######## apb_to_rbi_bridge ########
apb_to_rbi_bridge, the clock network:
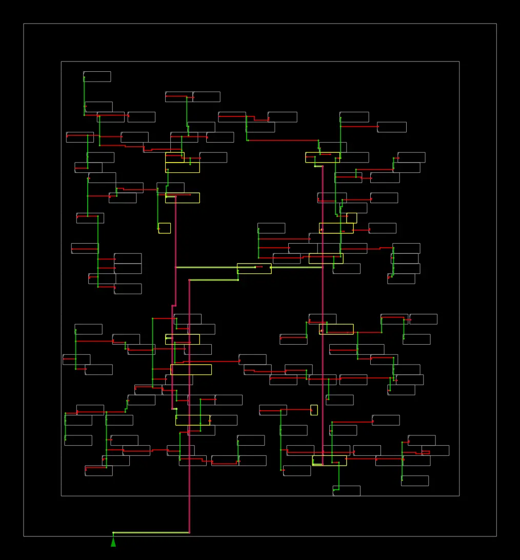

File: src/rtl/apb_to_rbi_bridge.sv
// rtl/apb_to_rbi_bridge.sv - APB4 subordinate to RBI manager bridge with ack timeout
//
// Purpose: turns each APB transfer into exactly one RBI read or write request,
// waits for the matching ack (or a timeout) and returns the result as a
// single-cycle pready pulse. All outputs are registered.
//
// Ports:
//   clk, rst_n        clock, synchronous active-low reset
//   psel, penable     APB select / access phase
//   pwrite            APB direction (1 = write)
//   paddr, pwdata     APB address / write data
//   pstrb             APB byte strobes
//   pready            one-cycle transfer-complete pulse
//   prdata, pslverr   APB read data / error response
//   rbi_addr          RBI address
//   rbi_write_en      RBI write request
//   rbi_wdata         RBI write data
//   rbi_wbit_mask     RBI per-bit write enable (byte strobes expanded)
//   rbi_write_ack/err RBI write completion / error
//   rbi_read_en       RBI read request
//   rbi_read_ack/err  RBI read completion / error
//   rbi_rdata         RBI read data

module apb_to_rbi_bridge #(
  parameter int ADDR_WIDTH     = 32,
  parameter int DATA_WIDTH     = 32,
  parameter int TIMEOUT_CYCLES = 16
) (
  input  logic                    clk,
  input  logic                    rst_n,
  input  logic                    psel,
  input  logic                    penable,
  input  logic                    pwrite,
  input  logic [ADDR_WIDTH-1:0]   paddr,
  input  logic [DATA_WIDTH-1:0]   pwdata,
  input  logic [DATA_WIDTH/8-1:0] pstrb,
  output logic                    pready,
  output logic [DATA_WIDTH-1:0]   prdata,
  output logic                    pslverr,
  output logic [ADDR_WIDTH-1:0]   rbi_addr,
  output logic                    rbi_write_en,
  output logic [DATA_WIDTH-1:0]   rbi_wdata,
  output logic [DATA_WIDTH-1:0]   rbi_wbit_mask,
  input  logic                    rbi_write_ack,
  input  logic                    rbi_write_err,
  output logic                    rbi_read_en,
  input  logic                    rbi_read_ack,
  input  logic [DATA_WIDTH-1:0]   rbi_rdata,
  input  logic                    rbi_read_err
);

  localparam int STRB_W = DATA_WIDTH / 8;
  // Keep the counter at least one bit wide so a disabled timeout still elaborates.
  localparam int CNT_W  = (TIMEOUT_CYCLES > 0) ? $clog2(TIMEOUT_CYCLES + 1) : 1;
  localparam logic [CNT_W-1:0] CNT_LIMIT = CNT_W'(TIMEOUT_CYCLES);
  localparam bit TO_EN = (TIMEOUT_CYCLES != 0);

  typedef enum logic [1:0] {
    ST_IDLE = 2'd0,
    ST_REQ  = 2'd1,
    ST_RESP = 2'd2
  } state_t;

  state_t                state_q, state_d;
  logic [CNT_W-1:0]      cnt_q, cnt_d;
  logic [CNT_W-1:0]      cnt_inc;
  logic [ADDR_WIDTH-1:0] addr_q, addr_d;
  logic [DATA_WIDTH-1:0] wdata_q, wdata_d;
  logic [DATA_WIDTH-1:0] mask_q, mask_d;
  logic [DATA_WIDTH-1:0] mask_exp;
  logic                  wen_q, wen_d;
  logic                  ren_q, ren_d;
  logic                  pready_q, pready_d;
  logic [DATA_WIDTH-1:0] prdata_q, prdata_d;
  logic                  pslverr_q, pslverr_d;

  always_comb begin
    mask_exp = '0;
    for (int i = 0; i < STRB_W; i++) begin
      mask_exp[8*i +: 8] = {8{pstrb[i]}};
    end
  end

  assign cnt_inc = cnt_q + CNT_W'(1);

  always_comb begin
    state_d   = state_q;
    cnt_d     = cnt_q;
    addr_d    = addr_q;
    wdata_d   = wdata_q;
    mask_d    = mask_q;
    wen_d     = wen_q;
    ren_d     = ren_q;
    pready_d  = 1'b0;
    prdata_d  = prdata_q;
    pslverr_d = pslverr_q;

    case (state_q)
      ST_IDLE: begin
        if (psel && !penable) begin
          addr_d  = paddr;
          wdata_d = pwdata;
          // Reads never carry a write mask onto the register bus.
          mask_d  = pwrite ? mask_exp : '0;
          wen_d   = pwrite;
          ren_d   = !pwrite;
          cnt_d   = '0;
          state_d = ST_REQ;
        end
      end

      ST_REQ: begin
        // Only the ack matching the outstanding request counts; an ack in the
        // same cycle as the timeout limit takes priority over the timeout.
        if (wen_q && rbi_write_ack) begin
          wen_d     = 1'b0;
          pslverr_d = rbi_write_err;
          prdata_d  = '0;
          pready_d  = 1'b1;
          state_d   = ST_RESP;
        end else if (ren_q && rbi_read_ack) begin
          ren_d     = 1'b0;
          pslverr_d = rbi_read_err;
          prdata_d  = rbi_rdata;
          pready_d  = 1'b1;
          state_d   = ST_RESP;
        end else begin
          if (cnt_q != CNT_LIMIT) begin
            cnt_d = cnt_inc;
          end
          if (TO_EN && (cnt_inc == CNT_LIMIT)) begin
            wen_d     = 1'b0;
            ren_d     = 1'b0;
            pslverr_d = 1'b1;
            prdata_d  = '0;
            pready_d  = 1'b1;
            state_d   = ST_RESP;
          end
        end
      end

      ST_RESP: begin
        state_d = ST_IDLE;
      end

      default: begin
        state_d = ST_IDLE;
        wen_d   = 1'b0;
        ren_d   = 1'b0;
      end
    endcase
  end

  always_ff @(posedge clk) begin
    if (!rst_n) begin
      state_q   <= ST_IDLE;
      cnt_q     <= '0;
      addr_q    <= '0;
      wdata_q   <= '0;
      mask_q    <= '0;
      wen_q     <= 1'b0;
      ren_q     <= 1'b0;
      pready_q  <= 1'b0;
      prdata_q  <= '0;
      pslverr_q <= 1'b0;
    end else begin
      state_q   <= state_d;
      cnt_q     <= cnt_d;
      addr_q    <= addr_d;
      wdata_q   <= wdata_d;
      mask_q    <= mask_d;
      wen_q     <= wen_d;
      ren_q     <= ren_d;
      pready_q  <= pready_d;
      prdata_q  <= prdata_d;
      pslverr_q <= pslverr_d;
    end
  end

  assign pready        = pready_q;
  assign prdata        = prdata_q;
  assign pslverr       = pslverr_q;
  assign rbi_addr      = addr_q;
  assign rbi_wdata     = wdata_q;
  assign rbi_wbit_mask = mask_q;
  assign rbi_write_en  = wen_q;
  assign rbi_read_en   = ren_q;

endmodule

File: config.mk
export PLATFORM = sky130hd
export DESIGN_NAME = apb_to_rbi_bridge
export DESIGN_NICKNAME = d
export VERILOG_FILES = /design/src/rtl/apb_to_rbi_bridge.sv
export SDC_FILE = /design/constraint.sdc
export NUM_CORES = 1
export LEC_CHECK = 0
export ABC_AREA = 1
export CORE_ASPECT_RATIO = 1.1
export CORE_MARGIN = 10
export CORE_UTILIZATION = 35
export DETAILED_ROUTE_END_ITERATION = 12
export PLACE_DENSITY = 0.76
export SLEW_MARGIN = 10
export SYNTH_ARGS = -nofsm -noshare
export SYNTH_HDL_FRONTEND = slang
export SYNTH_SLANG_ARGS = --single-unit
export TNS_END_PERCENT = 1
File: constraint.sdc
create_clock -name clk -period 1.37 [get_ports clk]
set_clock_uncertainty 0.05 [all_clocks]
set_input_delay 0.274 -clock clk [delete_from_list [all_inputs] [get_ports clk]]
set_output_delay 0.274 -clock clk [all_outputs]
set_load 0.05 [all_outputs]
######## lsu ########
==> config.mk <==
export PLATFORM = sky130hd
export DESIGN_NAME = lsu
export DESIGN_NICKNAME = d
export VERILOG_FILES = /design/src/rtl/lsu_pkg.sv /design/src/rtl/lsu_lane.sv /design/src/rtl/lsu.sv
export SDC_FILE = /design/constraint.sdc
export NUM_CORES = 1
export LEC_CHECK = 0
export ABC_AREA = 0
export CORE_ASPECT_RATIO = 0.8
export CORE_MARGIN = 2
export CORE_UTILIZATION = 35
export DETAILED_ROUTE_END_ITERATION = 6
export PLACE_DENSITY_LB_ADDON = 0.1
export SETUP_SLACK_MARGIN = 0.2
export SLEW_MARGIN = 20
export SYNTH_ARGS = -nofsm -noshare
export SYNTH_HDL_FRONTEND = slang
export SYNTH_SLANG_ARGS = --single-unit
==> constraint.sdc <==
create_clock -name clk -period 7.2 [get_ports clk]
set_input_delay 1.08 -clock clk [delete_from_list [all_inputs] [get_ports clk]]
set_output_delay 1.08 -clock clk [all_outputs]
set_load 0.02 [all_outputs]
==> src/rtl/lsu_pkg.sv <==
// Shared definitions for the load/store unit: funct3 encodings, FSM states
// and the request legality check.
package lsu_pkg;

  localparam logic [2:0] F3_B  = 3'b000;
  localparam logic [2:0] F3_H  = 3'b001;
  localparam logic [2:0] F3_W  = 3'b010;
  localparam logic [2:0] F3_BU = 3'b100;
  localparam logic [2:0] F3_HU = 3'b101;

  typedef enum logic [2:0] {
    IDLE,
    ACC0,
    ACC1,
    LWAIT,
    DONE
  } lsu_state_t;

  // Stores only have signed encodings; loads add the unsigned byte/half forms.
  function automatic logic f3_legal(input logic we, input logic [2:0] f3);
    logic ok;
    ok = (f3 == F3_B) || (f3 == F3_H) || (f3 == F3_W);
    if (!we) begin
      ok = ok || (f3 == F3_BU) || (f3 == F3_HU);
    end
    return ok;
  endfunction

endpackage

==> src/rtl/lsu_lane.sv <==
// Byte-lane steering for the LSU: builds the two-word write mask and shifted
// store data, flags word-crossing accesses, and extracts/extends load data.
module lsu_lane
  import lsu_pkg::*;
(
  input  logic [2:0]  funct3,
  input  logic [1:0]  offset,
  input  logic [31:0] wdata,
  input  logic [31:0] hi,
  input  logic [31:0] lo,
  output logic [7:0]  mask,
  output logic [63:0] wdata_sh,
  output logic        split,
  output logic [31:0] rdata
);

  logic [7:0]  base_mask;
  logic [4:0]  bit_sh;
  logic [31:0] rd_win;

  assign bit_sh = {offset, 3'b000};

  // Lane mask over the two-word window; upper nibble belongs to the next word.
  always_comb begin
    case (funct3[1:0])
      2'b00:   base_mask = 8'h01;
      2'b01:   base_mask = 8'h03;
      default: base_mask = 8'h0F;
    endcase
    mask     = base_mask << offset;
    split    = |mask[7:4];
    wdata_sh = {32'b0, wdata} << bit_sh;
  end

  // Load extraction: slide the {hi, lo} window down, then size and extend.
  always_comb begin
    rd_win = 32'({hi, lo} >> bit_sh);
    case (funct3)
      F3_B:    rdata = {{24{rd_win[7]}}, rd_win[7:0]};
      F3_H:    rdata = {{16{rd_win[15]}}, rd_win[15:0]};
      F3_W:    rdata = rd_win;
      F3_BU:   rdata = {24'b0, rd_win[7:0]};
      F3_HU:   rdata = {16'b0, rd_win[15:0]};
      default: rdata = 32'b0;
    endcase
  end

endmodule

==> src/rtl/lsu.sv <==
// Load/store unit: accepts one byte-addressed RV32 access per handshake,
// issues one or two word accesses to data memory and returns the response.
module lsu
  import lsu_pkg::*;
(
  input  logic        clk,
  input  logic        rst,
  input  logic        req_valid,
  output logic        req_ready,
  input  logic        req_we,
  input  logic [2:0]  req_funct3,
  input  logic [31:0] req_addr,
  input  logic [31:0] req_wdata,
  output logic        resp_valid,
  output logic [31:0] resp_rdata,
  output logic        resp_err,
  output logic [31:0] mem_addr,
  output logic [31:0] mem_wdata,
  output logic [3:0]  mem_wmask,
  output logic        mem_we,
  input  logic [31:0] mem_rdata
);

  lsu_state_t  state_q, state_d;
  logic        we_q, we_d;
  logic        err_q, err_d;
  logic [31:0] rdata_q, rdata_d;
  logic [2:0]  f3_q, f3_d;
  logic [31:0] addr_q, addr_d;
  logic [31:0] wdata_q, wdata_d;
  logic [31:0] lo_q, lo_d;

  logic [7:0]  lane_mask;
  logic [63:0] lane_wdata;
  logic        lane_split;
  logic [31:0] lane_rdata;
  logic [31:0] lane_hi;
  logic [31:0] lane_lo;
  logic [29:0] word0;
  logic [29:0] word1;

  // An unsplit load has only one word, taken straight from memory.
  assign lane_hi = lane_split ? mem_rdata : 32'b0;
  assign lane_lo = lane_split ? lo_q : mem_rdata;
  assign word0   = addr_q[31:2];
  assign word1   = addr_q[31:2] + 30'd1;

  lsu_lane u_lane (
    .funct3   (f3_q),
    .offset   (addr_q[1:0]),
    .wdata    (wdata_q),
    .hi       (lane_hi),
    .lo       (lane_lo),
    .mask     (lane_mask),
    .wdata_sh (lane_wdata),
    .split    (lane_split),
    .rdata    (lane_rdata)
  );

  // Next-state and register-update logic for the access sequencer.
  always_comb begin
    state_d = state_q;
    we_d    = we_q;
    err_d   = err_q;
    rdata_d = rdata_q;
    f3_d    = f3_q;
    addr_d  = addr_q;
    wdata_d = wdata_q;
    lo_d    = lo_q;
    case (state_q)
      IDLE: begin
        if (req_valid) begin
          we_d    = req_we;
          f3_d    = req_funct3;
          addr_d  = req_addr;
          wdata_d = req_wdata;
          rdata_d = 32'b0;
          err_d   = !f3_legal(req_we, req_funct3);
          state_d = f3_legal(req_we, req_funct3) ? ACC0 : DONE;
        end
      end
      ACC0: begin
        if (lane_split)  state_d = ACC1;
        else if (!we_q)  state_d = LWAIT;
        else             state_d = DONE;
      end
      ACC1: begin
        if (!we_q) lo_d = mem_rdata;
        state_d = we_q ? DONE : LWAIT;
      end
      LWAIT: begin
        rdata_d = lane_rdata;
        state_d = DONE;
      end
      DONE:    state_d = IDLE;
      default: state_d = IDLE;
    endcase
  end

  // Control state and the response register, cleared by reset.
  always_ff @(posedge clk or posedge rst) begin
    if (rst) begin
      state_q <= IDLE;
      we_q    <= 1'b0;
      err_q   <= 1'b0;
      rdata_q <= 32'b0;
    end else begin
      state_q <= state_d;
      we_q    <= we_d;
      err_q   <= err_d;
      rdata_q <= rdata_d;
    end
  end

  // Request datapath; only observed while the state says it is meaningful.
  always_ff @(posedge clk) begin
    f3_q    <= f3_d;
    addr_q  <= addr_d;
    wdata_q <= wdata_d;
    lo_q    <= lo_d;
  end

  // Memory and handshake outputs decoded purely from registered state.
  always_comb begin
    mem_addr  = 32'b0;
    mem_wdata = 32'b0;
    mem_wmask = 4'b0;
    mem_we    = 1'b0;
    case (state_q)
      ACC0: begin
        mem_addr  = {2'b00, word0};
        mem_wmask = lane_mask[3:0];
        mem_we    = we_q;
        mem_wdata = we_q ? lane_wdata[31:0] : 32'b0;
      end
      ACC1: begin
        mem_addr  = {2'b00, word1};
        mem_wmask = lane_mask[7:4];
        mem_we    = we_q;
        mem_wdata = we_q ? lane_wdata[63:32] : 32'b0;
      end
      default: ;
    endcase
  end

  assign req_ready  = (state_q == IDLE);
  assign resp_valid = (state_q == DONE);
  assign resp_err   = resp_valid & err_q;
  assign resp_rdata = rdata_q;

endmodule
apb_to_rbi_bridge, metal 4:
(3 px per um) Supply wires on this layer in grey. Cells faint in the background.
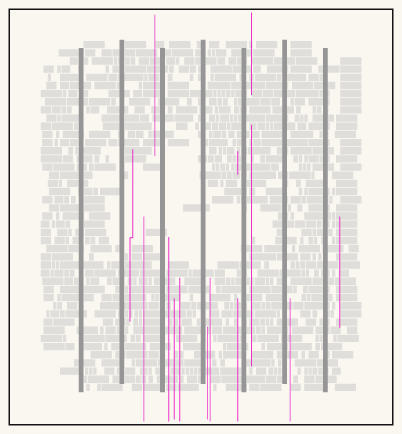
The layer holds 3.9% of the routed length. The wires run mostly vertical.

apb_to_rbi_bridge, ports around the boundary:
(3 px per um) Pins as bars across the die edge, other pins in grey.
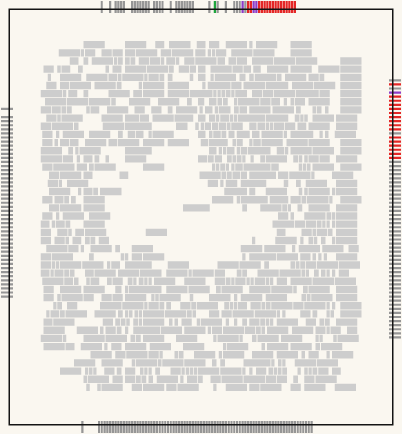
Green stands for rbi_read_ack, pins 1, direction input, edge top. Red stands for rbi_wbit_mask, pins 32, direction output, edge 16 top, 16 right. Purple stands for pstrb, pins 4, direction input, edge 3 top, 1 right.
All pins by edge: 79 bottom, 64 right, 52 top, 46 left.

## Picture notes: 'the clock network' of apb_to_rbi_bridge
clock latency reported for the late side of the worst-skew pair: 0.34 ns
total CTS buffers: 9

==> results.txt, apb_to_rbi_bridge <==
Flow results are below.

- Non-clock buffers in the final layout number 276.
- Looking at the critical path, the single cell with the biggest stage delay is sky130_fd_sc_hd__dfxtp_1.
- For reference, the final report shows the max-slew violation count at 0.
- Routing resource usage on met2 recorded by global route was 32.04%.
- The cell area after layout is 0.008867 sq mm, for reference.
- The checks that failed: negative setup slack.
- The final worst-path setup slack is -0.1871 ns, for reference.
- The final layout report lists a filler cell count of 869.
- The final-layout non-clock buffer area share is 46.96%, for reference.
- The mux contribution to synthesized area is 0%, for reference.
- After floorplanning, the core was divided into 43 placement rows.
- In this run, post-CTS repair resized a total of about 44 instances.
- The number of cells reported by Yosys stat comes to 553.
- Detailed-route iteration 0 reported a violation count of 266.
- In the final layout, excluding clock inverters the inverter count is 17.
- In this run the critical path is formed by buf_4 -> nand2_1 -> o21ai_1 -> nand2_2 -> inv_1 -> o21ai_0 -> o21ai_0 -> nor2_1.
- The flow ran to the end, but the final reports show violations.
- In this run the number of H-tree levels came out at 3.
- The final tally of setup violations is 98, for reference.
- After global routing, the most crowded layer is met2.
- For this run, the top clock speed supported by timing is around 640 MHz.
- The sequential share of cell area is 25.22%, for reference.
- The cell count after synthesis is 553, for reference.
-- apb_to_rbi_bridge: how the worst min path moves through the flow --
stage,startpoint,endpoint,slack (ns),depth (start not counted)
after global routing,rst_n,pslverr,0.32,3
after floorplan,rbi_rdata[1],prdata[1],0.37,2
after global placement,rbi_wbit_mask[23],rbi_wbit_mask[23],0.44,2
after detailed placement,prdata[2],prdata[2],0.45,2
after CTS,rst_n,pslverr,0.28,3
final,rst_n,pslverr,0.29,3
-- apb_to_rbi_bridge: power breakdown --
group          leakage (nW)  internal, W  switching, W  total (W)
clock                 0.153      0.00157       0.00118    0.00275
combinational          2.41      0.00118       0.00122    0.00240
sequential            0.911      0.00339      0.000177    0.00357
total                  3.47      0.00614       0.00257    0.00871
-- apb_to_rbi_bridge: Yosys cell counts (all sizes together) --
cell type  count  area [sq um]
a211oi         1         7.510
a21o           1         7.510
a21oi          9         45.04
a22oi          2         15.01
buf           43         322.8
clkbuf        19         71.32
clkinv         2         8.750
dfxtp        111          2222
ha             2         25.02
inv           15         56.30
nand2         57         234.0
nand3         45         247.7
nand4          4         25.02
nor2         140         528.0
o21ai        101         610.6
o22ai          1         6.260
lsu, metal 4:
(2 px per um) Supply wires on this layer in grey. Cells faint in the background.
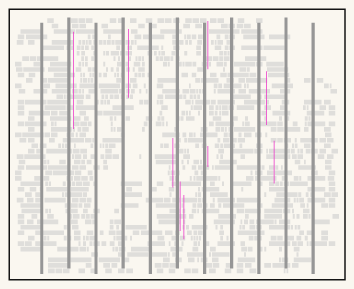
The longest straight run is 48.3 um. 7 nets have wire on it.

lsu, the clock network:
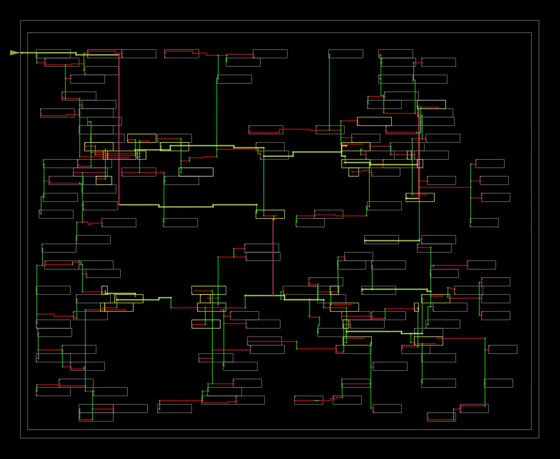
power in the clock group: 0.000886 W
total CTS buffers: 17
clock latency reported for the late side of the worst-skew pair: 0.42 ns

==> results.txt, lsu <==
Flow results are below.

- Dividing the detail-routed via count by the number of cells gives 5.648.
- The timing report gives the worst reg2reg path a setup slack of 4.08 ns.
- The area recorded from the Yosys report for this design is 0.007450 sq mm.
- The critical setup path kind is flip-flop to output port, for reference.
- The fraction of final layout cells with drive strength greater than 1 is 8.245%, for reference.
- The flow ran to the end, and the final reports show no timing, DRC or antenna violations.
- The worst-case vdd ir drop is 179.9 uV, for reference.
- The tree built by TritonCTS fans out to 128 sinks.
- After synthesis, the design contains 748 cells according to Yosys.
- The number of top-level pins is a little over 200, for reference.
- The report counts max-capacitance violations totalling 0.
- After detailed routing, the average wire length per cell comes to 20.43 um.
- The placement summary gives the final routability congestion estimate as ~0.82.
- The xor and xnor fraction of the mapped netlist area is less than 1%, for reference.
- The number of cells upsized or downsized after cts is 0, for reference.
- The minimum clock period is 4.966 ns, for reference.
- The highest-utilization routing layer at the global route stage is met1, for reference.
- The flow measured a signed area growth from synthesis to layout of 38.28%.
- Of all flip-flops after synthesis, the portion carrying an async set or reset was 28.91%.
- By count the netlist is led by sky130_fd_sc_hd__nand2_1, sky130_fd_sc_hd__edfxtp_1, sky130_fd_sc_hd__nor2_1, sky130_fd_sc_hd__nand3_1, sky130_fd_sc_hd__o21ai_0.
- The chip width is roughly 170 um, for reference.
- After layout the clock buffers and inverters come to 5.745% of cell area.
-- lsu: through the flow --
stage               util [%]  instance area [sq um]  cells  hold slack, ns  power, W
finish                 49.62                  10300   1215          0.4945  0.003435
global placement       46.72                   9698   1183          0.4793  0.002561
detailed placement     46.72                   9698   1183          0.4897  0.002555
CTS                    49.57                  10290   1215          0.5036  0.003454
floorplan                  -                   7453    749          0.4729  0.001949
global route           49.62                  10300   1215          0.5261  0.003615
-- lsu: power by group --
group / leakage, nW / total, W / switching (W) / internal (W)
combinational: 2.13 / 0.00141 / 0.000831 / 0.000583
clock: 0.284 / 0.000886 / 0.000333 / 0.000553
sequential: 1.35 / 0.00114 / 0.000148 / 0.000988
total: 3.76 / 0.00344 / 0.00131 / 0.00212
-- lsu: flip-flops by register name, summed over array words and instances (netlist names) --
register / flops
err_q: 1
resp_rdata: 32
lo_q: 24
addr_q: 32
we_q: 1
state_q: 3
wdata_q: 32
f3_q: 3

######## alu_arbiter ########
alu_arbiter, layout detail:
Region (30, 30) to (80, 80) um. Cells in grey, sequential cells in the stronger grey; small squares are vias.
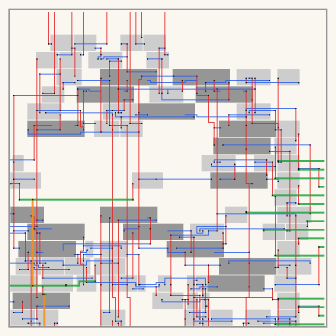

### src/rtl/alu_arbiter_pkg.sv
// Shared ALU opcode constants, widths, payload struct and opcode latency lookup
// for the two-requester ALU arbiter.
package alu_arbiter_pkg;

  localparam int unsigned DATA_W   = 8;
  localparam int unsigned SEL_W    = 3;
  localparam int unsigned LAT_FAST = 1;
  localparam int unsigned LAT_SLOW = 2;
  localparam int unsigned CNT_W    = 2;

  localparam logic [SEL_W-1:0] OP_FWD  = 3'b000;
  localparam logic [SEL_W-1:0] OP_ADD  = 3'b001;
  localparam logic [SEL_W-1:0] OP_AND  = 3'b010;
  localparam logic [SEL_W-1:0] OP_OR   = 3'b011;
  localparam logic [SEL_W-1:0] OP_MULT = 3'b100;
  localparam logic [SEL_W-1:0] OP_SL   = 3'b101;
  localparam logic [SEL_W-1:0] OP_SA   = 3'b110;
  localparam logic [SEL_W-1:0] OP_RO   = 3'b111;

  typedef enum logic [1:0] {
    IDLE = 2'd0,
    BUSY = 2'd1,
    DONE = 2'd2
  } state_t;

  typedef struct packed {
    logic [SEL_W-1:0]  sel;
    logic [DATA_W-1:0] data1;
    logic [DATA_W-1:0] data2;
  } alu_req_t;

  // Forward/and/or settle in one cycle; everything else needs two.
  function automatic logic [CNT_W-1:0] op_latency(input logic [SEL_W-1:0] sel);
    case (sel)
      OP_FWD, OP_AND, OP_OR: op_latency = CNT_W'(LAT_FAST);
      default:               op_latency = CNT_W'(LAT_SLOW);
    endcase
  endfunction

endpackage

### src/rtl/rr_arb2.sv
// Two-way round-robin grant: a lone requester always wins, on a tie the
// requester named by ptr wins. Purely combinational.
module rr_arb2 (
  input  logic [1:0] valid,
  input  logic       ptr,
  input  logic       en,
  output logic [1:0] grant_c
);

  always_comb begin
    grant_c = 2'b00;
    if (en) begin
      if (valid == 2'b11) grant_c = ptr ? 2'b10 : 2'b01;
      else                grant_c = valid;
    end
  end

endmodule

### src/rtl/alu_arbiter.sv
// Shares one ALU between two requesters: round-robin grant, fixed-latency
// wait per opcode, then an ID-tagged response held until consumed.
module alu_arbiter
  import alu_arbiter_pkg::*;
(
  input  logic                  clk,
  input  logic                  rst,
  input  logic [1:0]            req_valid,
  output logic [1:0]            req_ready,
  input  logic [2*SEL_W-1:0]    req_select,
  input  logic [2*DATA_W-1:0]   req_data1,
  input  logic [2*DATA_W-1:0]   req_data2,
  output logic [DATA_W-1:0]     alu_data1,
  output logic [DATA_W-1:0]     alu_data2,
  output logic [SEL_W-1:0]      alu_select,
  input  logic [DATA_W-1:0]     alu_result,
  input  logic                  alu_zero,
  output logic                  rsp_valid,
  input  logic                  rsp_ready,
  output logic                  rsp_id,
  output logic [DATA_W-1:0]     rsp_result,
  output logic                  rsp_zero
);

  state_t           state, state_nxt;
  logic             ptr;
  logic [CNT_W-1:0] cnt;
  logic             id_q;
  alu_req_t         op_q;
  alu_req_t         win_req;
  logic [1:0]       grant;
  logic             win_id;
  logic             accept, capture, release_rsp;

  // Grant is suppressed outside IDLE and while reset is held.
  rr_arb2 u_arb (
    .valid   (req_valid),
    .ptr     (ptr),
    .en      ((state == IDLE) && !rst),
    .grant_c (grant)
  );

  assign req_ready = grant;
  assign win_id    = grant[1];

  always_comb begin
    win_req.sel   = win_id ? req_select[2*SEL_W-1:SEL_W]  : req_select[SEL_W-1:0];
    win_req.data1 = win_id ? req_data1[2*DATA_W-1:DATA_W] : req_data1[DATA_W-1:0];
    win_req.data2 = win_id ? req_data2[2*DATA_W-1:DATA_W] : req_data2[DATA_W-1:0];
  end

  always_ff @(posedge clk or posedge rst) begin
    if (rst) state <= IDLE;
    else     state <= state_nxt;
  end

  always_comb begin
    state_nxt   = state;
    accept      = 1'b0;
    capture     = 1'b0;
    release_rsp = 1'b0;
    case (state)
      IDLE: if (|(req_valid & grant)) begin
        accept    = 1'b1;
        state_nxt = BUSY;
      end
      BUSY: if (cnt == CNT_W'(1)) begin
        capture   = 1'b1;
        state_nxt = DONE;
      end
      DONE: if (rsp_ready) begin
        release_rsp = 1'b1;
        state_nxt   = IDLE;
      end
      default: state_nxt = IDLE;
    endcase
  end

  always_ff @(posedge clk or posedge rst) begin
    if (rst) begin
      ptr        <= 1'b0;
      cnt        <= '0;
      id_q       <= 1'b0;
      op_q       <= '0;
      rsp_valid  <= 1'b0;
      rsp_id     <= 1'b0;
      rsp_result <= '0;
      rsp_zero   <= 1'b0;
    end else begin
      if (accept) begin
        op_q <= win_req;
        id_q <= win_id;
        cnt  <= op_latency(win_req.sel);
        ptr  <= ~win_id;
      end else if (state == BUSY) begin
        cnt <= cnt - CNT_W'(1);
      end
      if (capture) begin
        rsp_valid  <= 1'b1;
        rsp_id     <= id_q;
        rsp_result <= alu_result;
        rsp_zero   <= alu_zero;
      end else if (release_rsp) begin
        rsp_valid <= 1'b0;
      end
    end
  end

  assign alu_data1  = op_q.data1;
  assign alu_data2  = op_q.data2;
  assign alu_select = op_q.sel;

endmodule
### config.mk
export PLATFORM = sky130hd
export DESIGN_NAME = alu_arbiter
export DESIGN_NICKNAME = d
export VERILOG_FILES = /design/src/rtl/alu_arbiter_pkg.sv /design/src/rtl/rr_arb2.sv /design/src/rtl/alu_arbiter.sv
export SDC_FILE = /design/constraint.sdc
export NUM_CORES = 1
export LEC_CHECK = 0
export ABC_CLOCK_PERIOD_IN_PS = 2200
export CAP_MARGIN = 20
export CELL_PAD_IN_SITES_DETAIL_PLACEMENT = 0
export CELL_PAD_IN_SITES_GLOBAL_PLACEMENT = 1
export CORE_MARGIN = 2
export CORE_UTILIZATION = 31
export DETAILED_ROUTE_END_ITERATION = 8
export PLACE_DENSITY = 0.8
export SKIP_CTS_REPAIR_TIMING = 1
export SLEW_MARGIN = 20
export SYNTH_ARGS = -nofsm -noshare
export SYNTH_HDL_FRONTEND = slang
export SYNTH_HIERARCHICAL = 1
export SYNTH_SLANG_ARGS = --single-unit
### constraint.sdc
create_clock -name clk -period 2.2 [get_ports clk]
set_input_delay 0.22 -clock clk [delete_from_list [all_inputs] [get_ports clk]]
set_output_delay 0.22 -clock clk [all_outputs]
set_load 0.01 [all_outputs]
######## mem_access ########
## src/rtl/mem_access.sv

```systemverilog
// Memory-access pipeline stage with a single-outstanding data-bus master.
// Decodes load/store ops from EX/MEM, issues a registered word-aligned bus
// request with big-endian byte lanes, and returns extended load data to MEM/WB.
// Ports:
//   clk, rst_                 clock, synchronous active-high reset
//   mem_i_op/waddr/wreg/...   EX/MEM pipeline inputs
//   mem_o_waddr/wreg/wdata    MEM/WB pipeline outputs (combinational)
//   stall_req                 freezes upstream pipeline while a transfer is open
//   dbus_*                    data bus request (registered) and response
//   exc_align, exc_bus        misaligned access / ack timeout, single-cycle
module mem_access #(
    parameter int unsigned ACK_TIMEOUT = 255
) (
    input  logic        clk,
    input  logic        rst_,
    input  logic [3:0]  mem_i_op,
    input  logic [4:0]  mem_i_waddr,
    input  logic        mem_i_wreg,
    input  logic [31:0] mem_i_wdata,
    input  logic [31:0] mem_i_maddr,
    input  logic [31:0] mem_i_sdata,
    output logic [4:0]  mem_o_waddr,
    output logic        mem_o_wreg,
    output logic [31:0] mem_o_wdata,
    output logic        stall_req,
    output logic [31:0] dbus_addr,
    output logic        dbus_stb,
    output logic        dbus_we,
    output logic [3:0]  dbus_sel,
    output logic [31:0] dbus_wdata,
    input  logic [31:0] dbus_rdata,
    input  logic        dbus_ack,
    output logic        exc_align,
    output logic        exc_bus
);

    // Counter only has to reach ACK_TIMEOUT-1; with timeout disabled it may wrap.
    localparam int unsigned CNT_W = (ACK_TIMEOUT > 1) ? $clog2(ACK_TIMEOUT) : 1;

    localparam logic [3:0] OP_LB  = 4'd1;
    localparam logic [3:0] OP_LBU = 4'd2;
    localparam logic [3:0] OP_LH  = 4'd3;
    localparam logic [3:0] OP_LHU = 4'd4;
    localparam logic [3:0] OP_LW  = 4'd5;
    localparam logic [3:0] OP_SB  = 4'd6;
    localparam logic [3:0] OP_SH  = 4'd7;
    localparam logic [3:0] OP_SW  = 4'd8;

    typedef enum logic [1:0] {
        S_IDLE = 2'd0,
        S_BUSY = 2'd1,
        S_DONE = 2'd2
    } state_e;

    state_e             state_q, state_d;
    logic               stb_q, stb_d;
    logic               we_q, we_d;
    logic [3:0]         sel_q, sel_d;
    logic [31:0]        addr_q, addr_d;
    logic [31:0]        bwdata_q, bwdata_d;
    logic [CNT_W-1:0]   cnt_q, cnt_d;
    logic [31:0]        rdat_q, rdat_d;
    logic               err_q, err_d;
    logic [3:0]         op_q, op_d;
    logic [1:0]         off_q, off_d;

    // Decode of the incoming op
    logic        is_b, is_h, is_w, is_st, is_mem, misal;
    logic [3:0]  sel_new;
    logic [31:0] sdata_new;

    always_comb begin
        is_b  = (mem_i_op == OP_LB) || (mem_i_op == OP_LBU) || (mem_i_op == OP_SB);
        is_h  = (mem_i_op == OP_LH) || (mem_i_op == OP_LHU) || (mem_i_op == OP_SH);
        is_w  = (mem_i_op == OP_LW) || (mem_i_op == OP_SW);
        is_st = (mem_i_op == OP_SB) || (mem_i_op == OP_SH) || (mem_i_op == OP_SW);
        is_mem = is_b || is_h || is_w;
        misal = (is_h && mem_i_maddr[0]) || (is_w && (mem_i_maddr[1:0] != 2'b00));

        sel_new   = 4'b1111;
        sdata_new = mem_i_sdata;
        if (is_b) begin
            sel_new   = 4'b1000 >> mem_i_maddr[1:0];
            sdata_new = {4{mem_i_sdata[7:0]}};
        end else if (is_h) begin
            sel_new   = mem_i_maddr[1] ? 4'b0011 : 4'b1100;
            sdata_new = {2{mem_i_sdata[15:0]}};
        end
    end

    // Lane extraction of returned read data for the latched op/offset
    logic [7:0]  ld_byte;
    logic [15:0] ld_half;
    logic [31:0] ld_val;
    logic        op_q_is_load;

    always_comb begin
        ld_byte = dbus_rdata[31:24];
        unique case (off_q)
            2'd0: ld_byte = dbus_rdata[31:24];
            2'd1: ld_byte = dbus_rdata[23:16];
            2'd2: ld_byte = dbus_rdata[15:8];
            2'd3: ld_byte = dbus_rdata[7:0];
            default: ld_byte = dbus_rdata[31:24];
        endcase
        ld_half = off_q[1] ? dbus_rdata[15:0] : dbus_rdata[31:16];

        ld_val = 32'd0;
        case (op_q)
            OP_LB:   ld_val = {{24{ld_byte[7]}}, ld_byte};
            OP_LBU:  ld_val = {24'd0, ld_byte};
            OP_LH:   ld_val = {{16{ld_half[15]}}, ld_half};
            OP_LHU:  ld_val = {16'd0, ld_half};
            OP_LW:   ld_val = dbus_rdata;
            default: ld_val = 32'd0;
        endcase

        op_q_is_load = (op_q >= OP_LB) && (op_q <= OP_LW);
    end

    // Next-state and outputs
    always_comb begin
        state_d  = state_q;
        stb_d    = stb_q;
        we_d     = we_q;
        sel_d    = sel_q;
        addr_d   = addr_q;
        bwdata_d = bwdata_q;
        cnt_d    = cnt_q;
        rdat_d   = rdat_q;
        err_d    = err_q;
        op_d     = op_q;
        off_d    = off_q;

        mem_o_wreg  = 1'b0;
        mem_o_wdata = mem_i_wdata;
        stall_req   = 1'b0;
        exc_align   = 1'b0;
        exc_bus     = 1'b0;

        unique case (state_q)
            S_IDLE: begin
                if (!is_mem) begin
                    mem_o_wreg = mem_i_wreg;
                end else if (misal) begin
                    exc_align = 1'b1;
                end else begin
                    stall_req = 1'b1;
                    state_d   = S_BUSY;
                    stb_d     = 1'b1;
                    we_d      = is_st;
                    sel_d     = sel_new;
                    addr_d    = {mem_i_maddr[31:2], 2'b00};
                    bwdata_d  = sdata_new;
                    cnt_d     = '0;
                    err_d     = 1'b0;
                    op_d      = mem_i_op;
                    off_d     = mem_i_maddr[1:0];
                end
            end
            S_BUSY: begin
                stall_req = 1'b1;
                // Ack wins over a coincident timeout
                if (dbus_ack) begin
                    rdat_d  = ld_val;
                    state_d = S_DONE;
                    stb_d   = 1'b0;
                    we_d    = 1'b0;
                end else if ((ACK_TIMEOUT != 32'd0) && (cnt_q == CNT_W'(ACK_TIMEOUT - 1))) begin
                    err_d   = 1'b1;
                    state_d = S_DONE;
                    stb_d   = 1'b0;
                    we_d    = 1'b0;
                end else begin
                    cnt_d = cnt_q + CNT_W'(1);
                end
            end
            S_DONE: begin
                state_d = S_IDLE;
                if (err_q) begin
                    exc_bus = 1'b1;
                end else if (op_q_is_load) begin
                    mem_o_wreg  = mem_i_wreg;
                    mem_o_wdata = rdat_q;
                end
            end
            default: state_d = S_IDLE;
        endcase

        // Pipeline-facing controls are forced quiet while reset is held
        if (rst_) begin
            mem_o_wreg = 1'b0;
            stall_req  = 1'b0;
            exc_align  = 1'b0;
            exc_bus    = 1'b0;
        end
    end

    // State and bus registers
    always_ff @(posedge clk) begin
        if (rst_) begin
            state_q  <= S_IDLE;
            stb_q    <= 1'b0;
            we_q     <= 1'b0;
            sel_q    <= 4'd0;
            addr_q   <= 32'd0;
            bwdata_q <= 32'd0;
            cnt_q    <= '0;
            rdat_q   <= 32'd0;
            err_q    <= 1'b0;
            op_q     <= 4'd0;
            off_q    <= 2'd0;
        end else begin
            state_q  <= state_d;
            stb_q    <= stb_d;
            we_q     <= we_d;
            sel_q    <= sel_d;
            addr_q   <= addr_d;
            bwdata_q <= bwdata_d;
            cnt_q    <= cnt_d;
            rdat_q   <= rdat_d;
            err_q    <= err_d;
            op_q     <= op_d;
            off_q    <= off_d;
        end
    end

    assign mem_o_waddr = mem_i_waddr;
    assign dbus_addr   = addr_q;
    assign dbus_stb    = stb_q;
    assign dbus_we     = we_q;
    assign dbus_sel    = sel_q;
    assign dbus_wdata  = bwdata_q;

endmodule

```

## config.mk

```make
export PLATFORM = sky130hd
export DESIGN_NAME = mem_access
export DESIGN_NICKNAME = d
export VERILOG_FILES = /design/src/rtl/mem_access.sv
export SDC_FILE = /design/constraint.sdc
export NUM_CORES = 1
export LEC_CHECK = 0
export ABC_AREA = 1
export ABC_CLOCK_PERIOD_IN_PS = 1400
export CORE_MARGIN = 8
export CORE_UTILIZATION = 39
export DETAILED_ROUTE_END_ITERATION = 6
export HOLD_SLACK_MARGIN = 0.12
export PLACE_DENSITY = 0.75
export REMOVE_ABC_BUFFERS = 1
export SYNTH_ARGS = -nofsm -noshare
export SYNTH_HDL_FRONTEND = slang
export SYNTH_SLANG_ARGS = --single-unit
```

## constraint.sdc

```tcl
create_clock -name clk -period 1.4 [get_ports clk]
set_input_delay 0.14 -clock clk [delete_from_list [all_inputs] [get_ports clk]]
set_output_delay 0.14 -clock clk [all_outputs]
set_load 0.02 [all_outputs]
```

######## operand_capture ########
--- config.mk ---
export PLATFORM = sky130hd
export DESIGN_NAME = operand_capture
export DESIGN_NICKNAME = d
export VERILOG_FILES = /design/src/rtl/operand_capture.sv
export SDC_FILE = /design/constraint.sdc
export NUM_CORES = 1
export LEC_CHECK = 0
export CAP_MARGIN = 20
export CORE_ASPECT_RATIO = 0.5
export CORE_MARGIN = 10
export CORE_UTILIZATION = 45
export CTS_CLUSTER_DIAMETER = 120
export CTS_CLUSTER_SIZE = 28
export DETAILED_ROUTE_END_ITERATION = 12
export MAX_ROUTING_LAYER = met4
export PLACE_DENSITY = 0.69
export SYNTH_ARGS = -nofsm -noshare
export SYNTH_HDL_FRONTEND = slang
export SYNTH_SLANG_ARGS = --single-unit
--- constraint.sdc ---
create_clock -name clk -period 1.5 [get_ports clk]
set_input_delay 0.3 -clock clk [delete_from_list [all_inputs] [get_ports clk]]
set_output_delay 0.3 -clock clk [all_outputs]
set_load 0.02 [all_outputs]
--- src/rtl/operand_capture.sv ---
// Input stage ahead of the ALU: synchronizes and debounces three buttons and latches the
// shared switch bus into operand A, operand B or the opcode on each debounced press.
module operand_capture #(
    parameter int unsigned NBITS           = 8,
    parameter int unsigned COD_OP          = 6,
    parameter int unsigned DEBOUNCE_CYCLES = 4
) (
    input  logic              clk,
    input  logic              rst_n,
    input  logic [2:0]        pulsador,
    input  logic [NBITS-1:0]  entrada,
    output logic [NBITS-1:0]  o_a,
    output logic [NBITS-1:0]  o_b,
    output logic [COD_OP-1:0] o_op,
    output logic              o_op_strobe,
    output logic              o_ready
);

    localparam int unsigned CW = $clog2(DEBOUNCE_CYCLES + 1);
    localparam logic [CW-1:0] CNT_MAX = CW'(DEBOUNCE_CYCLES - 1);

    logic [2:0]         btn_meta_q, btn_s_q;
    logic [NBITS-1:0]   data_meta_q, data_s_q;
    logic [2:0]         stable_q, stable_d;
    logic [2:0]         stable_dly_q;
    logic [2:0][CW-1:0] cnt_q, cnt_d;
    logic [2:0]         press;
    logic [2:0]         loaded_q;
    logic [NBITS-1:0]   a_q, b_q;
    logic [COD_OP-1:0]  op_q;
    logic               strobe_q;

    // Two-flop synchronizers for buttons and switch bus alike
    always_ff @(posedge clk or negedge rst_n) begin
        if (!rst_n) begin
            btn_meta_q  <= '0;
            btn_s_q     <= '0;
            data_meta_q <= '0;
            data_s_q    <= '0;
        end else begin
            btn_meta_q  <= pulsador;
            btn_s_q     <= btn_meta_q;
            data_meta_q <= entrada;
            data_s_q    <= data_meta_q;
        end
    end

    // A level change is accepted only after DEBOUNCE_CYCLES consecutive mismatching cycles
    always_comb begin
        stable_d = stable_q;
        cnt_d    = cnt_q;
        for (int i = 0; i < 3; i++) begin
            if (btn_s_q[i] == stable_q[i]) begin
                cnt_d[i] = '0;
            end else if (cnt_q[i] == CNT_MAX) begin
                stable_d[i] = btn_s_q[i];
                cnt_d[i]    = '0;
            end else begin
                cnt_d[i] = cnt_q[i] + 1'b1;
            end
        end
    end

    always_ff @(posedge clk or negedge rst_n) begin
        if (!rst_n) begin
            stable_q     <= '0;
            stable_dly_q <= '0;
            cnt_q        <= '0;
        end else begin
            stable_q     <= stable_d;
            stable_dly_q <= stable_q;
            cnt_q        <= cnt_d;
        end
    end

    assign press = stable_q & ~stable_dly_q;

    always_ff @(posedge clk or negedge rst_n) begin
        if (!rst_n) begin
            a_q      <= '0;
            b_q      <= '0;
            op_q     <= '0;
            strobe_q <= 1'b0;
            loaded_q <= '0;
        end else begin
            if (press[0]) a_q <= data_s_q;
            if (press[1]) b_q <= data_s_q;
            if (press[2]) op_q <= data_s_q[COD_OP-1:0];
            strobe_q <= press[2];
            loaded_q <= loaded_q | press;
        end
    end

    assign o_a         = a_q;
    assign o_b         = b_q;
    assign o_op        = op_q;
    assign o_op_strobe = strobe_q;
    assign o_ready     = &loaded_q;

endmodule

######## affinex_point_fifo ########
### src/rtl/affinex_point_fifo.sv
// affinex_point_fifo: pairs CPU X/Y coordinate writes into points and queues them for the affine engine (FWFT read).
// Define AFFINEX_FIFO_THRESH_EN to build the occupancy threshold interrupt (thresh / thresh_irq).
module affinex_point_fifo #(
    parameter int DEPTH = 8,
    parameter int WIDTH = 16
) (
    input  logic                    clk,
    input  logic                    rst_n,
    input  logic                    clear,
    input  logic                    wr_x_en,
    input  logic                    wr_y_en,
    input  logic [WIDTH-1:0]        wr_data,
    input  logic                    rd_en,
`ifdef AFFINEX_FIFO_THRESH_EN
    input  logic [$clog2(DEPTH):0]  thresh,
    output logic                    thresh_irq,
`endif
    output logic [WIDTH-1:0]        rd_x,
    output logic [WIDTH-1:0]        rd_y,
    output logic                    empty,
    output logic                    full,
    output logic [$clog2(DEPTH):0]  count,
    output logic                    x_pending,
    output logic                    overflow,
    output logic                    underflow,
    output logic                    pair_err
);
    localparam int AW = $clog2(DEPTH);
    logic [2*WIDTH-1:0] mem [DEPTH];
    logic [AW-1:0]      wp, rp;
    logic [WIDTH-1:0]   x_stage;
    logic               push, pop, flush;
    assign flush = !rst_n || clear;
    assign empty = count == '0;
    assign full  = count == (AW+1)'(DEPTH);
    // full/empty are judged on the pre-edge count, so a full FIFO pops but drops the push
    assign push  = wr_y_en && !full;
    assign pop   = rd_en && !empty;
    assign rd_x  = empty ? '0 : mem[rp][2*WIDTH-1:WIDTH];
    assign rd_y  = empty ? '0 : mem[rp][WIDTH-1:0];
    always_ff @(posedge clk) begin
        if (!flush && push) mem[wp] <= {x_stage, wr_data};
    end
    always_ff @(posedge clk) begin
        if (flush) begin
            wp        <= '0;
            rp        <= '0;
            count     <= '0;
            x_stage   <= '0;
            x_pending <= 1'b0;
            overflow  <= 1'b0;
            underflow <= 1'b0;
            pair_err  <= 1'b0;
        end else begin
            if (push) wp <= wp + AW'(1);
            if (pop) rp <= rp + AW'(1);
            count     <= count + (AW+1)'(push) - (AW+1)'(pop);
            if (wr_x_en) x_stage <= wr_data;
            x_pending <= wr_x_en || (x_pending && !wr_y_en);
            overflow  <= overflow || (wr_y_en && full);
            underflow <= underflow || (rd_en && empty);
            // a same-cycle X+Y is judged by the Y rule alone
            pair_err  <= pair_err || (wr_y_en && !x_pending) || (wr_x_en && !wr_y_en && x_pending);
        end
    end
`ifdef AFFINEX_FIFO_THRESH_EN
    always_ff @(posedge clk) begin
        if (flush) thresh_irq <= 1'b0;
        else thresh_irq <= (thresh != '0) && (count >= thresh);
    end
`endif
endmodule
### config.mk
export PLATFORM = sky130hd
export DESIGN_NAME = affinex_point_fifo
export DESIGN_NICKNAME = d
export VERILOG_FILES = /design/src/rtl/affinex_point_fifo.sv
export SDC_FILE = /design/constraint.sdc
export NUM_CORES = 1
export LEC_CHECK = 0
export CORE_ASPECT_RATIO = 1.1
export CORE_MARGIN = 2
export CORE_UTILIZATION = 25
export CTS_BUF_LIST = sky130_fd_sc_hd__clkbuf_4
export CTS_CLUSTER_DIAMETER = 50
export DETAILED_ROUTE_END_ITERATION = 12
export GPL_TIMING_DRIVEN = 0
export MAX_ROUTING_LAYER = met4
export SLEW_MARGIN = 20
export SYNTH_ARGS = -nofsm -noshare
export SYNTH_HDL_FRONTEND = slang
export SYNTH_SLANG_ARGS = --single-unit
export TNS_END_PERCENT = 5
### constraint.sdc
create_clock -name clk -period 5.7 [get_ports clk]
set_clock_uncertainty 0.2 [all_clocks]
set_input_delay 0.57 -clock clk [delete_from_list [all_inputs] [get_ports clk]]
set_output_delay 0.57 -clock clk [all_outputs]
set_load 0.03 [all_outputs]
alu_arbiter, ports around the boundary:
(4 px per um) Pins as bars across the die edge, other pins in grey.
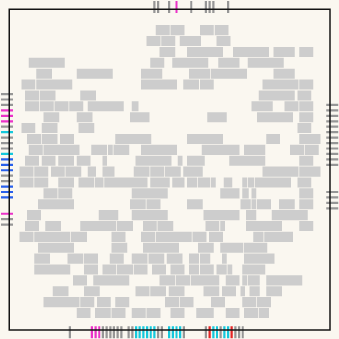
Magenta stands for alu_data2, pins 8, direction output, edge 4 left, 3 bottom, 1 top. Cyan stands for req_data1, pins 16, direction input, edge 14 bottom, 2 left. Blue stands for req_select, pins 6, direction input, edge left. Red stands for req_ready, pins 2, direction output, edge bottom.
All pins by edge: 36 bottom, 23 left, 16 right, 9 top.

Notes on 'layout detail' of alu_arbiter above:
Orange stands for metal 4. Blue stands for metal 1. Green stands for metal 3. Red stands for metal 2.
Most frequent: clkdlybuf4s50_1 (25), dfrtp_1 (17), mux2_4 (10). Sequential cells in the window: 18. 80 logic cells have their middle in the window. Netlist names of flops here include rsp_result (7), alu_data1 (2), cnt (2).

==> results.txt, alu_arbiter <==
Flow results are below.

- Per the Yosys statistics, synthesis produced 123 cells.
- The uppermost signal routing layer after detailed routing is met4, for reference.
- The most common logic cell in the final layout is sky130_fd_sc_hd__clkdlybuf4s50_1.
- Pins over their slew limit in the final report were tallied at 0.
- Of the combinational cells, the family taking the most area is multiplexers.
- Pin placement for this block handled 84 I/O pins.
- The antenna diode count is 0, for reference.
- The period utilization is 94.43%, for reference.
- The type recorded for the worst min-delay path is input port to asynchronous set/reset pin.
- The final-layout clock buffer total is 5, for reference.
- STA classifies the critical path startpoint as a flip-flop.
- The die is 79.84 um wide.
- The setup TNS after final layout is 0 ns, for reference.
- The run finished with clean final reports.
- The placed cell count is 278, for reference.
- The count of port buffers added during placement is slightly above 80, for reference.
- The layout buffer count excluding clock buffers is 94, for reference.
## alu_arbiter: sequential cells by signal, summed over array words and instances, names as in the netlist
register,flops
alu_data1,8
alu_data2,8
alu_select,3
cnt,2
id_q,1
ptr,1
rsp_id,1
rsp_result,8
rsp_valid,1
rsp_zero,1
state,2
## alu_arbiter: worst paths after layout
kind / to / slack [ns]
max reg2reg: alu_data1[3] / 0.17
min in group clk: id_q / 0.50
min: alu_data1[3] / 0.44
max: req_ready[0] / 0.12
min reg2reg: id_q / 0.50
max in group asynchronous: state[0] / 1.41
## alu_arbiter: power groups by stage
stage / Clock, W / Sequential, W / Combinational [W]
floorplan: 0 / 0.00131 / 0.000729
global placement: 0 / 0.00118 / 0.00165
detailed placement: 0 / 0.00119 / 0.00167
CTS: 0.000603 / 0.00118 / 0.00167
global route: 0.000645 / 0.00124 / 0.00183
finish: 0.000576 / 0.00119 / 0.00171
## alu_arbiter: synthesized netlist by cell type, drive strengths merged
cell    number
mux2        51
a32oi        1
nor3         2
inv          7
nor2         2
nor2b        1
a21o         1
o31ai        1
dfrtp       36
xnor2        1
mux2i        2
buf          6
nand2b       2
a21oi        4
nand2        4
a22oi        1
ha           1
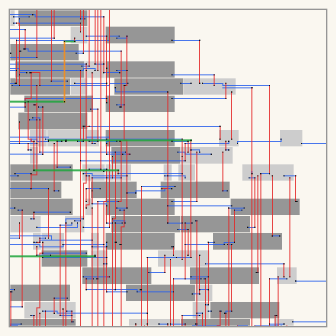
affinex_point_fifo: layout detail
Region (128, 143) to (178, 193) um. Cells in grey, sequential cells in the stronger grey; small squares are vias.
Orange stands for metal 4. Blue stands for metal 1. Green stands for metal 3. Red stands for metal 2.
Most frequent: edfxtp_1 (27), clkbuf_4 (8), mux4_2 (7). Netlist names of flops here include mem (27), x_stage (2). Sequential cells in the window: 29. 57 logic cells have their middle in the window.

affinex_point_fifo, metal 4:
(1.5 px per um) Supply wires on this layer in grey. Cells faint in the background.
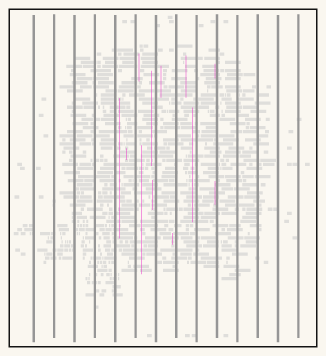
The wires run mostly vertical. The layer carries 445 um of wire. The longest straight run is 93.2 um.

==> results.txt, affinex_point_fifo <==
Flow results are below.

- The run finished with clean final reports.
- After filler insertion, the fill cell instance count of the layout stands at 4226.
- Checking max transition, the worst relative margin is 39.12%.
- For the pin with the worst max-slew slack, the measured transition is 0.9132 ns.
- The wire length of the first global-routing pass is roughly 38 mm, for reference.
- The final HPWL from detailed placement is 17.05 mm, for reference.
- CTS added clock buffers totalling around 75.
- Per the OpenROAD floorplan log, the area of the core is 0.04344 sq mm.
- The final worst-path setup slack is 1.378 ns, for reference.
- The arrival time at the worst endpoint is 3.55 ns, for reference.
- The average cell area after synthesis is 20.86 sq um, for reference.
- Sequential cells were found to cover 75.93% of the synthesized design area.
- The via total after detailed routing is 5725, for reference.
- The number of nets with antenna violations after detailed routing is 0, for reference.
- The share of synthesized area in the top cell type comes to 69.92%.
- The number of well taps is 574, for reference.
- The final weighted congestion recorded by global placement is 0.6675.
- The critical path starts at count[2].
- The number of buffers on the longest clock path is 3, for reference.
- The uppermost signal routing layer after detailed routing is met4, for reference.
- The met1 routing resource usage after global routing is 14.10%, for reference.
- The biggest area contributor in the post-synthesis netlist is sky130_fd_sc_hd__edfxtp_1.
- The met3 usage in global routing is under 10%, for reference.
- Switching power as a fraction of the total was reported as 24.81%.
- STA classifies the critical path endpoint as an output port.
- The antenna diode count is 4, for reference.
- Ranked by instance count, the synthesized netlist is headed by sky130_fd_sc_hd__edfxtp_1, sky130_fd_sc_hd__mux4_2, sky130_fd_sc_hd__dfxtp_1, sky130_fd_sc_hd__a22o_1, sky130_fd_sc_hd__nor2_1.
- Listed in order, past its start point the critical path passes inv_1 -> ha_1 -> or3b_4 -> inv_2 -> nor2_2 -> clkbuf_1 -> a22o_1 -> clkdlybuf4s50_1.
- Setup repair after global routing left no endpoint under its margin.
[affinex_point_fifo: layout by cell type (no fill, tap or decap), types with 3 or more instances in the layout]
cell type                         Yosys  final
sky130_fd_sc_hd__edfxtp_1           256    256
sky130_fd_sc_hd__clkbuf_4             0    113
sky130_fd_sc_hd__mux4_2              64     64
sky130_fd_sc_hd__clkdlybuf4s50_1      0     61
sky130_fd_sc_hd__dfxtp_1             33     33
sky130_fd_sc_hd__a22o_1              30     30
sky130_fd_sc_hd__buf_2                8     24
sky130_fd_sc_hd__nor2_1              23     22
sky130_fd_sc_hd__buf_6                9     21
sky130_fd_sc_hd__clkinv_1             0     18
sky130_fd_sc_hd__mux2i_1             17     17
sky130_fd_sc_hd__a21oi_1             15     15
sky130_fd_sc_hd__buf_4                2     13
sky130_fd_sc_hd__inv_1               10     10
sky130_fd_sc_hd__clkbuf_1             8      8
sky130_fd_sc_hd__ha_1                 7      7
sky130_fd_sc_hd__nand2_1              5      5
sky130_fd_sc_hd__diode_2              0      4
sky130_fd_sc_hd__nand3_1              4      4
sky130_fd_sc_hd__o21ai_0              4      4
sky130_fd_sc_hd__bufinv_16            0      3
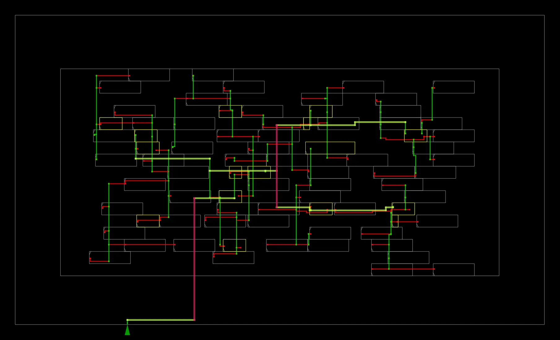
operand_capture: the clock network
clock buffers: 14
clock tree sinks: 63
power in the clock group: 0.00150 W

==> results.txt, operand_capture <==
Flow results are below.

- The run finished with clean final reports.
- The category of cells accounting for the largest share of critical-path delay is flip-flops, for reference.
- The number of global-route vias before repair was roughly 1200.
- The max-capacitance violation count is 0, for reference.
- The required time of the worst setup path is 1.20 ns, for reference.
- The synthesis warning total is 0, for reference.
- The multi-input gate share of the layout cell area is 19.99%, for reference.
- Data on the critical path arrives at its endpoint at 1.04 ns.
- The met1 routing resource usage after global routing is 10.83%, for reference.
- The start point of the critical path is o_a[6], for reference.
- For reference, the final report shows the max-slew violation count at 0.
- The count of cells along the worst hold path is 0, for reference.
- The average instance in the mapped netlist occupies 18.71 sq um.
- The fraction of area in clock buffers and inverters is 7.497%, for reference.
- The wire length after detailed routing is approximately 3.5 mm, for reference.
- Clock latency on the worst-skew pair, taken at its later pin, is 0.32 ns.
- The worst setup path is launched from a flip-flop.
- The total routing usage reported by global routing is under 10%, for reference.
- The largest fanout on the critical path is 2, for reference.
- The xor and xnor fraction of the mapped netlist area is approximately 1.2%, for reference.
- The mean routed wirelength per cell is 14.68 um, for reference.
- The length of the first detailed-routing pass in iterations is 4, for reference.
- The number of well taps is 66, for reference.
- The number of antenna violations at the first check in global routing is 0, for reference.
operand_capture: synthesized netlist by cell type:
cell                       count
sky130_fd_sc_hd__nor3_1        3
sky130_fd_sc_hd__or2_2         1
sky130_fd_sc_hd__ha_1          3
sky130_fd_sc_hd__buf_6         3
sky130_fd_sc_hd__nor2b_4       1
sky130_fd_sc_hd__nor2b_1       3
sky130_fd_sc_hd__dfrtp_1      63
sky130_fd_sc_hd__and3_1        1
sky130_fd_sc_hd__xnor2_1       3
sky130_fd_sc_hd__or2b_1        2
sky130_fd_sc_hd__mux2_2        3
sky130_fd_sc_hd__mux2_4       22
sky130_fd_sc_hd__nor3b_1       6
sky130_fd_sc_hd__nand2b_1      2
operand_capture: registers in the layout, summed over array words and instances, names as in the netlist:
register	cells
o_op	6
data_s_q	8
data_meta_q	8
btn_s_q	3
o_b	8
o_a	8
cnt_q	9
btn_meta_q	3
o_op_strobe	1
stable_dly_q	3
stable_q	3
loaded_q	3
operand_capture: what timing repair did:
item / in CTS / in global routing
hold buffers: 1 / 0
resized: 24 / 2
endpoints found under the setup margin: 24 / 1
pin swaps: 0 / 0
endpoints found under the hold margin: 11 / 0
mem_access, metal 4:
(3 px per um) Supply wires on this layer in grey. Cells faint in the background.
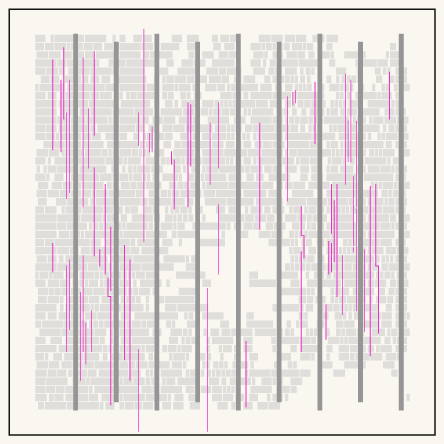
53 nets have wire on it. The layer carries 1520 um of wire. The layer holds 4.8% of the routed length. The wires run mostly vertical.

==> results.txt, mem_access <==
Flow results are below.

- The run finished, with violations left.
- The final reports fail on negative setup slack.
- The cell area after layout is between 0.01 and 0.015 sq mm, for reference.
- Per the layout report, the design carries 383 non-clock buffers.
- The final-layout clock buffer total is 20, for reference.
- The max-capacitance violation count is 0, for reference.
- The transition time recorded at the tightest slew-check pin is slightly below 0.7 ns.
- The arrival time of data at the worst endpoint is listed as 1.92 ns.
- The endpoint of the worst setup timing path is mem_o_wdata[7], for reference.
- The start point of the critical path is op_q[2], for reference.
- The number of rows in the core area is 46, for reference.
- The completed layout was analyzed and its total power is 0.01396 W.
- The clock network takes up around 5.2% of total cell area after layout.
- The cell-mix breakdown from Yosys lists the adder-cell area share as 0.4079%.
- The most used cell along the critical path is sky130_fd_sc_hd__nand2_1, for reference.
- The final worst-path setup slack is -0.6603 ns, for reference.
- For the worst flop-to-flop path, the logic depth is 12.
- The end-of-flow timing check tallies setup violations at 152.
- After synthesis, the mean cell area works out to 6.357 sq um.
- The sequential fraction of design power is 28.2%, for reference.
- In this run the count of I/O pins placed on the die edge is approximately 250.
- The combinational power share is 37.7%, for reference.
- The tree built by TritonCTS fans out to between 100 and 150 sinks.
- The final weighted congestion recorded by global placement is 0.8775.
- Per the layout report, the design carries 992 filler cells.
- The number of global-route vias before repair is roughly 8000.
mem_access: cell usage after synthesis (2+ instances only):
cell	n	area share, %
sky130_fd_sc_hd__buf_6	8	1.5
sky130_fd_sc_hd__nand4_1	11	1.1
sky130_fd_sc_hd__nand2_2	4	0.41
sky130_fd_sc_hd__inv_2	3	0.18
sky130_fd_sc_hd__clkbuf_1	28	1.7
sky130_fd_sc_hd__inv_1	46	2.8
sky130_fd_sc_hd__o211ai_1	17	2.1
sky130_fd_sc_hd__o21ai_0	90	7.3
sky130_fd_sc_hd__buf_4	15	1.8
sky130_fd_sc_hd__o21ai_1	13	1.1
sky130_fd_sc_hd__a22oi_1	4	0.49
sky130_fd_sc_hd__a21oi_1	57	4.7
sky130_fd_sc_hd__nand3_1	36	2.9
sky130_fd_sc_hd__nor2_1	169	10
sky130_fd_sc_hd__dfxtp_1	117	38
sky130_fd_sc_hd__buf_2	13	1.1
sky130_fd_sc_hd__nand2_1	312	19
sky130_fd_sc_hd__ha_1	2	0.41
sky130_fd_sc_hd__or2_2	3	0.31
sky130_fd_sc_hd__o22ai_1	5	0.51

######## kgp_mem_arbiter ########
## config.mk

```make
export PLATFORM = sky130hd
export DESIGN_NAME = kgp_mem_arbiter
export DESIGN_NICKNAME = d
export VERILOG_FILES = /design/src/rtl/kgp_mem_arbiter.sv
export SDC_FILE = /design/constraint.sdc
export NUM_CORES = 1
export LEC_CHECK = 0
export CORE_AREA = 2 2 106 108
export CTS_CLUSTER_DIAMETER = 40
export DETAILED_ROUTE_END_ITERATION = 7
export DIE_AREA = 0 0 108 110
export DONT_BUFFER_PORTS = 1
export HOLD_SLACK_MARGIN = 0.02
export SETUP_SLACK_MARGIN = 0.15
export SLEW_MARGIN = 20
export SYNTH_ARGS = -nofsm -noshare
export SYNTH_HDL_FRONTEND = slang
export SYNTH_SLANG_ARGS = --single-unit
```

## constraint.sdc

```tcl
create_clock -name clk -period 4.75 [get_ports clk]
set_input_delay 0.95 -clock clk [delete_from_list [all_inputs] [get_ports clk]]
set_output_delay 0.95 -clock clk [all_outputs]
set_load 0.01 [all_outputs]
```

## src/rtl/kgp_mem_arbiter.sv

```systemverilog
// Single-port memory arbiter: instruction fetch vs. data load/store, one transaction in flight.
// Optional perf counters are built when KGP_ARB_PERF_EN is defined.
module kgp_mem_arbiter #(
  parameter int unsigned MEM_LAT        = 1,
  parameter int unsigned DATA_BURST_MAX = 4
) (
  input  logic        clk,
  input  logic        rst_n,
  input  logic        if_req,
  input  logic [31:0] if_addr,
  output logic        if_gnt,
  output logic        if_valid,
  output logic [31:0] if_rdata,
  input  logic        d_req,
  input  logic        d_we,
  input  logic [31:0] d_addr,
  input  logic [31:0] d_wdata,
  output logic        d_gnt,
  output logic        d_valid,
  output logic [31:0] d_rdata,
  output logic        mem_en,
  output logic [31:0] mem_addr,
  output logic [31:0] mem_wdata,
  output logic [3:0]  mem_wea,
  input  logic [31:0] mem_rdata,
  output logic        cpu_stall
`ifdef KGP_ARB_PERF_EN
  ,
  output logic [31:0] perf_if_grants,
  output logic [31:0] perf_d_grants,
  output logic [31:0] perf_stall_cycles
`endif
);

  typedef enum logic [1:0] {StIdle, StAccess, StResp} state_e;
  typedef enum logic [1:0] {OpFetch, OpLoad, OpStore} op_e;

  localparam logic [3:0] BurstMax = 4'(DATA_BURST_MAX);
  localparam logic [2:0] LatMax   = 3'(MEM_LAT);

  state_e      state_q, state_d;
  op_e         op_q, op_d;
  logic [2:0]  lat_q, lat_d;
  logic [3:0]  burst_q, burst_d;
  logic [31:0] if_rdata_q, d_rdata_q;
  logic        fetch_win, grant_ok, store_gnt, capture;

  // State register
  always_ff @(posedge clk or negedge rst_n) begin
    if (!rst_n) begin
      state_q <= StIdle;
      op_q    <= OpFetch;
      lat_q   <= 3'd0;
      burst_q <= 4'd0;
    end else begin
      state_q <= state_d;
      op_q    <= op_d;
      lat_q   <= lat_d;
      burst_q <= burst_d;
    end
  end

  // Next-state logic
  always_comb begin
    state_d = state_q;
    op_d    = op_q;
    lat_d   = lat_q;
    unique case (state_q)
      StIdle: begin
        if (if_gnt) begin
          state_d = StAccess;
          op_d    = OpFetch;
          lat_d   = 3'd1;
        end else if (d_gnt) begin
          state_d = StAccess;
          op_d    = d_we ? OpStore : OpLoad;
          lat_d   = 3'd1;
        end
      end
      StAccess: begin
        if (op_q == OpStore) begin
          state_d = StIdle;
        end else if (lat_q == LatMax) begin
          state_d = StResp;
        end else begin
          lat_d = lat_q + 3'd1;
        end
      end
      StResp:  state_d = StIdle;
      default: state_d = StIdle;
    endcase

    // Burst count only tracks data grants that starved a waiting fetch
    if (!if_req || if_gnt) begin
      burst_d = 4'd0;
    end else if (d_gnt && burst_q != BurstMax) begin
      burst_d = burst_q + 4'd1;
    end else begin
      burst_d = burst_q;
    end
  end

  // Outputs; gated by rst_n so they fall immediately when reset asserts
  always_comb begin
    fetch_win = if_req & (~d_req | (burst_q == BurstMax));
    grant_ok  = rst_n & (state_q == StIdle);
    if_gnt    = grant_ok & fetch_win;
    d_gnt     = grant_ok & d_req & ~fetch_win;
    store_gnt = d_gnt & d_we;
    mem_en    = if_gnt | d_gnt;
    mem_addr  = if_gnt ? if_addr : (d_gnt ? d_addr : 32'd0);
    mem_wea   = {4{store_gnt}};
    mem_wdata = store_gnt ? d_wdata : 32'd0;
    if_valid  = rst_n & (state_q == StResp) & (op_q == OpFetch);
    d_valid   = rst_n & (((state_q == StAccess) & (op_q == OpStore)) |
                         ((state_q == StResp) & (op_q == OpLoad)));
    cpu_stall = rst_n & (if_req | d_req | (state_q != StIdle)) & ~(if_valid | d_valid);
    capture   = (state_q == StAccess) & (op_q != OpStore) & (lat_q == LatMax);
  end

  always_ff @(posedge clk or negedge rst_n) begin
    if (!rst_n) begin
      if_rdata_q <= 32'd0;
      d_rdata_q  <= 32'd0;
    end else if (capture) begin
      if (op_q == OpFetch) if_rdata_q <= mem_rdata;
      else                 d_rdata_q  <= mem_rdata;
    end
  end

  assign if_rdata = if_rdata_q;
  assign d_rdata  = d_rdata_q;

`ifdef KGP_ARB_PERF_EN
  always_ff @(posedge clk or negedge rst_n) begin
    if (!rst_n) begin
      perf_if_grants    <= 32'd0;
      perf_d_grants     <= 32'd0;
      perf_stall_cycles <= 32'd0;
    end else begin
      if (if_gnt)    perf_if_grants    <= perf_if_grants + 32'd1;
      if (d_gnt)     perf_d_grants     <= perf_d_grants + 32'd1;
      if (cpu_stall) perf_stall_cycles <= perf_stall_cycles + 32'd1;
    end
  end
`endif

endmodule

```

######## noise_envelope ########
$ cat config.mk
export PLATFORM = sky130hd
export DESIGN_NAME = noise_envelope
export DESIGN_NICKNAME = d
export VERILOG_FILES = /design/src/rtl/noise_envelope.sv
export SDC_FILE = /design/constraint.sdc
export NUM_CORES = 1
export LEC_CHECK = 0
export ABC_CLOCK_PERIOD_IN_PS = 3900
export CAP_MARGIN = 25
export CORE_MARGIN = 1
export CORE_UTILIZATION = 30
export CTS_BUF_LIST = sky130_fd_sc_hd__clkbuf_16
export CTS_CLUSTER_DIAMETER = 150
export DETAILED_ROUTE_END_ITERATION = 10
export SETUP_SLACK_MARGIN = 0.5
export SKIP_LAST_GASP = 1
export SYNTH_ARGS = -nofsm -noshare
export SYNTH_HDL_FRONTEND = slang
export SYNTH_SLANG_ARGS = --single-unit
$ cat constraint.sdc
create_clock -name clk -period 3.9 [get_ports clk]
set_clock_uncertainty 0.1 [all_clocks]
set_input_delay 0.78 -clock clk [delete_from_list [all_inputs] [get_ports clk]]
set_output_delay 0.78 -clock clk [all_outputs]
set_load 0.02 [all_outputs]
$ cat src/rtl/noise_envelope.sv
// Gate-triggered ADSR envelope applied to a 1-bit LFSR noise stream.
// Steps are paced by a shared sample-rate tick through a per-phase rate divider.
module noise_envelope #(
  parameter int AMP_W  = 4,
  parameter int RATE_W = 8
) (
  input  logic              clk,
  input  logic              rst_n,
  input  logic              tick,
  input  logic              gate,
  input  logic              noise_in,
  input  logic [RATE_W-1:0] attack_rate,
  input  logic [RATE_W-1:0] decay_rate,
  input  logic [AMP_W-1:0]  sustain_level,
  input  logic [RATE_W-1:0] release_rate,
  output logic [AMP_W-1:0]  amp_out,
  output logic [AMP_W-1:0]  env_level,
  output logic              busy
);

  typedef enum logic [2:0] {
    IDLE    = 3'd0,
    ATTACK  = 3'd1,
    DECAY   = 3'd2,
    SUSTAIN = 3'd3,
    RELEASE = 3'd4
  } state_t;

  localparam logic [AMP_W-1:0] MAX = '1;

  state_t            state, state_n;
  logic [AMP_W-1:0]  env, env_n;
  logic [RATE_W-1:0] div, div_n, cur_rate;
  logic              gate_q, rise, fall, step;

  assign rise = gate & ~gate_q;
  assign fall = ~gate & gate_q;

  always_ff @(posedge clk or negedge rst_n) begin
    if (!rst_n) begin
      state   <= IDLE;
      env     <= '0;
      div     <= '0;
      gate_q  <= 1'b0;
      amp_out <= '0;
    end else begin
      state   <= state_n;
      env     <= env_n;
      div     <= div_n;
      gate_q  <= gate;
      amp_out <= noise_in ? env : '0;
    end
  end

  // Gate events take priority over a coincident tick and restart the divider.
  always_comb begin
    state_n  = state;
    env_n    = env;
    div_n    = div;
    step     = 1'b0;
    cur_rate = '0;

    case (state)
      ATTACK:  cur_rate = attack_rate;
      DECAY:   cur_rate = decay_rate;
      RELEASE: cur_rate = release_rate;
      default: cur_rate = '0;
    endcase

    if (rise) begin
      state_n = ATTACK;
      div_n   = '0;
    end else if (fall && (state == ATTACK || state == DECAY || state == SUSTAIN)) begin
      state_n = RELEASE;
      div_n   = '0;
    end else if (state != IDLE && tick) begin
      if (div == cur_rate) begin
        div_n = '0;
        step  = 1'b1;
      end else begin
        div_n = div + 1'b1;
      end
    end

    // Every saturation check below keeps env from wrapping at 0 or MAX.
    if (step) begin
      case (state)
        ATTACK: begin
          if (env != MAX) env_n = env + 1'b1;
          if (env_n == MAX) state_n = (sustain_level == MAX) ? SUSTAIN : DECAY;
        end
        DECAY: begin
          if (env <= sustain_level) begin
            state_n = SUSTAIN;
          end else begin
            env_n = env - 1'b1;
            if (env_n == sustain_level) state_n = SUSTAIN;
          end
        end
        RELEASE: begin
          if (env == '0) begin
            state_n = IDLE;
          end else begin
            env_n = env - 1'b1;
            if (env_n == '0) state_n = IDLE;
          end
        end
        default: env_n = env;
      endcase
    end
  end

  assign env_level = env;
  assign busy      = (state != IDLE);

endmodule

######## bcd_tick_counter ########
### src/rtl/bcd_tick_counter.sv
// Multi-digit BCD up/down counter advanced by a one-cycle tick strobe.
// The counter has start/stop run control, clear and parallel load, and drives a registered count and a wrap pulse.
//
// state      | meaning
// -----------+-------------------------------------------
// ST_STOPPED | ticks ignored, count holds
// ST_RUNNING | each tick steps the count up or down
module bcd_tick_counter #(
    parameter int DIGITS = 4
) (
    input  logic                  clk,
    input  logic                  rst,
    input  logic                  tick,
    input  logic                  start,
    input  logic                  stop,
    input  logic                  up,
    input  logic                  clr,
    input  logic                  load,
    input  logic [4*DIGITS-1:0]   load_val,
    output logic [4*DIGITS-1:0]   count,
    output logic                  running,
    output logic                  wrap
);

    typedef enum logic {ST_STOPPED = 1'b0, ST_RUNNING = 1'b1} state_t;

    state_t              state_q, state_d;
    logic [4*DIGITS-1:0] count_q, count_d;
    logic                wrap_q, wrap_d;
    logic [4*DIGITS-1:0] step_val;
    logic                step_wrap;
    logic [4*DIGITS-1:0] load_sat;

    always_ff @(posedge clk) begin
        if (rst) begin
            state_q <= ST_STOPPED;
            count_q <= '0;
            wrap_q  <= 1'b0;
        end else begin
            state_q <= state_d;
            count_q <= count_d;
            wrap_q  <= wrap_d;
        end
    end

    // Stop has priority over start when both arrive together.
    always_comb begin
        state_d = state_q;
        case (state_q)
            ST_STOPPED: if (start && !stop) state_d = ST_RUNNING;
            ST_RUNNING: if (stop)           state_d = ST_STOPPED;
            default:                        state_d = ST_STOPPED;
        endcase
    end

    // Ripple carry/borrow across digits; a carry out of the top digit is a wrap.
    always_comb begin
        logic       carry;
        logic [3:0] dig;
        step_val = count_q;
        carry    = 1'b1;
        for (int i = 0; i < DIGITS; i++) begin
            dig = count_q[4*i +: 4];
            if (carry) begin
                if (up) begin
                    if (dig >= 4'd9) begin
                        step_val[4*i +: 4] = 4'd0;
                    end else begin
                        step_val[4*i +: 4] = dig + 4'd1;
                        carry = 1'b0;
                    end
                end else begin
                    if (dig == 4'd0) begin
                        step_val[4*i +: 4] = 4'd9;
                    end else begin
                        step_val[4*i +: 4] = dig - 4'd1;
                        carry = 1'b0;
                    end
                end
            end
        end
        step_wrap = carry;
    end

    always_comb begin
        load_sat = load_val;
        for (int i = 0; i < DIGITS; i++) begin
            if (load_val[4*i +: 4] > 4'd9) load_sat[4*i +: 4] = 4'd9;
        end
    end

    always_comb begin
        count_d = count_q;
        wrap_d  = 1'b0;
        if (clr) begin
            count_d = '0;
        end else if (load) begin
            count_d = load_sat;
        end else if (tick && state_q == ST_RUNNING) begin
            count_d = step_val;
            wrap_d  = step_wrap;
        end
    end

    assign count   = count_q;
    assign running = (state_q == ST_RUNNING);
    assign wrap    = wrap_q;

endmodule

### config.mk
export PLATFORM = sky130hd
export DESIGN_NAME = bcd_tick_counter
export DESIGN_NICKNAME = d
export VERILOG_FILES = /design/src/rtl/bcd_tick_counter.sv
export SDC_FILE = /design/constraint.sdc
export NUM_CORES = 1
export LEC_CHECK = 0
export CORE_ASPECT_RATIO = 1.1
export CORE_MARGIN = 2
export CORE_UTILIZATION = 54
export CTS_CLUSTER_SIZE = 12
export DETAILED_ROUTE_END_ITERATION = 8
export PLACE_DENSITY_LB_ADDON = 0.05
export SYNTH_ARGS = -nofsm -noshare
export SYNTH_HDL_FRONTEND = slang
export SYNTH_SLANG_ARGS = --single-unit
### constraint.sdc
create_clock -name clk -period 4.5 [get_ports clk]
set_clock_uncertainty 0.15 [all_clocks]
set_input_delay 0.675 -clock clk [delete_from_list [all_inputs] [get_ports clk]]
set_output_delay 0.675 -clock clk [all_outputs]
set_load 0.005 [all_outputs]
######## sprinkler_cycle_controller ########
--- src/rtl/sprinkler_pkg.sv ---
// Shared definitions for the sprinkler duration counter chain.
//   state_t   : cycle controller state encoding (also seen on its state output)
//   BCD_ZERO  : value of a BCD digit reading zero
//   is_bcd()  : true when a 4-bit digit holds a legal BCD value (0..9)
// Reused by the counter and display blocks as well as the cycle controller.
package sprinkler_pkg;

    typedef enum logic [2:0] {
        ST_IDLE     = 3'd0,
        ST_LOAD     = 3'd1,
        ST_SETTLE   = 3'd2,
        ST_IRRIGATE = 3'd3,
        ST_COOLDOWN = 3'd4,
        ST_FAULT    = 3'd5
    } state_t;

    localparam logic [3:0] BCD_ZERO = 4'h0;

    function automatic logic is_bcd(input logic [3:0] digit);
        return digit <= 4'd9;
    endfunction

endpackage

--- src/rtl/sprinkler_cycle_controller_tick_prescaler.sv ---
// Free-running tick prescaler.
//   clk   in  : system clock, rising edge
//   reset in  : asynchronous, active-low
//   clear in  : synchronous restart; count returns to 0 on the next edge
//   en    in  : count enable
//   tick  out : high for the single cycle in which the count holds TICK_DIV-1
// The count runs 0..TICK_DIV-1 and wraps; tick is a flop that tracks the
// count so it is aligned with the cycle holding the terminal value.
module tick_prescaler #(
    parameter int TICK_DIV = 50_000_000
) (
    input  logic clk,
    input  logic reset,
    input  logic clear,
    input  logic en,
    output logic tick
);

    localparam int CW = (TICK_DIV > 2) ? $clog2(TICK_DIV) : 1;
    localparam logic [CW-1:0] LAST = CW'(TICK_DIV - 1);

    logic [CW-1:0] cnt_q;
    logic          tick_q;

    always_ff @(posedge clk or negedge reset) begin
        if (!reset) begin
            cnt_q  <= '0;
            tick_q <= 1'b0;
        end else if (clear) begin
            cnt_q  <= '0;
            tick_q <= 1'b0;
        end else if (en) begin
            if (cnt_q == LAST) begin
                cnt_q <= '0;
            end else begin
                cnt_q <= cnt_q + CW'(1);
            end
            // Count becomes LAST on this edge exactly when it now holds LAST-1.
            tick_q <= (cnt_q == LAST - CW'(1));
        end else begin
            tick_q <= 1'b0;
        end
    end

    assign tick = tick_q;

endmodule

--- src/rtl/sprinkler_cycle_controller.sv ---
// Sprinkler irrigation cycle controller (initiator side of the BCD
// duration counter chain).
//   clk        in  : system clock, rising edge
//   reset      in  : asynchronous, active-low; clears all state and outputs
//   start_req  in  : level, soil dry -> request a cycle
//   abort      in  : level, terminate an active irrigation
//   cnt_tens   in  : BCD tens digit from the counter
//   cnt_units  in  : BCD units digit from the counter
//   load_pulse out : one-cycle preset strobe to both counter digits
//   cnt_tick   out : one-cycle count enable to the units digit
//   valve_on   out : valve drive
//   busy       out : high in every state except IDLE and FAULT
//   done       out : one-cycle pulse when the counters reach 00 normally
//   fault      out : sticky until reset
//   state      out : current FSM state (sprinkler_pkg::state_t encoding)
// Handshake: there is no valid/ready pair here. load_pulse and cnt_tick are
// single-cycle strobes the counter must act on at the following edge; the
// counter's digits are assumed synchronous to clk and are sampled every cycle.
module sprinkler_cycle_controller
    import sprinkler_pkg::*;
#(
    parameter int TICK_DIV       = 50_000_000,
    parameter int WATCHDOG_TICKS = 3,
    parameter int COOLDOWN_TICKS = 5
) (
    input  logic       clk,
    input  logic       reset,
    input  logic       start_req,
    input  logic       abort,
    input  logic [3:0] cnt_tens,
    input  logic [3:0] cnt_units,
    output logic       load_pulse,
    output logic       cnt_tick,
    output logic       valve_on,
    output logic       busy,
    output logic       done,
    output logic       fault,
    output logic [2:0] state
);

    localparam int WD_W = $clog2(WATCHDOG_TICKS + 1);
    localparam int CD_W = (COOLDOWN_TICKS > 1) ? $clog2(COOLDOWN_TICKS + 1) : 1;
    localparam logic [WD_W-1:0] WD_LIMIT = WD_W'(WATCHDOG_TICKS);
    localparam logic [CD_W-1:0] CD_LAST  = CD_W'(COOLDOWN_TICKS - 1);

    state_t state_q, state_d;

    logic load_pulse_q, valve_on_q, busy_q, done_q, fault_q;
    logic done_d;

    logic presc_tick, presc_clear, presc_en;

    logic [7:0]      snap_q;
    logic            snap_valid_q;
    logic [WD_W-1:0] stall_q;
    logic [WD_W-1:0] stall_inc;
    logic [CD_W-1:0] cd_q;

    logic digits_ok, count_zero, count_same, stall_hit, cd_last;

    assign digits_ok  = is_bcd(cnt_tens) && is_bcd(cnt_units);
    assign count_zero = (cnt_tens == BCD_ZERO) && (cnt_units == BCD_ZERO);
    assign count_same = ({cnt_tens, cnt_units} == snap_q);
    assign stall_inc  = stall_q + WD_W'(1);
    // The first tick after entering IRRIGATE only takes a snapshot; from the
    // second tick on, an unchanged count advances the stall counter.
    assign stall_hit  = presc_tick && snap_valid_q && count_same && (stall_inc == WD_LIMIT);
    assign cd_last    = presc_tick && (cd_q == CD_LAST);

    // Every state change restarts the prescaler, so both IRRIGATE and
    // COOLDOWN start their tick timing from zero.
    assign presc_clear = (state_d != state_q);
    assign presc_en    = (state_q == ST_IRRIGATE) || (state_q == ST_COOLDOWN);

    tick_prescaler #(
        .TICK_DIV (TICK_DIV)
    ) u_prescaler (
        .clk   (clk),
        .reset (reset),
        .clear (presc_clear),
        .en    (presc_en),
        .tick  (presc_tick)
    );

    always_comb begin
        state_d = state_q;
        done_d  = 1'b0;
        case (state_q)
            ST_IDLE: begin
                if (start_req) state_d = ST_LOAD;
            end
            ST_LOAD: begin
                state_d = ST_SETTLE;
            end
            ST_SETTLE: begin
                if (!digits_ok || count_zero) state_d = ST_FAULT;
                else                          state_d = ST_IRRIGATE;
            end
            ST_IRRIGATE: begin
                if (abort) begin
                    state_d = ST_COOLDOWN;
                end else if (!digits_ok) begin
                    state_d = ST_FAULT;
                end else if (count_zero) begin
                    state_d = ST_COOLDOWN;
                    done_d  = 1'b1;
                end else if (stall_hit) begin
                    state_d = ST_FAULT;
                end
            end
            ST_COOLDOWN: begin
                if (cd_last) state_d = ST_IDLE;
            end
            ST_FAULT: begin
                state_d = ST_FAULT;
            end
            default: begin
                state_d = ST_FAULT;
            end
        endcase
    end

    // Outputs are flops loaded from the next state so they line up with the
    // state they describe.
    always_ff @(posedge clk or negedge reset) begin
        if (!reset) begin
            state_q      <= ST_IDLE;
            load_pulse_q <= 1'b0;
            valve_on_q   <= 1'b0;
            busy_q       <= 1'b0;
            done_q       <= 1'b0;
            fault_q      <= 1'b0;
        end else begin
            state_q      <= state_d;
            load_pulse_q <= (state_d == ST_LOAD);
            valve_on_q   <= (state_d == ST_IRRIGATE);
            busy_q       <= (state_d != ST_IDLE) && (state_d != ST_FAULT);
            done_q       <= done_d;
            fault_q      <= (state_d == ST_FAULT);
        end
    end

    // Watchdog: snapshot and stall counter live only while irrigating.
    always_ff @(posedge clk or negedge reset) begin
        if (!reset) begin
            snap_q       <= '0;
            snap_valid_q <= 1'b0;
            stall_q      <= '0;
        end else if (state_q != ST_IRRIGATE) begin
            snap_q       <= '0;
            snap_valid_q <= 1'b0;
            stall_q      <= '0;
        end else if (presc_tick) begin
            snap_q       <= {cnt_tens, cnt_units};
            snap_valid_q <= 1'b1;
            stall_q      <= (snap_valid_q && count_same) ? stall_inc : '0;
        end
    end

    always_ff @(posedge clk or negedge reset) begin
        if (!reset) begin
            cd_q <= '0;
        end else if (state_q != ST_COOLDOWN) begin
            cd_q <= '0;
        end else if (presc_tick) begin
            cd_q <= cd_q + CD_W'(1);
        end
    end

    assign load_pulse = load_pulse_q;
    assign cnt_tick   = presc_tick && (state_q == ST_IRRIGATE);
    assign valve_on   = valve_on_q;
    assign busy       = busy_q;
    assign done       = done_q;
    assign fault      = fault_q;
    assign state      = state_q;

endmodule

--- config.mk ---
export PLATFORM = sky130hd
export DESIGN_NAME = sprinkler_cycle_controller
export DESIGN_NICKNAME = d
export VERILOG_FILES = /design/src/rtl/sprinkler_pkg.sv /design/src/rtl/sprinkler_cycle_controller_tick_prescaler.sv /design/src/rtl/sprinkler_cycle_controller.sv
export SDC_FILE = /design/constraint.sdc
export NUM_CORES = 1
export LEC_CHECK = 0
export CAP_MARGIN = 20
export CORE_MARGIN = 3
export CORE_UTILIZATION = 50
export CTS_BUF_LIST = sky130_fd_sc_hd__clkbuf_2 sky130_fd_sc_hd__clkbuf_4 sky130_fd_sc_hd__clkbuf_8
export CTS_CLUSTER_DIAMETER = 100
export DETAILED_ROUTE_END_ITERATION = 10
export GPL_TIMING_DRIVEN = 1
export PLACE_DENSITY_LB_ADDON = 0.1
export SETUP_SLACK_MARGIN = 0.05
export SYNTH_ARGS = -nofsm -noshare
export SYNTH_HDL_FRONTEND = slang
export SYNTH_SLANG_ARGS = --single-unit
--- constraint.sdc ---
create_clock -name clk -period 2.2 [get_ports clk]
set_input_delay 0.33 -clock clk [delete_from_list [all_inputs] [get_ports clk]]
set_output_delay 0.33 -clock clk [all_outputs]
set_load 0.02 [all_outputs]
######## zjh_cmp_serial ########
--- src/rtl/zjh_cmp_serial.sv ---
// Nibble-serial WIDTH-bit magnitude comparator with 74HC85-style cascade inputs and registered results.
// Optional ZJH_CMP_MSB_EARLY_EN: MSB-first scan that finishes on the first differing nibble.
module zjh_cmp_serial #(
  parameter int WIDTH = 16
) (
  input  logic             CLK,
  input  logic             RST,
  input  logic             START,
  input  logic [WIDTH-1:0] A,
  input  logic [WIDTH-1:0] B,
  input  logic             IAGB,
  input  logic             IASB,
  input  logic             IAEB,
  output logic             BUSY,
  output logic             DONE,
  output logic             QAGB,
  output logic             QASB,
  output logic             QAEB
);
  localparam int NIBBLES = WIDTH / 4;
  localparam int IW      = (NIBBLES > 1) ? $clog2(NIBBLES) : 1;

  typedef enum logic {IDLE, RUN} state_t;

  state_t                  state_q, state_d;
  logic [NIBBLES-1:0][3:0] a_q, a_d, b_q, b_d;
  logic [IW-1:0]           idx_q, idx_d;
  logic                    decided_q, decided_d, gt_q, gt_d, lt_q, lt_d;
  logic                    cgt_q, cgt_d, clt_q, clt_d, ceq_q, ceq_d;
  logic                    busy_q, busy_d, done_q, done_d;
  logic                    qagb_q, qagb_d, qasb_q, qasb_d, qaeb_q, qaeb_d;

  logic [3:0] a_nib, b_nib;
  logic       nib_diff, dec_n, gt_n, lt_n, last;

  always_comb begin
    a_nib    = a_q[idx_q];
    b_nib    = b_q[idx_q];
    nib_diff = (a_nib != b_nib);
    // A differing nibble overwrites the accumulator; equal ones leave it alone.
    dec_n    = decided_q | nib_diff;
    gt_n     = nib_diff ? (a_nib > b_nib) : gt_q;
    lt_n     = nib_diff ? (a_nib < b_nib) : lt_q;
`ifdef ZJH_CMP_MSB_EARLY_EN
    last     = nib_diff || (idx_q == '0);
`else
    last     = (idx_q == IW'(NIBBLES - 1));
`endif

    state_d   = state_q;
    a_d       = a_q;
    b_d       = b_q;
    idx_d     = idx_q;
    decided_d = decided_q;
    gt_d      = gt_q;
    lt_d      = lt_q;
    cgt_d     = cgt_q;
    clt_d     = clt_q;
    ceq_d     = ceq_q;
    busy_d    = busy_q;
    done_d    = 1'b0;
    qagb_d    = qagb_q;
    qasb_d    = qasb_q;
    qaeb_d    = qaeb_q;

    case (state_q)
      IDLE: begin
        if (START) begin
          a_d       = A;
          b_d       = B;
          cgt_d     = IAGB;
          clt_d     = IASB;
          ceq_d     = IAEB;
          decided_d = 1'b0;
          gt_d      = 1'b0;
          lt_d      = 1'b0;
`ifdef ZJH_CMP_MSB_EARLY_EN
          idx_d     = IW'(NIBBLES - 1);
`else
          idx_d     = '0;
`endif
          busy_d    = 1'b1;
          state_d   = RUN;
        end
      end
      RUN: begin
        decided_d = dec_n;
        gt_d      = gt_n;
        lt_d      = lt_n;
`ifdef ZJH_CMP_MSB_EARLY_EN
        idx_d     = idx_q - IW'(1);
`else
        idx_d     = idx_q + IW'(1);
`endif
        if (last) begin
          idx_d   = '0;
          busy_d  = 1'b0;
          done_d  = 1'b1;
          state_d = IDLE;
          // Cascade inputs only matter when every nibble matched.
          if (dec_n) begin
            qagb_d = gt_n;
            qasb_d = lt_n;
            qaeb_d = 1'b0;
          end else if (ceq_q) begin
            qagb_d = 1'b0;
            qasb_d = 1'b0;
            qaeb_d = 1'b1;
          end else begin
            qagb_d = ~clt_q;
            qasb_d = ~cgt_q;
            qaeb_d = 1'b0;
          end
        end
      end
      default: state_d = IDLE;
    endcase
  end

  always_ff @(posedge CLK or posedge RST) begin
    if (RST) begin
      state_q   <= IDLE;
      a_q       <= '0;
      b_q       <= '0;
      idx_q     <= '0;
      decided_q <= 1'b0;
      gt_q      <= 1'b0;
      lt_q      <= 1'b0;
      cgt_q     <= 1'b0;
      clt_q     <= 1'b0;
      ceq_q     <= 1'b0;
      busy_q    <= 1'b0;
      done_q    <= 1'b0;
      qagb_q    <= 1'b0;
      qasb_q    <= 1'b0;
      qaeb_q    <= 1'b0;
    end else begin
      state_q   <= state_d;
      a_q       <= a_d;
      b_q       <= b_d;
      idx_q     <= idx_d;
      decided_q <= decided_d;
      gt_q      <= gt_d;
      lt_q      <= lt_d;
      cgt_q     <= cgt_d;
      clt_q     <= clt_d;
      ceq_q     <= ceq_d;
      busy_q    <= busy_d;
      done_q    <= done_d;
      qagb_q    <= qagb_d;
      qasb_q    <= qasb_d;
      qaeb_q    <= qaeb_d;
    end
  end

  assign BUSY = busy_q;
  assign DONE = done_q;
  assign QAGB = qagb_q;
  assign QASB = qasb_q;
  assign QAEB = qaeb_q;

endmodule
--- config.mk ---
export PLATFORM = sky130hd
export DESIGN_NAME = zjh_cmp_serial
export DESIGN_NICKNAME = d
export VERILOG_FILES = /design/src/rtl/zjh_cmp_serial.sv
export SDC_FILE = /design/constraint.sdc
export NUM_CORES = 1
export LEC_CHECK = 0
export CORE_AREA = 2 2 67 69
export CTS_BUF_LIST = sky130_fd_sc_hd__clkbuf_16
export DETAILED_ROUTE_END_ITERATION = 12
export DIE_AREA = 0 0 69 71
export GPL_ROUTABILITY_DRIVEN = 0
export PLACE_DENSITY = 0.81
export SLEW_MARGIN = 10
export SYNTH_ARGS = -nofsm -noshare
export SYNTH_HDL_FRONTEND = slang
export SYNTH_SLANG_ARGS = --single-unit
--- constraint.sdc ---
create_clock -name CLK -period 6.7 [get_ports CLK]
set_input_delay 0.67 -clock CLK [delete_from_list [all_inputs] [get_ports CLK]]
set_output_delay 0.67 -clock CLK [all_outputs]
set_load 0.01 [all_outputs]

==> notes/layouts.md <==
Pictures saved along the way, in no particular order.

Layout detail.
(a)
Region (56, 58) to (106, 108) um. Cells in grey, sequential cells in the stronger grey; small squares are vias.
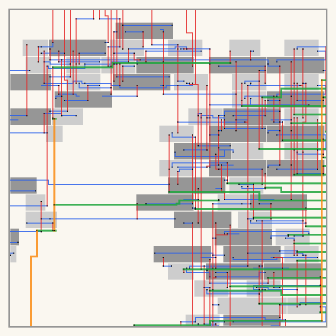
(b)
Region (33, 33) to (83, 83) um. Cells in grey, sequential cells in the stronger grey; small squares are vias.
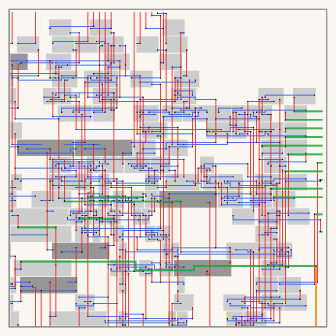
(c)
Region (28, 28) to (78, 78) um. Cells in grey, sequential cells in the stronger grey; small squares are vias.
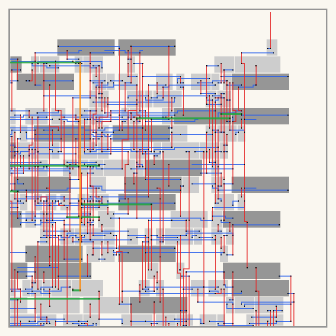
| from | picture |
|---|---|
| sprinkler_cycle_controller | (c) |
| kgp_mem_arbiter | (a) |
| noise_envelope | (b) |

noise_envelope, the clock network:
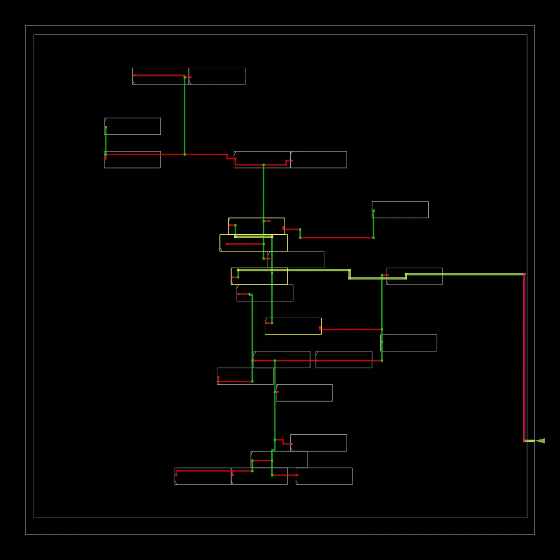
clock buffers: 3
clock tree sinks: 20

==> results.txt, noise_envelope <==
Flow results are below.

- The flow ran to the end, and the final reports show no timing, DRC or antenna violations.
- The transition time at the pin with the least slew margin is roughly 0.95 ns, for reference.
- The number of enable flip-flop cells is 0, for reference.
- The worst-case reg-to-reg path depth is 6, for reference.
- The hold buffer count at cts is 0, for reference.
- The worst-case reg-to-reg setup slack stands at 0.89 ns.
- The final-report hold violation count is 0, for reference.
- Looking at the clock tree report, the H-tree level count equals 1.
- The number of buffer and inverter instances along the worst setup path is 0, for reference.
- Per the placement log, port buffering inserted 41 buffers.
- For reference, the top cells by count after synthesis are sky130_fd_sc_hd__dfrtp_1, sky130_fd_sc_hd__nand4bb_1, sky130_fd_sc_hd__nand2_1, sky130_fd_sc_hd__nor2_1, sky130_fd_sc_hd__inv_1.
- The required time of the worst setup path is 3.97 ns, for reference.
- For this run, the top clock speed supported by timing is between 300 and 400 MHz.
- The total grt overflow is 0, for reference.
- The placed standard-cell area is 0.002416 sq mm, for reference.
## noise_envelope: per-layer routing
layer | share of wire [%] | vias up | global-route usage (%)
met5 | 0 | - | 0
met4 | 0.55 | 0 | 3.918
met3 | 3.8 | 2 | 2.883
met2 | 48 | 33 | 23.55
met1 | 48 | 927 | 19.77
li1 | - | 960 | -
## noise_envelope: kinds of logic after synthesis
| kind of cell | synth area share [%] |
|---|---|
| XOR/XNOR | 3.995 |
| multiplexers | 1.015 |
| flip-flops | 25.36 |
| AND/OR/NAND/NOR | 39.89 |
| adder cells (fa/ha/maj) | 5.073 |
| AND-OR/OR-AND | 18.77 |
| buffers and inverters | 5.897 |
## noise_envelope: power breakdown
part           switching, W  internal, W
clock             0.0000798     0.000204
sequential         0.000121     0.000243
combinational      0.000316     0.000316
total              0.000517     0.000763
## noise_envelope: sequential cells by signal (all words and copies together) (netlist names)
signal     count
gate_q         1
amp_out        4
div            8
state          3
env_level      4
## noise_envelope: layout make-up
class	count	area share, %
Clock inverter	1	1.178
Sequential cell	20	19.64
Tap cell	77	3.780
Inverter	12	1.767
Multi-Input combinational cell	188	53.22
Clock buffer	3	2.946
Timing Repair Buffer	43	17.48
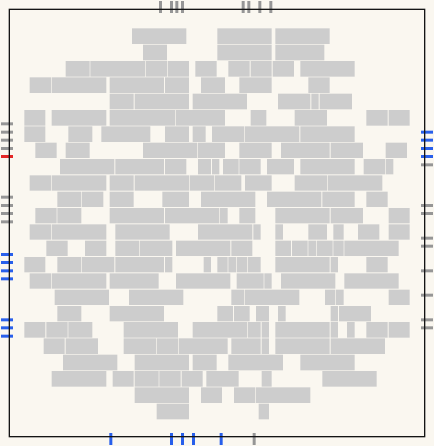
zjh_cmp_serial: ports around the boundary
(6 px per um) Pins as bars across the die edge, other pins in grey.
Blue stands for A, pins 16, direction input, edge 7 left, 5 bottom, 4 right. Red stands for CLK, pins 1, direction input, edge left.
All pins by edge: 16 left, 13 right, 8 top, 6 bottom.

==> results.txt, zjh_cmp_serial <==
Flow results are below.

- Among all stages on the critical path, the largest delay is contributed by sky130_fd_sc_hd__dfrtp_1.
- In the final design, more cell area goes to flip-flops and latches than to any other class.
- The adder-cell share of the synthesized area is under 10%, for reference.
- The chip width is between 60 and 70 um, for reference.
- Of all the cell area in the finished design, non-clock buffers hold 15.27%.
- The buffers inserted during post-CTS setup optimization is 0, for reference.
- The category of cells accounting for the largest share of critical-path delay is flip-flops, for reference.
- The required time of the worst setup path is 6.91 ns, for reference.
- The async set-or-reset flop fraction in the synthesized netlist is 100.0%, for reference.
- Per the synth stats, the flop cell with the highest instance count is sky130_fd_sc_hd__dfrtp_1.
- Synthesis produced a netlist whose cell count is 144.
- The internal power component is 0.0009519 W, for reference.
- The sequential element share of the synthesized area is between 50% and 60%, for reference.
- In this run, distinct cell masters in the synthesized netlist total 29.
- The report lists the power per cell area as 505.2 mW/mm^2.
- Across the whole layout, storage elements account for 0.001151 sq mm.
- The compound-cell area share of the yosys netlist is 4.198%, for reference.
- The hold buffer count at cts is 0, for reference.
- The run finished with clean final reports.
- In this run the worst hold path is classified as flip-flop to flip-flop.
- The placed standard-cell area is 0.002586 sq mm, for reference.
- Once synthesis finished, the tally of register bits stood at around 46.
[zjh_cmp_serial: metal layers]
metal | routed length [um] | vias to the layer above | share of wire (%)
li1 | - | 602 | -
met1 | 1676 | 637 | 43
met2 | 1926 | 35 | 50
met3 | 172 | 6 | 4.5
met4 | 80 | 0 | 2.1
met5 | 0 | - | 0
[zjh_cmp_serial: worst paths after layout]
path | depth (start not counted) | to | slack, ns | from
worst max register to register | 6 | QAEB | 4.21 | idx_q[0]
worst max-delay path | 6 | QAEB | 4.21 | idx_q[0]
worst min register to register | 1 | a_q[13] | 0.50 | a_q[13]
min in group asynchronous | 2 | a_q[7] | 0.90 | RST
max in group asynchronous | 2 | b_q[10] | 5.23 | RST
worst min-delay path | 1 | a_q[13] | 0.50 | a_q[13]
[zjh_cmp_serial: through the flow]
step / util (%) / power [W] / hold slack [ns]
global route: 65.48 / 0.001485 / 0.5181
floorplan: - / 0.0009875 / 0.4632
finish: 65.48 / 0.001391 / 0.5040
CTS: 65.48 / 0.001405 / 0.5039
detailed placement: 61.52 / 0.001121 / 0.4907
global placement: 61.52 / 0.001080 / 0.4641
bcd_tick_counter, cell classes on the final placement:
(10 px per um)
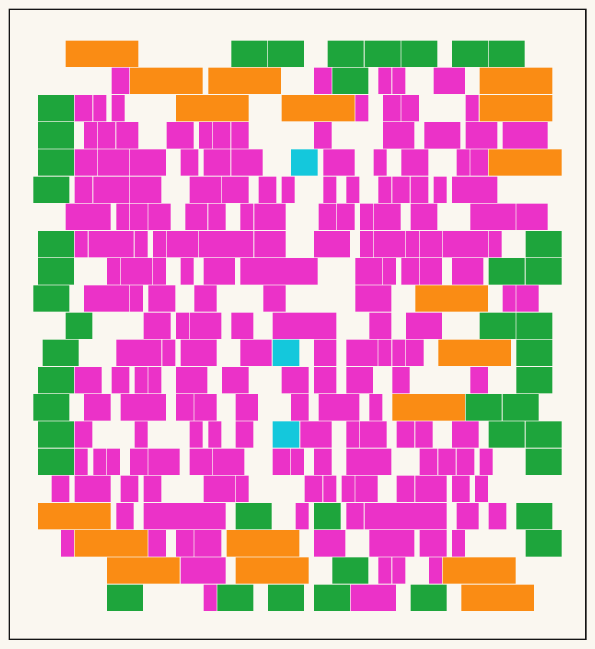
Magenta stands for combinational and other logic, cells 193. Orange stands for flops, cells 18. Cyan stands for clock drivers, cells 3. Green stands for other buffers and delay cells, cells 43.

bcd_tick_counter, the clock network:
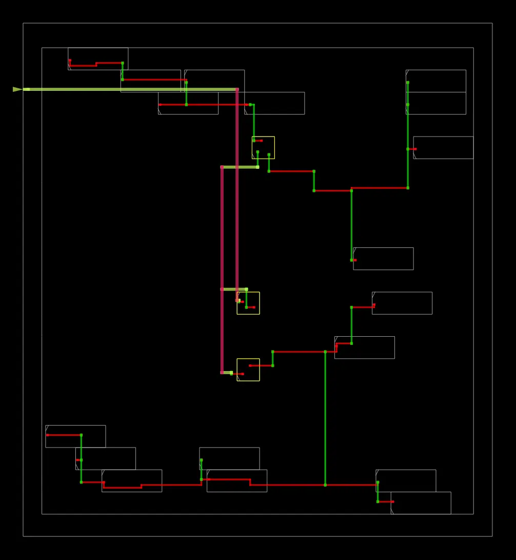
seq_cells: 18
power in the clock group: 0.0000831 W
clock tree sinks: 18

==> results.txt, bcd_tick_counter <==
Flow results are below.

- The flow ran to the end, and the final reports show no timing, DRC or antenna violations.
- Yosys reports that the leading cell type by area covers 21.19% of the netlist area.
- The number of cells upsized or downsized after cts is 0, for reference.
- Summed over all nets, wire length on met3 after detailed routing comes to 281 um.
- By count the netlist is led by sky130_fd_sc_hd__nor2_1, sky130_fd_sc_hd__a21oi_1, sky130_fd_sc_hd__dfxtp_1, sky130_fd_sc_hd__inv_1, sky130_fd_sc_hd__o21ai_0.
- The uppermost signal routing layer after detailed routing is met4, for reference.
- Per the detailed placement report, the placed cell area equals 0.002106 sq mm.
- The final antenna diode tally reported by the flow is 0.
- The final layout report lists a non-clock buffer count of 43.
- The overall die area is 0.003614 sq mm, for reference.
- The overall power after layout is 0.0003932 W, for reference.
- The clock tree from TritonCTS is done, for reference.
- The final worst-path setup slack is 1.709 ns, for reference.
- Among all stages on the critical path, the maximum delay recorded is between 0.6 and 0.7 ns.
- The cell sequence reported for the critical path is clkdlybuf4s50_1 -> buf_4 -> nor4b_1 -> a31oi_1 -> o31ai_4 -> o311ai_0 -> o32ai_1.
- Along the critical path, the tally of buffer and inverter instances is 2.
- For this run, asynchronously set or reset flops after synthesis account for 0%.
- The largest individual stage delay along the critical path comes from the cell sky130_fd_sc_hd__clkdlybuf4s50_1.
- The layout summary lists the proportion of cells stronger than drive strength 1 as 6.615%.
## bcd_tick_counter: registers in the layout (all words and copies together), names as in the netlist
register and count:
wrap 1, running 1, count 16
## bcd_tick_counter: worst paths after layout
kind             from        end  cells after the start
max reg2reg  count[0]  count[12]                      7
min reg2reg  count[9]   count[9]                      2
min          count[9]   count[9]                      2
max                up  count[12]                      7
## bcd_tick_counter: cell families (layout without fill, tap and decap cells)
kind of cell | after synthesis | count (layout) | synth area share [%]
compound gates | 84 | 84 | 35.54
fa+ha+maj | 13 | 13 | 9.566
flops | 18 | 18 | 21.19
mux | 2 | 2 | 2.649
xor+xnor | 1 | 1 | 0.5152
buf+inv | 32 | 63 | 7.432
simple gates | 76 | 76 | 23.11
## bcd_tick_counter: power by group
part | leakage (nW) | internal, W | switching, W | total (W)
Sequential | 0.147 | 0.000166 | 0.0000144 | 0.000180
Combinational | 0.585 | 0.0000690 | 0.0000613 | 0.000130
Clock | 0.0138 | 0.0000312 | 0.0000518 | 0.0000831
Total | 0.746 | 0.000266 | 0.000127 | 0.000393
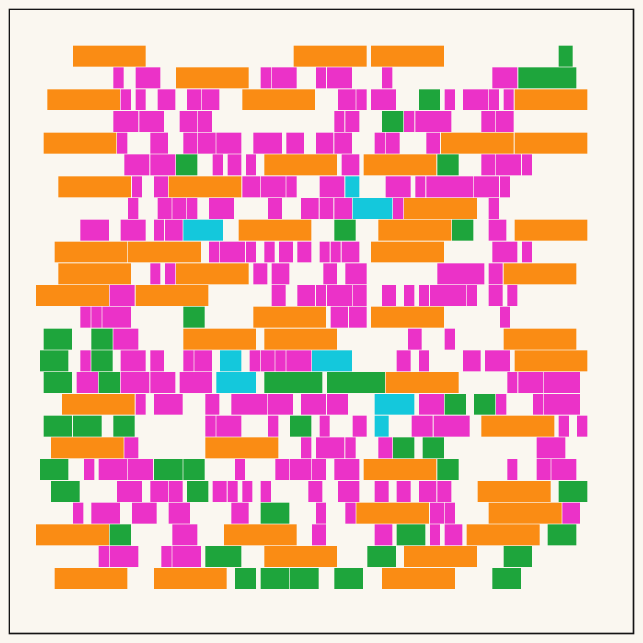
sprinkler_cycle_controller: cell classes on the final placement
(8 px per um)
Cyan stands for clock drivers and dummy loads, cells 8. Green stands for other buffers and delay cells, cells 44. Orange stands for flops, cells 49. Magenta stands for combinational and other logic, cells 208.

==> results.txt, sprinkler_cycle_controller <==
Flow results are below.

- The post-synthesis cell type with the largest instance count is sky130_fd_sc_hd__dfrtp_1, for reference.
- The global router reports that the layer with the highest usage is met2.
- The checks that failed: negative hold slack.
- The multi-input combinational cells in the finished layout cover a total of 0.001246 sq mm.
- The final critical path takes up 92.36% of the cycle.
- The clock H-tree reported by CTS has 2 levels.
- By instance count after routing, the leading logic cell types are sky130_fd_sc_hd__dfrtp_1, sky130_fd_sc_hd__nor2_1, sky130_fd_sc_hd__xor2_1, sky130_fd_sc_hd__buf_4.
- The number of nets in the final layout is 325, for reference.
- The final-report hold violation count is 11, for reference.
- Per the synthesis report, the dominant area consumer among library cells is sky130_fd_sc_hd__dfrtp_1.
- Setup violations remaining at the end of the flow were counted as 0.
- The commonest cells after synthesis are sky130_fd_sc_hd__dfrtp_1, sky130_fd_sc_hd__nor2_1, sky130_fd_sc_hd__xor2_1, sky130_fd_sc_hd__nand2_1, sky130_fd_sc_hd__nand3_1.
- The max-capacitance violation count is 0, for reference.
- The worst hold slack is -0.004508 ns, for reference.
- The flow ran to the end, but the final reports show violations.
- The core occupancy in the finished layout is 63.69%, for reference.
- The via total after detailed routing is 2040, for reference.
- Summing all non-filler instances in the final layout gives an area of 0.003088 sq mm.
- Per the gpl log, the routability congestion estimate is roughly 0.84.
- The buffers inserted during post-CTS setup optimization is 0, for reference.
==> sprinkler_cycle_controller: report_power, final <==
| group | switching [W] | internal (W) |
|---|---|---|
| combinational | 0.000473 | 0.000371 |
| sequential | 0.0000397 | 0.000960 |
| clock | 0.000295 | 0.000220 |
| total | 0.000808 | 0.00155 |
==> sprinkler_cycle_controller: cell families after synthesis <==
logic type                 synth area share (%)
and+or+nand+nor                           23.90
DFF                                       47.50
AOI/OAI and AO/OA                         7.853
xor gates and xnor gates                  10.18
buffers and inverters                     4.217
muxes                                     3.926
adders and majority gates                 2.424
==> sprinkler_cycle_controller: final timing paths <==
kind	to	depth (start not counted)
max in group asynchronous	snap_q[6]	2
worst min register to register	snap_valid_q	2
min in group clk	snap_valid_q	2
worst max register to register	u_prescaler.cnt_q[15]	5
worst min-delay path	u_prescaler.cnt_q[4]	1
worst max-delay path	fault	6
==> sprinkler_cycle_controller: final cells by class <==
class	count	area share (%)
Clock inverter	3	0.5673
Multi-Input combinational cell	200	40.36
Tap cell	67	2.715
Clock buffer	5	2.229
Inverter	8	0.9724
Sequential cell	49	39.71
Timing Repair Buffer	44	13.45
kgp_mem_arbiter, metal 4:
(3 px per um) Supply wires on this layer in grey. Cells faint in the background.
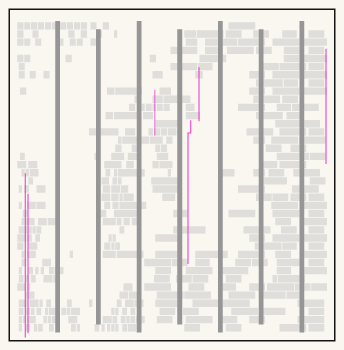
5 nets have wire on it. The layer carries 220 um of wire. The wires run mostly vertical. The layer holds 2.0% of the routed length.

==> results.txt, kgp_mem_arbiter <==
Flow results are below.

- The worst-case vdd ir drop is 264.8 uV, for reference.
- Setup slack on the worst reg-to-reg path comes out at 2.49 ns.
- The maximum clock frequency is roughly 290 MHz, for reference.
- The flow reports power dissipated in sequential cells as 0.00134 W.
- The run finished with clean final reports.
- The number of top-level pins is 271, for reference.
- The kind of start point of the critical path is an input port, for reference.
- The routability-driven placement congestion ratio is 0.8832, for reference.
- The die covers between 0.01 and 0.015 sq mm.
- Leaving out fill and tap cells, the most frequent cells in the layout are sky130_fd_sc_hd__dfrtp_1, sky130_fd_sc_hd__mux2_4, sky130_fd_sc_hd__nand2_1, sky130_fd_sc_hd__and2_1, sky130_fd_sc_hd__o2111ai_1.
- Sequential cells account for 45.2% of the total power.
- In the setup report, the worst path falls into the class input port to output port.
- STA classifies the critical path endpoint as an output port.
- The normalized max-slew margin is 24.72%, for reference.
- The largest individual stage delay along the critical path comes from the cell sky130_fd_sc_hd__o21ai_0.
## kgp_mem_arbiter: per-layer routing
metal	up-vias	GRT usage [%]	routed length (um)
li1	1283	-	-
met1	1410	18.57	3854
met2	190	29.25	5472
met3	15	8.524	1495
met4	0	6.685	219
met5	-	0	0
## kgp_mem_arbiter: worst min path at each step
| stage | from | to | slack, ns | depth (start not counted) |
|---|---|---|---|---|
| after global placement | lat_q[1] | lat_q[1] | 0.52 | 2 |
| after CTS | rst_n | d_rdata[26] | 0.26 | 0 |
| final | rst_n | d_rdata[0] | 0.28 | 0 |
| after floorplan | lat_q[1] | lat_q[1] | 0.50 | 2 |
| after detailed placement | lat_q[1] | lat_q[1] | 0.55 | 2 |
| after global routing | rst_n | d_rdata[29] | 0.24 | 0 |
## kgp_mem_arbiter: layout make-up
| class | count | area (sq um) |
|---|---|---|
| inverters | 8 | 30.03 |
| multi-input cells | 249 | 2160 |
| clock buffers | 10 | 137.6 |
| well taps | 140 | 175.2 |
| repair buffers | 2 | 15.01 |
| diodes | 1 | 2.502 |
| fillers | 1001 | 6190 |
| clock inverters | 6 | 111.4 |
| flip-flops and latches | 75 | 1877 |

######## adsb_spi_rx_flat ########
adsb_spi_rx_flat, ports around the boundary:
(2 px per um) Pins as bars across the die edge, other pins in grey.
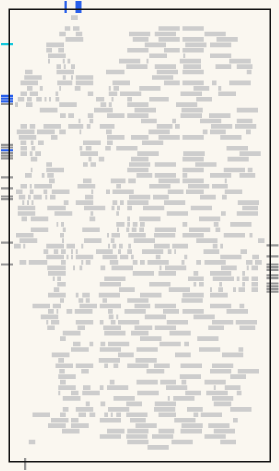

$ cat config.mk
export PLATFORM = sky130hd
export DESIGN_NAME = adsb_spi_rx_flat
export DESIGN_NICKNAME = d
export VERILOG_FILES = /design/src/rtl/adsb_pkg.sv /design/src/rtl/adsb_spi_rx_if.sv /design/src/rtl/sync_fifo.sv /design/src/rtl/adsb_spi_rx.sv /design/src/flat_wrapper.sv
export SDC_FILE = /design/constraint.sdc
export NUM_CORES = 1
export LEC_CHECK = 0
export CAP_MARGIN = 40
export CELL_PAD_IN_SITES_DETAIL_PLACEMENT = 1
export CELL_PAD_IN_SITES_GLOBAL_PLACEMENT = 1
export CORE_ASPECT_RATIO = 1.75
export CORE_UTILIZATION = 30
export DETAILED_ROUTE_END_ITERATION = 10
export PLACE_DENSITY_LB_ADDON = 0.1
export SYNTH_ARGS = -nofsm -noshare
export SYNTH_HDL_FRONTEND = slang
export SYNTH_SLANG_ARGS = --single-unit
$ cat constraint.sdc
create_clock -name clk8M -period 8.7 [get_ports clk8M]
set_input_delay 1.74 -clock clk8M [delete_from_list [all_inputs] [get_ports clk8M]]
set_output_delay 1.74 -clock clk8M [all_outputs]
set_load 0.01 [all_outputs]
$ cat src/rtl/adsb_pkg.sv
// Shared ADS-B SPI definitions: byte width, FIFO word layout and the
// standard ADS-B message lengths used by downstream consumers.
`timescale 1ns/1ps
package adsb_pkg;

  localparam int SPI_BYTE_W       = 8;
  localparam int ADSB_LONG_BYTES  = 14;
  localparam int ADSB_SHORT_BYTES = 7;

  // One received byte plus its frame-boundary tags.
  typedef struct packed {
    logic                  err;
    logic                  last;
    logic [SPI_BYTE_W-1:0] data;
  } fifo_word_t;

  localparam int FIFO_WORD_W = $bits(fifo_word_t);

endpackage

$ cat src/rtl/adsb_spi_rx_if.sv
// Byte stream from the SPI receiver to the message decoder / host side.
// The master presents data/last/err/valid and the slave answers with ready.
`timescale 1ns/1ps
interface adsb_spi_rx_if;
  import adsb_pkg::*;

  logic [SPI_BYTE_W-1:0] out_data;
  logic                  out_last;
  logic                  out_err;
  logic                  out_valid;
  logic                  out_ready;

  modport master (
    output out_data,
    output out_last,
    output out_err,
    output out_valid,
    input  out_ready
  );

  modport slave (
    input  out_data,
    input  out_last,
    input  out_err,
    input  out_valid,
    output out_ready
  );

endinterface

$ cat src/rtl/sync_fifo.sv
// Single-clock first-word-fall-through FIFO. The head word is visible on
// pop_data_o whenever empty_o is low. A pop in the same cycle as a push to
// a full FIFO frees the slot first, so that push is still accepted.
`timescale 1ns/1ps
module sync_fifo #(
  parameter int DEPTH = 16,
  parameter int WIDTH = 10
) (
  input  logic             clk_i,
  input  logic             rst_ni,
  input  logic             push_i,
  input  logic [WIDTH-1:0] push_data_i,
  input  logic             pop_i,
  output logic [WIDTH-1:0] pop_data_o,
  output logic             full_o,
  output logic             empty_o
);

  localparam int AW = $clog2(DEPTH);

  // Pointers carry one extra wrap bit to tell full from empty.
  logic [AW:0]      wr_ptr_q, wr_ptr_d;
  logic [AW:0]      rd_ptr_q, rd_ptr_d;
  logic [WIDTH-1:0] mem_q [DEPTH];
  logic             pop_ok;
  logic             push_ok;

  assign empty_o    = (wr_ptr_q == rd_ptr_q);
  assign full_o     = (wr_ptr_q[AW] != rd_ptr_q[AW]) &&
                      (wr_ptr_q[AW-1:0] == rd_ptr_q[AW-1:0]);
  assign pop_ok     = pop_i && !empty_o;
  assign push_ok    = push_i && (!full_o || pop_ok);
  assign pop_data_o = mem_q[rd_ptr_q[AW-1:0]];

  // Advance pointers on accepted pushes and pops.
  always_comb begin
    wr_ptr_d = wr_ptr_q + {{AW{1'b0}}, push_ok};
    rd_ptr_d = rd_ptr_q + {{AW{1'b0}}, pop_ok};
  end

  // Pointer state; storage itself needs no reset.
  always_ff @(posedge clk_i or negedge rst_ni) begin
    if (!rst_ni) begin
      wr_ptr_q <= '0;
      rd_ptr_q <= '0;
    end else begin
      wr_ptr_q <= wr_ptr_d;
      rd_ptr_q <= rd_ptr_d;
    end
  end

  // Write storage on every accepted push.
  always_ff @(posedge clk_i) begin
    if (push_ok) begin
      mem_q[wr_ptr_q[AW-1:0]] <= push_data_i;
    end
  end

endmodule

$ cat src/rtl/adsb_spi_rx.sv
// SPI mode-0 slave receiver for the ADS-B bridge output. Oversamples
// sck/mosi/ss in the clk8M domain, deserialises bytes MSB-first, holds the
// newest byte back one step so the final byte of a frame can be tagged
// last (and err if the frame ended mid-byte), and queues words in a FWFT
// FIFO behind a valid/ready stream. Counts FIFO-full drops and empty frames.
`timescale 1ns/1ps
module adsb_spi_rx
  import adsb_pkg::*;
#(
  parameter int FIFO_DEPTH = 16,
  parameter int CNT_W      = 8
) (
  input  logic              clk8M,
  input  logic              rst,
  input  logic              spi_sck,
  input  logic              spi_mosi,
  input  logic              spi_ss,
  adsb_spi_rx_if.master     rx,
  output logic [CNT_W-1:0]  ovf_cnt,
  output logic [CNT_W-1:0]  empty_cnt
);

  function automatic logic [CNT_W-1:0] sat_inc(input logic [CNT_W-1:0] v);
    return (&v) ? v : v + {{(CNT_W-1){1'b0}}, 1'b1};
  endfunction

  // Synchroniser chains: [1] is the synced value, [2] the previous one.
  logic [2:0] sck_q;
  logic [2:0] ss_q;
  logic [1:0] mosi_q;
  // Marks when the ss chain holds real pin samples rather than reset presets.
  logic [1:0] sync_vld_q;

  logic sck_rise, ss_rise, ss_fall, ss_lo, mosi_s;

  // Frame state.
  logic                  armed_q, armed_d;
  logic                  frame_q, frame_d;
  logic [SPI_BYTE_W-1:0] shift_q, shift_d;
  logic [2:0]            bit_cnt_q, bit_cnt_d;
  logic [SPI_BYTE_W-1:0] pend_q, pend_d;
  logic                  pend_vld_q, pend_vld_d;
  logic [CNT_W-1:0]      empty_cnt_q, empty_cnt_d;
  logic [CNT_W-1:0]      ovf_cnt_q, ovf_cnt_d;

  // FIFO side.
  logic       push;
  fifo_word_t push_word;
  fifo_word_t head;
  logic       fifo_full, fifo_empty;
  logic       pop, drop;

  assign sck_rise = sck_q[1] & ~sck_q[2];
  assign ss_rise  = ss_q[1] & ~ss_q[2];
  assign ss_fall  = ~ss_q[1] & ss_q[2];
  assign ss_lo    = ~ss_q[1];
  assign mosi_s   = mosi_q[1];

  // Two-stage synchronisers plus an edge-detect stage; idle is sck=0, ss=1.
  always_ff @(posedge clk8M or negedge rst) begin
    if (!rst) begin
      sck_q      <= 3'b000;
      ss_q       <= 3'b111;
      mosi_q     <= 2'b00;
      sync_vld_q <= 2'b00;
    end else begin
      sck_q      <= {sck_q[1:0], spi_sck};
      ss_q       <= {ss_q[1:0], spi_ss};
      mosi_q     <= {mosi_q[0], spi_mosi};
      sync_vld_q <= {sync_vld_q[0], 1'b1};
    end
  end

  // Frame deserialiser: a frame only opens on a genuine ss fall seen after
  // ss was observed high, so a reset in mid-frame discards the rest of it.
  always_comb begin
    armed_d     = armed_q | (sync_vld_q[1] & ss_q[1]);
    frame_d     = frame_q;
    shift_d     = shift_q;
    bit_cnt_d   = bit_cnt_q;
    pend_d      = pend_q;
    pend_vld_d  = pend_vld_q;
    empty_cnt_d = empty_cnt_q;
    push        = 1'b0;
    push_word   = '0;
    if (ss_fall && armed_q) begin
      frame_d   = 1'b1;
      bit_cnt_d = '0;
      shift_d   = '0;
    end else if (ss_rise && frame_q) begin
      frame_d    = 1'b0;
      bit_cnt_d  = '0;
      pend_vld_d = 1'b0;
      if (pend_vld_q) begin
        push           = 1'b1;
        push_word.data = pend_q;
        push_word.last = 1'b1;
        push_word.err  = (bit_cnt_q != 3'd0);
      end else begin
        empty_cnt_d = sat_inc(empty_cnt_q);
      end
    end else if (sck_rise && ss_lo && frame_q) begin
      shift_d   = {shift_q[SPI_BYTE_W-2:0], mosi_s};
      bit_cnt_d = bit_cnt_q + 3'd1;
      if (bit_cnt_q == 3'd7) begin
        // Older pending byte is known not to be final: release it.
        push           = pend_vld_q;
        push_word.data = pend_q;
        pend_d         = shift_d;
        pend_vld_d     = 1'b1;
      end
    end
  end

  assign pop  = rx.out_valid && rx.out_ready;
  assign drop = push && fifo_full && !pop;

  // Saturating count of bytes lost to a full FIFO.
  always_comb begin
    ovf_cnt_d = drop ? sat_inc(ovf_cnt_q) : ovf_cnt_q;
  end

  // Frame and counter state registers.
  always_ff @(posedge clk8M or negedge rst) begin
    if (!rst) begin
      armed_q     <= 1'b0;
      frame_q     <= 1'b0;
      shift_q     <= '0;
      bit_cnt_q   <= '0;
      pend_q      <= '0;
      pend_vld_q  <= 1'b0;
      empty_cnt_q <= '0;
      ovf_cnt_q   <= '0;
    end else begin
      armed_q     <= armed_d;
      frame_q     <= frame_d;
      shift_q     <= shift_d;
      bit_cnt_q   <= bit_cnt_d;
      pend_q      <= pend_d;
      pend_vld_q  <= pend_vld_d;
      empty_cnt_q <= empty_cnt_d;
      ovf_cnt_q   <= ovf_cnt_d;
    end
  end

  sync_fifo #(
    .DEPTH (FIFO_DEPTH),
    .WIDTH (FIFO_WORD_W)
  ) u_fifo (
    .clk_i       (clk8M),
    .rst_ni      (rst),
    .push_i      (push),
    .push_data_i (push_word),
    .pop_i       (pop),
    .pop_data_o  (head),
    .full_o      (fifo_full),
    .empty_o     (fifo_empty)
  );

  // Stream outputs are forced to zero while nothing is queued.
  assign rx.out_valid = ~fifo_empty;
  assign rx.out_data  = fifo_empty ? '0 : head.data;
  assign rx.out_last  = ~fifo_empty & head.last;
  assign rx.out_err   = ~fifo_empty & head.err;
  assign ovf_cnt      = ovf_cnt_q;
  assign empty_cnt    = empty_cnt_q;

endmodule

$ cat src/flat_wrapper.sv
// flat-port wrapper written by rule: the top's interface ports become plain ports
module adsb_spi_rx_flat import adsb_pkg::*;
#(
  parameter int FIFO_DEPTH = 16,
  parameter int CNT_W      = 8
)
  (clk8M, rst, spi_sck, spi_mosi, spi_ss, ovf_cnt, empty_cnt, rx_out_data, rx_out_last, rx_out_err, rx_out_valid, rx_out_ready);
  adsb_spi_rx_if rx_i ();
  input  logic clk8M;
  input  logic rst;
  input  logic spi_sck;
  input  logic spi_mosi;
  input  logic spi_ss;
  output logic [CNT_W-1:0] ovf_cnt;
  output logic [CNT_W-1:0] empty_cnt;
  output wire logic [$bits(rx_i.out_data)-1:0] rx_out_data;
  output wire logic [$bits(rx_i.out_last)-1:0] rx_out_last;
  output wire logic [$bits(rx_i.out_err)-1:0] rx_out_err;
  output wire logic [$bits(rx_i.out_valid)-1:0] rx_out_valid;
  input wire logic [$bits(rx_i.out_ready)-1:0] rx_out_ready;
  assign rx_out_data = rx_i.out_data;
  assign rx_out_last = rx_i.out_last;
  assign rx_out_err = rx_i.out_err;
  assign rx_out_valid = rx_i.out_valid;
  assign rx_i.out_ready = rx_out_ready;
  adsb_spi_rx #(.FIFO_DEPTH(FIFO_DEPTH), .CNT_W(CNT_W)) u_core (.clk8M(clk8M), .rst(rst), .spi_sck(spi_sck), .spi_mosi(spi_mosi), .spi_ss(spi_ss), .rx(rx_i), .ovf_cnt(ovf_cnt), .empty_cnt(empty_cnt));
endmodule
######## trap_ctrl ########
<file path="config.mk">
export PLATFORM = sky130hd
export DESIGN_NAME = trap_ctrl
export DESIGN_NICKNAME = d
export VERILOG_FILES = /design/src/rtl/trap_ctrl.sv
export SDC_FILE = /design/constraint.sdc
export NUM_CORES = 1
export LEC_CHECK = 0
export CAP_MARGIN = 20
export CORE_AREA = 10 10 123 125
export DETAILED_ROUTE_END_ITERATION = 16
export DIE_AREA = 0 0 133 135
export GPL_TIMING_DRIVEN = 0
export MAX_ROUTING_LAYER = met4
export PLACE_DENSITY = 0.65
export RECOVER_POWER = 50
export SLEW_MARGIN = 5
export SYNTH_ARGS = -nofsm -noshare
export SYNTH_HDL_FRONTEND = slang
export SYNTH_SLANG_ARGS = --single-unit
</file>
<file path="constraint.sdc">
create_clock -name clk -period 5.1 [get_ports clk]
set_clock_uncertainty 0.15 [all_clocks]
set_input_delay 0.765 -clock clk [delete_from_list [all_inputs] [get_ports clk]]
set_output_delay 0.765 -clock clk [all_outputs]
set_load 0.01 [all_outputs]
</file>
<file path="src/rtl/trap_ctrl.sv">
// Commit-stage trap sequencer: retire/trap/mret pulses, privilege level, flush and fetch redirect.
// Optional timer-interrupt entry is compiled in with `define TRAP_IRQ_EN.
module trap_ctrl #(
    parameter int DATA_WIDTH   = 32,
    parameter int FLUSH_CYCLES = 2
) (
    input  logic                  clk,
    input  logic                  rst,
    input  logic                  mem_stall,
    input  logic                  commit_valid,
    input  logic [DATA_WIDTH-1:0] commit_pc,
    input  logic                  commit_exc,
    input  logic [DATA_WIDTH-1:0] commit_cause,
    input  logic [DATA_WIDTH-1:0] commit_tval,
    input  logic                  commit_mret,
    input  logic [DATA_WIDTH-1:0] handler_addr,
    input  logic [DATA_WIDTH-1:0] mret_out,
    input  logic [DATA_WIDTH-1:0] mstatus_out,
    input  logic                  irq_timer,
    output logic [1:0]            priv_level,
    output logic                  inst_commit,
    output logic                  exception_commit,
    output logic                  mret_commit,
    output logic [DATA_WIDTH-1:0] exception_pc,
    output logic [DATA_WIDTH-1:0] exception_cause,
    output logic [DATA_WIDTH-1:0] exception_tval,
    output logic                  flush,
    output logic                  redirect_valid,
    output logic [DATA_WIDTH-1:0] redirect_pc
);
    localparam int CW = (FLUSH_CYCLES > 1) ? $clog2(FLUSH_CYCLES) : 1;
    localparam logic [DATA_WIDTH-1:0] IRQ_CAUSE = {1'b1, {(DATA_WIDTH-4){1'b0}}, 3'd7};

    typedef enum logic [1:0] {IDLE, FLUSH, REDIRECT} state_t;

    state_t                  state, state_nx;
    logic [CW-1:0]           cnt, cnt_nx;
    logic [DATA_WIDTH-1:0]   rpc_q, rpc_nx;
    logic [1:0]              priv_q, priv_nx;
    logic                    accept, take_exc, take_irq, take_mret;
    logic [DATA_WIDTH-1:0]   tvec_base, irq_vec;
    logic                    unused_bits;

    assign accept    = commit_valid & ~mem_stall & (state == IDLE);
    assign take_exc  = accept & commit_exc;
    assign take_mret = accept & commit_mret & ~commit_exc;
    assign tvec_base = {handler_addr[DATA_WIDTH-1:2], 2'b00};

`ifdef TRAP_IRQ_EN
    assign take_irq = accept & irq_timer & mstatus_out[3] & ~commit_exc & ~commit_mret;
    // Vectored mode (mode==1) jumps to base + 4*cause for the timer interrupt.
    assign irq_vec  = (handler_addr[1:0] == 2'b01) ? tvec_base + DATA_WIDTH'(28) : tvec_base;
`else
    assign take_irq = 1'b0;
    assign irq_vec  = tvec_base;
`endif

    assign unused_bits = ^{mstatus_out, irq_timer, irq_vec};

    assign priv_level  = priv_q;
    assign redirect_pc = rpc_q;

    always_ff @(posedge clk or posedge rst) begin
        if (rst) begin
            state  <= IDLE;
            cnt    <= '0;
            rpc_q  <= '0;
            priv_q <= 2'b11;
        end else begin
            state  <= state_nx;
            cnt    <= cnt_nx;
            rpc_q  <= rpc_nx;
            priv_q <= priv_nx;
        end
    end

    always_comb begin
        state_nx         = state;
        cnt_nx           = cnt;
        rpc_nx           = rpc_q;
        priv_nx          = priv_q;
        inst_commit      = 1'b0;
        exception_commit = 1'b0;
        mret_commit      = 1'b0;
        exception_pc     = '0;
        exception_cause  = '0;
        exception_tval   = '0;
        flush            = 1'b0;
        redirect_valid   = 1'b0;
        case (state)
            IDLE: begin
                if (take_exc || take_irq) begin
                    exception_commit = 1'b1;
                    exception_pc     = commit_pc;
                    exception_cause  = take_exc ? commit_cause : IRQ_CAUSE;
                    exception_tval   = take_exc ? commit_tval : '0;
                    flush            = 1'b1;
                    rpc_nx           = take_exc ? tvec_base : irq_vec;
                    priv_nx          = 2'b11;
                    cnt_nx           = CW'(FLUSH_CYCLES - 1);
                    state_nx         = FLUSH;
                end else if (take_mret) begin
                    mret_commit = 1'b1;
                    inst_commit = 1'b1;
                    flush       = 1'b1;
                    rpc_nx      = mret_out;
                    priv_nx     = mstatus_out[12:11];
                    cnt_nx      = CW'(FLUSH_CYCLES - 1);
                    state_nx    = FLUSH;
                end else if (accept) begin
                    inst_commit = 1'b1;
                end
            end
            FLUSH: begin
                flush = 1'b1;
                if (cnt == '0) state_nx = REDIRECT;
                else           cnt_nx   = cnt - CW'(1);
            end
            REDIRECT: begin
                flush          = 1'b1;
                redirect_valid = 1'b1;
                state_nx       = IDLE;
            end
            default: state_nx = IDLE;
        endcase
    end
endmodule

</file>
adsb_spi_rx_flat, metal 4:
(2 px per um) Supply wires on this layer in grey. Cells faint in the background.
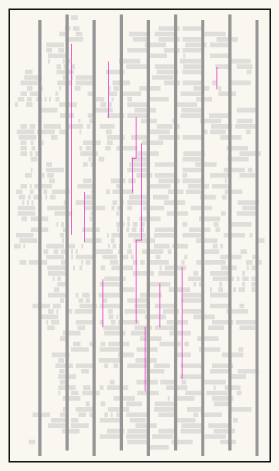
The layer holds 2.1% of the routed length. The layer carries 424 um of wire.

Notes on 'ports around the boundary' of adsb_spi_rx_flat above:
Blue stands for ovf_cnt, pins 8, direction output, edge 4 left, 4 top. Cyan stands for clk8M, pins 1, direction input, edge left.

==> results.txt, adsb_spi_rx_flat <==
Flow results are below.

- The run finished with clean final reports.
- Per the OpenROAD floorplan log, the area of the core is 0.02797 sq mm.
- The met3 usage in global routing is 2.042%, for reference.
- The worst-case vdd ir drop is 165.0 uV, for reference.
- By instance count after routing, the leading logic cell type is sky130_fd_sc_hd__edfxtp_1.
- The capture point of the worst register-to-register path is recorded as u_core.u_fifo.mem_q[3][1].
- The yosys cell count is 465, for reference.
- The most frequently used library cell after synthesis is sky130_fd_sc_hd__edfxtp_1.
- The number of buffer and inverter instances along the worst setup path is 1, for reference.
- For this design, the sink count on the clock tree is around 220.
- A synthesized cell averages approximately 18 sq um.
- The pin count of the biggest net entering global routing is 58, for reference.
- The start point of the critical path is u_core.u_fifo.rd_ptr_q[1], for reference.
- The endpoint of the worst setup timing path is rx_out_data[1], for reference.
- The timing report gives the biggest stage delay along the critical path as 0.75 ns.
- The first global-routing pass estimated 31.24 mm of wire.
- The area fraction in and, or, nand and nor cells after synthesis is under 10%, for reference.
- Once the clock tree was built, the setup fixing pass inserted 0 buffers.
- In the hold timing report, the worst path depth is 0.
- The synthesis run shows the most used standard cells to be sky130_fd_sc_hd__edfxtp_1, sky130_fd_sc_hd__dfrtp_1, sky130_fd_sc_hd__mux4_2, sky130_fd_sc_hd__a22oi_1, sky130_fd_sc_hd__nand2_1.
adsb_spi_rx_flat: stage by stage:
step	std cells	hold slack [ns]	worst slack (ns)	total power, W
after detailed placement	879	0.3416	4.288	0.001676
after CTS	918	0.3545	3.732	0.002580
after global placement	872	0.3320	4.138	0.001648
after global routing	918	0.3621	3.610	0.002640
after floorplan	465	0.3312	5.087	0.001471
final	918	0.3504	3.832	0.002527
adsb_spi_rx_flat: cell families after synthesis:
logic type                 after synthesis
buffers and inverters                   31
DFF                                    217
muxes                                   50
xor gates and xnor gates                25
adders and majority gates                9
and+or+nand+nor                         83
other                                    1
AOI/OAI and AO/OA                       49
adsb_spi_rx_flat: flip-flops by register name (all words and copies together) (netlist names), 2 cells and up:
name	count
u_core.empty_cnt	8
u_core.ovf_cnt	8
u_core.bit_cnt_q	3
u_core.sck_q	3
u_core.shift_q	7
u_core.u_fifo.wr_ptr_q	5
u_core.u_fifo.mem_q	160
u_core.u_fifo.rd_ptr_q	5
u_core.pend_q	8
u_core.sync_vld_q	2
u_core.mosi_q	2
u_core.ss_q	3
trap_ctrl, layout detail:
Region (75, 76) to (125, 126) um. Cells in grey, sequential cells in the stronger grey; small squares are vias.
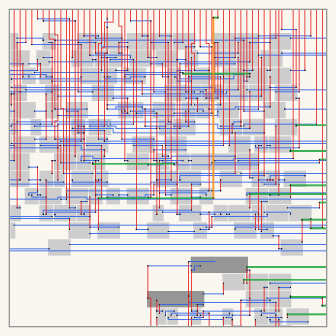
Green stands for metal 3. Blue stands for metal 1. Red stands for metal 2. Orange stands for metal 4.
130 logic cells have their middle in the window. Sequential cells in the window: 2. Most frequent: clkdlybuf4s50_1 (77), and2_1 (38), clkbuf_2 (4). Netlist names of flops here include redirect_pc (2).

==> results.txt, trap_ctrl <==
Flow results are below.

- The area inside the core boundary is 0.01257 sq mm, for reference.
- For the worst flop-to-flop path, the logic depth is 7.
- In the final routed layout, each cell accounts on average for approximately 20 um.
- The chip width is roughly 130 um, for reference.
- The timing report shows that the slowest cell on the worst path is sky130_fd_sc_hd__dlygate4sd3_1.
- The die is 135 um tall.
- The final-layout non-clock buffer area share is 53.99%, for reference.
- The final timing report lists a hold violation count of 0.
- In the CTS report, the clock slew at the register clock pins of the worst setup and hold paths is listed as 0.06 ns.
- The area share of the leading cell type in the synthesized netlist is 35.18%, for reference.
- The power report puts the net switching power at approximately 0.00058 W.
- The flow ran to the end, and the final reports show no timing, DRC or antenna violations.
- The detailed-routed wire length on met2 is 7.893 mm, for reference.
- Buffers placed on the I/O ports in this run total approximately 300.
- In the final layout, the multi-input gates occupy 0.001333 sq mm.
- Across all checked pins, the minimum headroom to the slew limit is under 10%.
- The number of well taps is between 150 and 200, for reference.
- The number of global-route vias before repair is 3571.
- Global routing consumed, over all layers together, 16.31% of the routing resources.
- The clock tree root driver cell is sky130_fd_sc_hd__clkbuf_16, for reference.
- Routing resource usage on met1 recorded by global route was between 15 and 20%.
- At the end of routability-driven placement, the weighted congestion stood at 0.8897.
- The synthesis log from Yosys contains 0 warnings.
- The floorplan step records an initial core utilization of around 20%.
- The setup TNS after final layout is 0 ns, for reference.
- Per the post-synthesis report, the number of cells in the design is 287.
- In the hold report, the worst path ends at redirect_pc[11].
- Prior to clock tree synthesis, the placed netlist has a worst setup slack of between 1 and 1.5 ns.
## trap_ctrl: Yosys cell counts, drive strengths merged
master	n
and2	97
o21ai	66
dfrtp	35
o22ai	30
clkbuf	18
buf	9
inv	6
ha	5
nor2	4
a22o	2
dfstp	2
nand2	2
a21o	1
a21oi	1
a22oi	1
and4b	1
nand2b	1
nand3b	1
nor2b	1
nor3	1
nor3b	1
o2bb2ai	1
or2	1
## trap_ctrl: worst max-delay path by stage
stage	startpoint	endpoint	slack [ns]	depth (start not counted)
finish	commit_exc	flush	1.02	7
global route	commit_exc	flush	0.75	7
CTS	commit_exc	flush	1.35	7
detailed placement	commit_exc	flush	1.35	7
global placement	commit_exc	flush	1.34	7
floorplan	mem_stall	flush	2.52	5
## trap_ctrl: power groups by stage
stage	clock network (W)	logic [W]	registers, W
after global placement	0	0.000963	0.000508
after global routing	0.000381	0.000952	0.000524
final	0.000360	0.000871	0.000506
after detailed placement	0	0.000973	0.000517
after CTS	0.000371	0.000978	0.000514
after floorplan	0	0.000314	0.000572
## trap_ctrl: logic make-up after synthesis
kind of cell,synth area share [%]
buffers and inverters,7.286
and+or+nand+nor,27.74
adders and majority gates,2.513
AOI/OAI and AO/OA,25.18
DFF,37.29

## Gallery

The clock network.
image #1
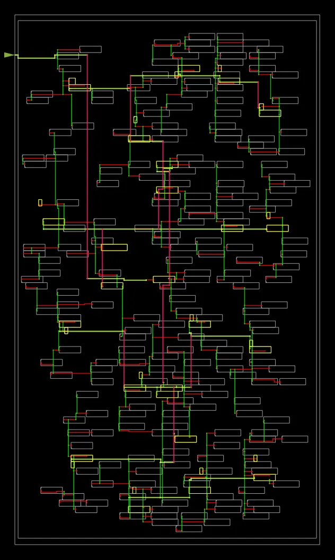
image #2
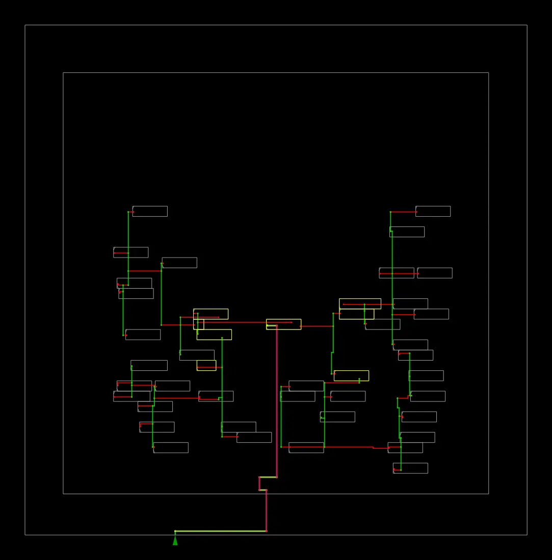
Of these, most clock buffers: image #1
Of these, most sequential cells: image #1
- image #2 = trap_ctrl
- image #1 = adsb_spi_rx_flat


######## uart_byte_to_bcd_flat ########
uart_byte_to_bcd_flat, layout detail:
Region (29, 29) to (79, 79) um. Cells in grey, sequential cells in the stronger grey; small squares are vias.
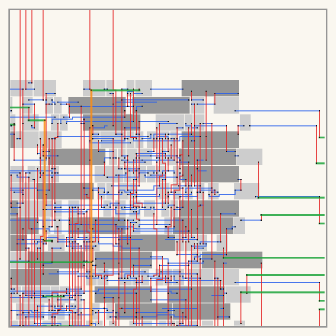

==> src/rtl/uart_byte_to_bcd_pkg.sv <==
// Shared types and constants for the UART-to-display path: converter FSM
// states, the BCD nibble type and the code the digit decoders render as '-'.
package uart_disp_pkg;

  typedef enum logic [0:0] {
    IDLE  = 1'b0,
    SHIFT = 1'b1
  } state_t;

  typedef logic [3:0] bcd_nibble_t;

  localparam bcd_nibble_t INVALID_DIGIT = 4'hA;

  // True when ndig decimal digits can hold every unsigned data_w-bit value,
  // i.e. 10^ndig > 2^data_w. Evaluated at elaboration only.
  function automatic bit ndig_fits(input int ndig, input int data_w);
    longint p10;
    p10 = 1;
    for (int i = 0; i < ndig; i++) begin
      p10 = p10 * 10;
    end
    return p10 > (longint'(1) << data_w);
  endfunction

endpackage

==> src/rtl/uart_byte_to_bcd_if.sv <==
// Byte-in / digits-out bundle between the UART receiver (master) and the
// BCD converter (slave).
//
// Handshake: a word transfers on a rising clock edge where in_valid and
// in_ready are both high. in_valid is not required to be held; a word
// presented while in_ready is low is simply not taken. digits changes only
// on the edge that raises done, and holds otherwise.
interface uart_byte_to_bcd_if #(
  parameter int DATA_W = 8,
  parameter int NDIG   = 3
);

  logic                in_valid;
  logic [DATA_W-1:0]   in_data;
  logic                in_err;
  logic                in_ready;
  logic [4*NDIG-1:0]   digits;
  logic                digits_valid;
  logic                done;
  logic                busy;

  modport master (
    output in_valid, in_data, in_err,
    input  in_ready, digits, digits_valid, done, busy
  );

  modport slave (
    input  in_valid, in_data, in_err,
    output in_ready, digits, digits_valid, done, busy
  );

endinterface

==> src/rtl/uart_byte_to_bcd_add3.sv <==
// One double-dabble correction nibble: values 5..9 get +3 so that the
// following left shift carries correctly into the next decimal digit.
module bcd_add3_nibble
  import uart_disp_pkg::*;
(
  input  bcd_nibble_t value,
  output bcd_nibble_t adjusted
);

  // Wraps at 4 bits; inputs above 9 never occur during a legal conversion.
  assign adjusted = (value >= 4'd5) ? bcd_nibble_t'(value + 4'd3) : value;

endmodule

==> src/rtl/uart_byte_to_bcd.sv <==
// Sequential binary-to-BCD converter (double dabble, one bit per clock)
// feeding the per-digit seven-segment decoders. Error-flagged words show
// dashes on every digit.
module uart_byte_to_bcd
  import uart_disp_pkg::*;
#(
  parameter int DATA_W = 8,
  parameter int NDIG   = 3
) (
  input  logic                clk,
  input  logic                rst,
  uart_byte_to_bcd_if.slave   bus,
  output state_t              state_dbg
);

  localparam int CNT_W = $clog2(DATA_W + 1);
  localparam int BCD_W = 4 * NDIG;

  // Refuse to build a converter whose digit count cannot hold the input range.
  if (!ndig_fits(NDIG, DATA_W)) begin : g_ndig_check
    $error("uart_byte_to_bcd: NDIG=%0d too small for DATA_W=%0d", NDIG, DATA_W);
  end

  state_t              state;
  state_t              state_next;
  logic [DATA_W-1:0]   bin;
  logic [BCD_W-1:0]    scratch;
  logic [BCD_W-1:0]    scratch_adj;
  logic [CNT_W-1:0]    cnt;
  logic [BCD_W-1:0]    digits;
  logic                digits_valid;
  logic                done;
  logic                err_pend;
  logic                accept;
  logic                last_shift;
  logic [BCD_W+DATA_W-1:0] shifted;

  assign accept     = bus.in_valid && (state == IDLE);
  assign last_shift = (state == SHIFT) && (cnt == CNT_W'(1));

  for (genvar k = 0; k < NDIG; k++) begin : g_add3
    bcd_add3_nibble u_add3 (
      .value    (scratch[4*k +: 4]),
      .adjusted (scratch_adj[4*k +: 4])
    );
  end

  // Corrected scratch and binary register move left as one, so the binary
  // MSB lands in scratch bit 0.
  assign shifted = {scratch_adj, bin} << 1;

  // State register.
  always_ff @(posedge clk or posedge rst) begin
    if (rst) begin
      state <= IDLE;
    end else begin
      state <= state_next;
    end
  end

  // Next state: only error-free words start a conversion; the last shift returns to IDLE.
  always_comb begin
    state_next = state;
    case (state)
      IDLE:    if (accept && !bus.in_err) state_next = SHIFT;
      SHIFT:   if (cnt == CNT_W'(1))      state_next = IDLE;
      default: state_next = IDLE;
    endcase
  end

  // Datapath: load on accept, shift while converting, publish result or dashes.
  always_ff @(posedge clk or posedge rst) begin
    if (rst) begin
      bin          <= '0;
      scratch      <= '0;
      cnt          <= '0;
      digits       <= {NDIG{INVALID_DIGIT}};
      digits_valid <= 1'b0;
      done         <= 1'b0;
      err_pend     <= 1'b0;
    end else begin
      done     <= 1'b0;
      err_pend <= accept && bus.in_err;

      // An error word accepted last edge shows dashes one edge later.
      if (err_pend) begin
        digits       <= {NDIG{INVALID_DIGIT}};
        done         <= 1'b1;
        digits_valid <= 1'b1;
      end

      if (accept && !bus.in_err) begin
        bin     <= bus.in_data;
        scratch <= '0;
        cnt     <= CNT_W'(DATA_W);
      end else if (state == SHIFT) begin
        scratch <= shifted[BCD_W+DATA_W-1 -: BCD_W];
        bin     <= shifted[DATA_W-1:0];
        cnt     <= cnt - CNT_W'(1);
        if (last_shift) begin
          digits       <= shifted[BCD_W+DATA_W-1 -: BCD_W];
          done         <= 1'b1;
          digits_valid <= 1'b1;
        end
      end
    end
  end

  assign bus.in_ready     = (state == IDLE);
  assign bus.busy         = (state == SHIFT);
  assign bus.digits       = digits;
  assign bus.digits_valid = digits_valid;
  assign bus.done         = done;
  assign state_dbg        = state;

endmodule

==> src/flat_wrapper.sv <==
// flat-port wrapper written by rule: the top's interface ports become plain ports
module uart_byte_to_bcd_flat import uart_disp_pkg::*;
#(
  parameter int DATA_W = 8,
  parameter int NDIG   = 3
)
  (clk, rst, state_dbg, bus_in_valid, bus_in_data, bus_in_err, bus_in_ready, bus_digits, bus_digits_valid, bus_done, bus_busy);
  uart_byte_to_bcd_if #(.DATA_W(DATA_W), .NDIG(NDIG)) bus_i ();
  input  logic clk;
  input  logic rst;
  output state_t state_dbg;
  input wire logic [$bits(bus_i.in_valid)-1:0] bus_in_valid;
  input wire logic [$bits(bus_i.in_data)-1:0] bus_in_data;
  input wire logic [$bits(bus_i.in_err)-1:0] bus_in_err;
  output wire logic [$bits(bus_i.in_ready)-1:0] bus_in_ready;
  output wire logic [$bits(bus_i.digits)-1:0] bus_digits;
  output wire logic [$bits(bus_i.digits_valid)-1:0] bus_digits_valid;
  output wire logic [$bits(bus_i.done)-1:0] bus_done;
  output wire logic [$bits(bus_i.busy)-1:0] bus_busy;
  assign bus_i.in_valid = bus_in_valid;
  assign bus_i.in_data = bus_in_data;
  assign bus_i.in_err = bus_in_err;
  assign bus_in_ready = bus_i.in_ready;
  assign bus_digits = bus_i.digits;
  assign bus_digits_valid = bus_i.digits_valid;
  assign bus_done = bus_i.done;
  assign bus_busy = bus_i.busy;
  uart_byte_to_bcd #(.DATA_W(DATA_W), .NDIG(NDIG)) u_core (.clk(clk), .rst(rst), .bus(bus_i), .state_dbg(state_dbg));
endmodule
==> config.mk <==
export PLATFORM = sky130hd
export DESIGN_NAME = uart_byte_to_bcd_flat
export DESIGN_NICKNAME = d
export VERILOG_FILES = /design/src/rtl/uart_byte_to_bcd_pkg.sv /design/src/rtl/uart_byte_to_bcd_if.sv /design/src/rtl/uart_byte_to_bcd_add3.sv /design/src/rtl/uart_byte_to_bcd.sv /design/src/flat_wrapper.sv
export SDC_FILE = /design/constraint.sdc
export NUM_CORES = 1
export LEC_CHECK = 0
export ABC_AREA = 1
export CAP_MARGIN = 0
export CORE_MARGIN = 10
export CORE_UTILIZATION = 58
export CTS_CLUSTER_SIZE = 30
export DETAILED_ROUTE_END_ITERATION = 7
export GPL_TIMING_DRIVEN = 0
export PLACE_DENSITY_LB_ADDON = 0.15
export SETUP_SLACK_MARGIN = 0.3
export SKIP_LAST_GASP = 1
export SYNTH_ARGS = -nofsm -noshare
export SYNTH_HDL_FRONTEND = slang
export SYNTH_SLANG_ARGS = --single-unit
==> constraint.sdc <==
create_clock -name clk -period 2 [get_ports clk]
set_input_delay 0.5 -clock clk [delete_from_list [all_inputs] [get_ports clk]]
set_output_delay 0.5 -clock clk [all_outputs]
set_load 0.05 [all_outputs]
######## goomba_spawner ########
**config.mk**
```make
export PLATFORM = sky130hd
export DESIGN_NAME = goomba_spawner
export DESIGN_NICKNAME = d
export VERILOG_FILES = /design/src/rtl/goomba_spawner.sv
export SDC_FILE = /design/constraint.sdc
export NUM_CORES = 1
export LEC_CHECK = 0
export CAP_MARGIN = 20
export CORE_ASPECT_RATIO = 1.75
export CORE_MARGIN = 2
export CORE_UTILIZATION = 45
export DETAILED_ROUTE_END_ITERATION = 16
export PLACE_DENSITY_LB_ADDON = 0.25
export SLEW_MARGIN = 30
export SYNTH_ARGS = -nofsm -noshare
export SYNTH_HDL_FRONTEND = slang
export SYNTH_SLANG_ARGS = --single-unit
```
**constraint.sdc**
```tcl
create_clock -name Clk -period 2.6 [get_ports Clk]
set_input_delay 0.52 -clock Clk [delete_from_list [all_inputs] [get_ports Clk]]
set_output_delay 0.52 -clock Clk [all_outputs]
set_load 0.02 [all_outputs]
```
**src/rtl/goomba_spawner.sv**
```systemverilog
// Goomba spawner: walks a fixed 8-entry spawn table as the screen scrolls and
// issues at most one spawn per frame into the lowest free goomba slot.
module goomba_spawner #(
  parameter int unsigned NUM_SLOTS = 4,
  parameter logic [9:0]  SPAWN_X   = 10'd500
) (
  input  logic                 Clk,
  input  logic                 Reset,
  input  logic                 frame_clk,
  input  logic                 Shift,
  input  logic                 level_reset,
  input  logic [NUM_SLOTS-1:0] isAlive,
  output logic [NUM_SLOTS-1:0] start,
  output logic [NUM_SLOTS-1:0] kill,
  output logic [9:0]           spawnX,
  output logic [9:0]           spawnY,
  output logic [7:0]           scroll_col,
  output logic                 all_spawned
);

  localparam logic [1:0] S_IDLE  = 2'd0;
  localparam logic [1:0] S_CHECK = 2'd1;
  localparam logic [1:0] S_SPAWN = 2'd2;
  localparam logic [1:0] S_WAIT  = 2'd3;

  localparam int unsigned PTR_W = 3;
  localparam int unsigned COL_W = 8;
  localparam int unsigned POS_W = 10;

  logic [1:0]           state, state_d;
  logic                 frame_prev;
  logic [PTR_W-1:0]     ptr, ptr_d;
  logic                 done_d;
  logic [COL_W-1:0]     scroll_d;
  logic [NUM_SLOTS-1:0] start_d, kill_d;
  logic [POS_W-1:0]     spawn_x_d, spawn_y_d;
  logic                 frame_edge_c;
  logic [NUM_SLOTS-1:0] lowest_free_c;

  // Spawn table column lookup
  function automatic logic [COL_W-1:0] rom_col(input logic [PTR_W-1:0] idx);
    case (idx)
      3'd0:    rom_col = 8'd2;
      3'd1:    rom_col = 8'd5;
      3'd2:    rom_col = 8'd6;
      3'd3:    rom_col = 8'd10;
      3'd4:    rom_col = 8'd14;
      3'd5:    rom_col = 8'd15;
      3'd6:    rom_col = 8'd20;
      default: rom_col = 8'd27;
    endcase
  endfunction

  // Spawn table ground-line lookup; entries 3 and 6 sit on raised platforms
  function automatic logic [POS_W-1:0] rom_y(input logic [PTR_W-1:0] idx);
    if (idx == 3'd3 || idx == 3'd6) rom_y = 10'd359;
    else                            rom_y = 10'd439;
  endfunction

  // Rising edge of the frame tick against its one-cycle delayed copy
  assign frame_edge_c = frame_clk & ~frame_prev;

  // Lowest clear bit of isAlive as a one-hot vector; zero when all slots busy
  assign lowest_free_c = ~isAlive & (isAlive + NUM_SLOTS'(1));

  // Next-state and next-output logic
  always_comb begin
    state_d   = state;
    ptr_d     = ptr;
    done_d    = all_spawned;
    scroll_d  = scroll_col;
    start_d   = '0;
    kill_d    = '0;
    spawn_x_d = spawnX;
    spawn_y_d = spawnY;

    if (level_reset) begin
      kill_d   = '1;
      scroll_d = '0;
      ptr_d    = '0;
      done_d   = 1'b0;
      state_d  = S_IDLE;
    end else begin
      if (frame_edge_c && Shift && scroll_col != 8'hFF)
        scroll_d = scroll_col + 8'd1;

      case (state)
        S_IDLE: begin
          if (frame_edge_c && !all_spawned && rom_col(ptr) <= scroll_col)
            state_d = S_CHECK;
        end
        S_CHECK: begin
          if (lowest_free_c != '0) begin
            state_d   = S_SPAWN;
            start_d   = lowest_free_c;
            spawn_x_d = SPAWN_X;
            spawn_y_d = rom_y(ptr);
            ptr_d     = ptr + 3'd1;
            if (ptr == 3'd7) done_d = 1'b1;
          end else begin
            state_d = S_IDLE;
          end
        end
        S_SPAWN: state_d = S_WAIT;
        S_WAIT:  state_d = S_IDLE;
        default: state_d = S_IDLE;
      endcase
    end
  end

  // State and output registers
  always_ff @(posedge Clk) begin
    if (Reset) begin
      state       <= S_IDLE;
      frame_prev  <= 1'b0;
      ptr         <= '0;
      all_spawned <= 1'b0;
      scroll_col  <= '0;
      start       <= '0;
      kill        <= '0;
      spawnX      <= '0;
      spawnY      <= '0;
    end else begin
      state       <= state_d;
      frame_prev  <= frame_clk;
      ptr         <= ptr_d;
      all_spawned <= done_d;
      scroll_col  <= scroll_d;
      start       <= start_d;
      kill        <= kill_d;
      spawnX      <= spawn_x_d;
      spawnY      <= spawn_y_d;
    end
  end

endmodule

```
goomba_spawner, routed metal per tile:
(4 px per um) The die is cut into 9 by 15 equal tiles; dark purple is low, yellow is high, scaled to the fullest tile. Values are wire area over tile area, all layers added.
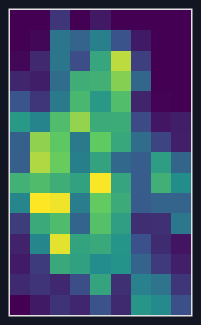
14% of the tiles are nearly empty. The mean over all tiles is 0.12. The emptiest ninth of the die: upper right. 33% of the tiles are over half the peak. The fullest tile reaches 0.34.

==> results.txt, goomba_spawner <==
Flow results are below.

- The run finished with clean final reports.
- The static leakage is roughly 0.62 nW, for reference.
- The Yosys step of the flow raised 0 warnings.
- The total number of cells along the worst setup path is 10, for reference.
- Setup repair after global routing left no endpoint under its margin.
- The CTS log lists the clock sinks for this run as 23.
- The number of enable flip-flop cells is 0, for reference.
- Setup total negative slack on the finished layout was measured at 0 ns.
- Looking at the group totals, the largest power group turns out to be sequential cells.
- Averaged over all synthesized cells, the footprint is 8.598 sq um.
- The share of total power dissipated in sequential elements is roughly 57%.
- For reference, the top logic cell family by area is simple AND/OR/NAND/NOR gates.
- The type of the worst min-delay path is flip-flop to flip-flop, for reference.
- The report gives the cell count of the worst hold path as 1.
- The clock tree root driver cell is sky130_fd_sc_hd__clkbuf_8, for reference.
- The clock slew at the register clock pins of the worst setup and hold paths is about 0.07 ns, for reference.
- 0 antenna diodes ended up in the layout.
- The most frequent logic cell in the layout is sky130_fd_sc_hd__clkdlybuf4s50_1, for reference.
- The number of buffer and inverter instances along the worst setup path is 1, for reference.
- The core occupancy in the finished layout is 57.26%, for reference.
- In this run, post-CTS repair resized a total of 0 instances.
- Per the hold report, the tightest min-delay path originates at state[0].
- The overall power after layout is ~0.00062 W, for reference.
[goomba_spawner: cell usage after synthesis, drive strengths merged (2+ instances only)]
cell type  instances
a31oi              2
nor4               2
dfxtp             23
buf               21
nor2              11
or3                3
o31ai              2
nand3b             2
nor3b              3
o21ai              5
nand3              4
a21o               2
nor3               2
xnor2              2
nor2b              5
clkbuf             3
inv               10
ha                12
nand2             11
a21oi             11
or4                2
[goomba_spawner: final cells by class]
| type | count | area (sq um) | share of cell area, % |
|---|---|---|---|
| well taps | 28 | 35.03 | 2.113 |
| flip-flops and latches | 23 | 460.4 | 27.77 |
| clock buffers | 4 | 45.04 | 2.717 |
| repair buffers | 39 | 390.4 | 23.55 |
| inverters | 10 | 37.54 | 2.264 |
| multi-input cells | 104 | 689.4 | 41.58 |
[goomba_spawner: state kept, by name, summed over array words and instances (netlist names), named ones only]
| name | cells |
|---|---|
| scroll_col | 8 |
| frame_prev | 1 |
| ptr | 3 |
| spawnY | 3 |
| kill | 1 |
| state | 1 |
| all_spawned | 1 |
| start | 4 |
uart_byte_to_bcd_flat, the clock network:
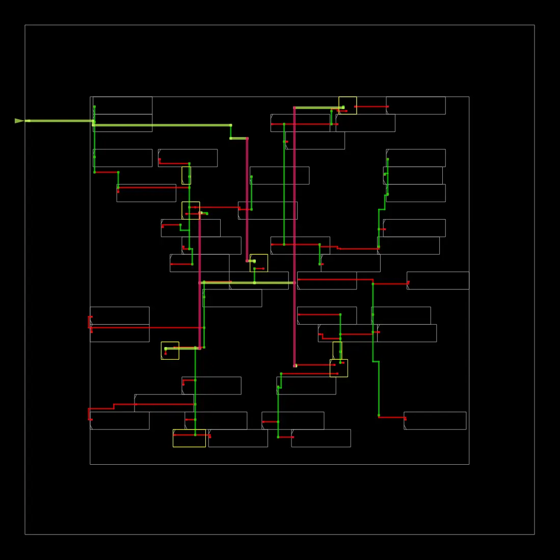
seq_cells: 40
power in the clock group: 0.000429 W
clock latency reported for the late side of the worst-skew pair: 0.36 ns
clock tree sinks: 40

uart_byte_to_bcd_flat, cell classes on the final placement:
(8 px per um)
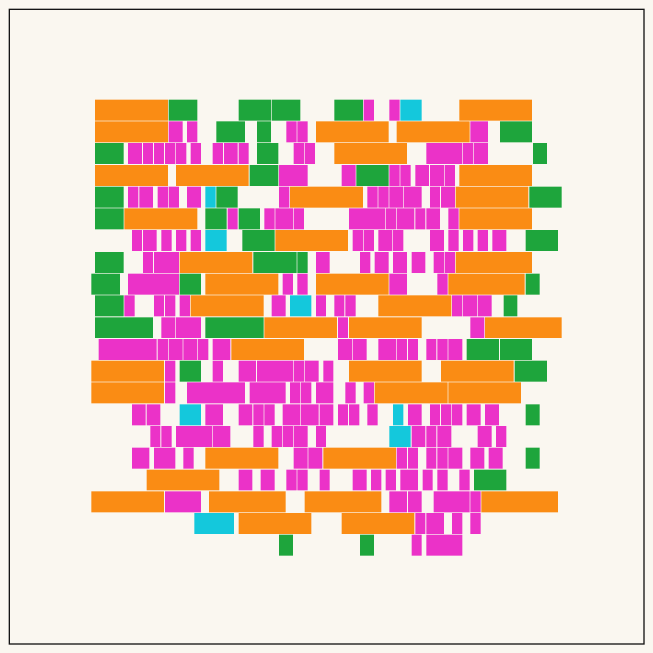
Green stands for other buffers and delay cells, cells 39. Orange stands for flops, cells 40. Magenta stands for combinational and other logic, cells 189. Cyan stands for clock drivers and dummy loads, cells 8.

## Picture notes: 'layout detail' of uart_byte_to_bcd_flat
Red stands for metal 2. Green stands for metal 3. Orange stands for metal 4. Blue stands for metal 1.
Sequential cells in the window: 21. Most frequent: nand2_1 (37), dfrtp_1 (18), nand3_1 (14). Netlist names of flops here include u_core.bus.digits (9), u_core.scratch (8), u_core.bin (2). 125 logic cells have their middle in the window.

==> results.txt, uart_byte_to_bcd_flat <==
Flow results are below.

- The run finished with clean final reports.
- At the end of the flow, the number of nets in the layout was 295.
- In this run the VDD rail shows a maximum IR drop of 898.5 uV.
- Each instance of the synthesized netlist takes up on average 8.636 sq um.
- The registers of the reported paths see a clock transition of around 0.11 ns.
- The fraction of final layout cells with drive strength greater than 1 is 18.84%, for reference.
- The final worst-path setup slack is between 0.3 and 0.4 ns, for reference.
- The wire length after detailed routing is 4.236 mm, for reference.
- The layout buffer count excluding clock buffers is 39, for reference.
- The required time of the worst setup path is approximately 1.5 ns, for reference.
- The post-synthesis cell type count is 27, for reference.
- The total routing usage reported by global routing is 14.04%, for reference.
- The via total after detailed routing is 1694, for reference.
- The number of buffer and inverter instances along the worst setup path is 4, for reference.
- The xor and xnor fraction of the mapped netlist area is 0%, for reference.
- Per the CTS log, the maximum H-tree level is 2.
-- uart_byte_to_bcd_flat: sequential cells by signal, indices dropped and copies added, names as in the netlist --
signal and count:
u_core.bin 8, u_core.err_pend 1, u_core.bus.digits_valid 1, u_core.bus.digits 12, u_core.bus.busy 1, u_core.scratch 12, u_core.bus.done 1, u_core.cnt 4
-- uart_byte_to_bcd_flat: per-stage QoR --
step	area, sq um	instances	total power [W]	TNS, ns	util (%)
after floorplan	2029	235	0.003191	0	-
after CTS	2419	318	0.004211	0	71.91
final	2444	322	0.004244	0	72.66
after global routing	2444	322	0.004591	0	72.66
after detailed placement	2367	309	0.003811	-0.06941	70.39
after global placement	2367	309	0.003752	-7.784	70.39
-- uart_byte_to_bcd_flat: metal layers --
layer | vias to the layer above | global-route usage [%]
met5 | - | 0
met4 | 0 | 7.885
met3 | 10 | 4.167
met2 | 40 | 23.33
met1 | 789 | 15.74
li1 | 855 | -
-- uart_byte_to_bcd_flat: where the power goes --
group          internal [W]  switching (W)  total, W
combinational      0.000844        0.00155   0.00240
clock              0.000174       0.000256  0.000429
sequential          0.00118       0.000233   0.00142

######## spi_master_fifo_flat ########
spi_master_fifo_flat, cell classes on the final placement:
(4 px per um)
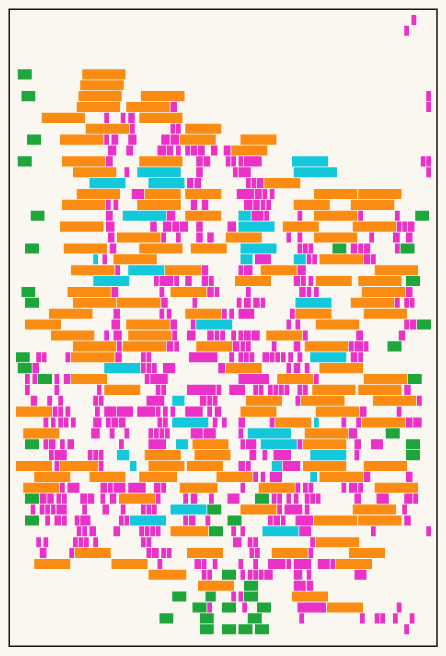

**src/rtl/spi_master_fifo_if.sv**
```systemverilog
// CPU-side register bus for the buffered SPI master.
// The I/O decode drives the strobes; the SPI block returns read data.
interface spi_master_fifo_if;
    logic        cs;
    logic [1:0]  addr;
    logic [31:0] wdata;
    logic [3:0]  wstrb;
    logic        rd;
    logic [31:0] rdata;

    modport master (output cs, addr, wdata, wstrb, rd, input rdata);
    modport slave  (input cs, addr, wdata, wstrb, rd, output rdata);
endinterface

```
**src/rtl/spi_master_fifo.sv**
```systemverilog
// Memory-mapped SPI master, mode 0, 8-bit MSB first.
// Separate TX and RX byte FIFOs with a level interrupt on RX data.
module spi_master_fifo #(
    parameter int         FIFO_DEPTH = 4,
    parameter logic [7:0] DIV_RESET  = 8'd7
) (
    input  logic              clk,
    input  logic              reset,
    spi_master_fifo_if.slave  bus,
    output logic              sck,
    output logic              mosi,
    input  logic              miso,
    output logic [1:0]        ss,
    output logic              irq
);
    localparam int AW = $clog2(FIFO_DEPTH);
    localparam logic [AW:0] FULL = (AW + 1)'(FIFO_DEPTH);

    typedef enum logic [1:0] {IDLE, LOAD, SHIFT} state_t;

    state_t        state;
    logic [7:0]    tx_mem [FIFO_DEPTH];
    logic [7:0]    rx_mem [FIFO_DEPTH];
    logic [AW-1:0] tx_rd, tx_wr, rx_rd, rx_wr;
    logic [AW:0]   tx_cnt, rx_cnt;
    logic [7:0]    divider, divcnt, shift_tx, shift_rx;
    logic [3:0]    bitcnt;
    logic          irqen, overrun, busy;

    logic wr, rd_en, tx_full, tx_empty, rx_full, rx_empty;
    logic fall, done, start;
    logic tx_push, tx_pop, rx_push, rx_pop;
    logic unused;

    assign wr       = bus.cs & (|bus.wstrb);
    assign rd_en    = bus.cs & bus.rd & (bus.wstrb == 4'h0);
    assign tx_full  = (tx_cnt == FULL);
    assign tx_empty = (tx_cnt == '0);
    assign rx_full  = (rx_cnt == FULL);
    assign rx_empty = (rx_cnt == '0);

    assign fall  = (state == SHIFT) && (divcnt == divider) && sck;
    assign done  = fall && (bitcnt == 4'd1);
    assign start = !tx_empty && ((state == IDLE) || done);

    // A load frees a TX slot, so a write in that cycle fits even when full.
    assign tx_pop  = start;
    assign tx_push = wr && (bus.addr == 2'd0) && (!tx_full || tx_pop);
    assign rx_pop  = rd_en && (bus.addr == 2'd0) && !rx_empty;
    assign rx_push = done && (!rx_full || rx_pop);

    assign unused = ^{bus.wdata[30:17], bus.wdata[15:8]};

    always_comb begin
        bus.rdata = 32'h0;
        unique case (bus.addr)
            2'd0: bus.rdata = {24'h0, rx_empty ? 8'h00 : rx_mem[rx_rd]};
            2'd1: bus.rdata = {15'h0, irqen, divider, 3'b000, overrun,
                               rx_empty, tx_empty, tx_full, busy};
            2'd2: bus.rdata = {30'h0, ss};
            default: bus.rdata = 32'h0;
        endcase
    end

    always_ff @(posedge clk) begin
        if (tx_push) tx_mem[tx_wr] <= bus.wdata[7:0];
        if (rx_push) rx_mem[rx_wr] <= shift_rx;
    end

    always_ff @(posedge clk or posedge reset) begin
        if (reset) begin
            tx_rd  <= '0;
            tx_wr  <= '0;
            tx_cnt <= '0;
            rx_rd  <= '0;
            rx_wr  <= '0;
            rx_cnt <= '0;
        end else begin
            if (tx_push) tx_wr <= tx_wr + 1'b1;
            if (tx_pop)  tx_rd <= tx_rd + 1'b1;
            if (rx_push) rx_wr <= rx_wr + 1'b1;
            if (rx_pop)  rx_rd <= rx_rd + 1'b1;
            tx_cnt <= tx_cnt + {{AW{1'b0}}, tx_push} - {{AW{1'b0}}, tx_pop};
            rx_cnt <= rx_cnt + {{AW{1'b0}}, rx_push} - {{AW{1'b0}}, rx_pop};
        end
    end

    always_ff @(posedge clk or posedge reset) begin
        if (reset) begin
            divider <= DIV_RESET;
            irqen   <= 1'b0;
            overrun <= 1'b0;
            ss      <= 2'b11;
            irq     <= 1'b0;
        end else begin
            irq <= irqen & ~rx_empty;
            if (wr && (bus.addr == 2'd1)) begin
                divider <= bus.wdata[7:0];
                irqen   <= bus.wdata[16];
                if (bus.wdata[31]) overrun <= 1'b0;
            end
            if (wr && (bus.addr == 2'd2)) ss <= bus.wdata[1:0];
            if (done && rx_full && !rx_pop) overrun <= 1'b1;
        end
    end

    always_ff @(posedge clk or posedge reset) begin
        if (reset) begin
            state    <= IDLE;
            sck      <= 1'b0;
            mosi     <= 1'b0;
            busy     <= 1'b0;
            shift_tx <= '0;
            shift_rx <= '0;
            bitcnt   <= '0;
            divcnt   <= '0;
        end else begin
            unique case (state)
                IDLE: begin
                    sck  <= 1'b0;
                    mosi <= 1'b0;
                end
                LOAD: state <= SHIFT;
                SHIFT: begin
                    if (divcnt == divider) begin
                        divcnt <= '0;
                        sck    <= ~sck;
                        if (!sck) begin
                            shift_rx <= {shift_rx[6:0], miso};
                        end else begin
                            shift_tx <= {shift_tx[6:0], 1'b0};
                            mosi     <= shift_tx[6];
                            bitcnt   <= bitcnt - 1'b1;
                            if (bitcnt == 4'd1) begin
                                state <= IDLE;
                                busy  <= 1'b0;
                                mosi  <= 1'b0;
                            end
                        end
                    end else begin
                        divcnt <= divcnt + 1'b1;
                    end
                end
                default: state <= IDLE;
            endcase
            // Loading overrides the idle/end-of-byte defaults above.
            if (start) begin
                state    <= LOAD;
                shift_tx <= tx_mem[tx_rd];
                mosi     <= tx_mem[tx_rd][7];
                shift_rx <= '0;
                bitcnt   <= 4'd8;
                divcnt   <= '0;
                busy     <= 1'b1;
            end
        end
    end
endmodule

```
**src/flat_wrapper.sv**
```systemverilog
// flat-port wrapper written by rule: the top's interface ports become plain ports
module spi_master_fifo_flat 
#(
    parameter int         FIFO_DEPTH = 4,
    parameter logic [7:0] DIV_RESET  = 8'd7
)
  (clk, reset, sck, mosi, miso, ss, irq, bus_cs, bus_addr, bus_wdata, bus_wstrb, bus_rd, bus_rdata);
  spi_master_fifo_if bus_i ();
  input  logic clk;
  input  logic reset;
  output logic sck;
  output logic mosi;
  input  logic miso;
  output logic [1:0] ss;
  output logic irq;
  input wire logic [$bits(bus_i.cs)-1:0] bus_cs;
  input wire logic [$bits(bus_i.addr)-1:0] bus_addr;
  input wire logic [$bits(bus_i.wdata)-1:0] bus_wdata;
  input wire logic [$bits(bus_i.wstrb)-1:0] bus_wstrb;
  input wire logic [$bits(bus_i.rd)-1:0] bus_rd;
  output wire logic [$bits(bus_i.rdata)-1:0] bus_rdata;
  assign bus_i.cs = bus_cs;
  assign bus_i.addr = bus_addr;
  assign bus_i.wdata = bus_wdata;
  assign bus_i.wstrb = bus_wstrb;
  assign bus_i.rd = bus_rd;
  assign bus_rdata = bus_i.rdata;
  spi_master_fifo #(.FIFO_DEPTH(FIFO_DEPTH), .DIV_RESET(DIV_RESET)) u_core (.clk(clk), .reset(reset), .bus(bus_i), .sck(sck), .mosi(mosi), .miso(miso), .ss(ss), .irq(irq));
endmodule
```
**config.mk**
```make
export PLATFORM = sky130hd
export DESIGN_NAME = spi_master_fifo_flat
export DESIGN_NICKNAME = d
export VERILOG_FILES = /design/src/rtl/spi_master_fifo_if.sv /design/src/rtl/spi_master_fifo.sv /design/src/flat_wrapper.sv
export SDC_FILE = /design/constraint.sdc
export NUM_CORES = 1
export LEC_CHECK = 0
export ABC_AREA = 1
export CAP_MARGIN = 20
export CORE_ASPECT_RATIO = 1.5
export CORE_UTILIZATION = 35
export CTS_CLUSTER_DIAMETER = 100
export DETAILED_ROUTE_END_ITERATION = 7
export PLACE_DENSITY = 0.56
export SLEW_MARGIN = 20
export SYNTH_ARGS = -nofsm -noshare
export SYNTH_HDL_FRONTEND = slang
export SYNTH_SLANG_ARGS = --single-unit
```
**constraint.sdc**
```tcl
create_clock -name clk -period 5.37 [get_ports clk]
set_input_delay 0.8055 -clock clk [delete_from_list [all_inputs] [get_ports clk]]
set_output_delay 0.8055 -clock clk [all_outputs]
set_load 0.005 [all_outputs]
```
######## ase_wr_responder ########
==> config.mk <==
export PLATFORM = sky130hd
export DESIGN_NAME = ase_wr_responder
export DESIGN_NICKNAME = d
export VERILOG_FILES = /design/src/rtl/ase_wr_responder.sv
export SDC_FILE = /design/constraint.sdc
export NUM_CORES = 1
export LEC_CHECK = 0
export CORE_ASPECT_RATIO = 1.2
export CORE_UTILIZATION = 38
export CTS_BUF_LIST = sky130_fd_sc_hd__clkbuf_4 sky130_fd_sc_hd__clkbuf_8 sky130_fd_sc_hd__clkbuf_16
export CTS_CLUSTER_SIZE = 28
export DETAILED_ROUTE_END_ITERATION = 6
export DONT_BUFFER_PORTS = 1
export MAX_ROUTING_LAYER = met4
export SYNTH_ARGS = -nofsm -noshare
export SYNTH_HDL_FRONTEND = slang
export SYNTH_SLANG_ARGS = --single-unit
==> constraint.sdc <==
create_clock -name clk -period 7.2 [get_ports clk]
set_input_delay 1.08 -clock clk [delete_from_list [all_inputs] [get_ports clk]]
set_output_delay 1.08 -clock clk [all_outputs]
set_load 0.05 [all_outputs]
==> src/rtl/ase_wr_responder.sv <==
// ase_wr_responder: CCI-P channel-1 write-response generator.
// Assembles write packets and replies in request order after RESP_LATENCY cycles.
module ase_wr_responder #(
    parameter int RESP_LATENCY   = 8,
    parameter int DEPTH          = 32,
    parameter int FULL_THRESHOLD = DEPTH - 5
) (
    input  logic        clk,
    input  logic        rst,
    input  logic        tx_valid,
    input  logic [73:0] tx_hdr,
    output logic        tx_almfull,
    output logic        rx_valid,
    output logic [27:0] rx_hdr,
    output logic        proto_err,
    output logic        ovf_err
);
    localparam int AW = $clog2(DEPTH);
    localparam logic [0:0]  S_IDLE  = 1'b0;
    localparam logic [0:0]  S_MULTI = 1'b1;
    localparam logic [3:0]  T_WRI   = 4'd3;
    localparam logic [3:0]  T_WRM   = 4'd4;
    localparam logic [3:0]  T_FENCE = 4'd5;
    localparam logic [3:0]  R_WR    = 4'd2;
    localparam logic [3:0]  R_FENCE = 4'd4;
    localparam logic [AW:0] C_FULL  = (AW+1)'(DEPTH);
    localparam logic [AW:0] C_THR   = (AW+1)'(FULL_THRESHOLD);

    logic [1:0]    w_vc;
    logic          w_sop;
    logic [1:0]    w_len;
    logic [3:0]    w_type;
    logic [15:0]   w_mdata;
    logic          w_is_wr;
    logic          w_is_fence;
    logic          w_unused;

    logic [0:0]    r_state;
    logic [1:0]    r_left;
    logic [1:0]    r_l_vc;
    logic [15:0]   r_l_mdata;
    logic [1:0]    r_l_len;
    logic [15:0]   r_ts;
    logic [AW-1:0] r_wp;
    logic [AW-1:0] r_rp;
    logic [AW:0]   r_count;
    logic [36:0]   r_mem [DEPTH];

    logic          w_done;
    logic          w_perr;
    logic          w_latch;
    logic [0:0]    w_nstate;
    logic [1:0]    w_nleft;
    logic [1:0]    w_c_vc;
    logic [15:0]   w_c_mdata;
    logic [1:0]    w_c_len;
    logic          w_c_fence;
    logic [36:0]   w_entry;
    logic [36:0]   w_head;
    logic [15:0]   w_lag;
    logic          w_pop;
    logic          w_push;
    logic          w_ovf;
    logic [1:0]    w_vc_used;
    logic          w_h_fence;
    logic [1:0]    w_h_len;
    logic [27:0]   w_rsp;

    assign w_vc       = tx_hdr[73:72];
    assign w_sop      = tx_hdr[71];
    assign w_len      = tx_hdr[69:68];
    assign w_type     = tx_hdr[67:64];
    assign w_mdata    = tx_hdr[15:0];
    assign w_is_wr    = (w_type == T_WRI) || (w_type == T_WRM);
    assign w_is_fence = (w_type == T_FENCE);
    assign w_unused   = ^{tx_hdr[70], tx_hdr[63:16]};

    always_comb begin
        w_done    = 1'b0;
        w_perr    = 1'b0;
        w_latch   = 1'b0;
        w_nstate  = r_state;
        w_nleft   = r_left;
        w_c_vc    = w_vc;
        w_c_mdata = w_mdata;
        w_c_len   = w_is_fence ? 2'd0 : w_len;
        w_c_fence = w_is_fence;
        if (tx_valid) begin
            if (!(w_is_wr || w_is_fence)) begin
                w_perr = 1'b1;
            end else if (r_state == S_IDLE) begin
                if (!w_sop) begin
                    w_perr = 1'b1;
                end else if (w_is_fence || w_len == 2'd0) begin
                    w_done = 1'b1;
                end else begin
                    w_latch  = 1'b1;
                    w_nleft  = w_len;
                    w_nstate = S_MULTI;
                end
            end else if (w_sop || w_is_fence) begin
                // Abort: the partially assembled packet is discarded.
                w_perr   = 1'b1;
                w_nstate = S_IDLE;
            end else begin
                w_nleft = r_left - 2'd1;
                if (r_left == 2'd1) begin
                    w_done    = 1'b1;
                    w_nstate  = S_IDLE;
                    w_c_vc    = r_l_vc;
                    w_c_mdata = r_l_mdata;
                    w_c_len   = r_l_len;
                    w_c_fence = 1'b0;
                end
            end
        end
    end

    assign w_entry = {w_c_vc, w_c_mdata, w_c_len, w_c_fence,
                      r_ts + 16'(RESP_LATENCY)};
    assign w_head  = r_mem[r_rp];
    // Wrap-safe: head is due once ts has reached its due stamp.
    assign w_lag   = r_ts - w_head[15:0];
    assign w_pop   = (r_count != '0) && !w_lag[15];
    assign w_push  = w_done && (r_count != C_FULL);
    assign w_ovf   = w_done && (r_count == C_FULL);

    assign w_h_fence = w_head[16];
    assign w_h_len   = w_h_fence ? 2'd0 : w_head[18:17];
    assign w_vc_used = (w_head[36:35] == 2'd0) ? 2'd1 : w_head[36:35];
    assign w_rsp     = {w_vc_used, 1'b0, 1'b0,
                        (!w_h_fence && w_h_len != 2'd0), 1'b0, w_h_len,
                        w_h_fence ? R_FENCE : R_WR, w_head[34:19]};

    always_ff @(posedge clk) begin
        if (w_push) r_mem[r_wp] <= w_entry;
    end

    always_ff @(posedge clk or posedge rst) begin
        if (rst) begin
            r_state    <= S_IDLE;
            r_left     <= 2'd0;
            r_l_vc     <= 2'd0;
            r_l_mdata  <= 16'd0;
            r_l_len    <= 2'd0;
            r_ts       <= 16'd0;
            r_wp       <= '0;
            r_rp       <= '0;
            r_count    <= '0;
            tx_almfull <= 1'b0;
            rx_valid   <= 1'b0;
            rx_hdr     <= 28'd0;
            proto_err  <= 1'b0;
            ovf_err    <= 1'b0;
        end else begin
            r_state <= w_nstate;
            r_left  <= w_nleft;
            if (w_latch) begin
                r_l_vc    <= w_vc;
                r_l_mdata <= w_mdata;
                r_l_len   <= w_len;
            end
            r_ts <= r_ts + 16'd1;
            if (w_push) r_wp <= r_wp + AW'(1);
            if (w_pop)  r_rp <= r_rp + AW'(1);
            r_count    <= r_count + (AW+1)'(w_push) - (AW+1)'(w_pop);
            tx_almfull <= (r_count >= C_THR);
            rx_valid   <= w_pop;
            if (w_pop)  rx_hdr    <= w_rsp;
            if (w_perr) proto_err <= 1'b1;
            if (w_ovf)  ovf_err   <= 1'b1;
        end
    end
endmodule

######## tcam_pri ########
`src/rtl/tcam_pri.sv`:
```
// ---------------------------------------------------------------------------
// tcam_pri -- ternary CAM with lowest-index priority resolution
//
// Each entry holds a value, a care mask (1 = compare, 0 = don't care) and a
// valid bit. A search compares the key against every entry in parallel. The
// lowest matching index wins. The search runs through a two-stage,
// backpressured pipeline:
//   p1 : registered DEPTH-bit match vector
//   p2 : registered priority-encoded result
//
// Optional feature: define TCAM_HIT_COUNT_EN to enable the saturating 16-bit
// counter of consumed hit results. When the macro is undefined, hit_count
// is tied to zero and no counter logic is built.
//
// Ports
//   clk, rst        : clock (rising edge), synchronous active-high reset
//   wr_en           : write/invalidate strobe for entry wr_addr
//   wr_addr         : entry index
//   wr_data/wr_mask : stored value / care mask
//   wr_valid        : 1 installs the entry, 0 invalidates it
//   search_valid    : search request handshake input
//   search_ready    : search request handshake output
//   search_key      : search key
//   result_valid    : result handshake output
//   result_ready    : result handshake input
//   result_hit      : any entry matched
//   result_multi    : two or more entries matched
//   result_index    : lowest matching index (0 on miss)
//   result_data     : stored value of result_index (0 on miss)
//   hit_count       : consumed-hit counter (0 unless TCAM_HIT_COUNT_EN)
// ---------------------------------------------------------------------------
module tcam_pri #(
    parameter int WIDTH = 8,
    parameter int DEPTH = 16,
    parameter int AW    = $clog2(DEPTH)
) (
    input  logic             clk,
    input  logic             rst,
    input  logic             wr_en,
    input  logic [AW-1:0]    wr_addr,
    input  logic [WIDTH-1:0] wr_data,
    input  logic [WIDTH-1:0] wr_mask,
    input  logic             wr_valid,
    input  logic             search_valid,
    input  logic [WIDTH-1:0] search_key,
    output logic             search_ready,
    output logic             result_valid,
    input  logic             result_ready,
    output logic             result_hit,
    output logic             result_multi,
    output logic [AW-1:0]    result_index,
    output logic [WIDTH-1:0] result_data,
    output logic [15:0]      hit_count
);

    logic [WIDTH-1:0] r_data  [DEPTH];
    logic [WIDTH-1:0] r_mask  [DEPTH];
    logic [DEPTH-1:0] r_valid;

    logic             r_vld_p1;
    logic [DEPTH-1:0] r_match_p1;

    logic             r_vld_p2;
    logic             r_hit_p2;
    logic             r_multi_p2;
    logic [AW-1:0]    r_index_p2;
    logic [WIDTH-1:0] r_data_p2;

    logic             w_s2_stall;
    logic             w_s2_load;
    logic             w_s1_load;
    logic [DEPTH-1:0] w_match;
    logic [DEPTH-1:0] w_match_p1;
    logic             w_hit;
    logic             w_multi;
    logic [AW-1:0]    w_index;
    logic [AW:0]      w_popcnt;
    logic [WIDTH-1:0] w_rdata;

    // S2 stalls only while it holds an unconsumed result; S1 may load
    // whenever it is empty or can hand its contents to S2.
    assign w_s2_stall   = r_vld_p2 && !result_ready;
    assign w_s2_load    = !w_s2_stall;
    assign w_s1_load    = !(r_vld_p1 && w_s2_stall);
    assign search_ready = w_s1_load;

    // Entry array: compares in this cycle see contents before this edge's write.
    always_ff @(posedge clk) begin
        if (rst) begin
            r_valid <= '0;
            for (int i = 0; i < DEPTH; i++) begin
                r_data[i] <= '0;
                r_mask[i] <= '0;
            end
        end else if (wr_en) begin
            r_valid[wr_addr] <= wr_valid;
            r_data[wr_addr]  <= wr_data;
            r_mask[wr_addr]  <= wr_mask;
        end
    end

    always_comb begin
        w_match = '0;
        for (int i = 0; i < DEPTH; i++) begin
            w_match[i] = r_valid[i] && (((search_key ^ r_data[i]) & r_mask[i]) == '0);
        end
    end

    // ---- stage p1: match vector ----
    always_ff @(posedge clk) begin
        if (rst) begin
            r_vld_p1   <= 1'b0;
            r_match_p1 <= '0;
        end else if (w_s1_load) begin
            r_vld_p1   <= search_valid;
            r_match_p1 <= w_match;
        end
    end

    // A bubble in S1 resolves to a clean miss so S2 never shows stale fields.
    assign w_match_p1 = r_vld_p1 ? r_match_p1 : '0;

    always_comb begin
        w_index  = '0;
        w_popcnt = '0;
        for (int i = DEPTH - 1; i >= 0; i--) begin
            if (w_match_p1[i]) begin
                w_index = AW'(i);
            end
        end
        for (int i = 0; i < DEPTH; i++) begin
            w_popcnt = w_popcnt + {{AW{1'b0}}, w_match_p1[i]};
        end
        w_hit   = |w_match_p1;
        w_multi = (w_popcnt >= (AW+1)'(2));
        w_rdata = w_hit ? r_data[w_index] : '0;
    end

    // ---- stage p2: resolved result ----
    always_ff @(posedge clk) begin
        if (rst) begin
            r_vld_p2   <= 1'b0;
            r_hit_p2   <= 1'b0;
            r_multi_p2 <= 1'b0;
            r_index_p2 <= '0;
            r_data_p2  <= '0;
        end else if (w_s2_load) begin
            r_vld_p2   <= r_vld_p1;
            r_hit_p2   <= w_hit;
            r_multi_p2 <= w_multi;
            r_index_p2 <= w_index;
            r_data_p2  <= w_rdata;
        end
    end

    assign result_valid = r_vld_p2;
    assign result_hit   = r_hit_p2;
    assign result_multi = r_multi_p2;
    assign result_index = r_index_p2;
    assign result_data  = r_data_p2;

`ifdef TCAM_HIT_COUNT_EN
    logic [15:0] r_hit_count;

    always_ff @(posedge clk) begin
        if (rst) begin
            r_hit_count <= '0;
        end else if (r_vld_p2 && result_ready && r_hit_p2 && (r_hit_count != 16'hFFFF)) begin
            r_hit_count <= r_hit_count + 16'd1;
        end
    end

    assign hit_count = r_hit_count;
`else
    assign hit_count = '0;
`endif

endmodule

```
`config.mk`:
```
export PLATFORM = sky130hd
export DESIGN_NAME = tcam_pri
export DESIGN_NICKNAME = d
export VERILOG_FILES = /design/src/rtl/tcam_pri.sv
export SDC_FILE = /design/constraint.sdc
export NUM_CORES = 1
export LEC_CHECK = 0
export CAP_MARGIN = 15
export CORE_MARGIN = 4
export CORE_UTILIZATION = 25
export DETAILED_ROUTE_END_ITERATION = 12
export GPL_ROUTABILITY_DRIVEN = 0
export GPL_TIMING_DRIVEN = 1
export PLACE_DENSITY = 0.49
export SETUP_SLACK_MARGIN = 0.05
export SLEW_MARGIN = 0
export SYNTH_ARGS = -nofsm -noshare
export SYNTH_HDL_FRONTEND = slang
export SYNTH_SLANG_ARGS = --single-unit
```
`constraint.sdc`:
```
create_clock -name clk -period 5.65 [get_ports clk]
set_clock_uncertainty 0.15 [all_clocks]
set_input_delay 1.4125 -clock clk [delete_from_list [all_inputs] [get_ports clk]]
set_output_delay 1.4125 -clock clk [all_outputs]
set_load 0.03 [all_outputs]
```
######## mem_stage_flat ########
**config.mk**
```make
export PLATFORM = sky130hd
export DESIGN_NAME = mem_stage_flat
export DESIGN_NICKNAME = d
export VERILOG_FILES = /design/src/rtl/mem_stage_if.sv /design/src/rtl/mem_stage.sv /design/src/flat_wrapper.sv
export SDC_FILE = /design/constraint.sdc
export NUM_CORES = 1
export LEC_CHECK = 0
export CAP_MARGIN = 15
export CORE_MARGIN = 1
export CORE_UTILIZATION = 47
export DETAILED_ROUTE_END_ITERATION = 6
export GPL_ROUTABILITY_DRIVEN = 0
export PLACE_DENSITY = 0.82
export RECOVER_POWER = 25
export SETUP_SLACK_MARGIN = 0.2
export SLEW_MARGIN = 20
export SYNTH_ARGS = -nofsm -noshare
export SYNTH_HDL_FRONTEND = slang
export SYNTH_SLANG_ARGS = --single-unit
```
**constraint.sdc**
```tcl
create_clock -name clk -period 2.05 [get_ports clk]
set_input_delay 0.41 -clock clk [delete_from_list [all_inputs] [get_ports clk]]
set_output_delay 0.41 -clock clk [all_outputs]
set_load 0.01 [all_outputs]
```
**src/rtl/mem_stage_if.sv**
```systemverilog
// -----------------------------------------------------------------------------
// mem_stage_if
// Data-memory request/ready port used by the memory-access stage.
//
// Signals:
//   dmem_req    stage -> memory  access request, held until ready or abort
//   dmem_we     stage -> memory  1 = write, 0 = read (valid with dmem_req)
//   dmem_addr   stage -> memory  word-aligned byte address
//   dmem_wdata  stage -> memory  store data replicated into byte lanes
//   dmem_wstrb  stage -> memory  byte-lane enables (0000 for reads)
//   dmem_rdata  memory -> stage  read data, valid with dmem_ready
//   dmem_ready  memory -> stage  access completes this cycle
//
// Modports:
//   master  the memory stage (issues requests)
//   slave   the data memory (answers requests)
// -----------------------------------------------------------------------------
interface mem_stage_if;
    logic        dmem_req;
    logic        dmem_we;
    logic [31:0] dmem_addr;
    logic [31:0] dmem_wdata;
    logic [3:0]  dmem_wstrb;
    logic [31:0] dmem_rdata;
    logic        dmem_ready;

    modport master (
        output dmem_req,
        output dmem_we,
        output dmem_addr,
        output dmem_wdata,
        output dmem_wstrb,
        input  dmem_rdata,
        input  dmem_ready
    );

    modport slave (
        input  dmem_req,
        input  dmem_we,
        input  dmem_addr,
        input  dmem_wdata,
        input  dmem_wstrb,
        output dmem_rdata,
        output dmem_ready
    );
endinterface

```
**src/rtl/mem_stage.sv**
```systemverilog
// -----------------------------------------------------------------------------
// mem_stage
// Memory-access stage of the single-issue datapath. Takes the registered ALU
// result and the one-cycle kick pulse from execute, performs loads/stores over
// a request/ready data-memory port, and hands a registered result plus a
// one-cycle kick pulse to write-back. ALU-only instructions pass straight
// through with one cycle of latency.
//
// Parameters:
//   WAIT_TIMEOUT  cycles to wait for dmem_ready before aborting (1..255)
//
// Ports:
//   clk                     system clock, rising edge
//   reset                   asynchronous reset, active low
//   ALU_result              load/store address, or pass-through value
//   reg_read_data_2         store data
//   Controller_memread      instruction is a load
//   Controller_memwrite     instruction is a store (wins over memread)
//   Controller_memsize      0 byte, 1 half, 2 word, 3 treated as word
//   Controller_memunsigned  1 zero-extends loads, 0 sign-extends
//   ALU_kick_up             inputs valid this cycle
//   dmem                    data-memory port (mem_stage_if.master)
//   MEM_result              registered result for write-back
//   MEM_error               sticky: last access timed out (or trapped)
//   MEM_kick_up             one-cycle pulse: MEM_result valid
//
// Build option:
//   MEM_MISALIGN_TRAP_EN    when defined, misaligned half/word accesses are
//                           not issued; they complete with MEM_error=1 and a
//                           zero result. Otherwise lanes come from the low
//                           address bits and no fault is raised.
// -----------------------------------------------------------------------------
module mem_stage #(
    parameter int unsigned WAIT_TIMEOUT = 255
) (
    input  logic               clk,
    input  logic               reset,
    input  logic [31:0]        ALU_result,
    input  logic [31:0]        reg_read_data_2,
    input  logic               Controller_memread,
    input  logic               Controller_memwrite,
    input  logic [1:0]         Controller_memsize,
    input  logic               Controller_memunsigned,
    input  logic               ALU_kick_up,
    mem_stage_if.master        dmem,
    output logic [31:0]        MEM_result,
    output logic               MEM_error,
    output logic               MEM_kick_up
);

    typedef enum logic [1:0] {
        IDLE   = 2'd0,
        ACCESS = 2'd1,
        DONE   = 2'd2
    } state_t;

    // Last counter value before the access is abandoned.
    localparam logic [7:0] LP_CNT_LAST = 8'(WAIT_TIMEOUT - 1);

    // -------------------------------------------------------------------------
    // Lane helpers
    // -------------------------------------------------------------------------
    function automatic logic [3:0] f_wstrb(input logic [1:0] size,
                                           input logic [1:0] a);
        logic [3:0] strb;
        case (size)
            2'd0:    strb = 4'b0001 << a;
            2'd1:    strb = a[1] ? 4'b1100 : 4'b0011;
            default: strb = 4'b1111;
        endcase
        return strb;
    endfunction

    function automatic logic [31:0] f_wdata(input logic [1:0]  size,
                                            input logic [31:0] d);
        logic [31:0] data;
        case (size)
            2'd0:    data = {4{d[7:0]}};
            2'd1:    data = {2{d[15:0]}};
            default: data = d;
        endcase
        return data;
    endfunction

    function automatic logic [31:0] f_load(input logic [31:0] rdata,
                                           input logic [1:0]  size,
                                           input logic [1:0]  a,
                                           input logic        uns);
        logic [7:0]  b;
        logic [15:0] h;
        logic [31:0] res;
        case (a)
            2'd0:    b = rdata[7:0];
            2'd1:    b = rdata[15:8];
            2'd2:    b = rdata[23:16];
            default: b = rdata[31:24];
        endcase
        h = a[1] ? rdata[31:16] : rdata[15:0];
        case (size)
            2'd0:    res = uns ? {24'd0, b} : {{24{b[7]}}, b};
            2'd1:    res = uns ? {16'd0, h} : {{16{h[15]}}, h};
            default: res = rdata;
        endcase
        return res;
    endfunction

    // -------------------------------------------------------------------------
    // State and datapath registers
    // -------------------------------------------------------------------------
    state_t      r_state;
    logic [7:0]  r_cnt;
    logic [31:0] r_addr;
    logic [1:0]  r_size;
    logic        r_uns;
    logic        r_we;
    logic [31:0] r_wdata;
    logic [3:0]  r_wstrb;
    logic [31:0] r_result;
    logic        r_error;
    logic        r_kick;

    state_t      w_state_nxt;
    logic [7:0]  w_cnt_nxt;
    logic [31:0] w_result_nxt;
    logic        w_error_nxt;
    logic        w_kick_nxt;
    logic        w_latch;
    logic        w_is_mem;
    logic        w_is_store;
    logic        w_req;

    assign w_is_mem   = Controller_memread | Controller_memwrite;
    // A load+store encoding is handled as a store.
    assign w_is_store = Controller_memwrite;

`ifdef MEM_MISALIGN_TRAP_EN
    logic w_misaligned;
    always_comb begin
        w_misaligned = 1'b0;
        case (Controller_memsize)
            2'd0:    w_misaligned = 1'b0;
            2'd1:    w_misaligned = ALU_result[0];
            default: w_misaligned = |ALU_result[1:0];
        endcase
    end
`endif

    // -------------------------------------------------------------------------
    // State register
    // -------------------------------------------------------------------------
    always_ff @(posedge clk or negedge reset) begin
        if (!reset) begin
            r_state <= IDLE;
        end else begin
            r_state <= w_state_nxt;
        end
    end

    // -------------------------------------------------------------------------
    // Next-state and result logic
    // -------------------------------------------------------------------------
    always_comb begin
        w_state_nxt  = r_state;
        w_cnt_nxt    = r_cnt;
        w_result_nxt = r_result;
        w_error_nxt  = r_error;
        w_kick_nxt   = 1'b0;
        w_latch      = 1'b0;

        case (r_state)
            IDLE: begin
                w_cnt_nxt = '0;
                if (ALU_kick_up) begin
                    if (!w_is_mem) begin
                        w_result_nxt = ALU_result;
                        w_kick_nxt   = 1'b1;
                    end
`ifdef MEM_MISALIGN_TRAP_EN
                    else if (w_misaligned) begin
                        w_result_nxt = '0;
                        w_error_nxt  = 1'b1;
                        w_state_nxt  = DONE;
                    end
`endif
                    else begin
                        w_latch     = 1'b1;
                        w_state_nxt = ACCESS;
                    end
                end
            end

            ACCESS: begin
                if (dmem.dmem_ready) begin
                    // Stores report their address so write-back sees a value.
                    w_result_nxt = r_we ? r_addr
                                        : f_load(dmem.dmem_rdata, r_size,
                                                 r_addr[1:0], r_uns);
                    w_error_nxt  = 1'b0;
                    w_state_nxt  = DONE;
                end else if (r_cnt == LP_CNT_LAST) begin
                    w_result_nxt = '0;
                    w_error_nxt  = 1'b1;
                    w_state_nxt  = DONE;
                end else begin
                    w_cnt_nxt = r_cnt + 8'd1;
                end
            end

            DONE: begin
                w_kick_nxt  = 1'b1;
                w_cnt_nxt   = '0;
                w_state_nxt = IDLE;
            end

            default: begin
                w_cnt_nxt   = '0;
                w_state_nxt = IDLE;
            end
        endcase
    end

    // -------------------------------------------------------------------------
    // Datapath registers
    // -------------------------------------------------------------------------
    always_ff @(posedge clk or negedge reset) begin
        if (!reset) begin
            r_cnt    <= '0;
            r_addr   <= '0;
            r_size   <= '0;
            r_uns    <= 1'b0;
            r_we     <= 1'b0;
            r_wdata  <= '0;
            r_wstrb  <= '0;
            r_result <= '0;
            r_error  <= 1'b0;
            r_kick   <= 1'b0;
        end else begin
            r_cnt    <= w_cnt_nxt;
            r_result <= w_result_nxt;
            r_error  <= w_error_nxt;
            r_kick   <= w_kick_nxt;
            if (w_latch) begin
                r_addr  <= ALU_result;
                r_size  <= Controller_memsize;
                r_uns   <= Controller_memunsigned;
                r_we    <= w_is_store;
                r_wdata <= f_wdata(Controller_memsize, reg_read_data_2);
                r_wstrb <= w_is_store ? f_wstrb(Controller_memsize,
                                                ALU_result[1:0])
                                      : 4'b0000;
            end
        end
    end

    // -------------------------------------------------------------------------
    // Outputs
    // -------------------------------------------------------------------------
    // Request follows the state register directly so an asynchronous reset
    // removes it immediately; the rest of the bus is quiet when idle.
    assign w_req           = (r_state == ACCESS);
    assign dmem.dmem_req   = w_req;
    assign dmem.dmem_we    = w_req & r_we;
    assign dmem.dmem_addr  = w_req ? {r_addr[31:2], 2'b00} : '0;
    assign dmem.dmem_wdata = w_req ? r_wdata : '0;
    assign dmem.dmem_wstrb = w_req ? r_wstrb : '0;

    assign MEM_result  = r_result;
    assign MEM_error   = r_error;
    assign MEM_kick_up = r_kick;

endmodule
```
**src/flat_wrapper.sv**
```systemverilog
// flat-port wrapper written by rule: the top's interface ports become plain ports
module mem_stage_flat 
#(
    parameter int unsigned WAIT_TIMEOUT = 255
)
  (clk, reset, ALU_result, reg_read_data_2, Controller_memread, Controller_memwrite, Controller_memsize, Controller_memunsigned, ALU_kick_up, MEM_result, MEM_error, MEM_kick_up, dmem_dmem_req, dmem_dmem_we, dmem_dmem_addr, dmem_dmem_wdata, dmem_dmem_wstrb, dmem_dmem_rdata, dmem_dmem_ready);
  mem_stage_if dmem_i ();
  input  logic clk;
  input  logic reset;
  input  logic [31:0] ALU_result;
  input  logic [31:0] reg_read_data_2;
  input  logic Controller_memread;
  input  logic Controller_memwrite;
  input  logic [1:0] Controller_memsize;
  input  logic Controller_memunsigned;
  input  logic ALU_kick_up;
  output logic [31:0] MEM_result;
  output logic MEM_error;
  output logic MEM_kick_up;
  output wire logic [$bits(dmem_i.dmem_req)-1:0] dmem_dmem_req;
  output wire logic [$bits(dmem_i.dmem_we)-1:0] dmem_dmem_we;
  output wire logic [$bits(dmem_i.dmem_addr)-1:0] dmem_dmem_addr;
  output wire logic [$bits(dmem_i.dmem_wdata)-1:0] dmem_dmem_wdata;
  output wire logic [$bits(dmem_i.dmem_wstrb)-1:0] dmem_dmem_wstrb;
  input wire logic [$bits(dmem_i.dmem_rdata)-1:0] dmem_dmem_rdata;
  input wire logic [$bits(dmem_i.dmem_ready)-1:0] dmem_dmem_ready;
  assign dmem_dmem_req = dmem_i.dmem_req;
  assign dmem_dmem_we = dmem_i.dmem_we;
  assign dmem_dmem_addr = dmem_i.dmem_addr;
  assign dmem_dmem_wdata = dmem_i.dmem_wdata;
  assign dmem_dmem_wstrb = dmem_i.dmem_wstrb;
  assign dmem_i.dmem_rdata = dmem_dmem_rdata;
  assign dmem_i.dmem_ready = dmem_dmem_ready;
  mem_stage #(.WAIT_TIMEOUT(WAIT_TIMEOUT)) u_core (.clk(clk), .reset(reset), .ALU_result(ALU_result), .reg_read_data_2(reg_read_data_2), .Controller_memread(Controller_memread), .Controller_memwrite(Controller_memwrite), .Controller_memsize(Controller_memsize), .Controller_memunsigned(Controller_memunsigned), .ALU_kick_up(ALU_kick_up), .dmem(dmem_i), .MEM_result(MEM_result), .MEM_error(MEM_error), .MEM_kick_up(MEM_kick_up));
endmodule
```
tcam_pri, metal 4:
(1.5 px per um) Supply wires on this layer in grey. Cells faint in the background.
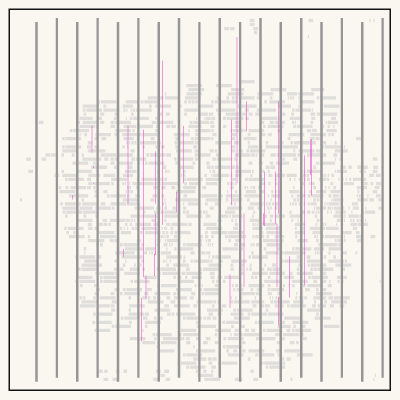
18 nets have wire on it. The layer carries 1090 um of wire.

tcam_pri, M3 wires:
(2 px per um) Cells faint in the background.
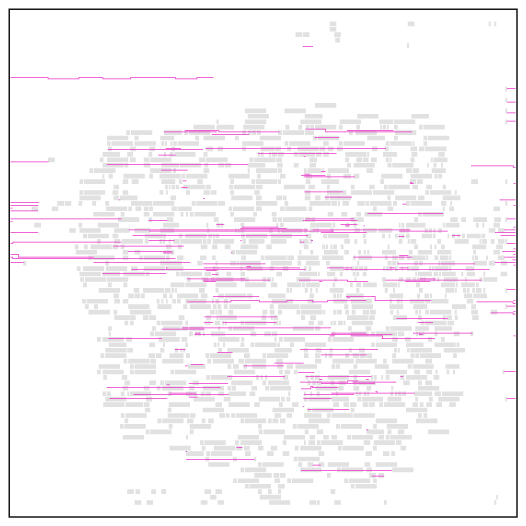
The layer holds 7.6% of the routed length. The layer carries 3540 um of wire. The wires run mostly horizontal. The longest straight run is 98.9 um.

==> results.txt, tcam_pri <==
Flow results are below.

- The cell taking the most area after synthesis is sky130_fd_sc_hd__edfxtp_1, for reference.
- The maximum clock frequency is 225.5 MHz, for reference.
- Per the post-synthesis stats, the area per cell is 12.06 sq um.
- Per the run report, area growth between synthesis and finish was 14.91%.
- STA puts the critical path data required time at 4.09 ns.
- According to the floorplan report, the die height is 253.1 um.
- The number of nets with antenna violations after detailed routing is 0, for reference.
- Registers represent a cell area share of 50.13%.
- The run finished with clean final reports.
- The signal on the critical path passes through clkdlybuf4s50_1 -> nand2b_1 -> nor2_4 -> inv_1 -> clkdlybuf4s50_1.
- The timing report shows the most common cell along the critical path to be sky130_fd_sc_hd__clkdlybuf4s50_1.
- The synthesis report lists the Yosys warning total as 0.
- The number of well taps is 773, for reference.
- After layout, the minimum clock period comes to 4.435 ns.
- The final-report hold violation count is 0, for reference.
- Max-slew check failures listed in the final report amount to 0.
- The adder-cell share of the synthesized area is 1.833%, for reference.
- The number of buffers and inverters on the critical path is 3.
- The via total after detailed routing is 9623, for reference.
## tcam_pri: flip-flops by register name, summed over array words and instances, names as in the netlist
name          count
r_mask          128
result_data       8
r_data          128
result_multi      1
result_valid      1
result_hit        1
r_valid          16
r_match_p1       16
r_vld_p1          1
result_index      4
## tcam_pri: through the flow
stage | instance area, sq um | instances | hold WS (ns)
global placement | 16200 | 2007 | 0.2936
detailed placement | 16200 | 2007 | 0.3042
global route | 17250 | 2072 | 0.3244
CTS | 17240 | 2071 | 0.3123
finish | 17250 | 2074 | 0.3065
floorplan | 15070 | 1260 | 0.2955
## tcam_pri: worst max-delay path by stage
stage          cells after the start  slack (ns)            to
6_report                           5        1.21  search_ready
5_1_grt                           12        0.95  result_multi
4_1_cts                            5        1.19  search_ready
3_5_place_dp                       5        1.20  search_ready
3_3_place_gp                       5        1.20  search_ready
2_1_floorplan                     14        1.31  result_multi
## tcam_pri: power breakdown
| part | internal [W] | switching [W] | total (W) |
|---|---|---|---|
| clock | 0.00121 | 0.000932 | 0.00215 |
| sequential | 0.00255 | 0.0000643 | 0.00261 |
| combinational | 0.000130 | 0.000269 | 0.000399 |
| total | 0.00389 | 0.00127 | 0.00516 |
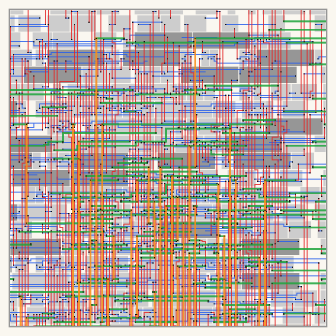
mem_stage_flat: layout detail
Region (65, 65) to (115, 115) um. Cells in grey, sequential cells in the stronger grey; small squares are vias.
Green stands for metal 3. Blue stands for metal 1. Orange stands for metal 4. Red stands for metal 2.
Netlist names of flops here include u_core.MEM_result (10), u_core.r_addr (10). 219 logic cells have their middle in the window. Sequential cells in the window: 20. Most frequent: nand2_1 (43), clkdlybuf4s50_1 (25), dfrtp_1 (20).

==> results.txt, mem_stage_flat <==
Flow results are below.

- In the log, the iteration count for the first detailed-route pass is 7.
- The setup path with the least slack is of type flip-flop to flip-flop.
- The number of buffer and inverter instances along the worst setup path is 7, for reference.
- The via total after detailed routing is 7411, for reference.
- The end-of-flow timing check tallies setup violations at 73.
- The total cell area reported by yosys after synthesis is 0.006512 sq mm, for reference.
- The placed cell count is 1143, for reference.
- The first global-routing pass estimated 38.47 mm of wire.
- The run finished, with violations left.
- The number of cells upsized or downsized after cts is 398, for reference.
- The final reports fail on design-rule violations, negative setup slack.
- The final worst-path setup slack is -0.2398 ns, for reference.
- The compound-cell area share of the yosys netlist is 19.04%, for reference.
- The met3 usage in global routing is 11.88%, for reference.
- The type of the worst min-delay path is input port to asynchronous set/reset pin, for reference.
- The worst-case reg-to-reg setup slack stands at -0.24 ns.
- between 200 and 250 I/O pins were placed.
- The final max-slew violation count is 0, for reference.
- After detailed routing, the number of remaining DRC violations is 2.
- The hold buffer count at cts is 1, for reference.
- The number of nets in the final layout is about 1100, for reference.
- The max-capacitance violation count is 0, for reference.
- The number of antenna violations at the first check in global routing is 0, for reference.
- The final antenna diode tally reported by the flow is 0.
- The cell area after layout is 0.01063 sq mm, for reference.
- The power spent charging and discharging nets is 0.004573 W, for reference.
- The worst slack at placement is -0.2185 ns, for reference.
-- mem_stage_flat: final cells by class --
cell class / count / area, sq um
Multi-Input combinational cell: 575 / 3597
Timing Repair Buffer: 302 / 3286
Sequential cell: 116 / 2903
Fill cell: 804 / 2775
Clock buffer: 25 / 505.5
Tap cell: 176 / 220.2
Inverter: 17 / 66.31
Clock inverter: 4 / 47.55
-- mem_stage_flat: flip-flops by register name (all words and copies together), names as in the netlist --
signal              flops
u_core.MEM_result      32
u_core.r_addr          32
u_core.r_wdata         32
u_core.r_cnt            8
u_core.r_wstrb          4
u_core.r_size           2
u_core.r_state          2
u_core.MEM_error        1
u_core.MEM_kick_up      1
u_core.r_uns            1
u_core.r_we             1
-- mem_stage_flat: power by group through the flow --
stage	logic (W)	registers [W]	clock network (W)
global route	0.00627	0.00381	0.00295
detailed placement	0.00464	0.00368	0
global placement	0.00452	0.00365	0
finish	0.00593	0.00374	0.00286
floorplan	0.00226	0.00363	0
CTS	0.00537	0.00367	0.00284
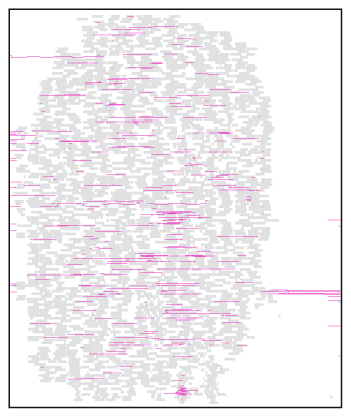
ase_wr_responder: M3 wires
(1 px per um) Cells faint in the background.
157 nets have wire on it. The longest straight run is 81.9 um. The wires run mostly horizontal.

ase_wr_responder, layout detail:
Region (223, 272) to (273, 322) um. Cells in grey, sequential cells in the stronger grey; small squares are vias.
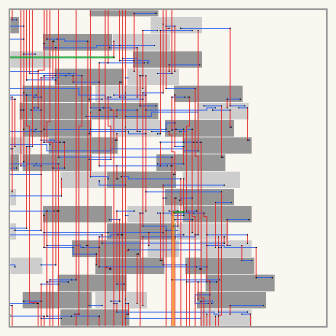
Green stands for metal 3. Orange stands for metal 4. Red stands for metal 2. Blue stands for metal 1.
Netlist names of flops here include r_mem (26). 43 logic cells have their middle in the window. Sequential cells in the window: 26. Most frequent: edfxtp_1 (26), mux4_2 (10), clkbuf_16 (3).

==> results.txt, ase_wr_responder <==
Flow results are below.

- The combinational power is 0.00477 W, for reference.
- The number of nets with antenna violations after detailed routing is 0, for reference.
- The combinational power share is 24.1%, for reference.
- The region available for standard cell placement spans 0.1286 sq mm.
- The count of buffers added on input and output ports is 0.
- CTS placed an instance of sky130_fd_sc_hd__clkbuf_16 at the clock tree root.
- After synthesis, the design contains 2125 cells according to Yosys.
- The flow ran to the end, and the final reports show no timing, DRC or antenna violations.
- Setup slack on the critical path of the routed design comes to between 1 and 1.5 ns.
- The post-synthesis cell type with the largest instance count is sky130_fd_sc_hd__edfxtp_1, for reference.
- Per the final layout report, the fraction of cells sized above drive strength 1 comes to 32.90%.
- After the flow finishes, the layout carries non-filler instances totaling 3992.
- The total cell area reported by yosys after synthesis is 0.04932 sq mm, for reference.
- On the critical path the largest part of the delay comes from multiplexers.
- Looking at the cell usage after synthesis, the top flip-flop cell is sky130_fd_sc_hd__edfxtp_1.
- The peak per-stage delay on the critical path is between 1 and 1.5 ns, for reference.
- Max-slew check failures listed in the final report amount to 0.
## ase_wr_responder: final timing paths
kind                            start         end  slack [ns]
max reg2reg                   r_rp[0]  r_count[4]        1.14
max in group asynchronous         rst     r_rp[3]        5.44
min reg2reg                r_l_len[0]  r_l_len[0]        0.49
min                               rst  rx_hdr[17]        0.26
max                           r_rp[0]  r_count[4]        1.14
min in group clk           r_l_len[0]  r_l_len[0]        0.49
## ase_wr_responder: cells by family (layout without fill, tap and decap cells)
family                     after synthesis  after routing  synth area share, %
muxes                                  468            468                19.08
DFF                                   1266           1266                76.25
other                                    1              5             0.007604
AOI/OAI and AO/OA                       48             48               0.6317
adders and majority gates               35             35               0.9032
xor gates and xnor gates                39             39               0.7078
and+or+nand+nor                        142            142                1.309
buffers and inverters                  126            310                1.104
## ase_wr_responder: metal layers
metal,track usage [%],up-vias,wire length (um)
met5,-,-,0
met4,5.497,0,2915
met3,2.376,166,5393
met2,30.96,624,59830
met1,22.27,11880,44980
li1,-,9111,-
## ase_wr_responder: sequential cells by signal, indices dropped and copies added (netlist names), 2 cells and up
register	flops
r_count	6
r_l_len	2
r_l_mdata	16
r_l_vc	2
r_left	2
r_mem	1184
r_rp	5
r_ts	16
r_wp	5
rx_hdr	23
spi_master_fifo_flat, layout detail:
Region (55, 94) to (105, 144) um. Cells in grey, sequential cells in the stronger grey; small squares are vias.
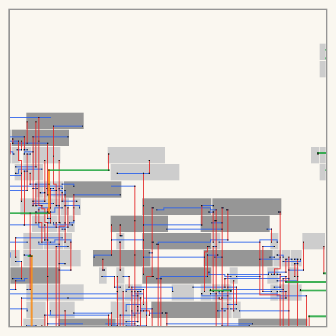
Red stands for metal 2. Orange stands for metal 4. Blue stands for metal 1. Green stands for metal 3.
Sequential cells in the window: 13. Netlist names of flops here include u_core.rx_mem (7), u_core.bitcnt (4), u_core.shift_rx (2). 70 logic cells have their middle in the window. Most frequent: nand2_1 (10), nor2_1 (10), edfxtp_1 (7).

spi_master_fifo_flat, M3 wires:
(3 px per um) Cells faint in the background.
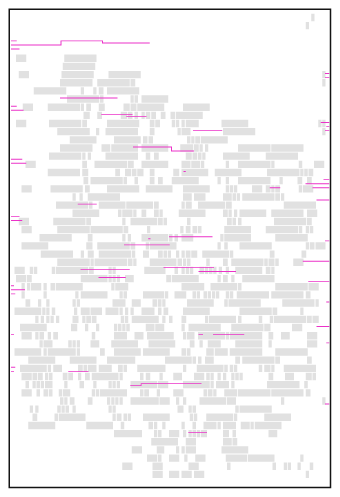
The layer holds 2.7% of the routed length. 40 nets have wire on it. The longest straight run is 20.0 um. The layer carries 335 um of wire. The wires run mostly horizontal.

Notes on 'cell classes on the final placement' of spi_master_fifo_flat above:
Cyan stands for clock drivers and dummy loads, cells 32. Green stands for other buffers and delay cells, cells 43. Orange stands for flops, cells 123. Magenta stands for combinational and other logic, cells 448.

==> results.txt, spi_master_fifo_flat <==
Flow results are below.

- The run finished with clean final reports.
- The uppermost signal routing layer after detailed routing is met4, for reference.
- The post-layout instance count excluding filler cells is 852, for reference.
- The routed length on met1 is 5.044 mm, for reference.
- The area of the multi-input gates is around 0.0019 sq mm, for reference.
- The yosys cell count is 586, for reference.
- The number of antenna violations at the first check in global routing was 0.
- Max-slew check failures listed in the final report amount to 0.
- The worst-case clock skew is 0.009704 ns, for reference.
- The arrival time at the worst endpoint is 2.93 ns, for reference.
- The cell area after layout is slightly below 0.007 sq mm, for reference.
- The synthesized design contains approximately 64 enable-type register cells.
- The final antenna diode tally reported by the flow is 0.
- The largest cell class by area is flip-flops and latches, for reference.
- The script computed a power per unit cell area of 444.3 mW/mm^2.
- The number of DRC markers in iteration 0 is 188, for reference.
- The async set-or-reset flop fraction in the synthesized netlist is 47.97%, for reference.
- The highest-utilization routing layer at the global route stage is met2, for reference.
- The wire length of the first global-routing pass is 20.09 mm, for reference.
- Dividing the detail-routed via count by the number of cells gives 4.683.
- After floorplanning, the core was divided into 57 placement rows.
- The kind of start point of the critical path is an input port, for reference.
- The mux contribution to synthesized area is 0%, for reference.
- The area inside the core boundary is 0.01612 sq mm, for reference.
- The chip width is 106.6 um, for reference.
==> spi_master_fifo_flat: sequential cells by signal, summed over array words and instances, names as in the netlist, 3 cells and up <==
signal,cells
u_core.rx_mem,32
u_core.tx_mem,32
u_core.divcnt,8
u_core.divider,8
u_core.shift_rx,8
u_core.shift_tx,7
u_core.bitcnt,4
u_core.rx_cnt,3
u_core.tx_cnt,3
==> spi_master_fifo_flat: critical path: stages <==
cell	delay (ns)
sky130_fd_sc_hd__clkdlybuf4s50_1	0.48
sky130_fd_sc_hd__inv_1	0.05
sky130_fd_sc_hd__nor2_1	0.31
sky130_fd_sc_hd__inv_1	0.35
sky130_fd_sc_hd__o21ai_0	0.37
sky130_fd_sc_hd__clkdlybuf4s50_1	0.56
==> spi_master_fifo_flat: power breakdown <==
group	switching, W	total, W	internal (W)
Combinational	0.000420	0.000656	0.000235
Clock	0.000424	0.00120	0.000776
Sequential	0.000104	0.00121	0.00111
Total	0.000948	0.00307	0.00212
==> spi_master_fifo_flat: cell families after synthesis <==
kind of cell	Yosys count
and+or+nand+nor	242
DFF	123
buffers and inverters	106
AOI/OAI and AO/OA	84
adders and majority gates	16
xor gates and xnor gates	14
other	1

==> screenshots <==
Ports around the boundary.
panel A
(2 px per um) Pins as bars across the die edge, other pins in grey.
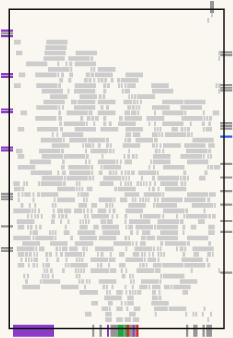
panel B
(1.5 px per um) Pins as bars across the die edge, other pins in grey.
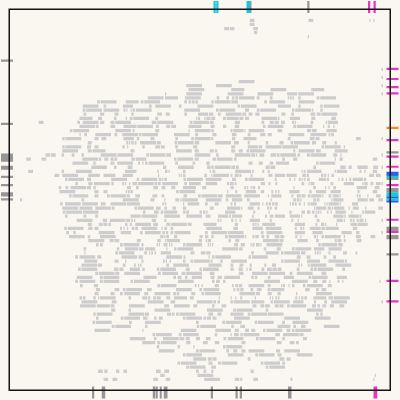
panel C
(1 px per um) Pins as bars across the die edge, other pins in grey.
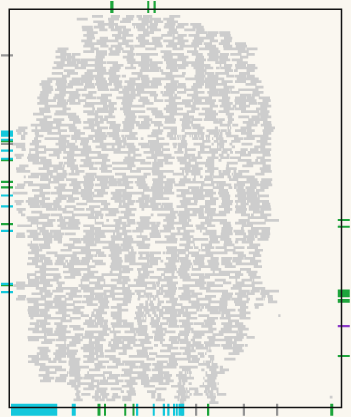
panel D
(3 px per um) Pins as bars across the die edge, other pins in grey.
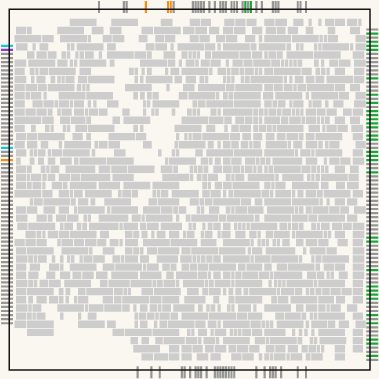
- largest die: panel C
- smallest die: panel D
| picture | from |
|---|---|
| panel A | spi_master_fifo_flat |
| panel D | mem_stage_flat |
| panel C | ase_wr_responder |
| panel B | tcam_pri |

Key to panel B:
Magenta stands for hit_count, pins 16, direction output, edge 12 right, 2 bottom, 2 top. Blue stands for result_index, pins 4, direction output, edge right. Orange stands for search_valid, pins 1, direction input, edge right. Cyan stands for result_data, pins 8, direction output, edge 4 right, 4 top.
All pins by edge: 30 right, 15 bottom, 13 left, 8 top.



==> notes/layouts.md <==
Pictures saved along the way, in no particular order.

The clock network.
shot_01.png
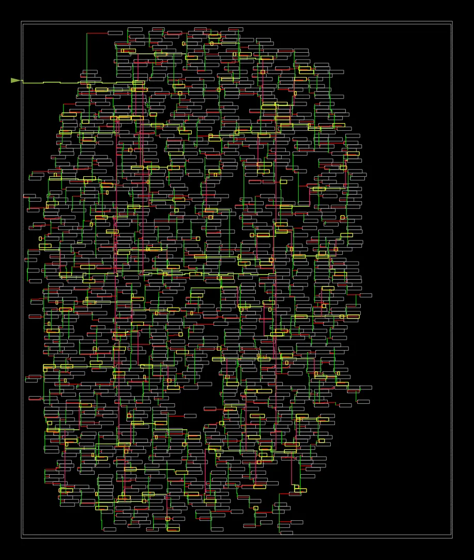
shot_02.png
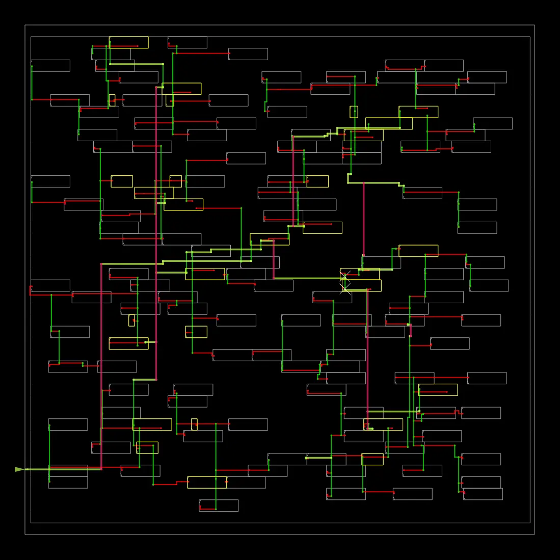
shot_03.png
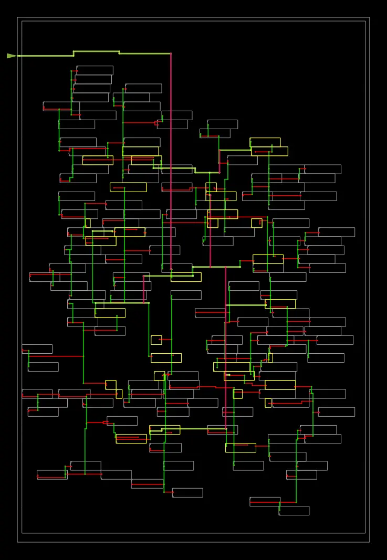
shot_04.png
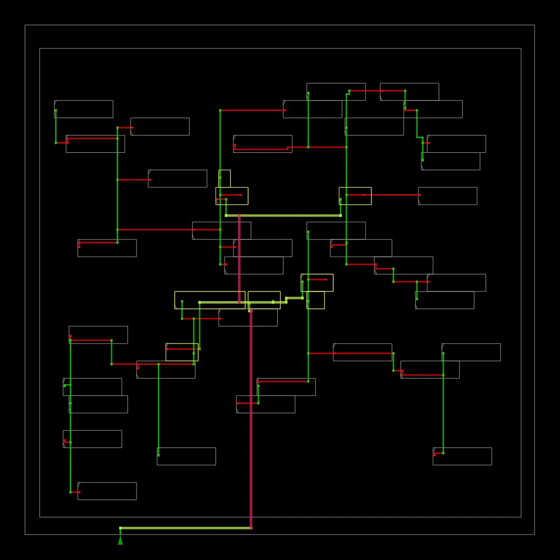
shot_05.png
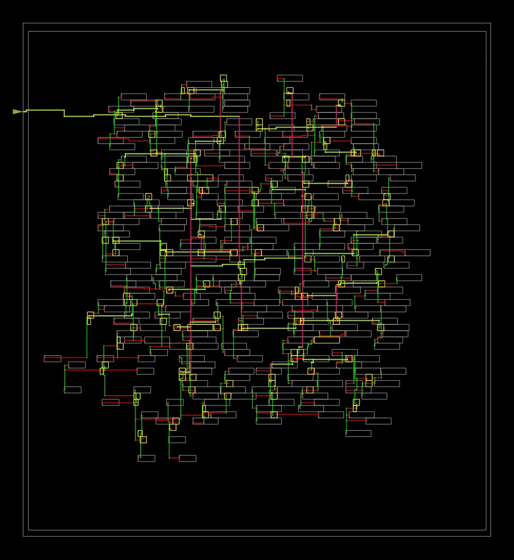
shot_06.png
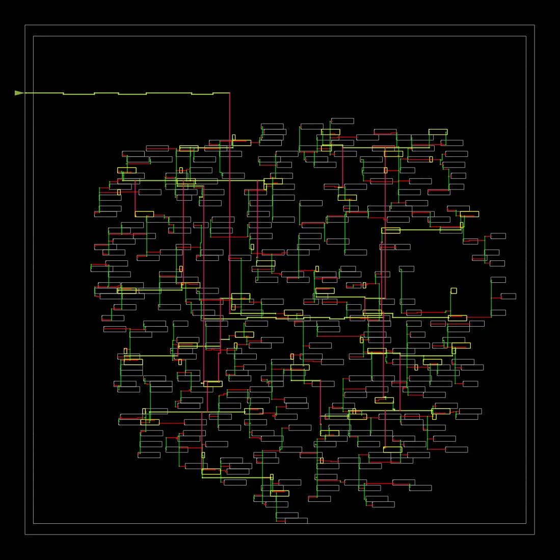
The one with the fewest sequential cells is shot_04.png.
shot_02.png: mem_stage_flat
shot_04.png: alu_arbiter
shot_03.png: spi_master_fifo_flat
shot_06.png: tcam_pri
shot_05.png: affinex_point_fifo
shot_01.png: ase_wr_responder


## Gallery

M3 wires.
picture 1
(4 px per um) Cells faint in the background.
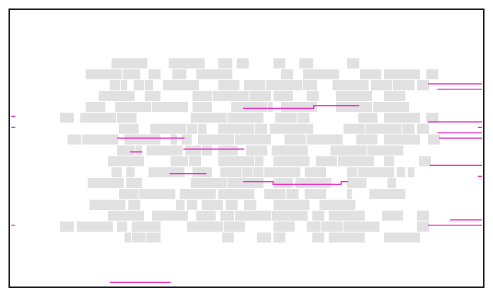
picture 2
(6 px per um) Cells faint in the background.
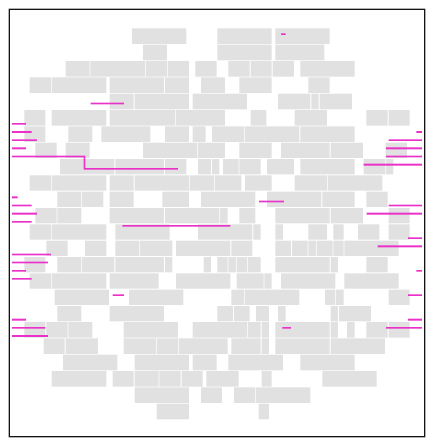
picture 3
(4 px per um) Cells faint in the background.
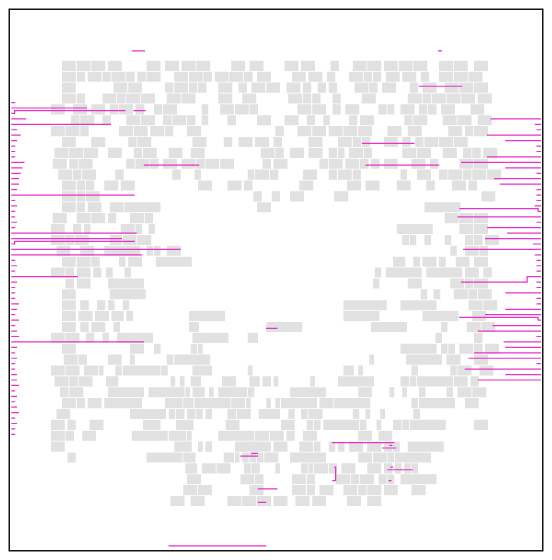
picture 4
(3 px per um) Cells faint in the background.
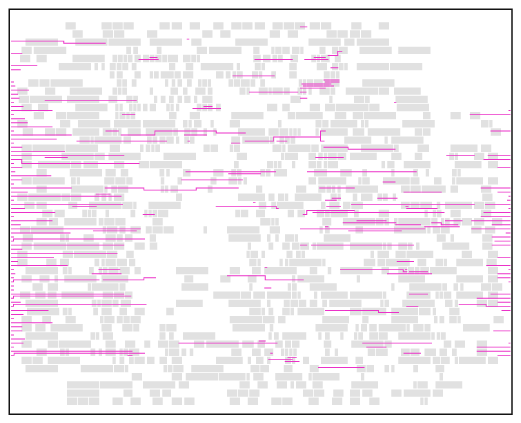
picture 5
(8 px per um) Cells faint in the background.
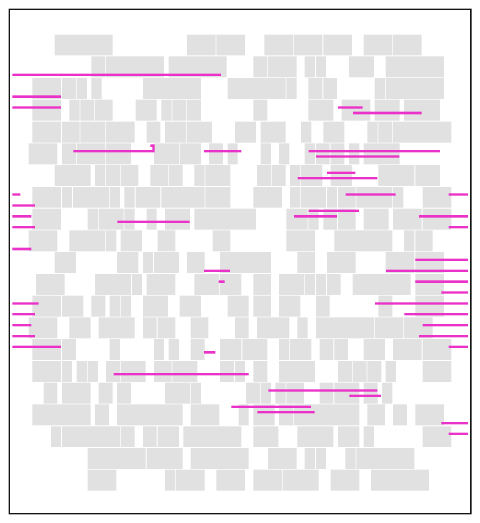
picture 6
(2 px per um) Cells faint in the background.
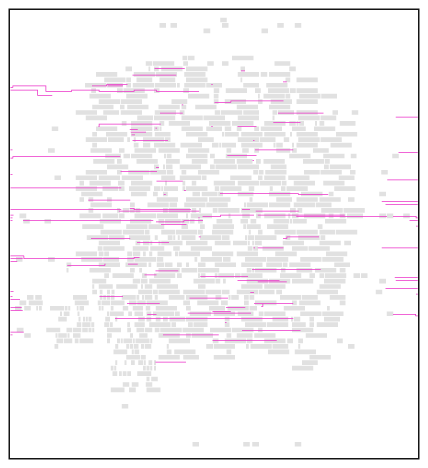
The one with the smallest die is picture 5.
The one with the largest die is picture 6.
| picture | from |
|---|---|
| picture 6 | affinex_point_fifo |
| picture 1 | operand_capture |
| picture 2 | zjh_cmp_serial |
| picture 3 | trap_ctrl |
| picture 5 | bcd_tick_counter |
| picture 4 | lsu |

Key to picture 4:
The wires run mostly horizontal. The layer carries 2230 um of wire. The longest straight run is 44.2 um. 169 nets have wire on it.

Power is estimated from default activity; no workload was simulated.
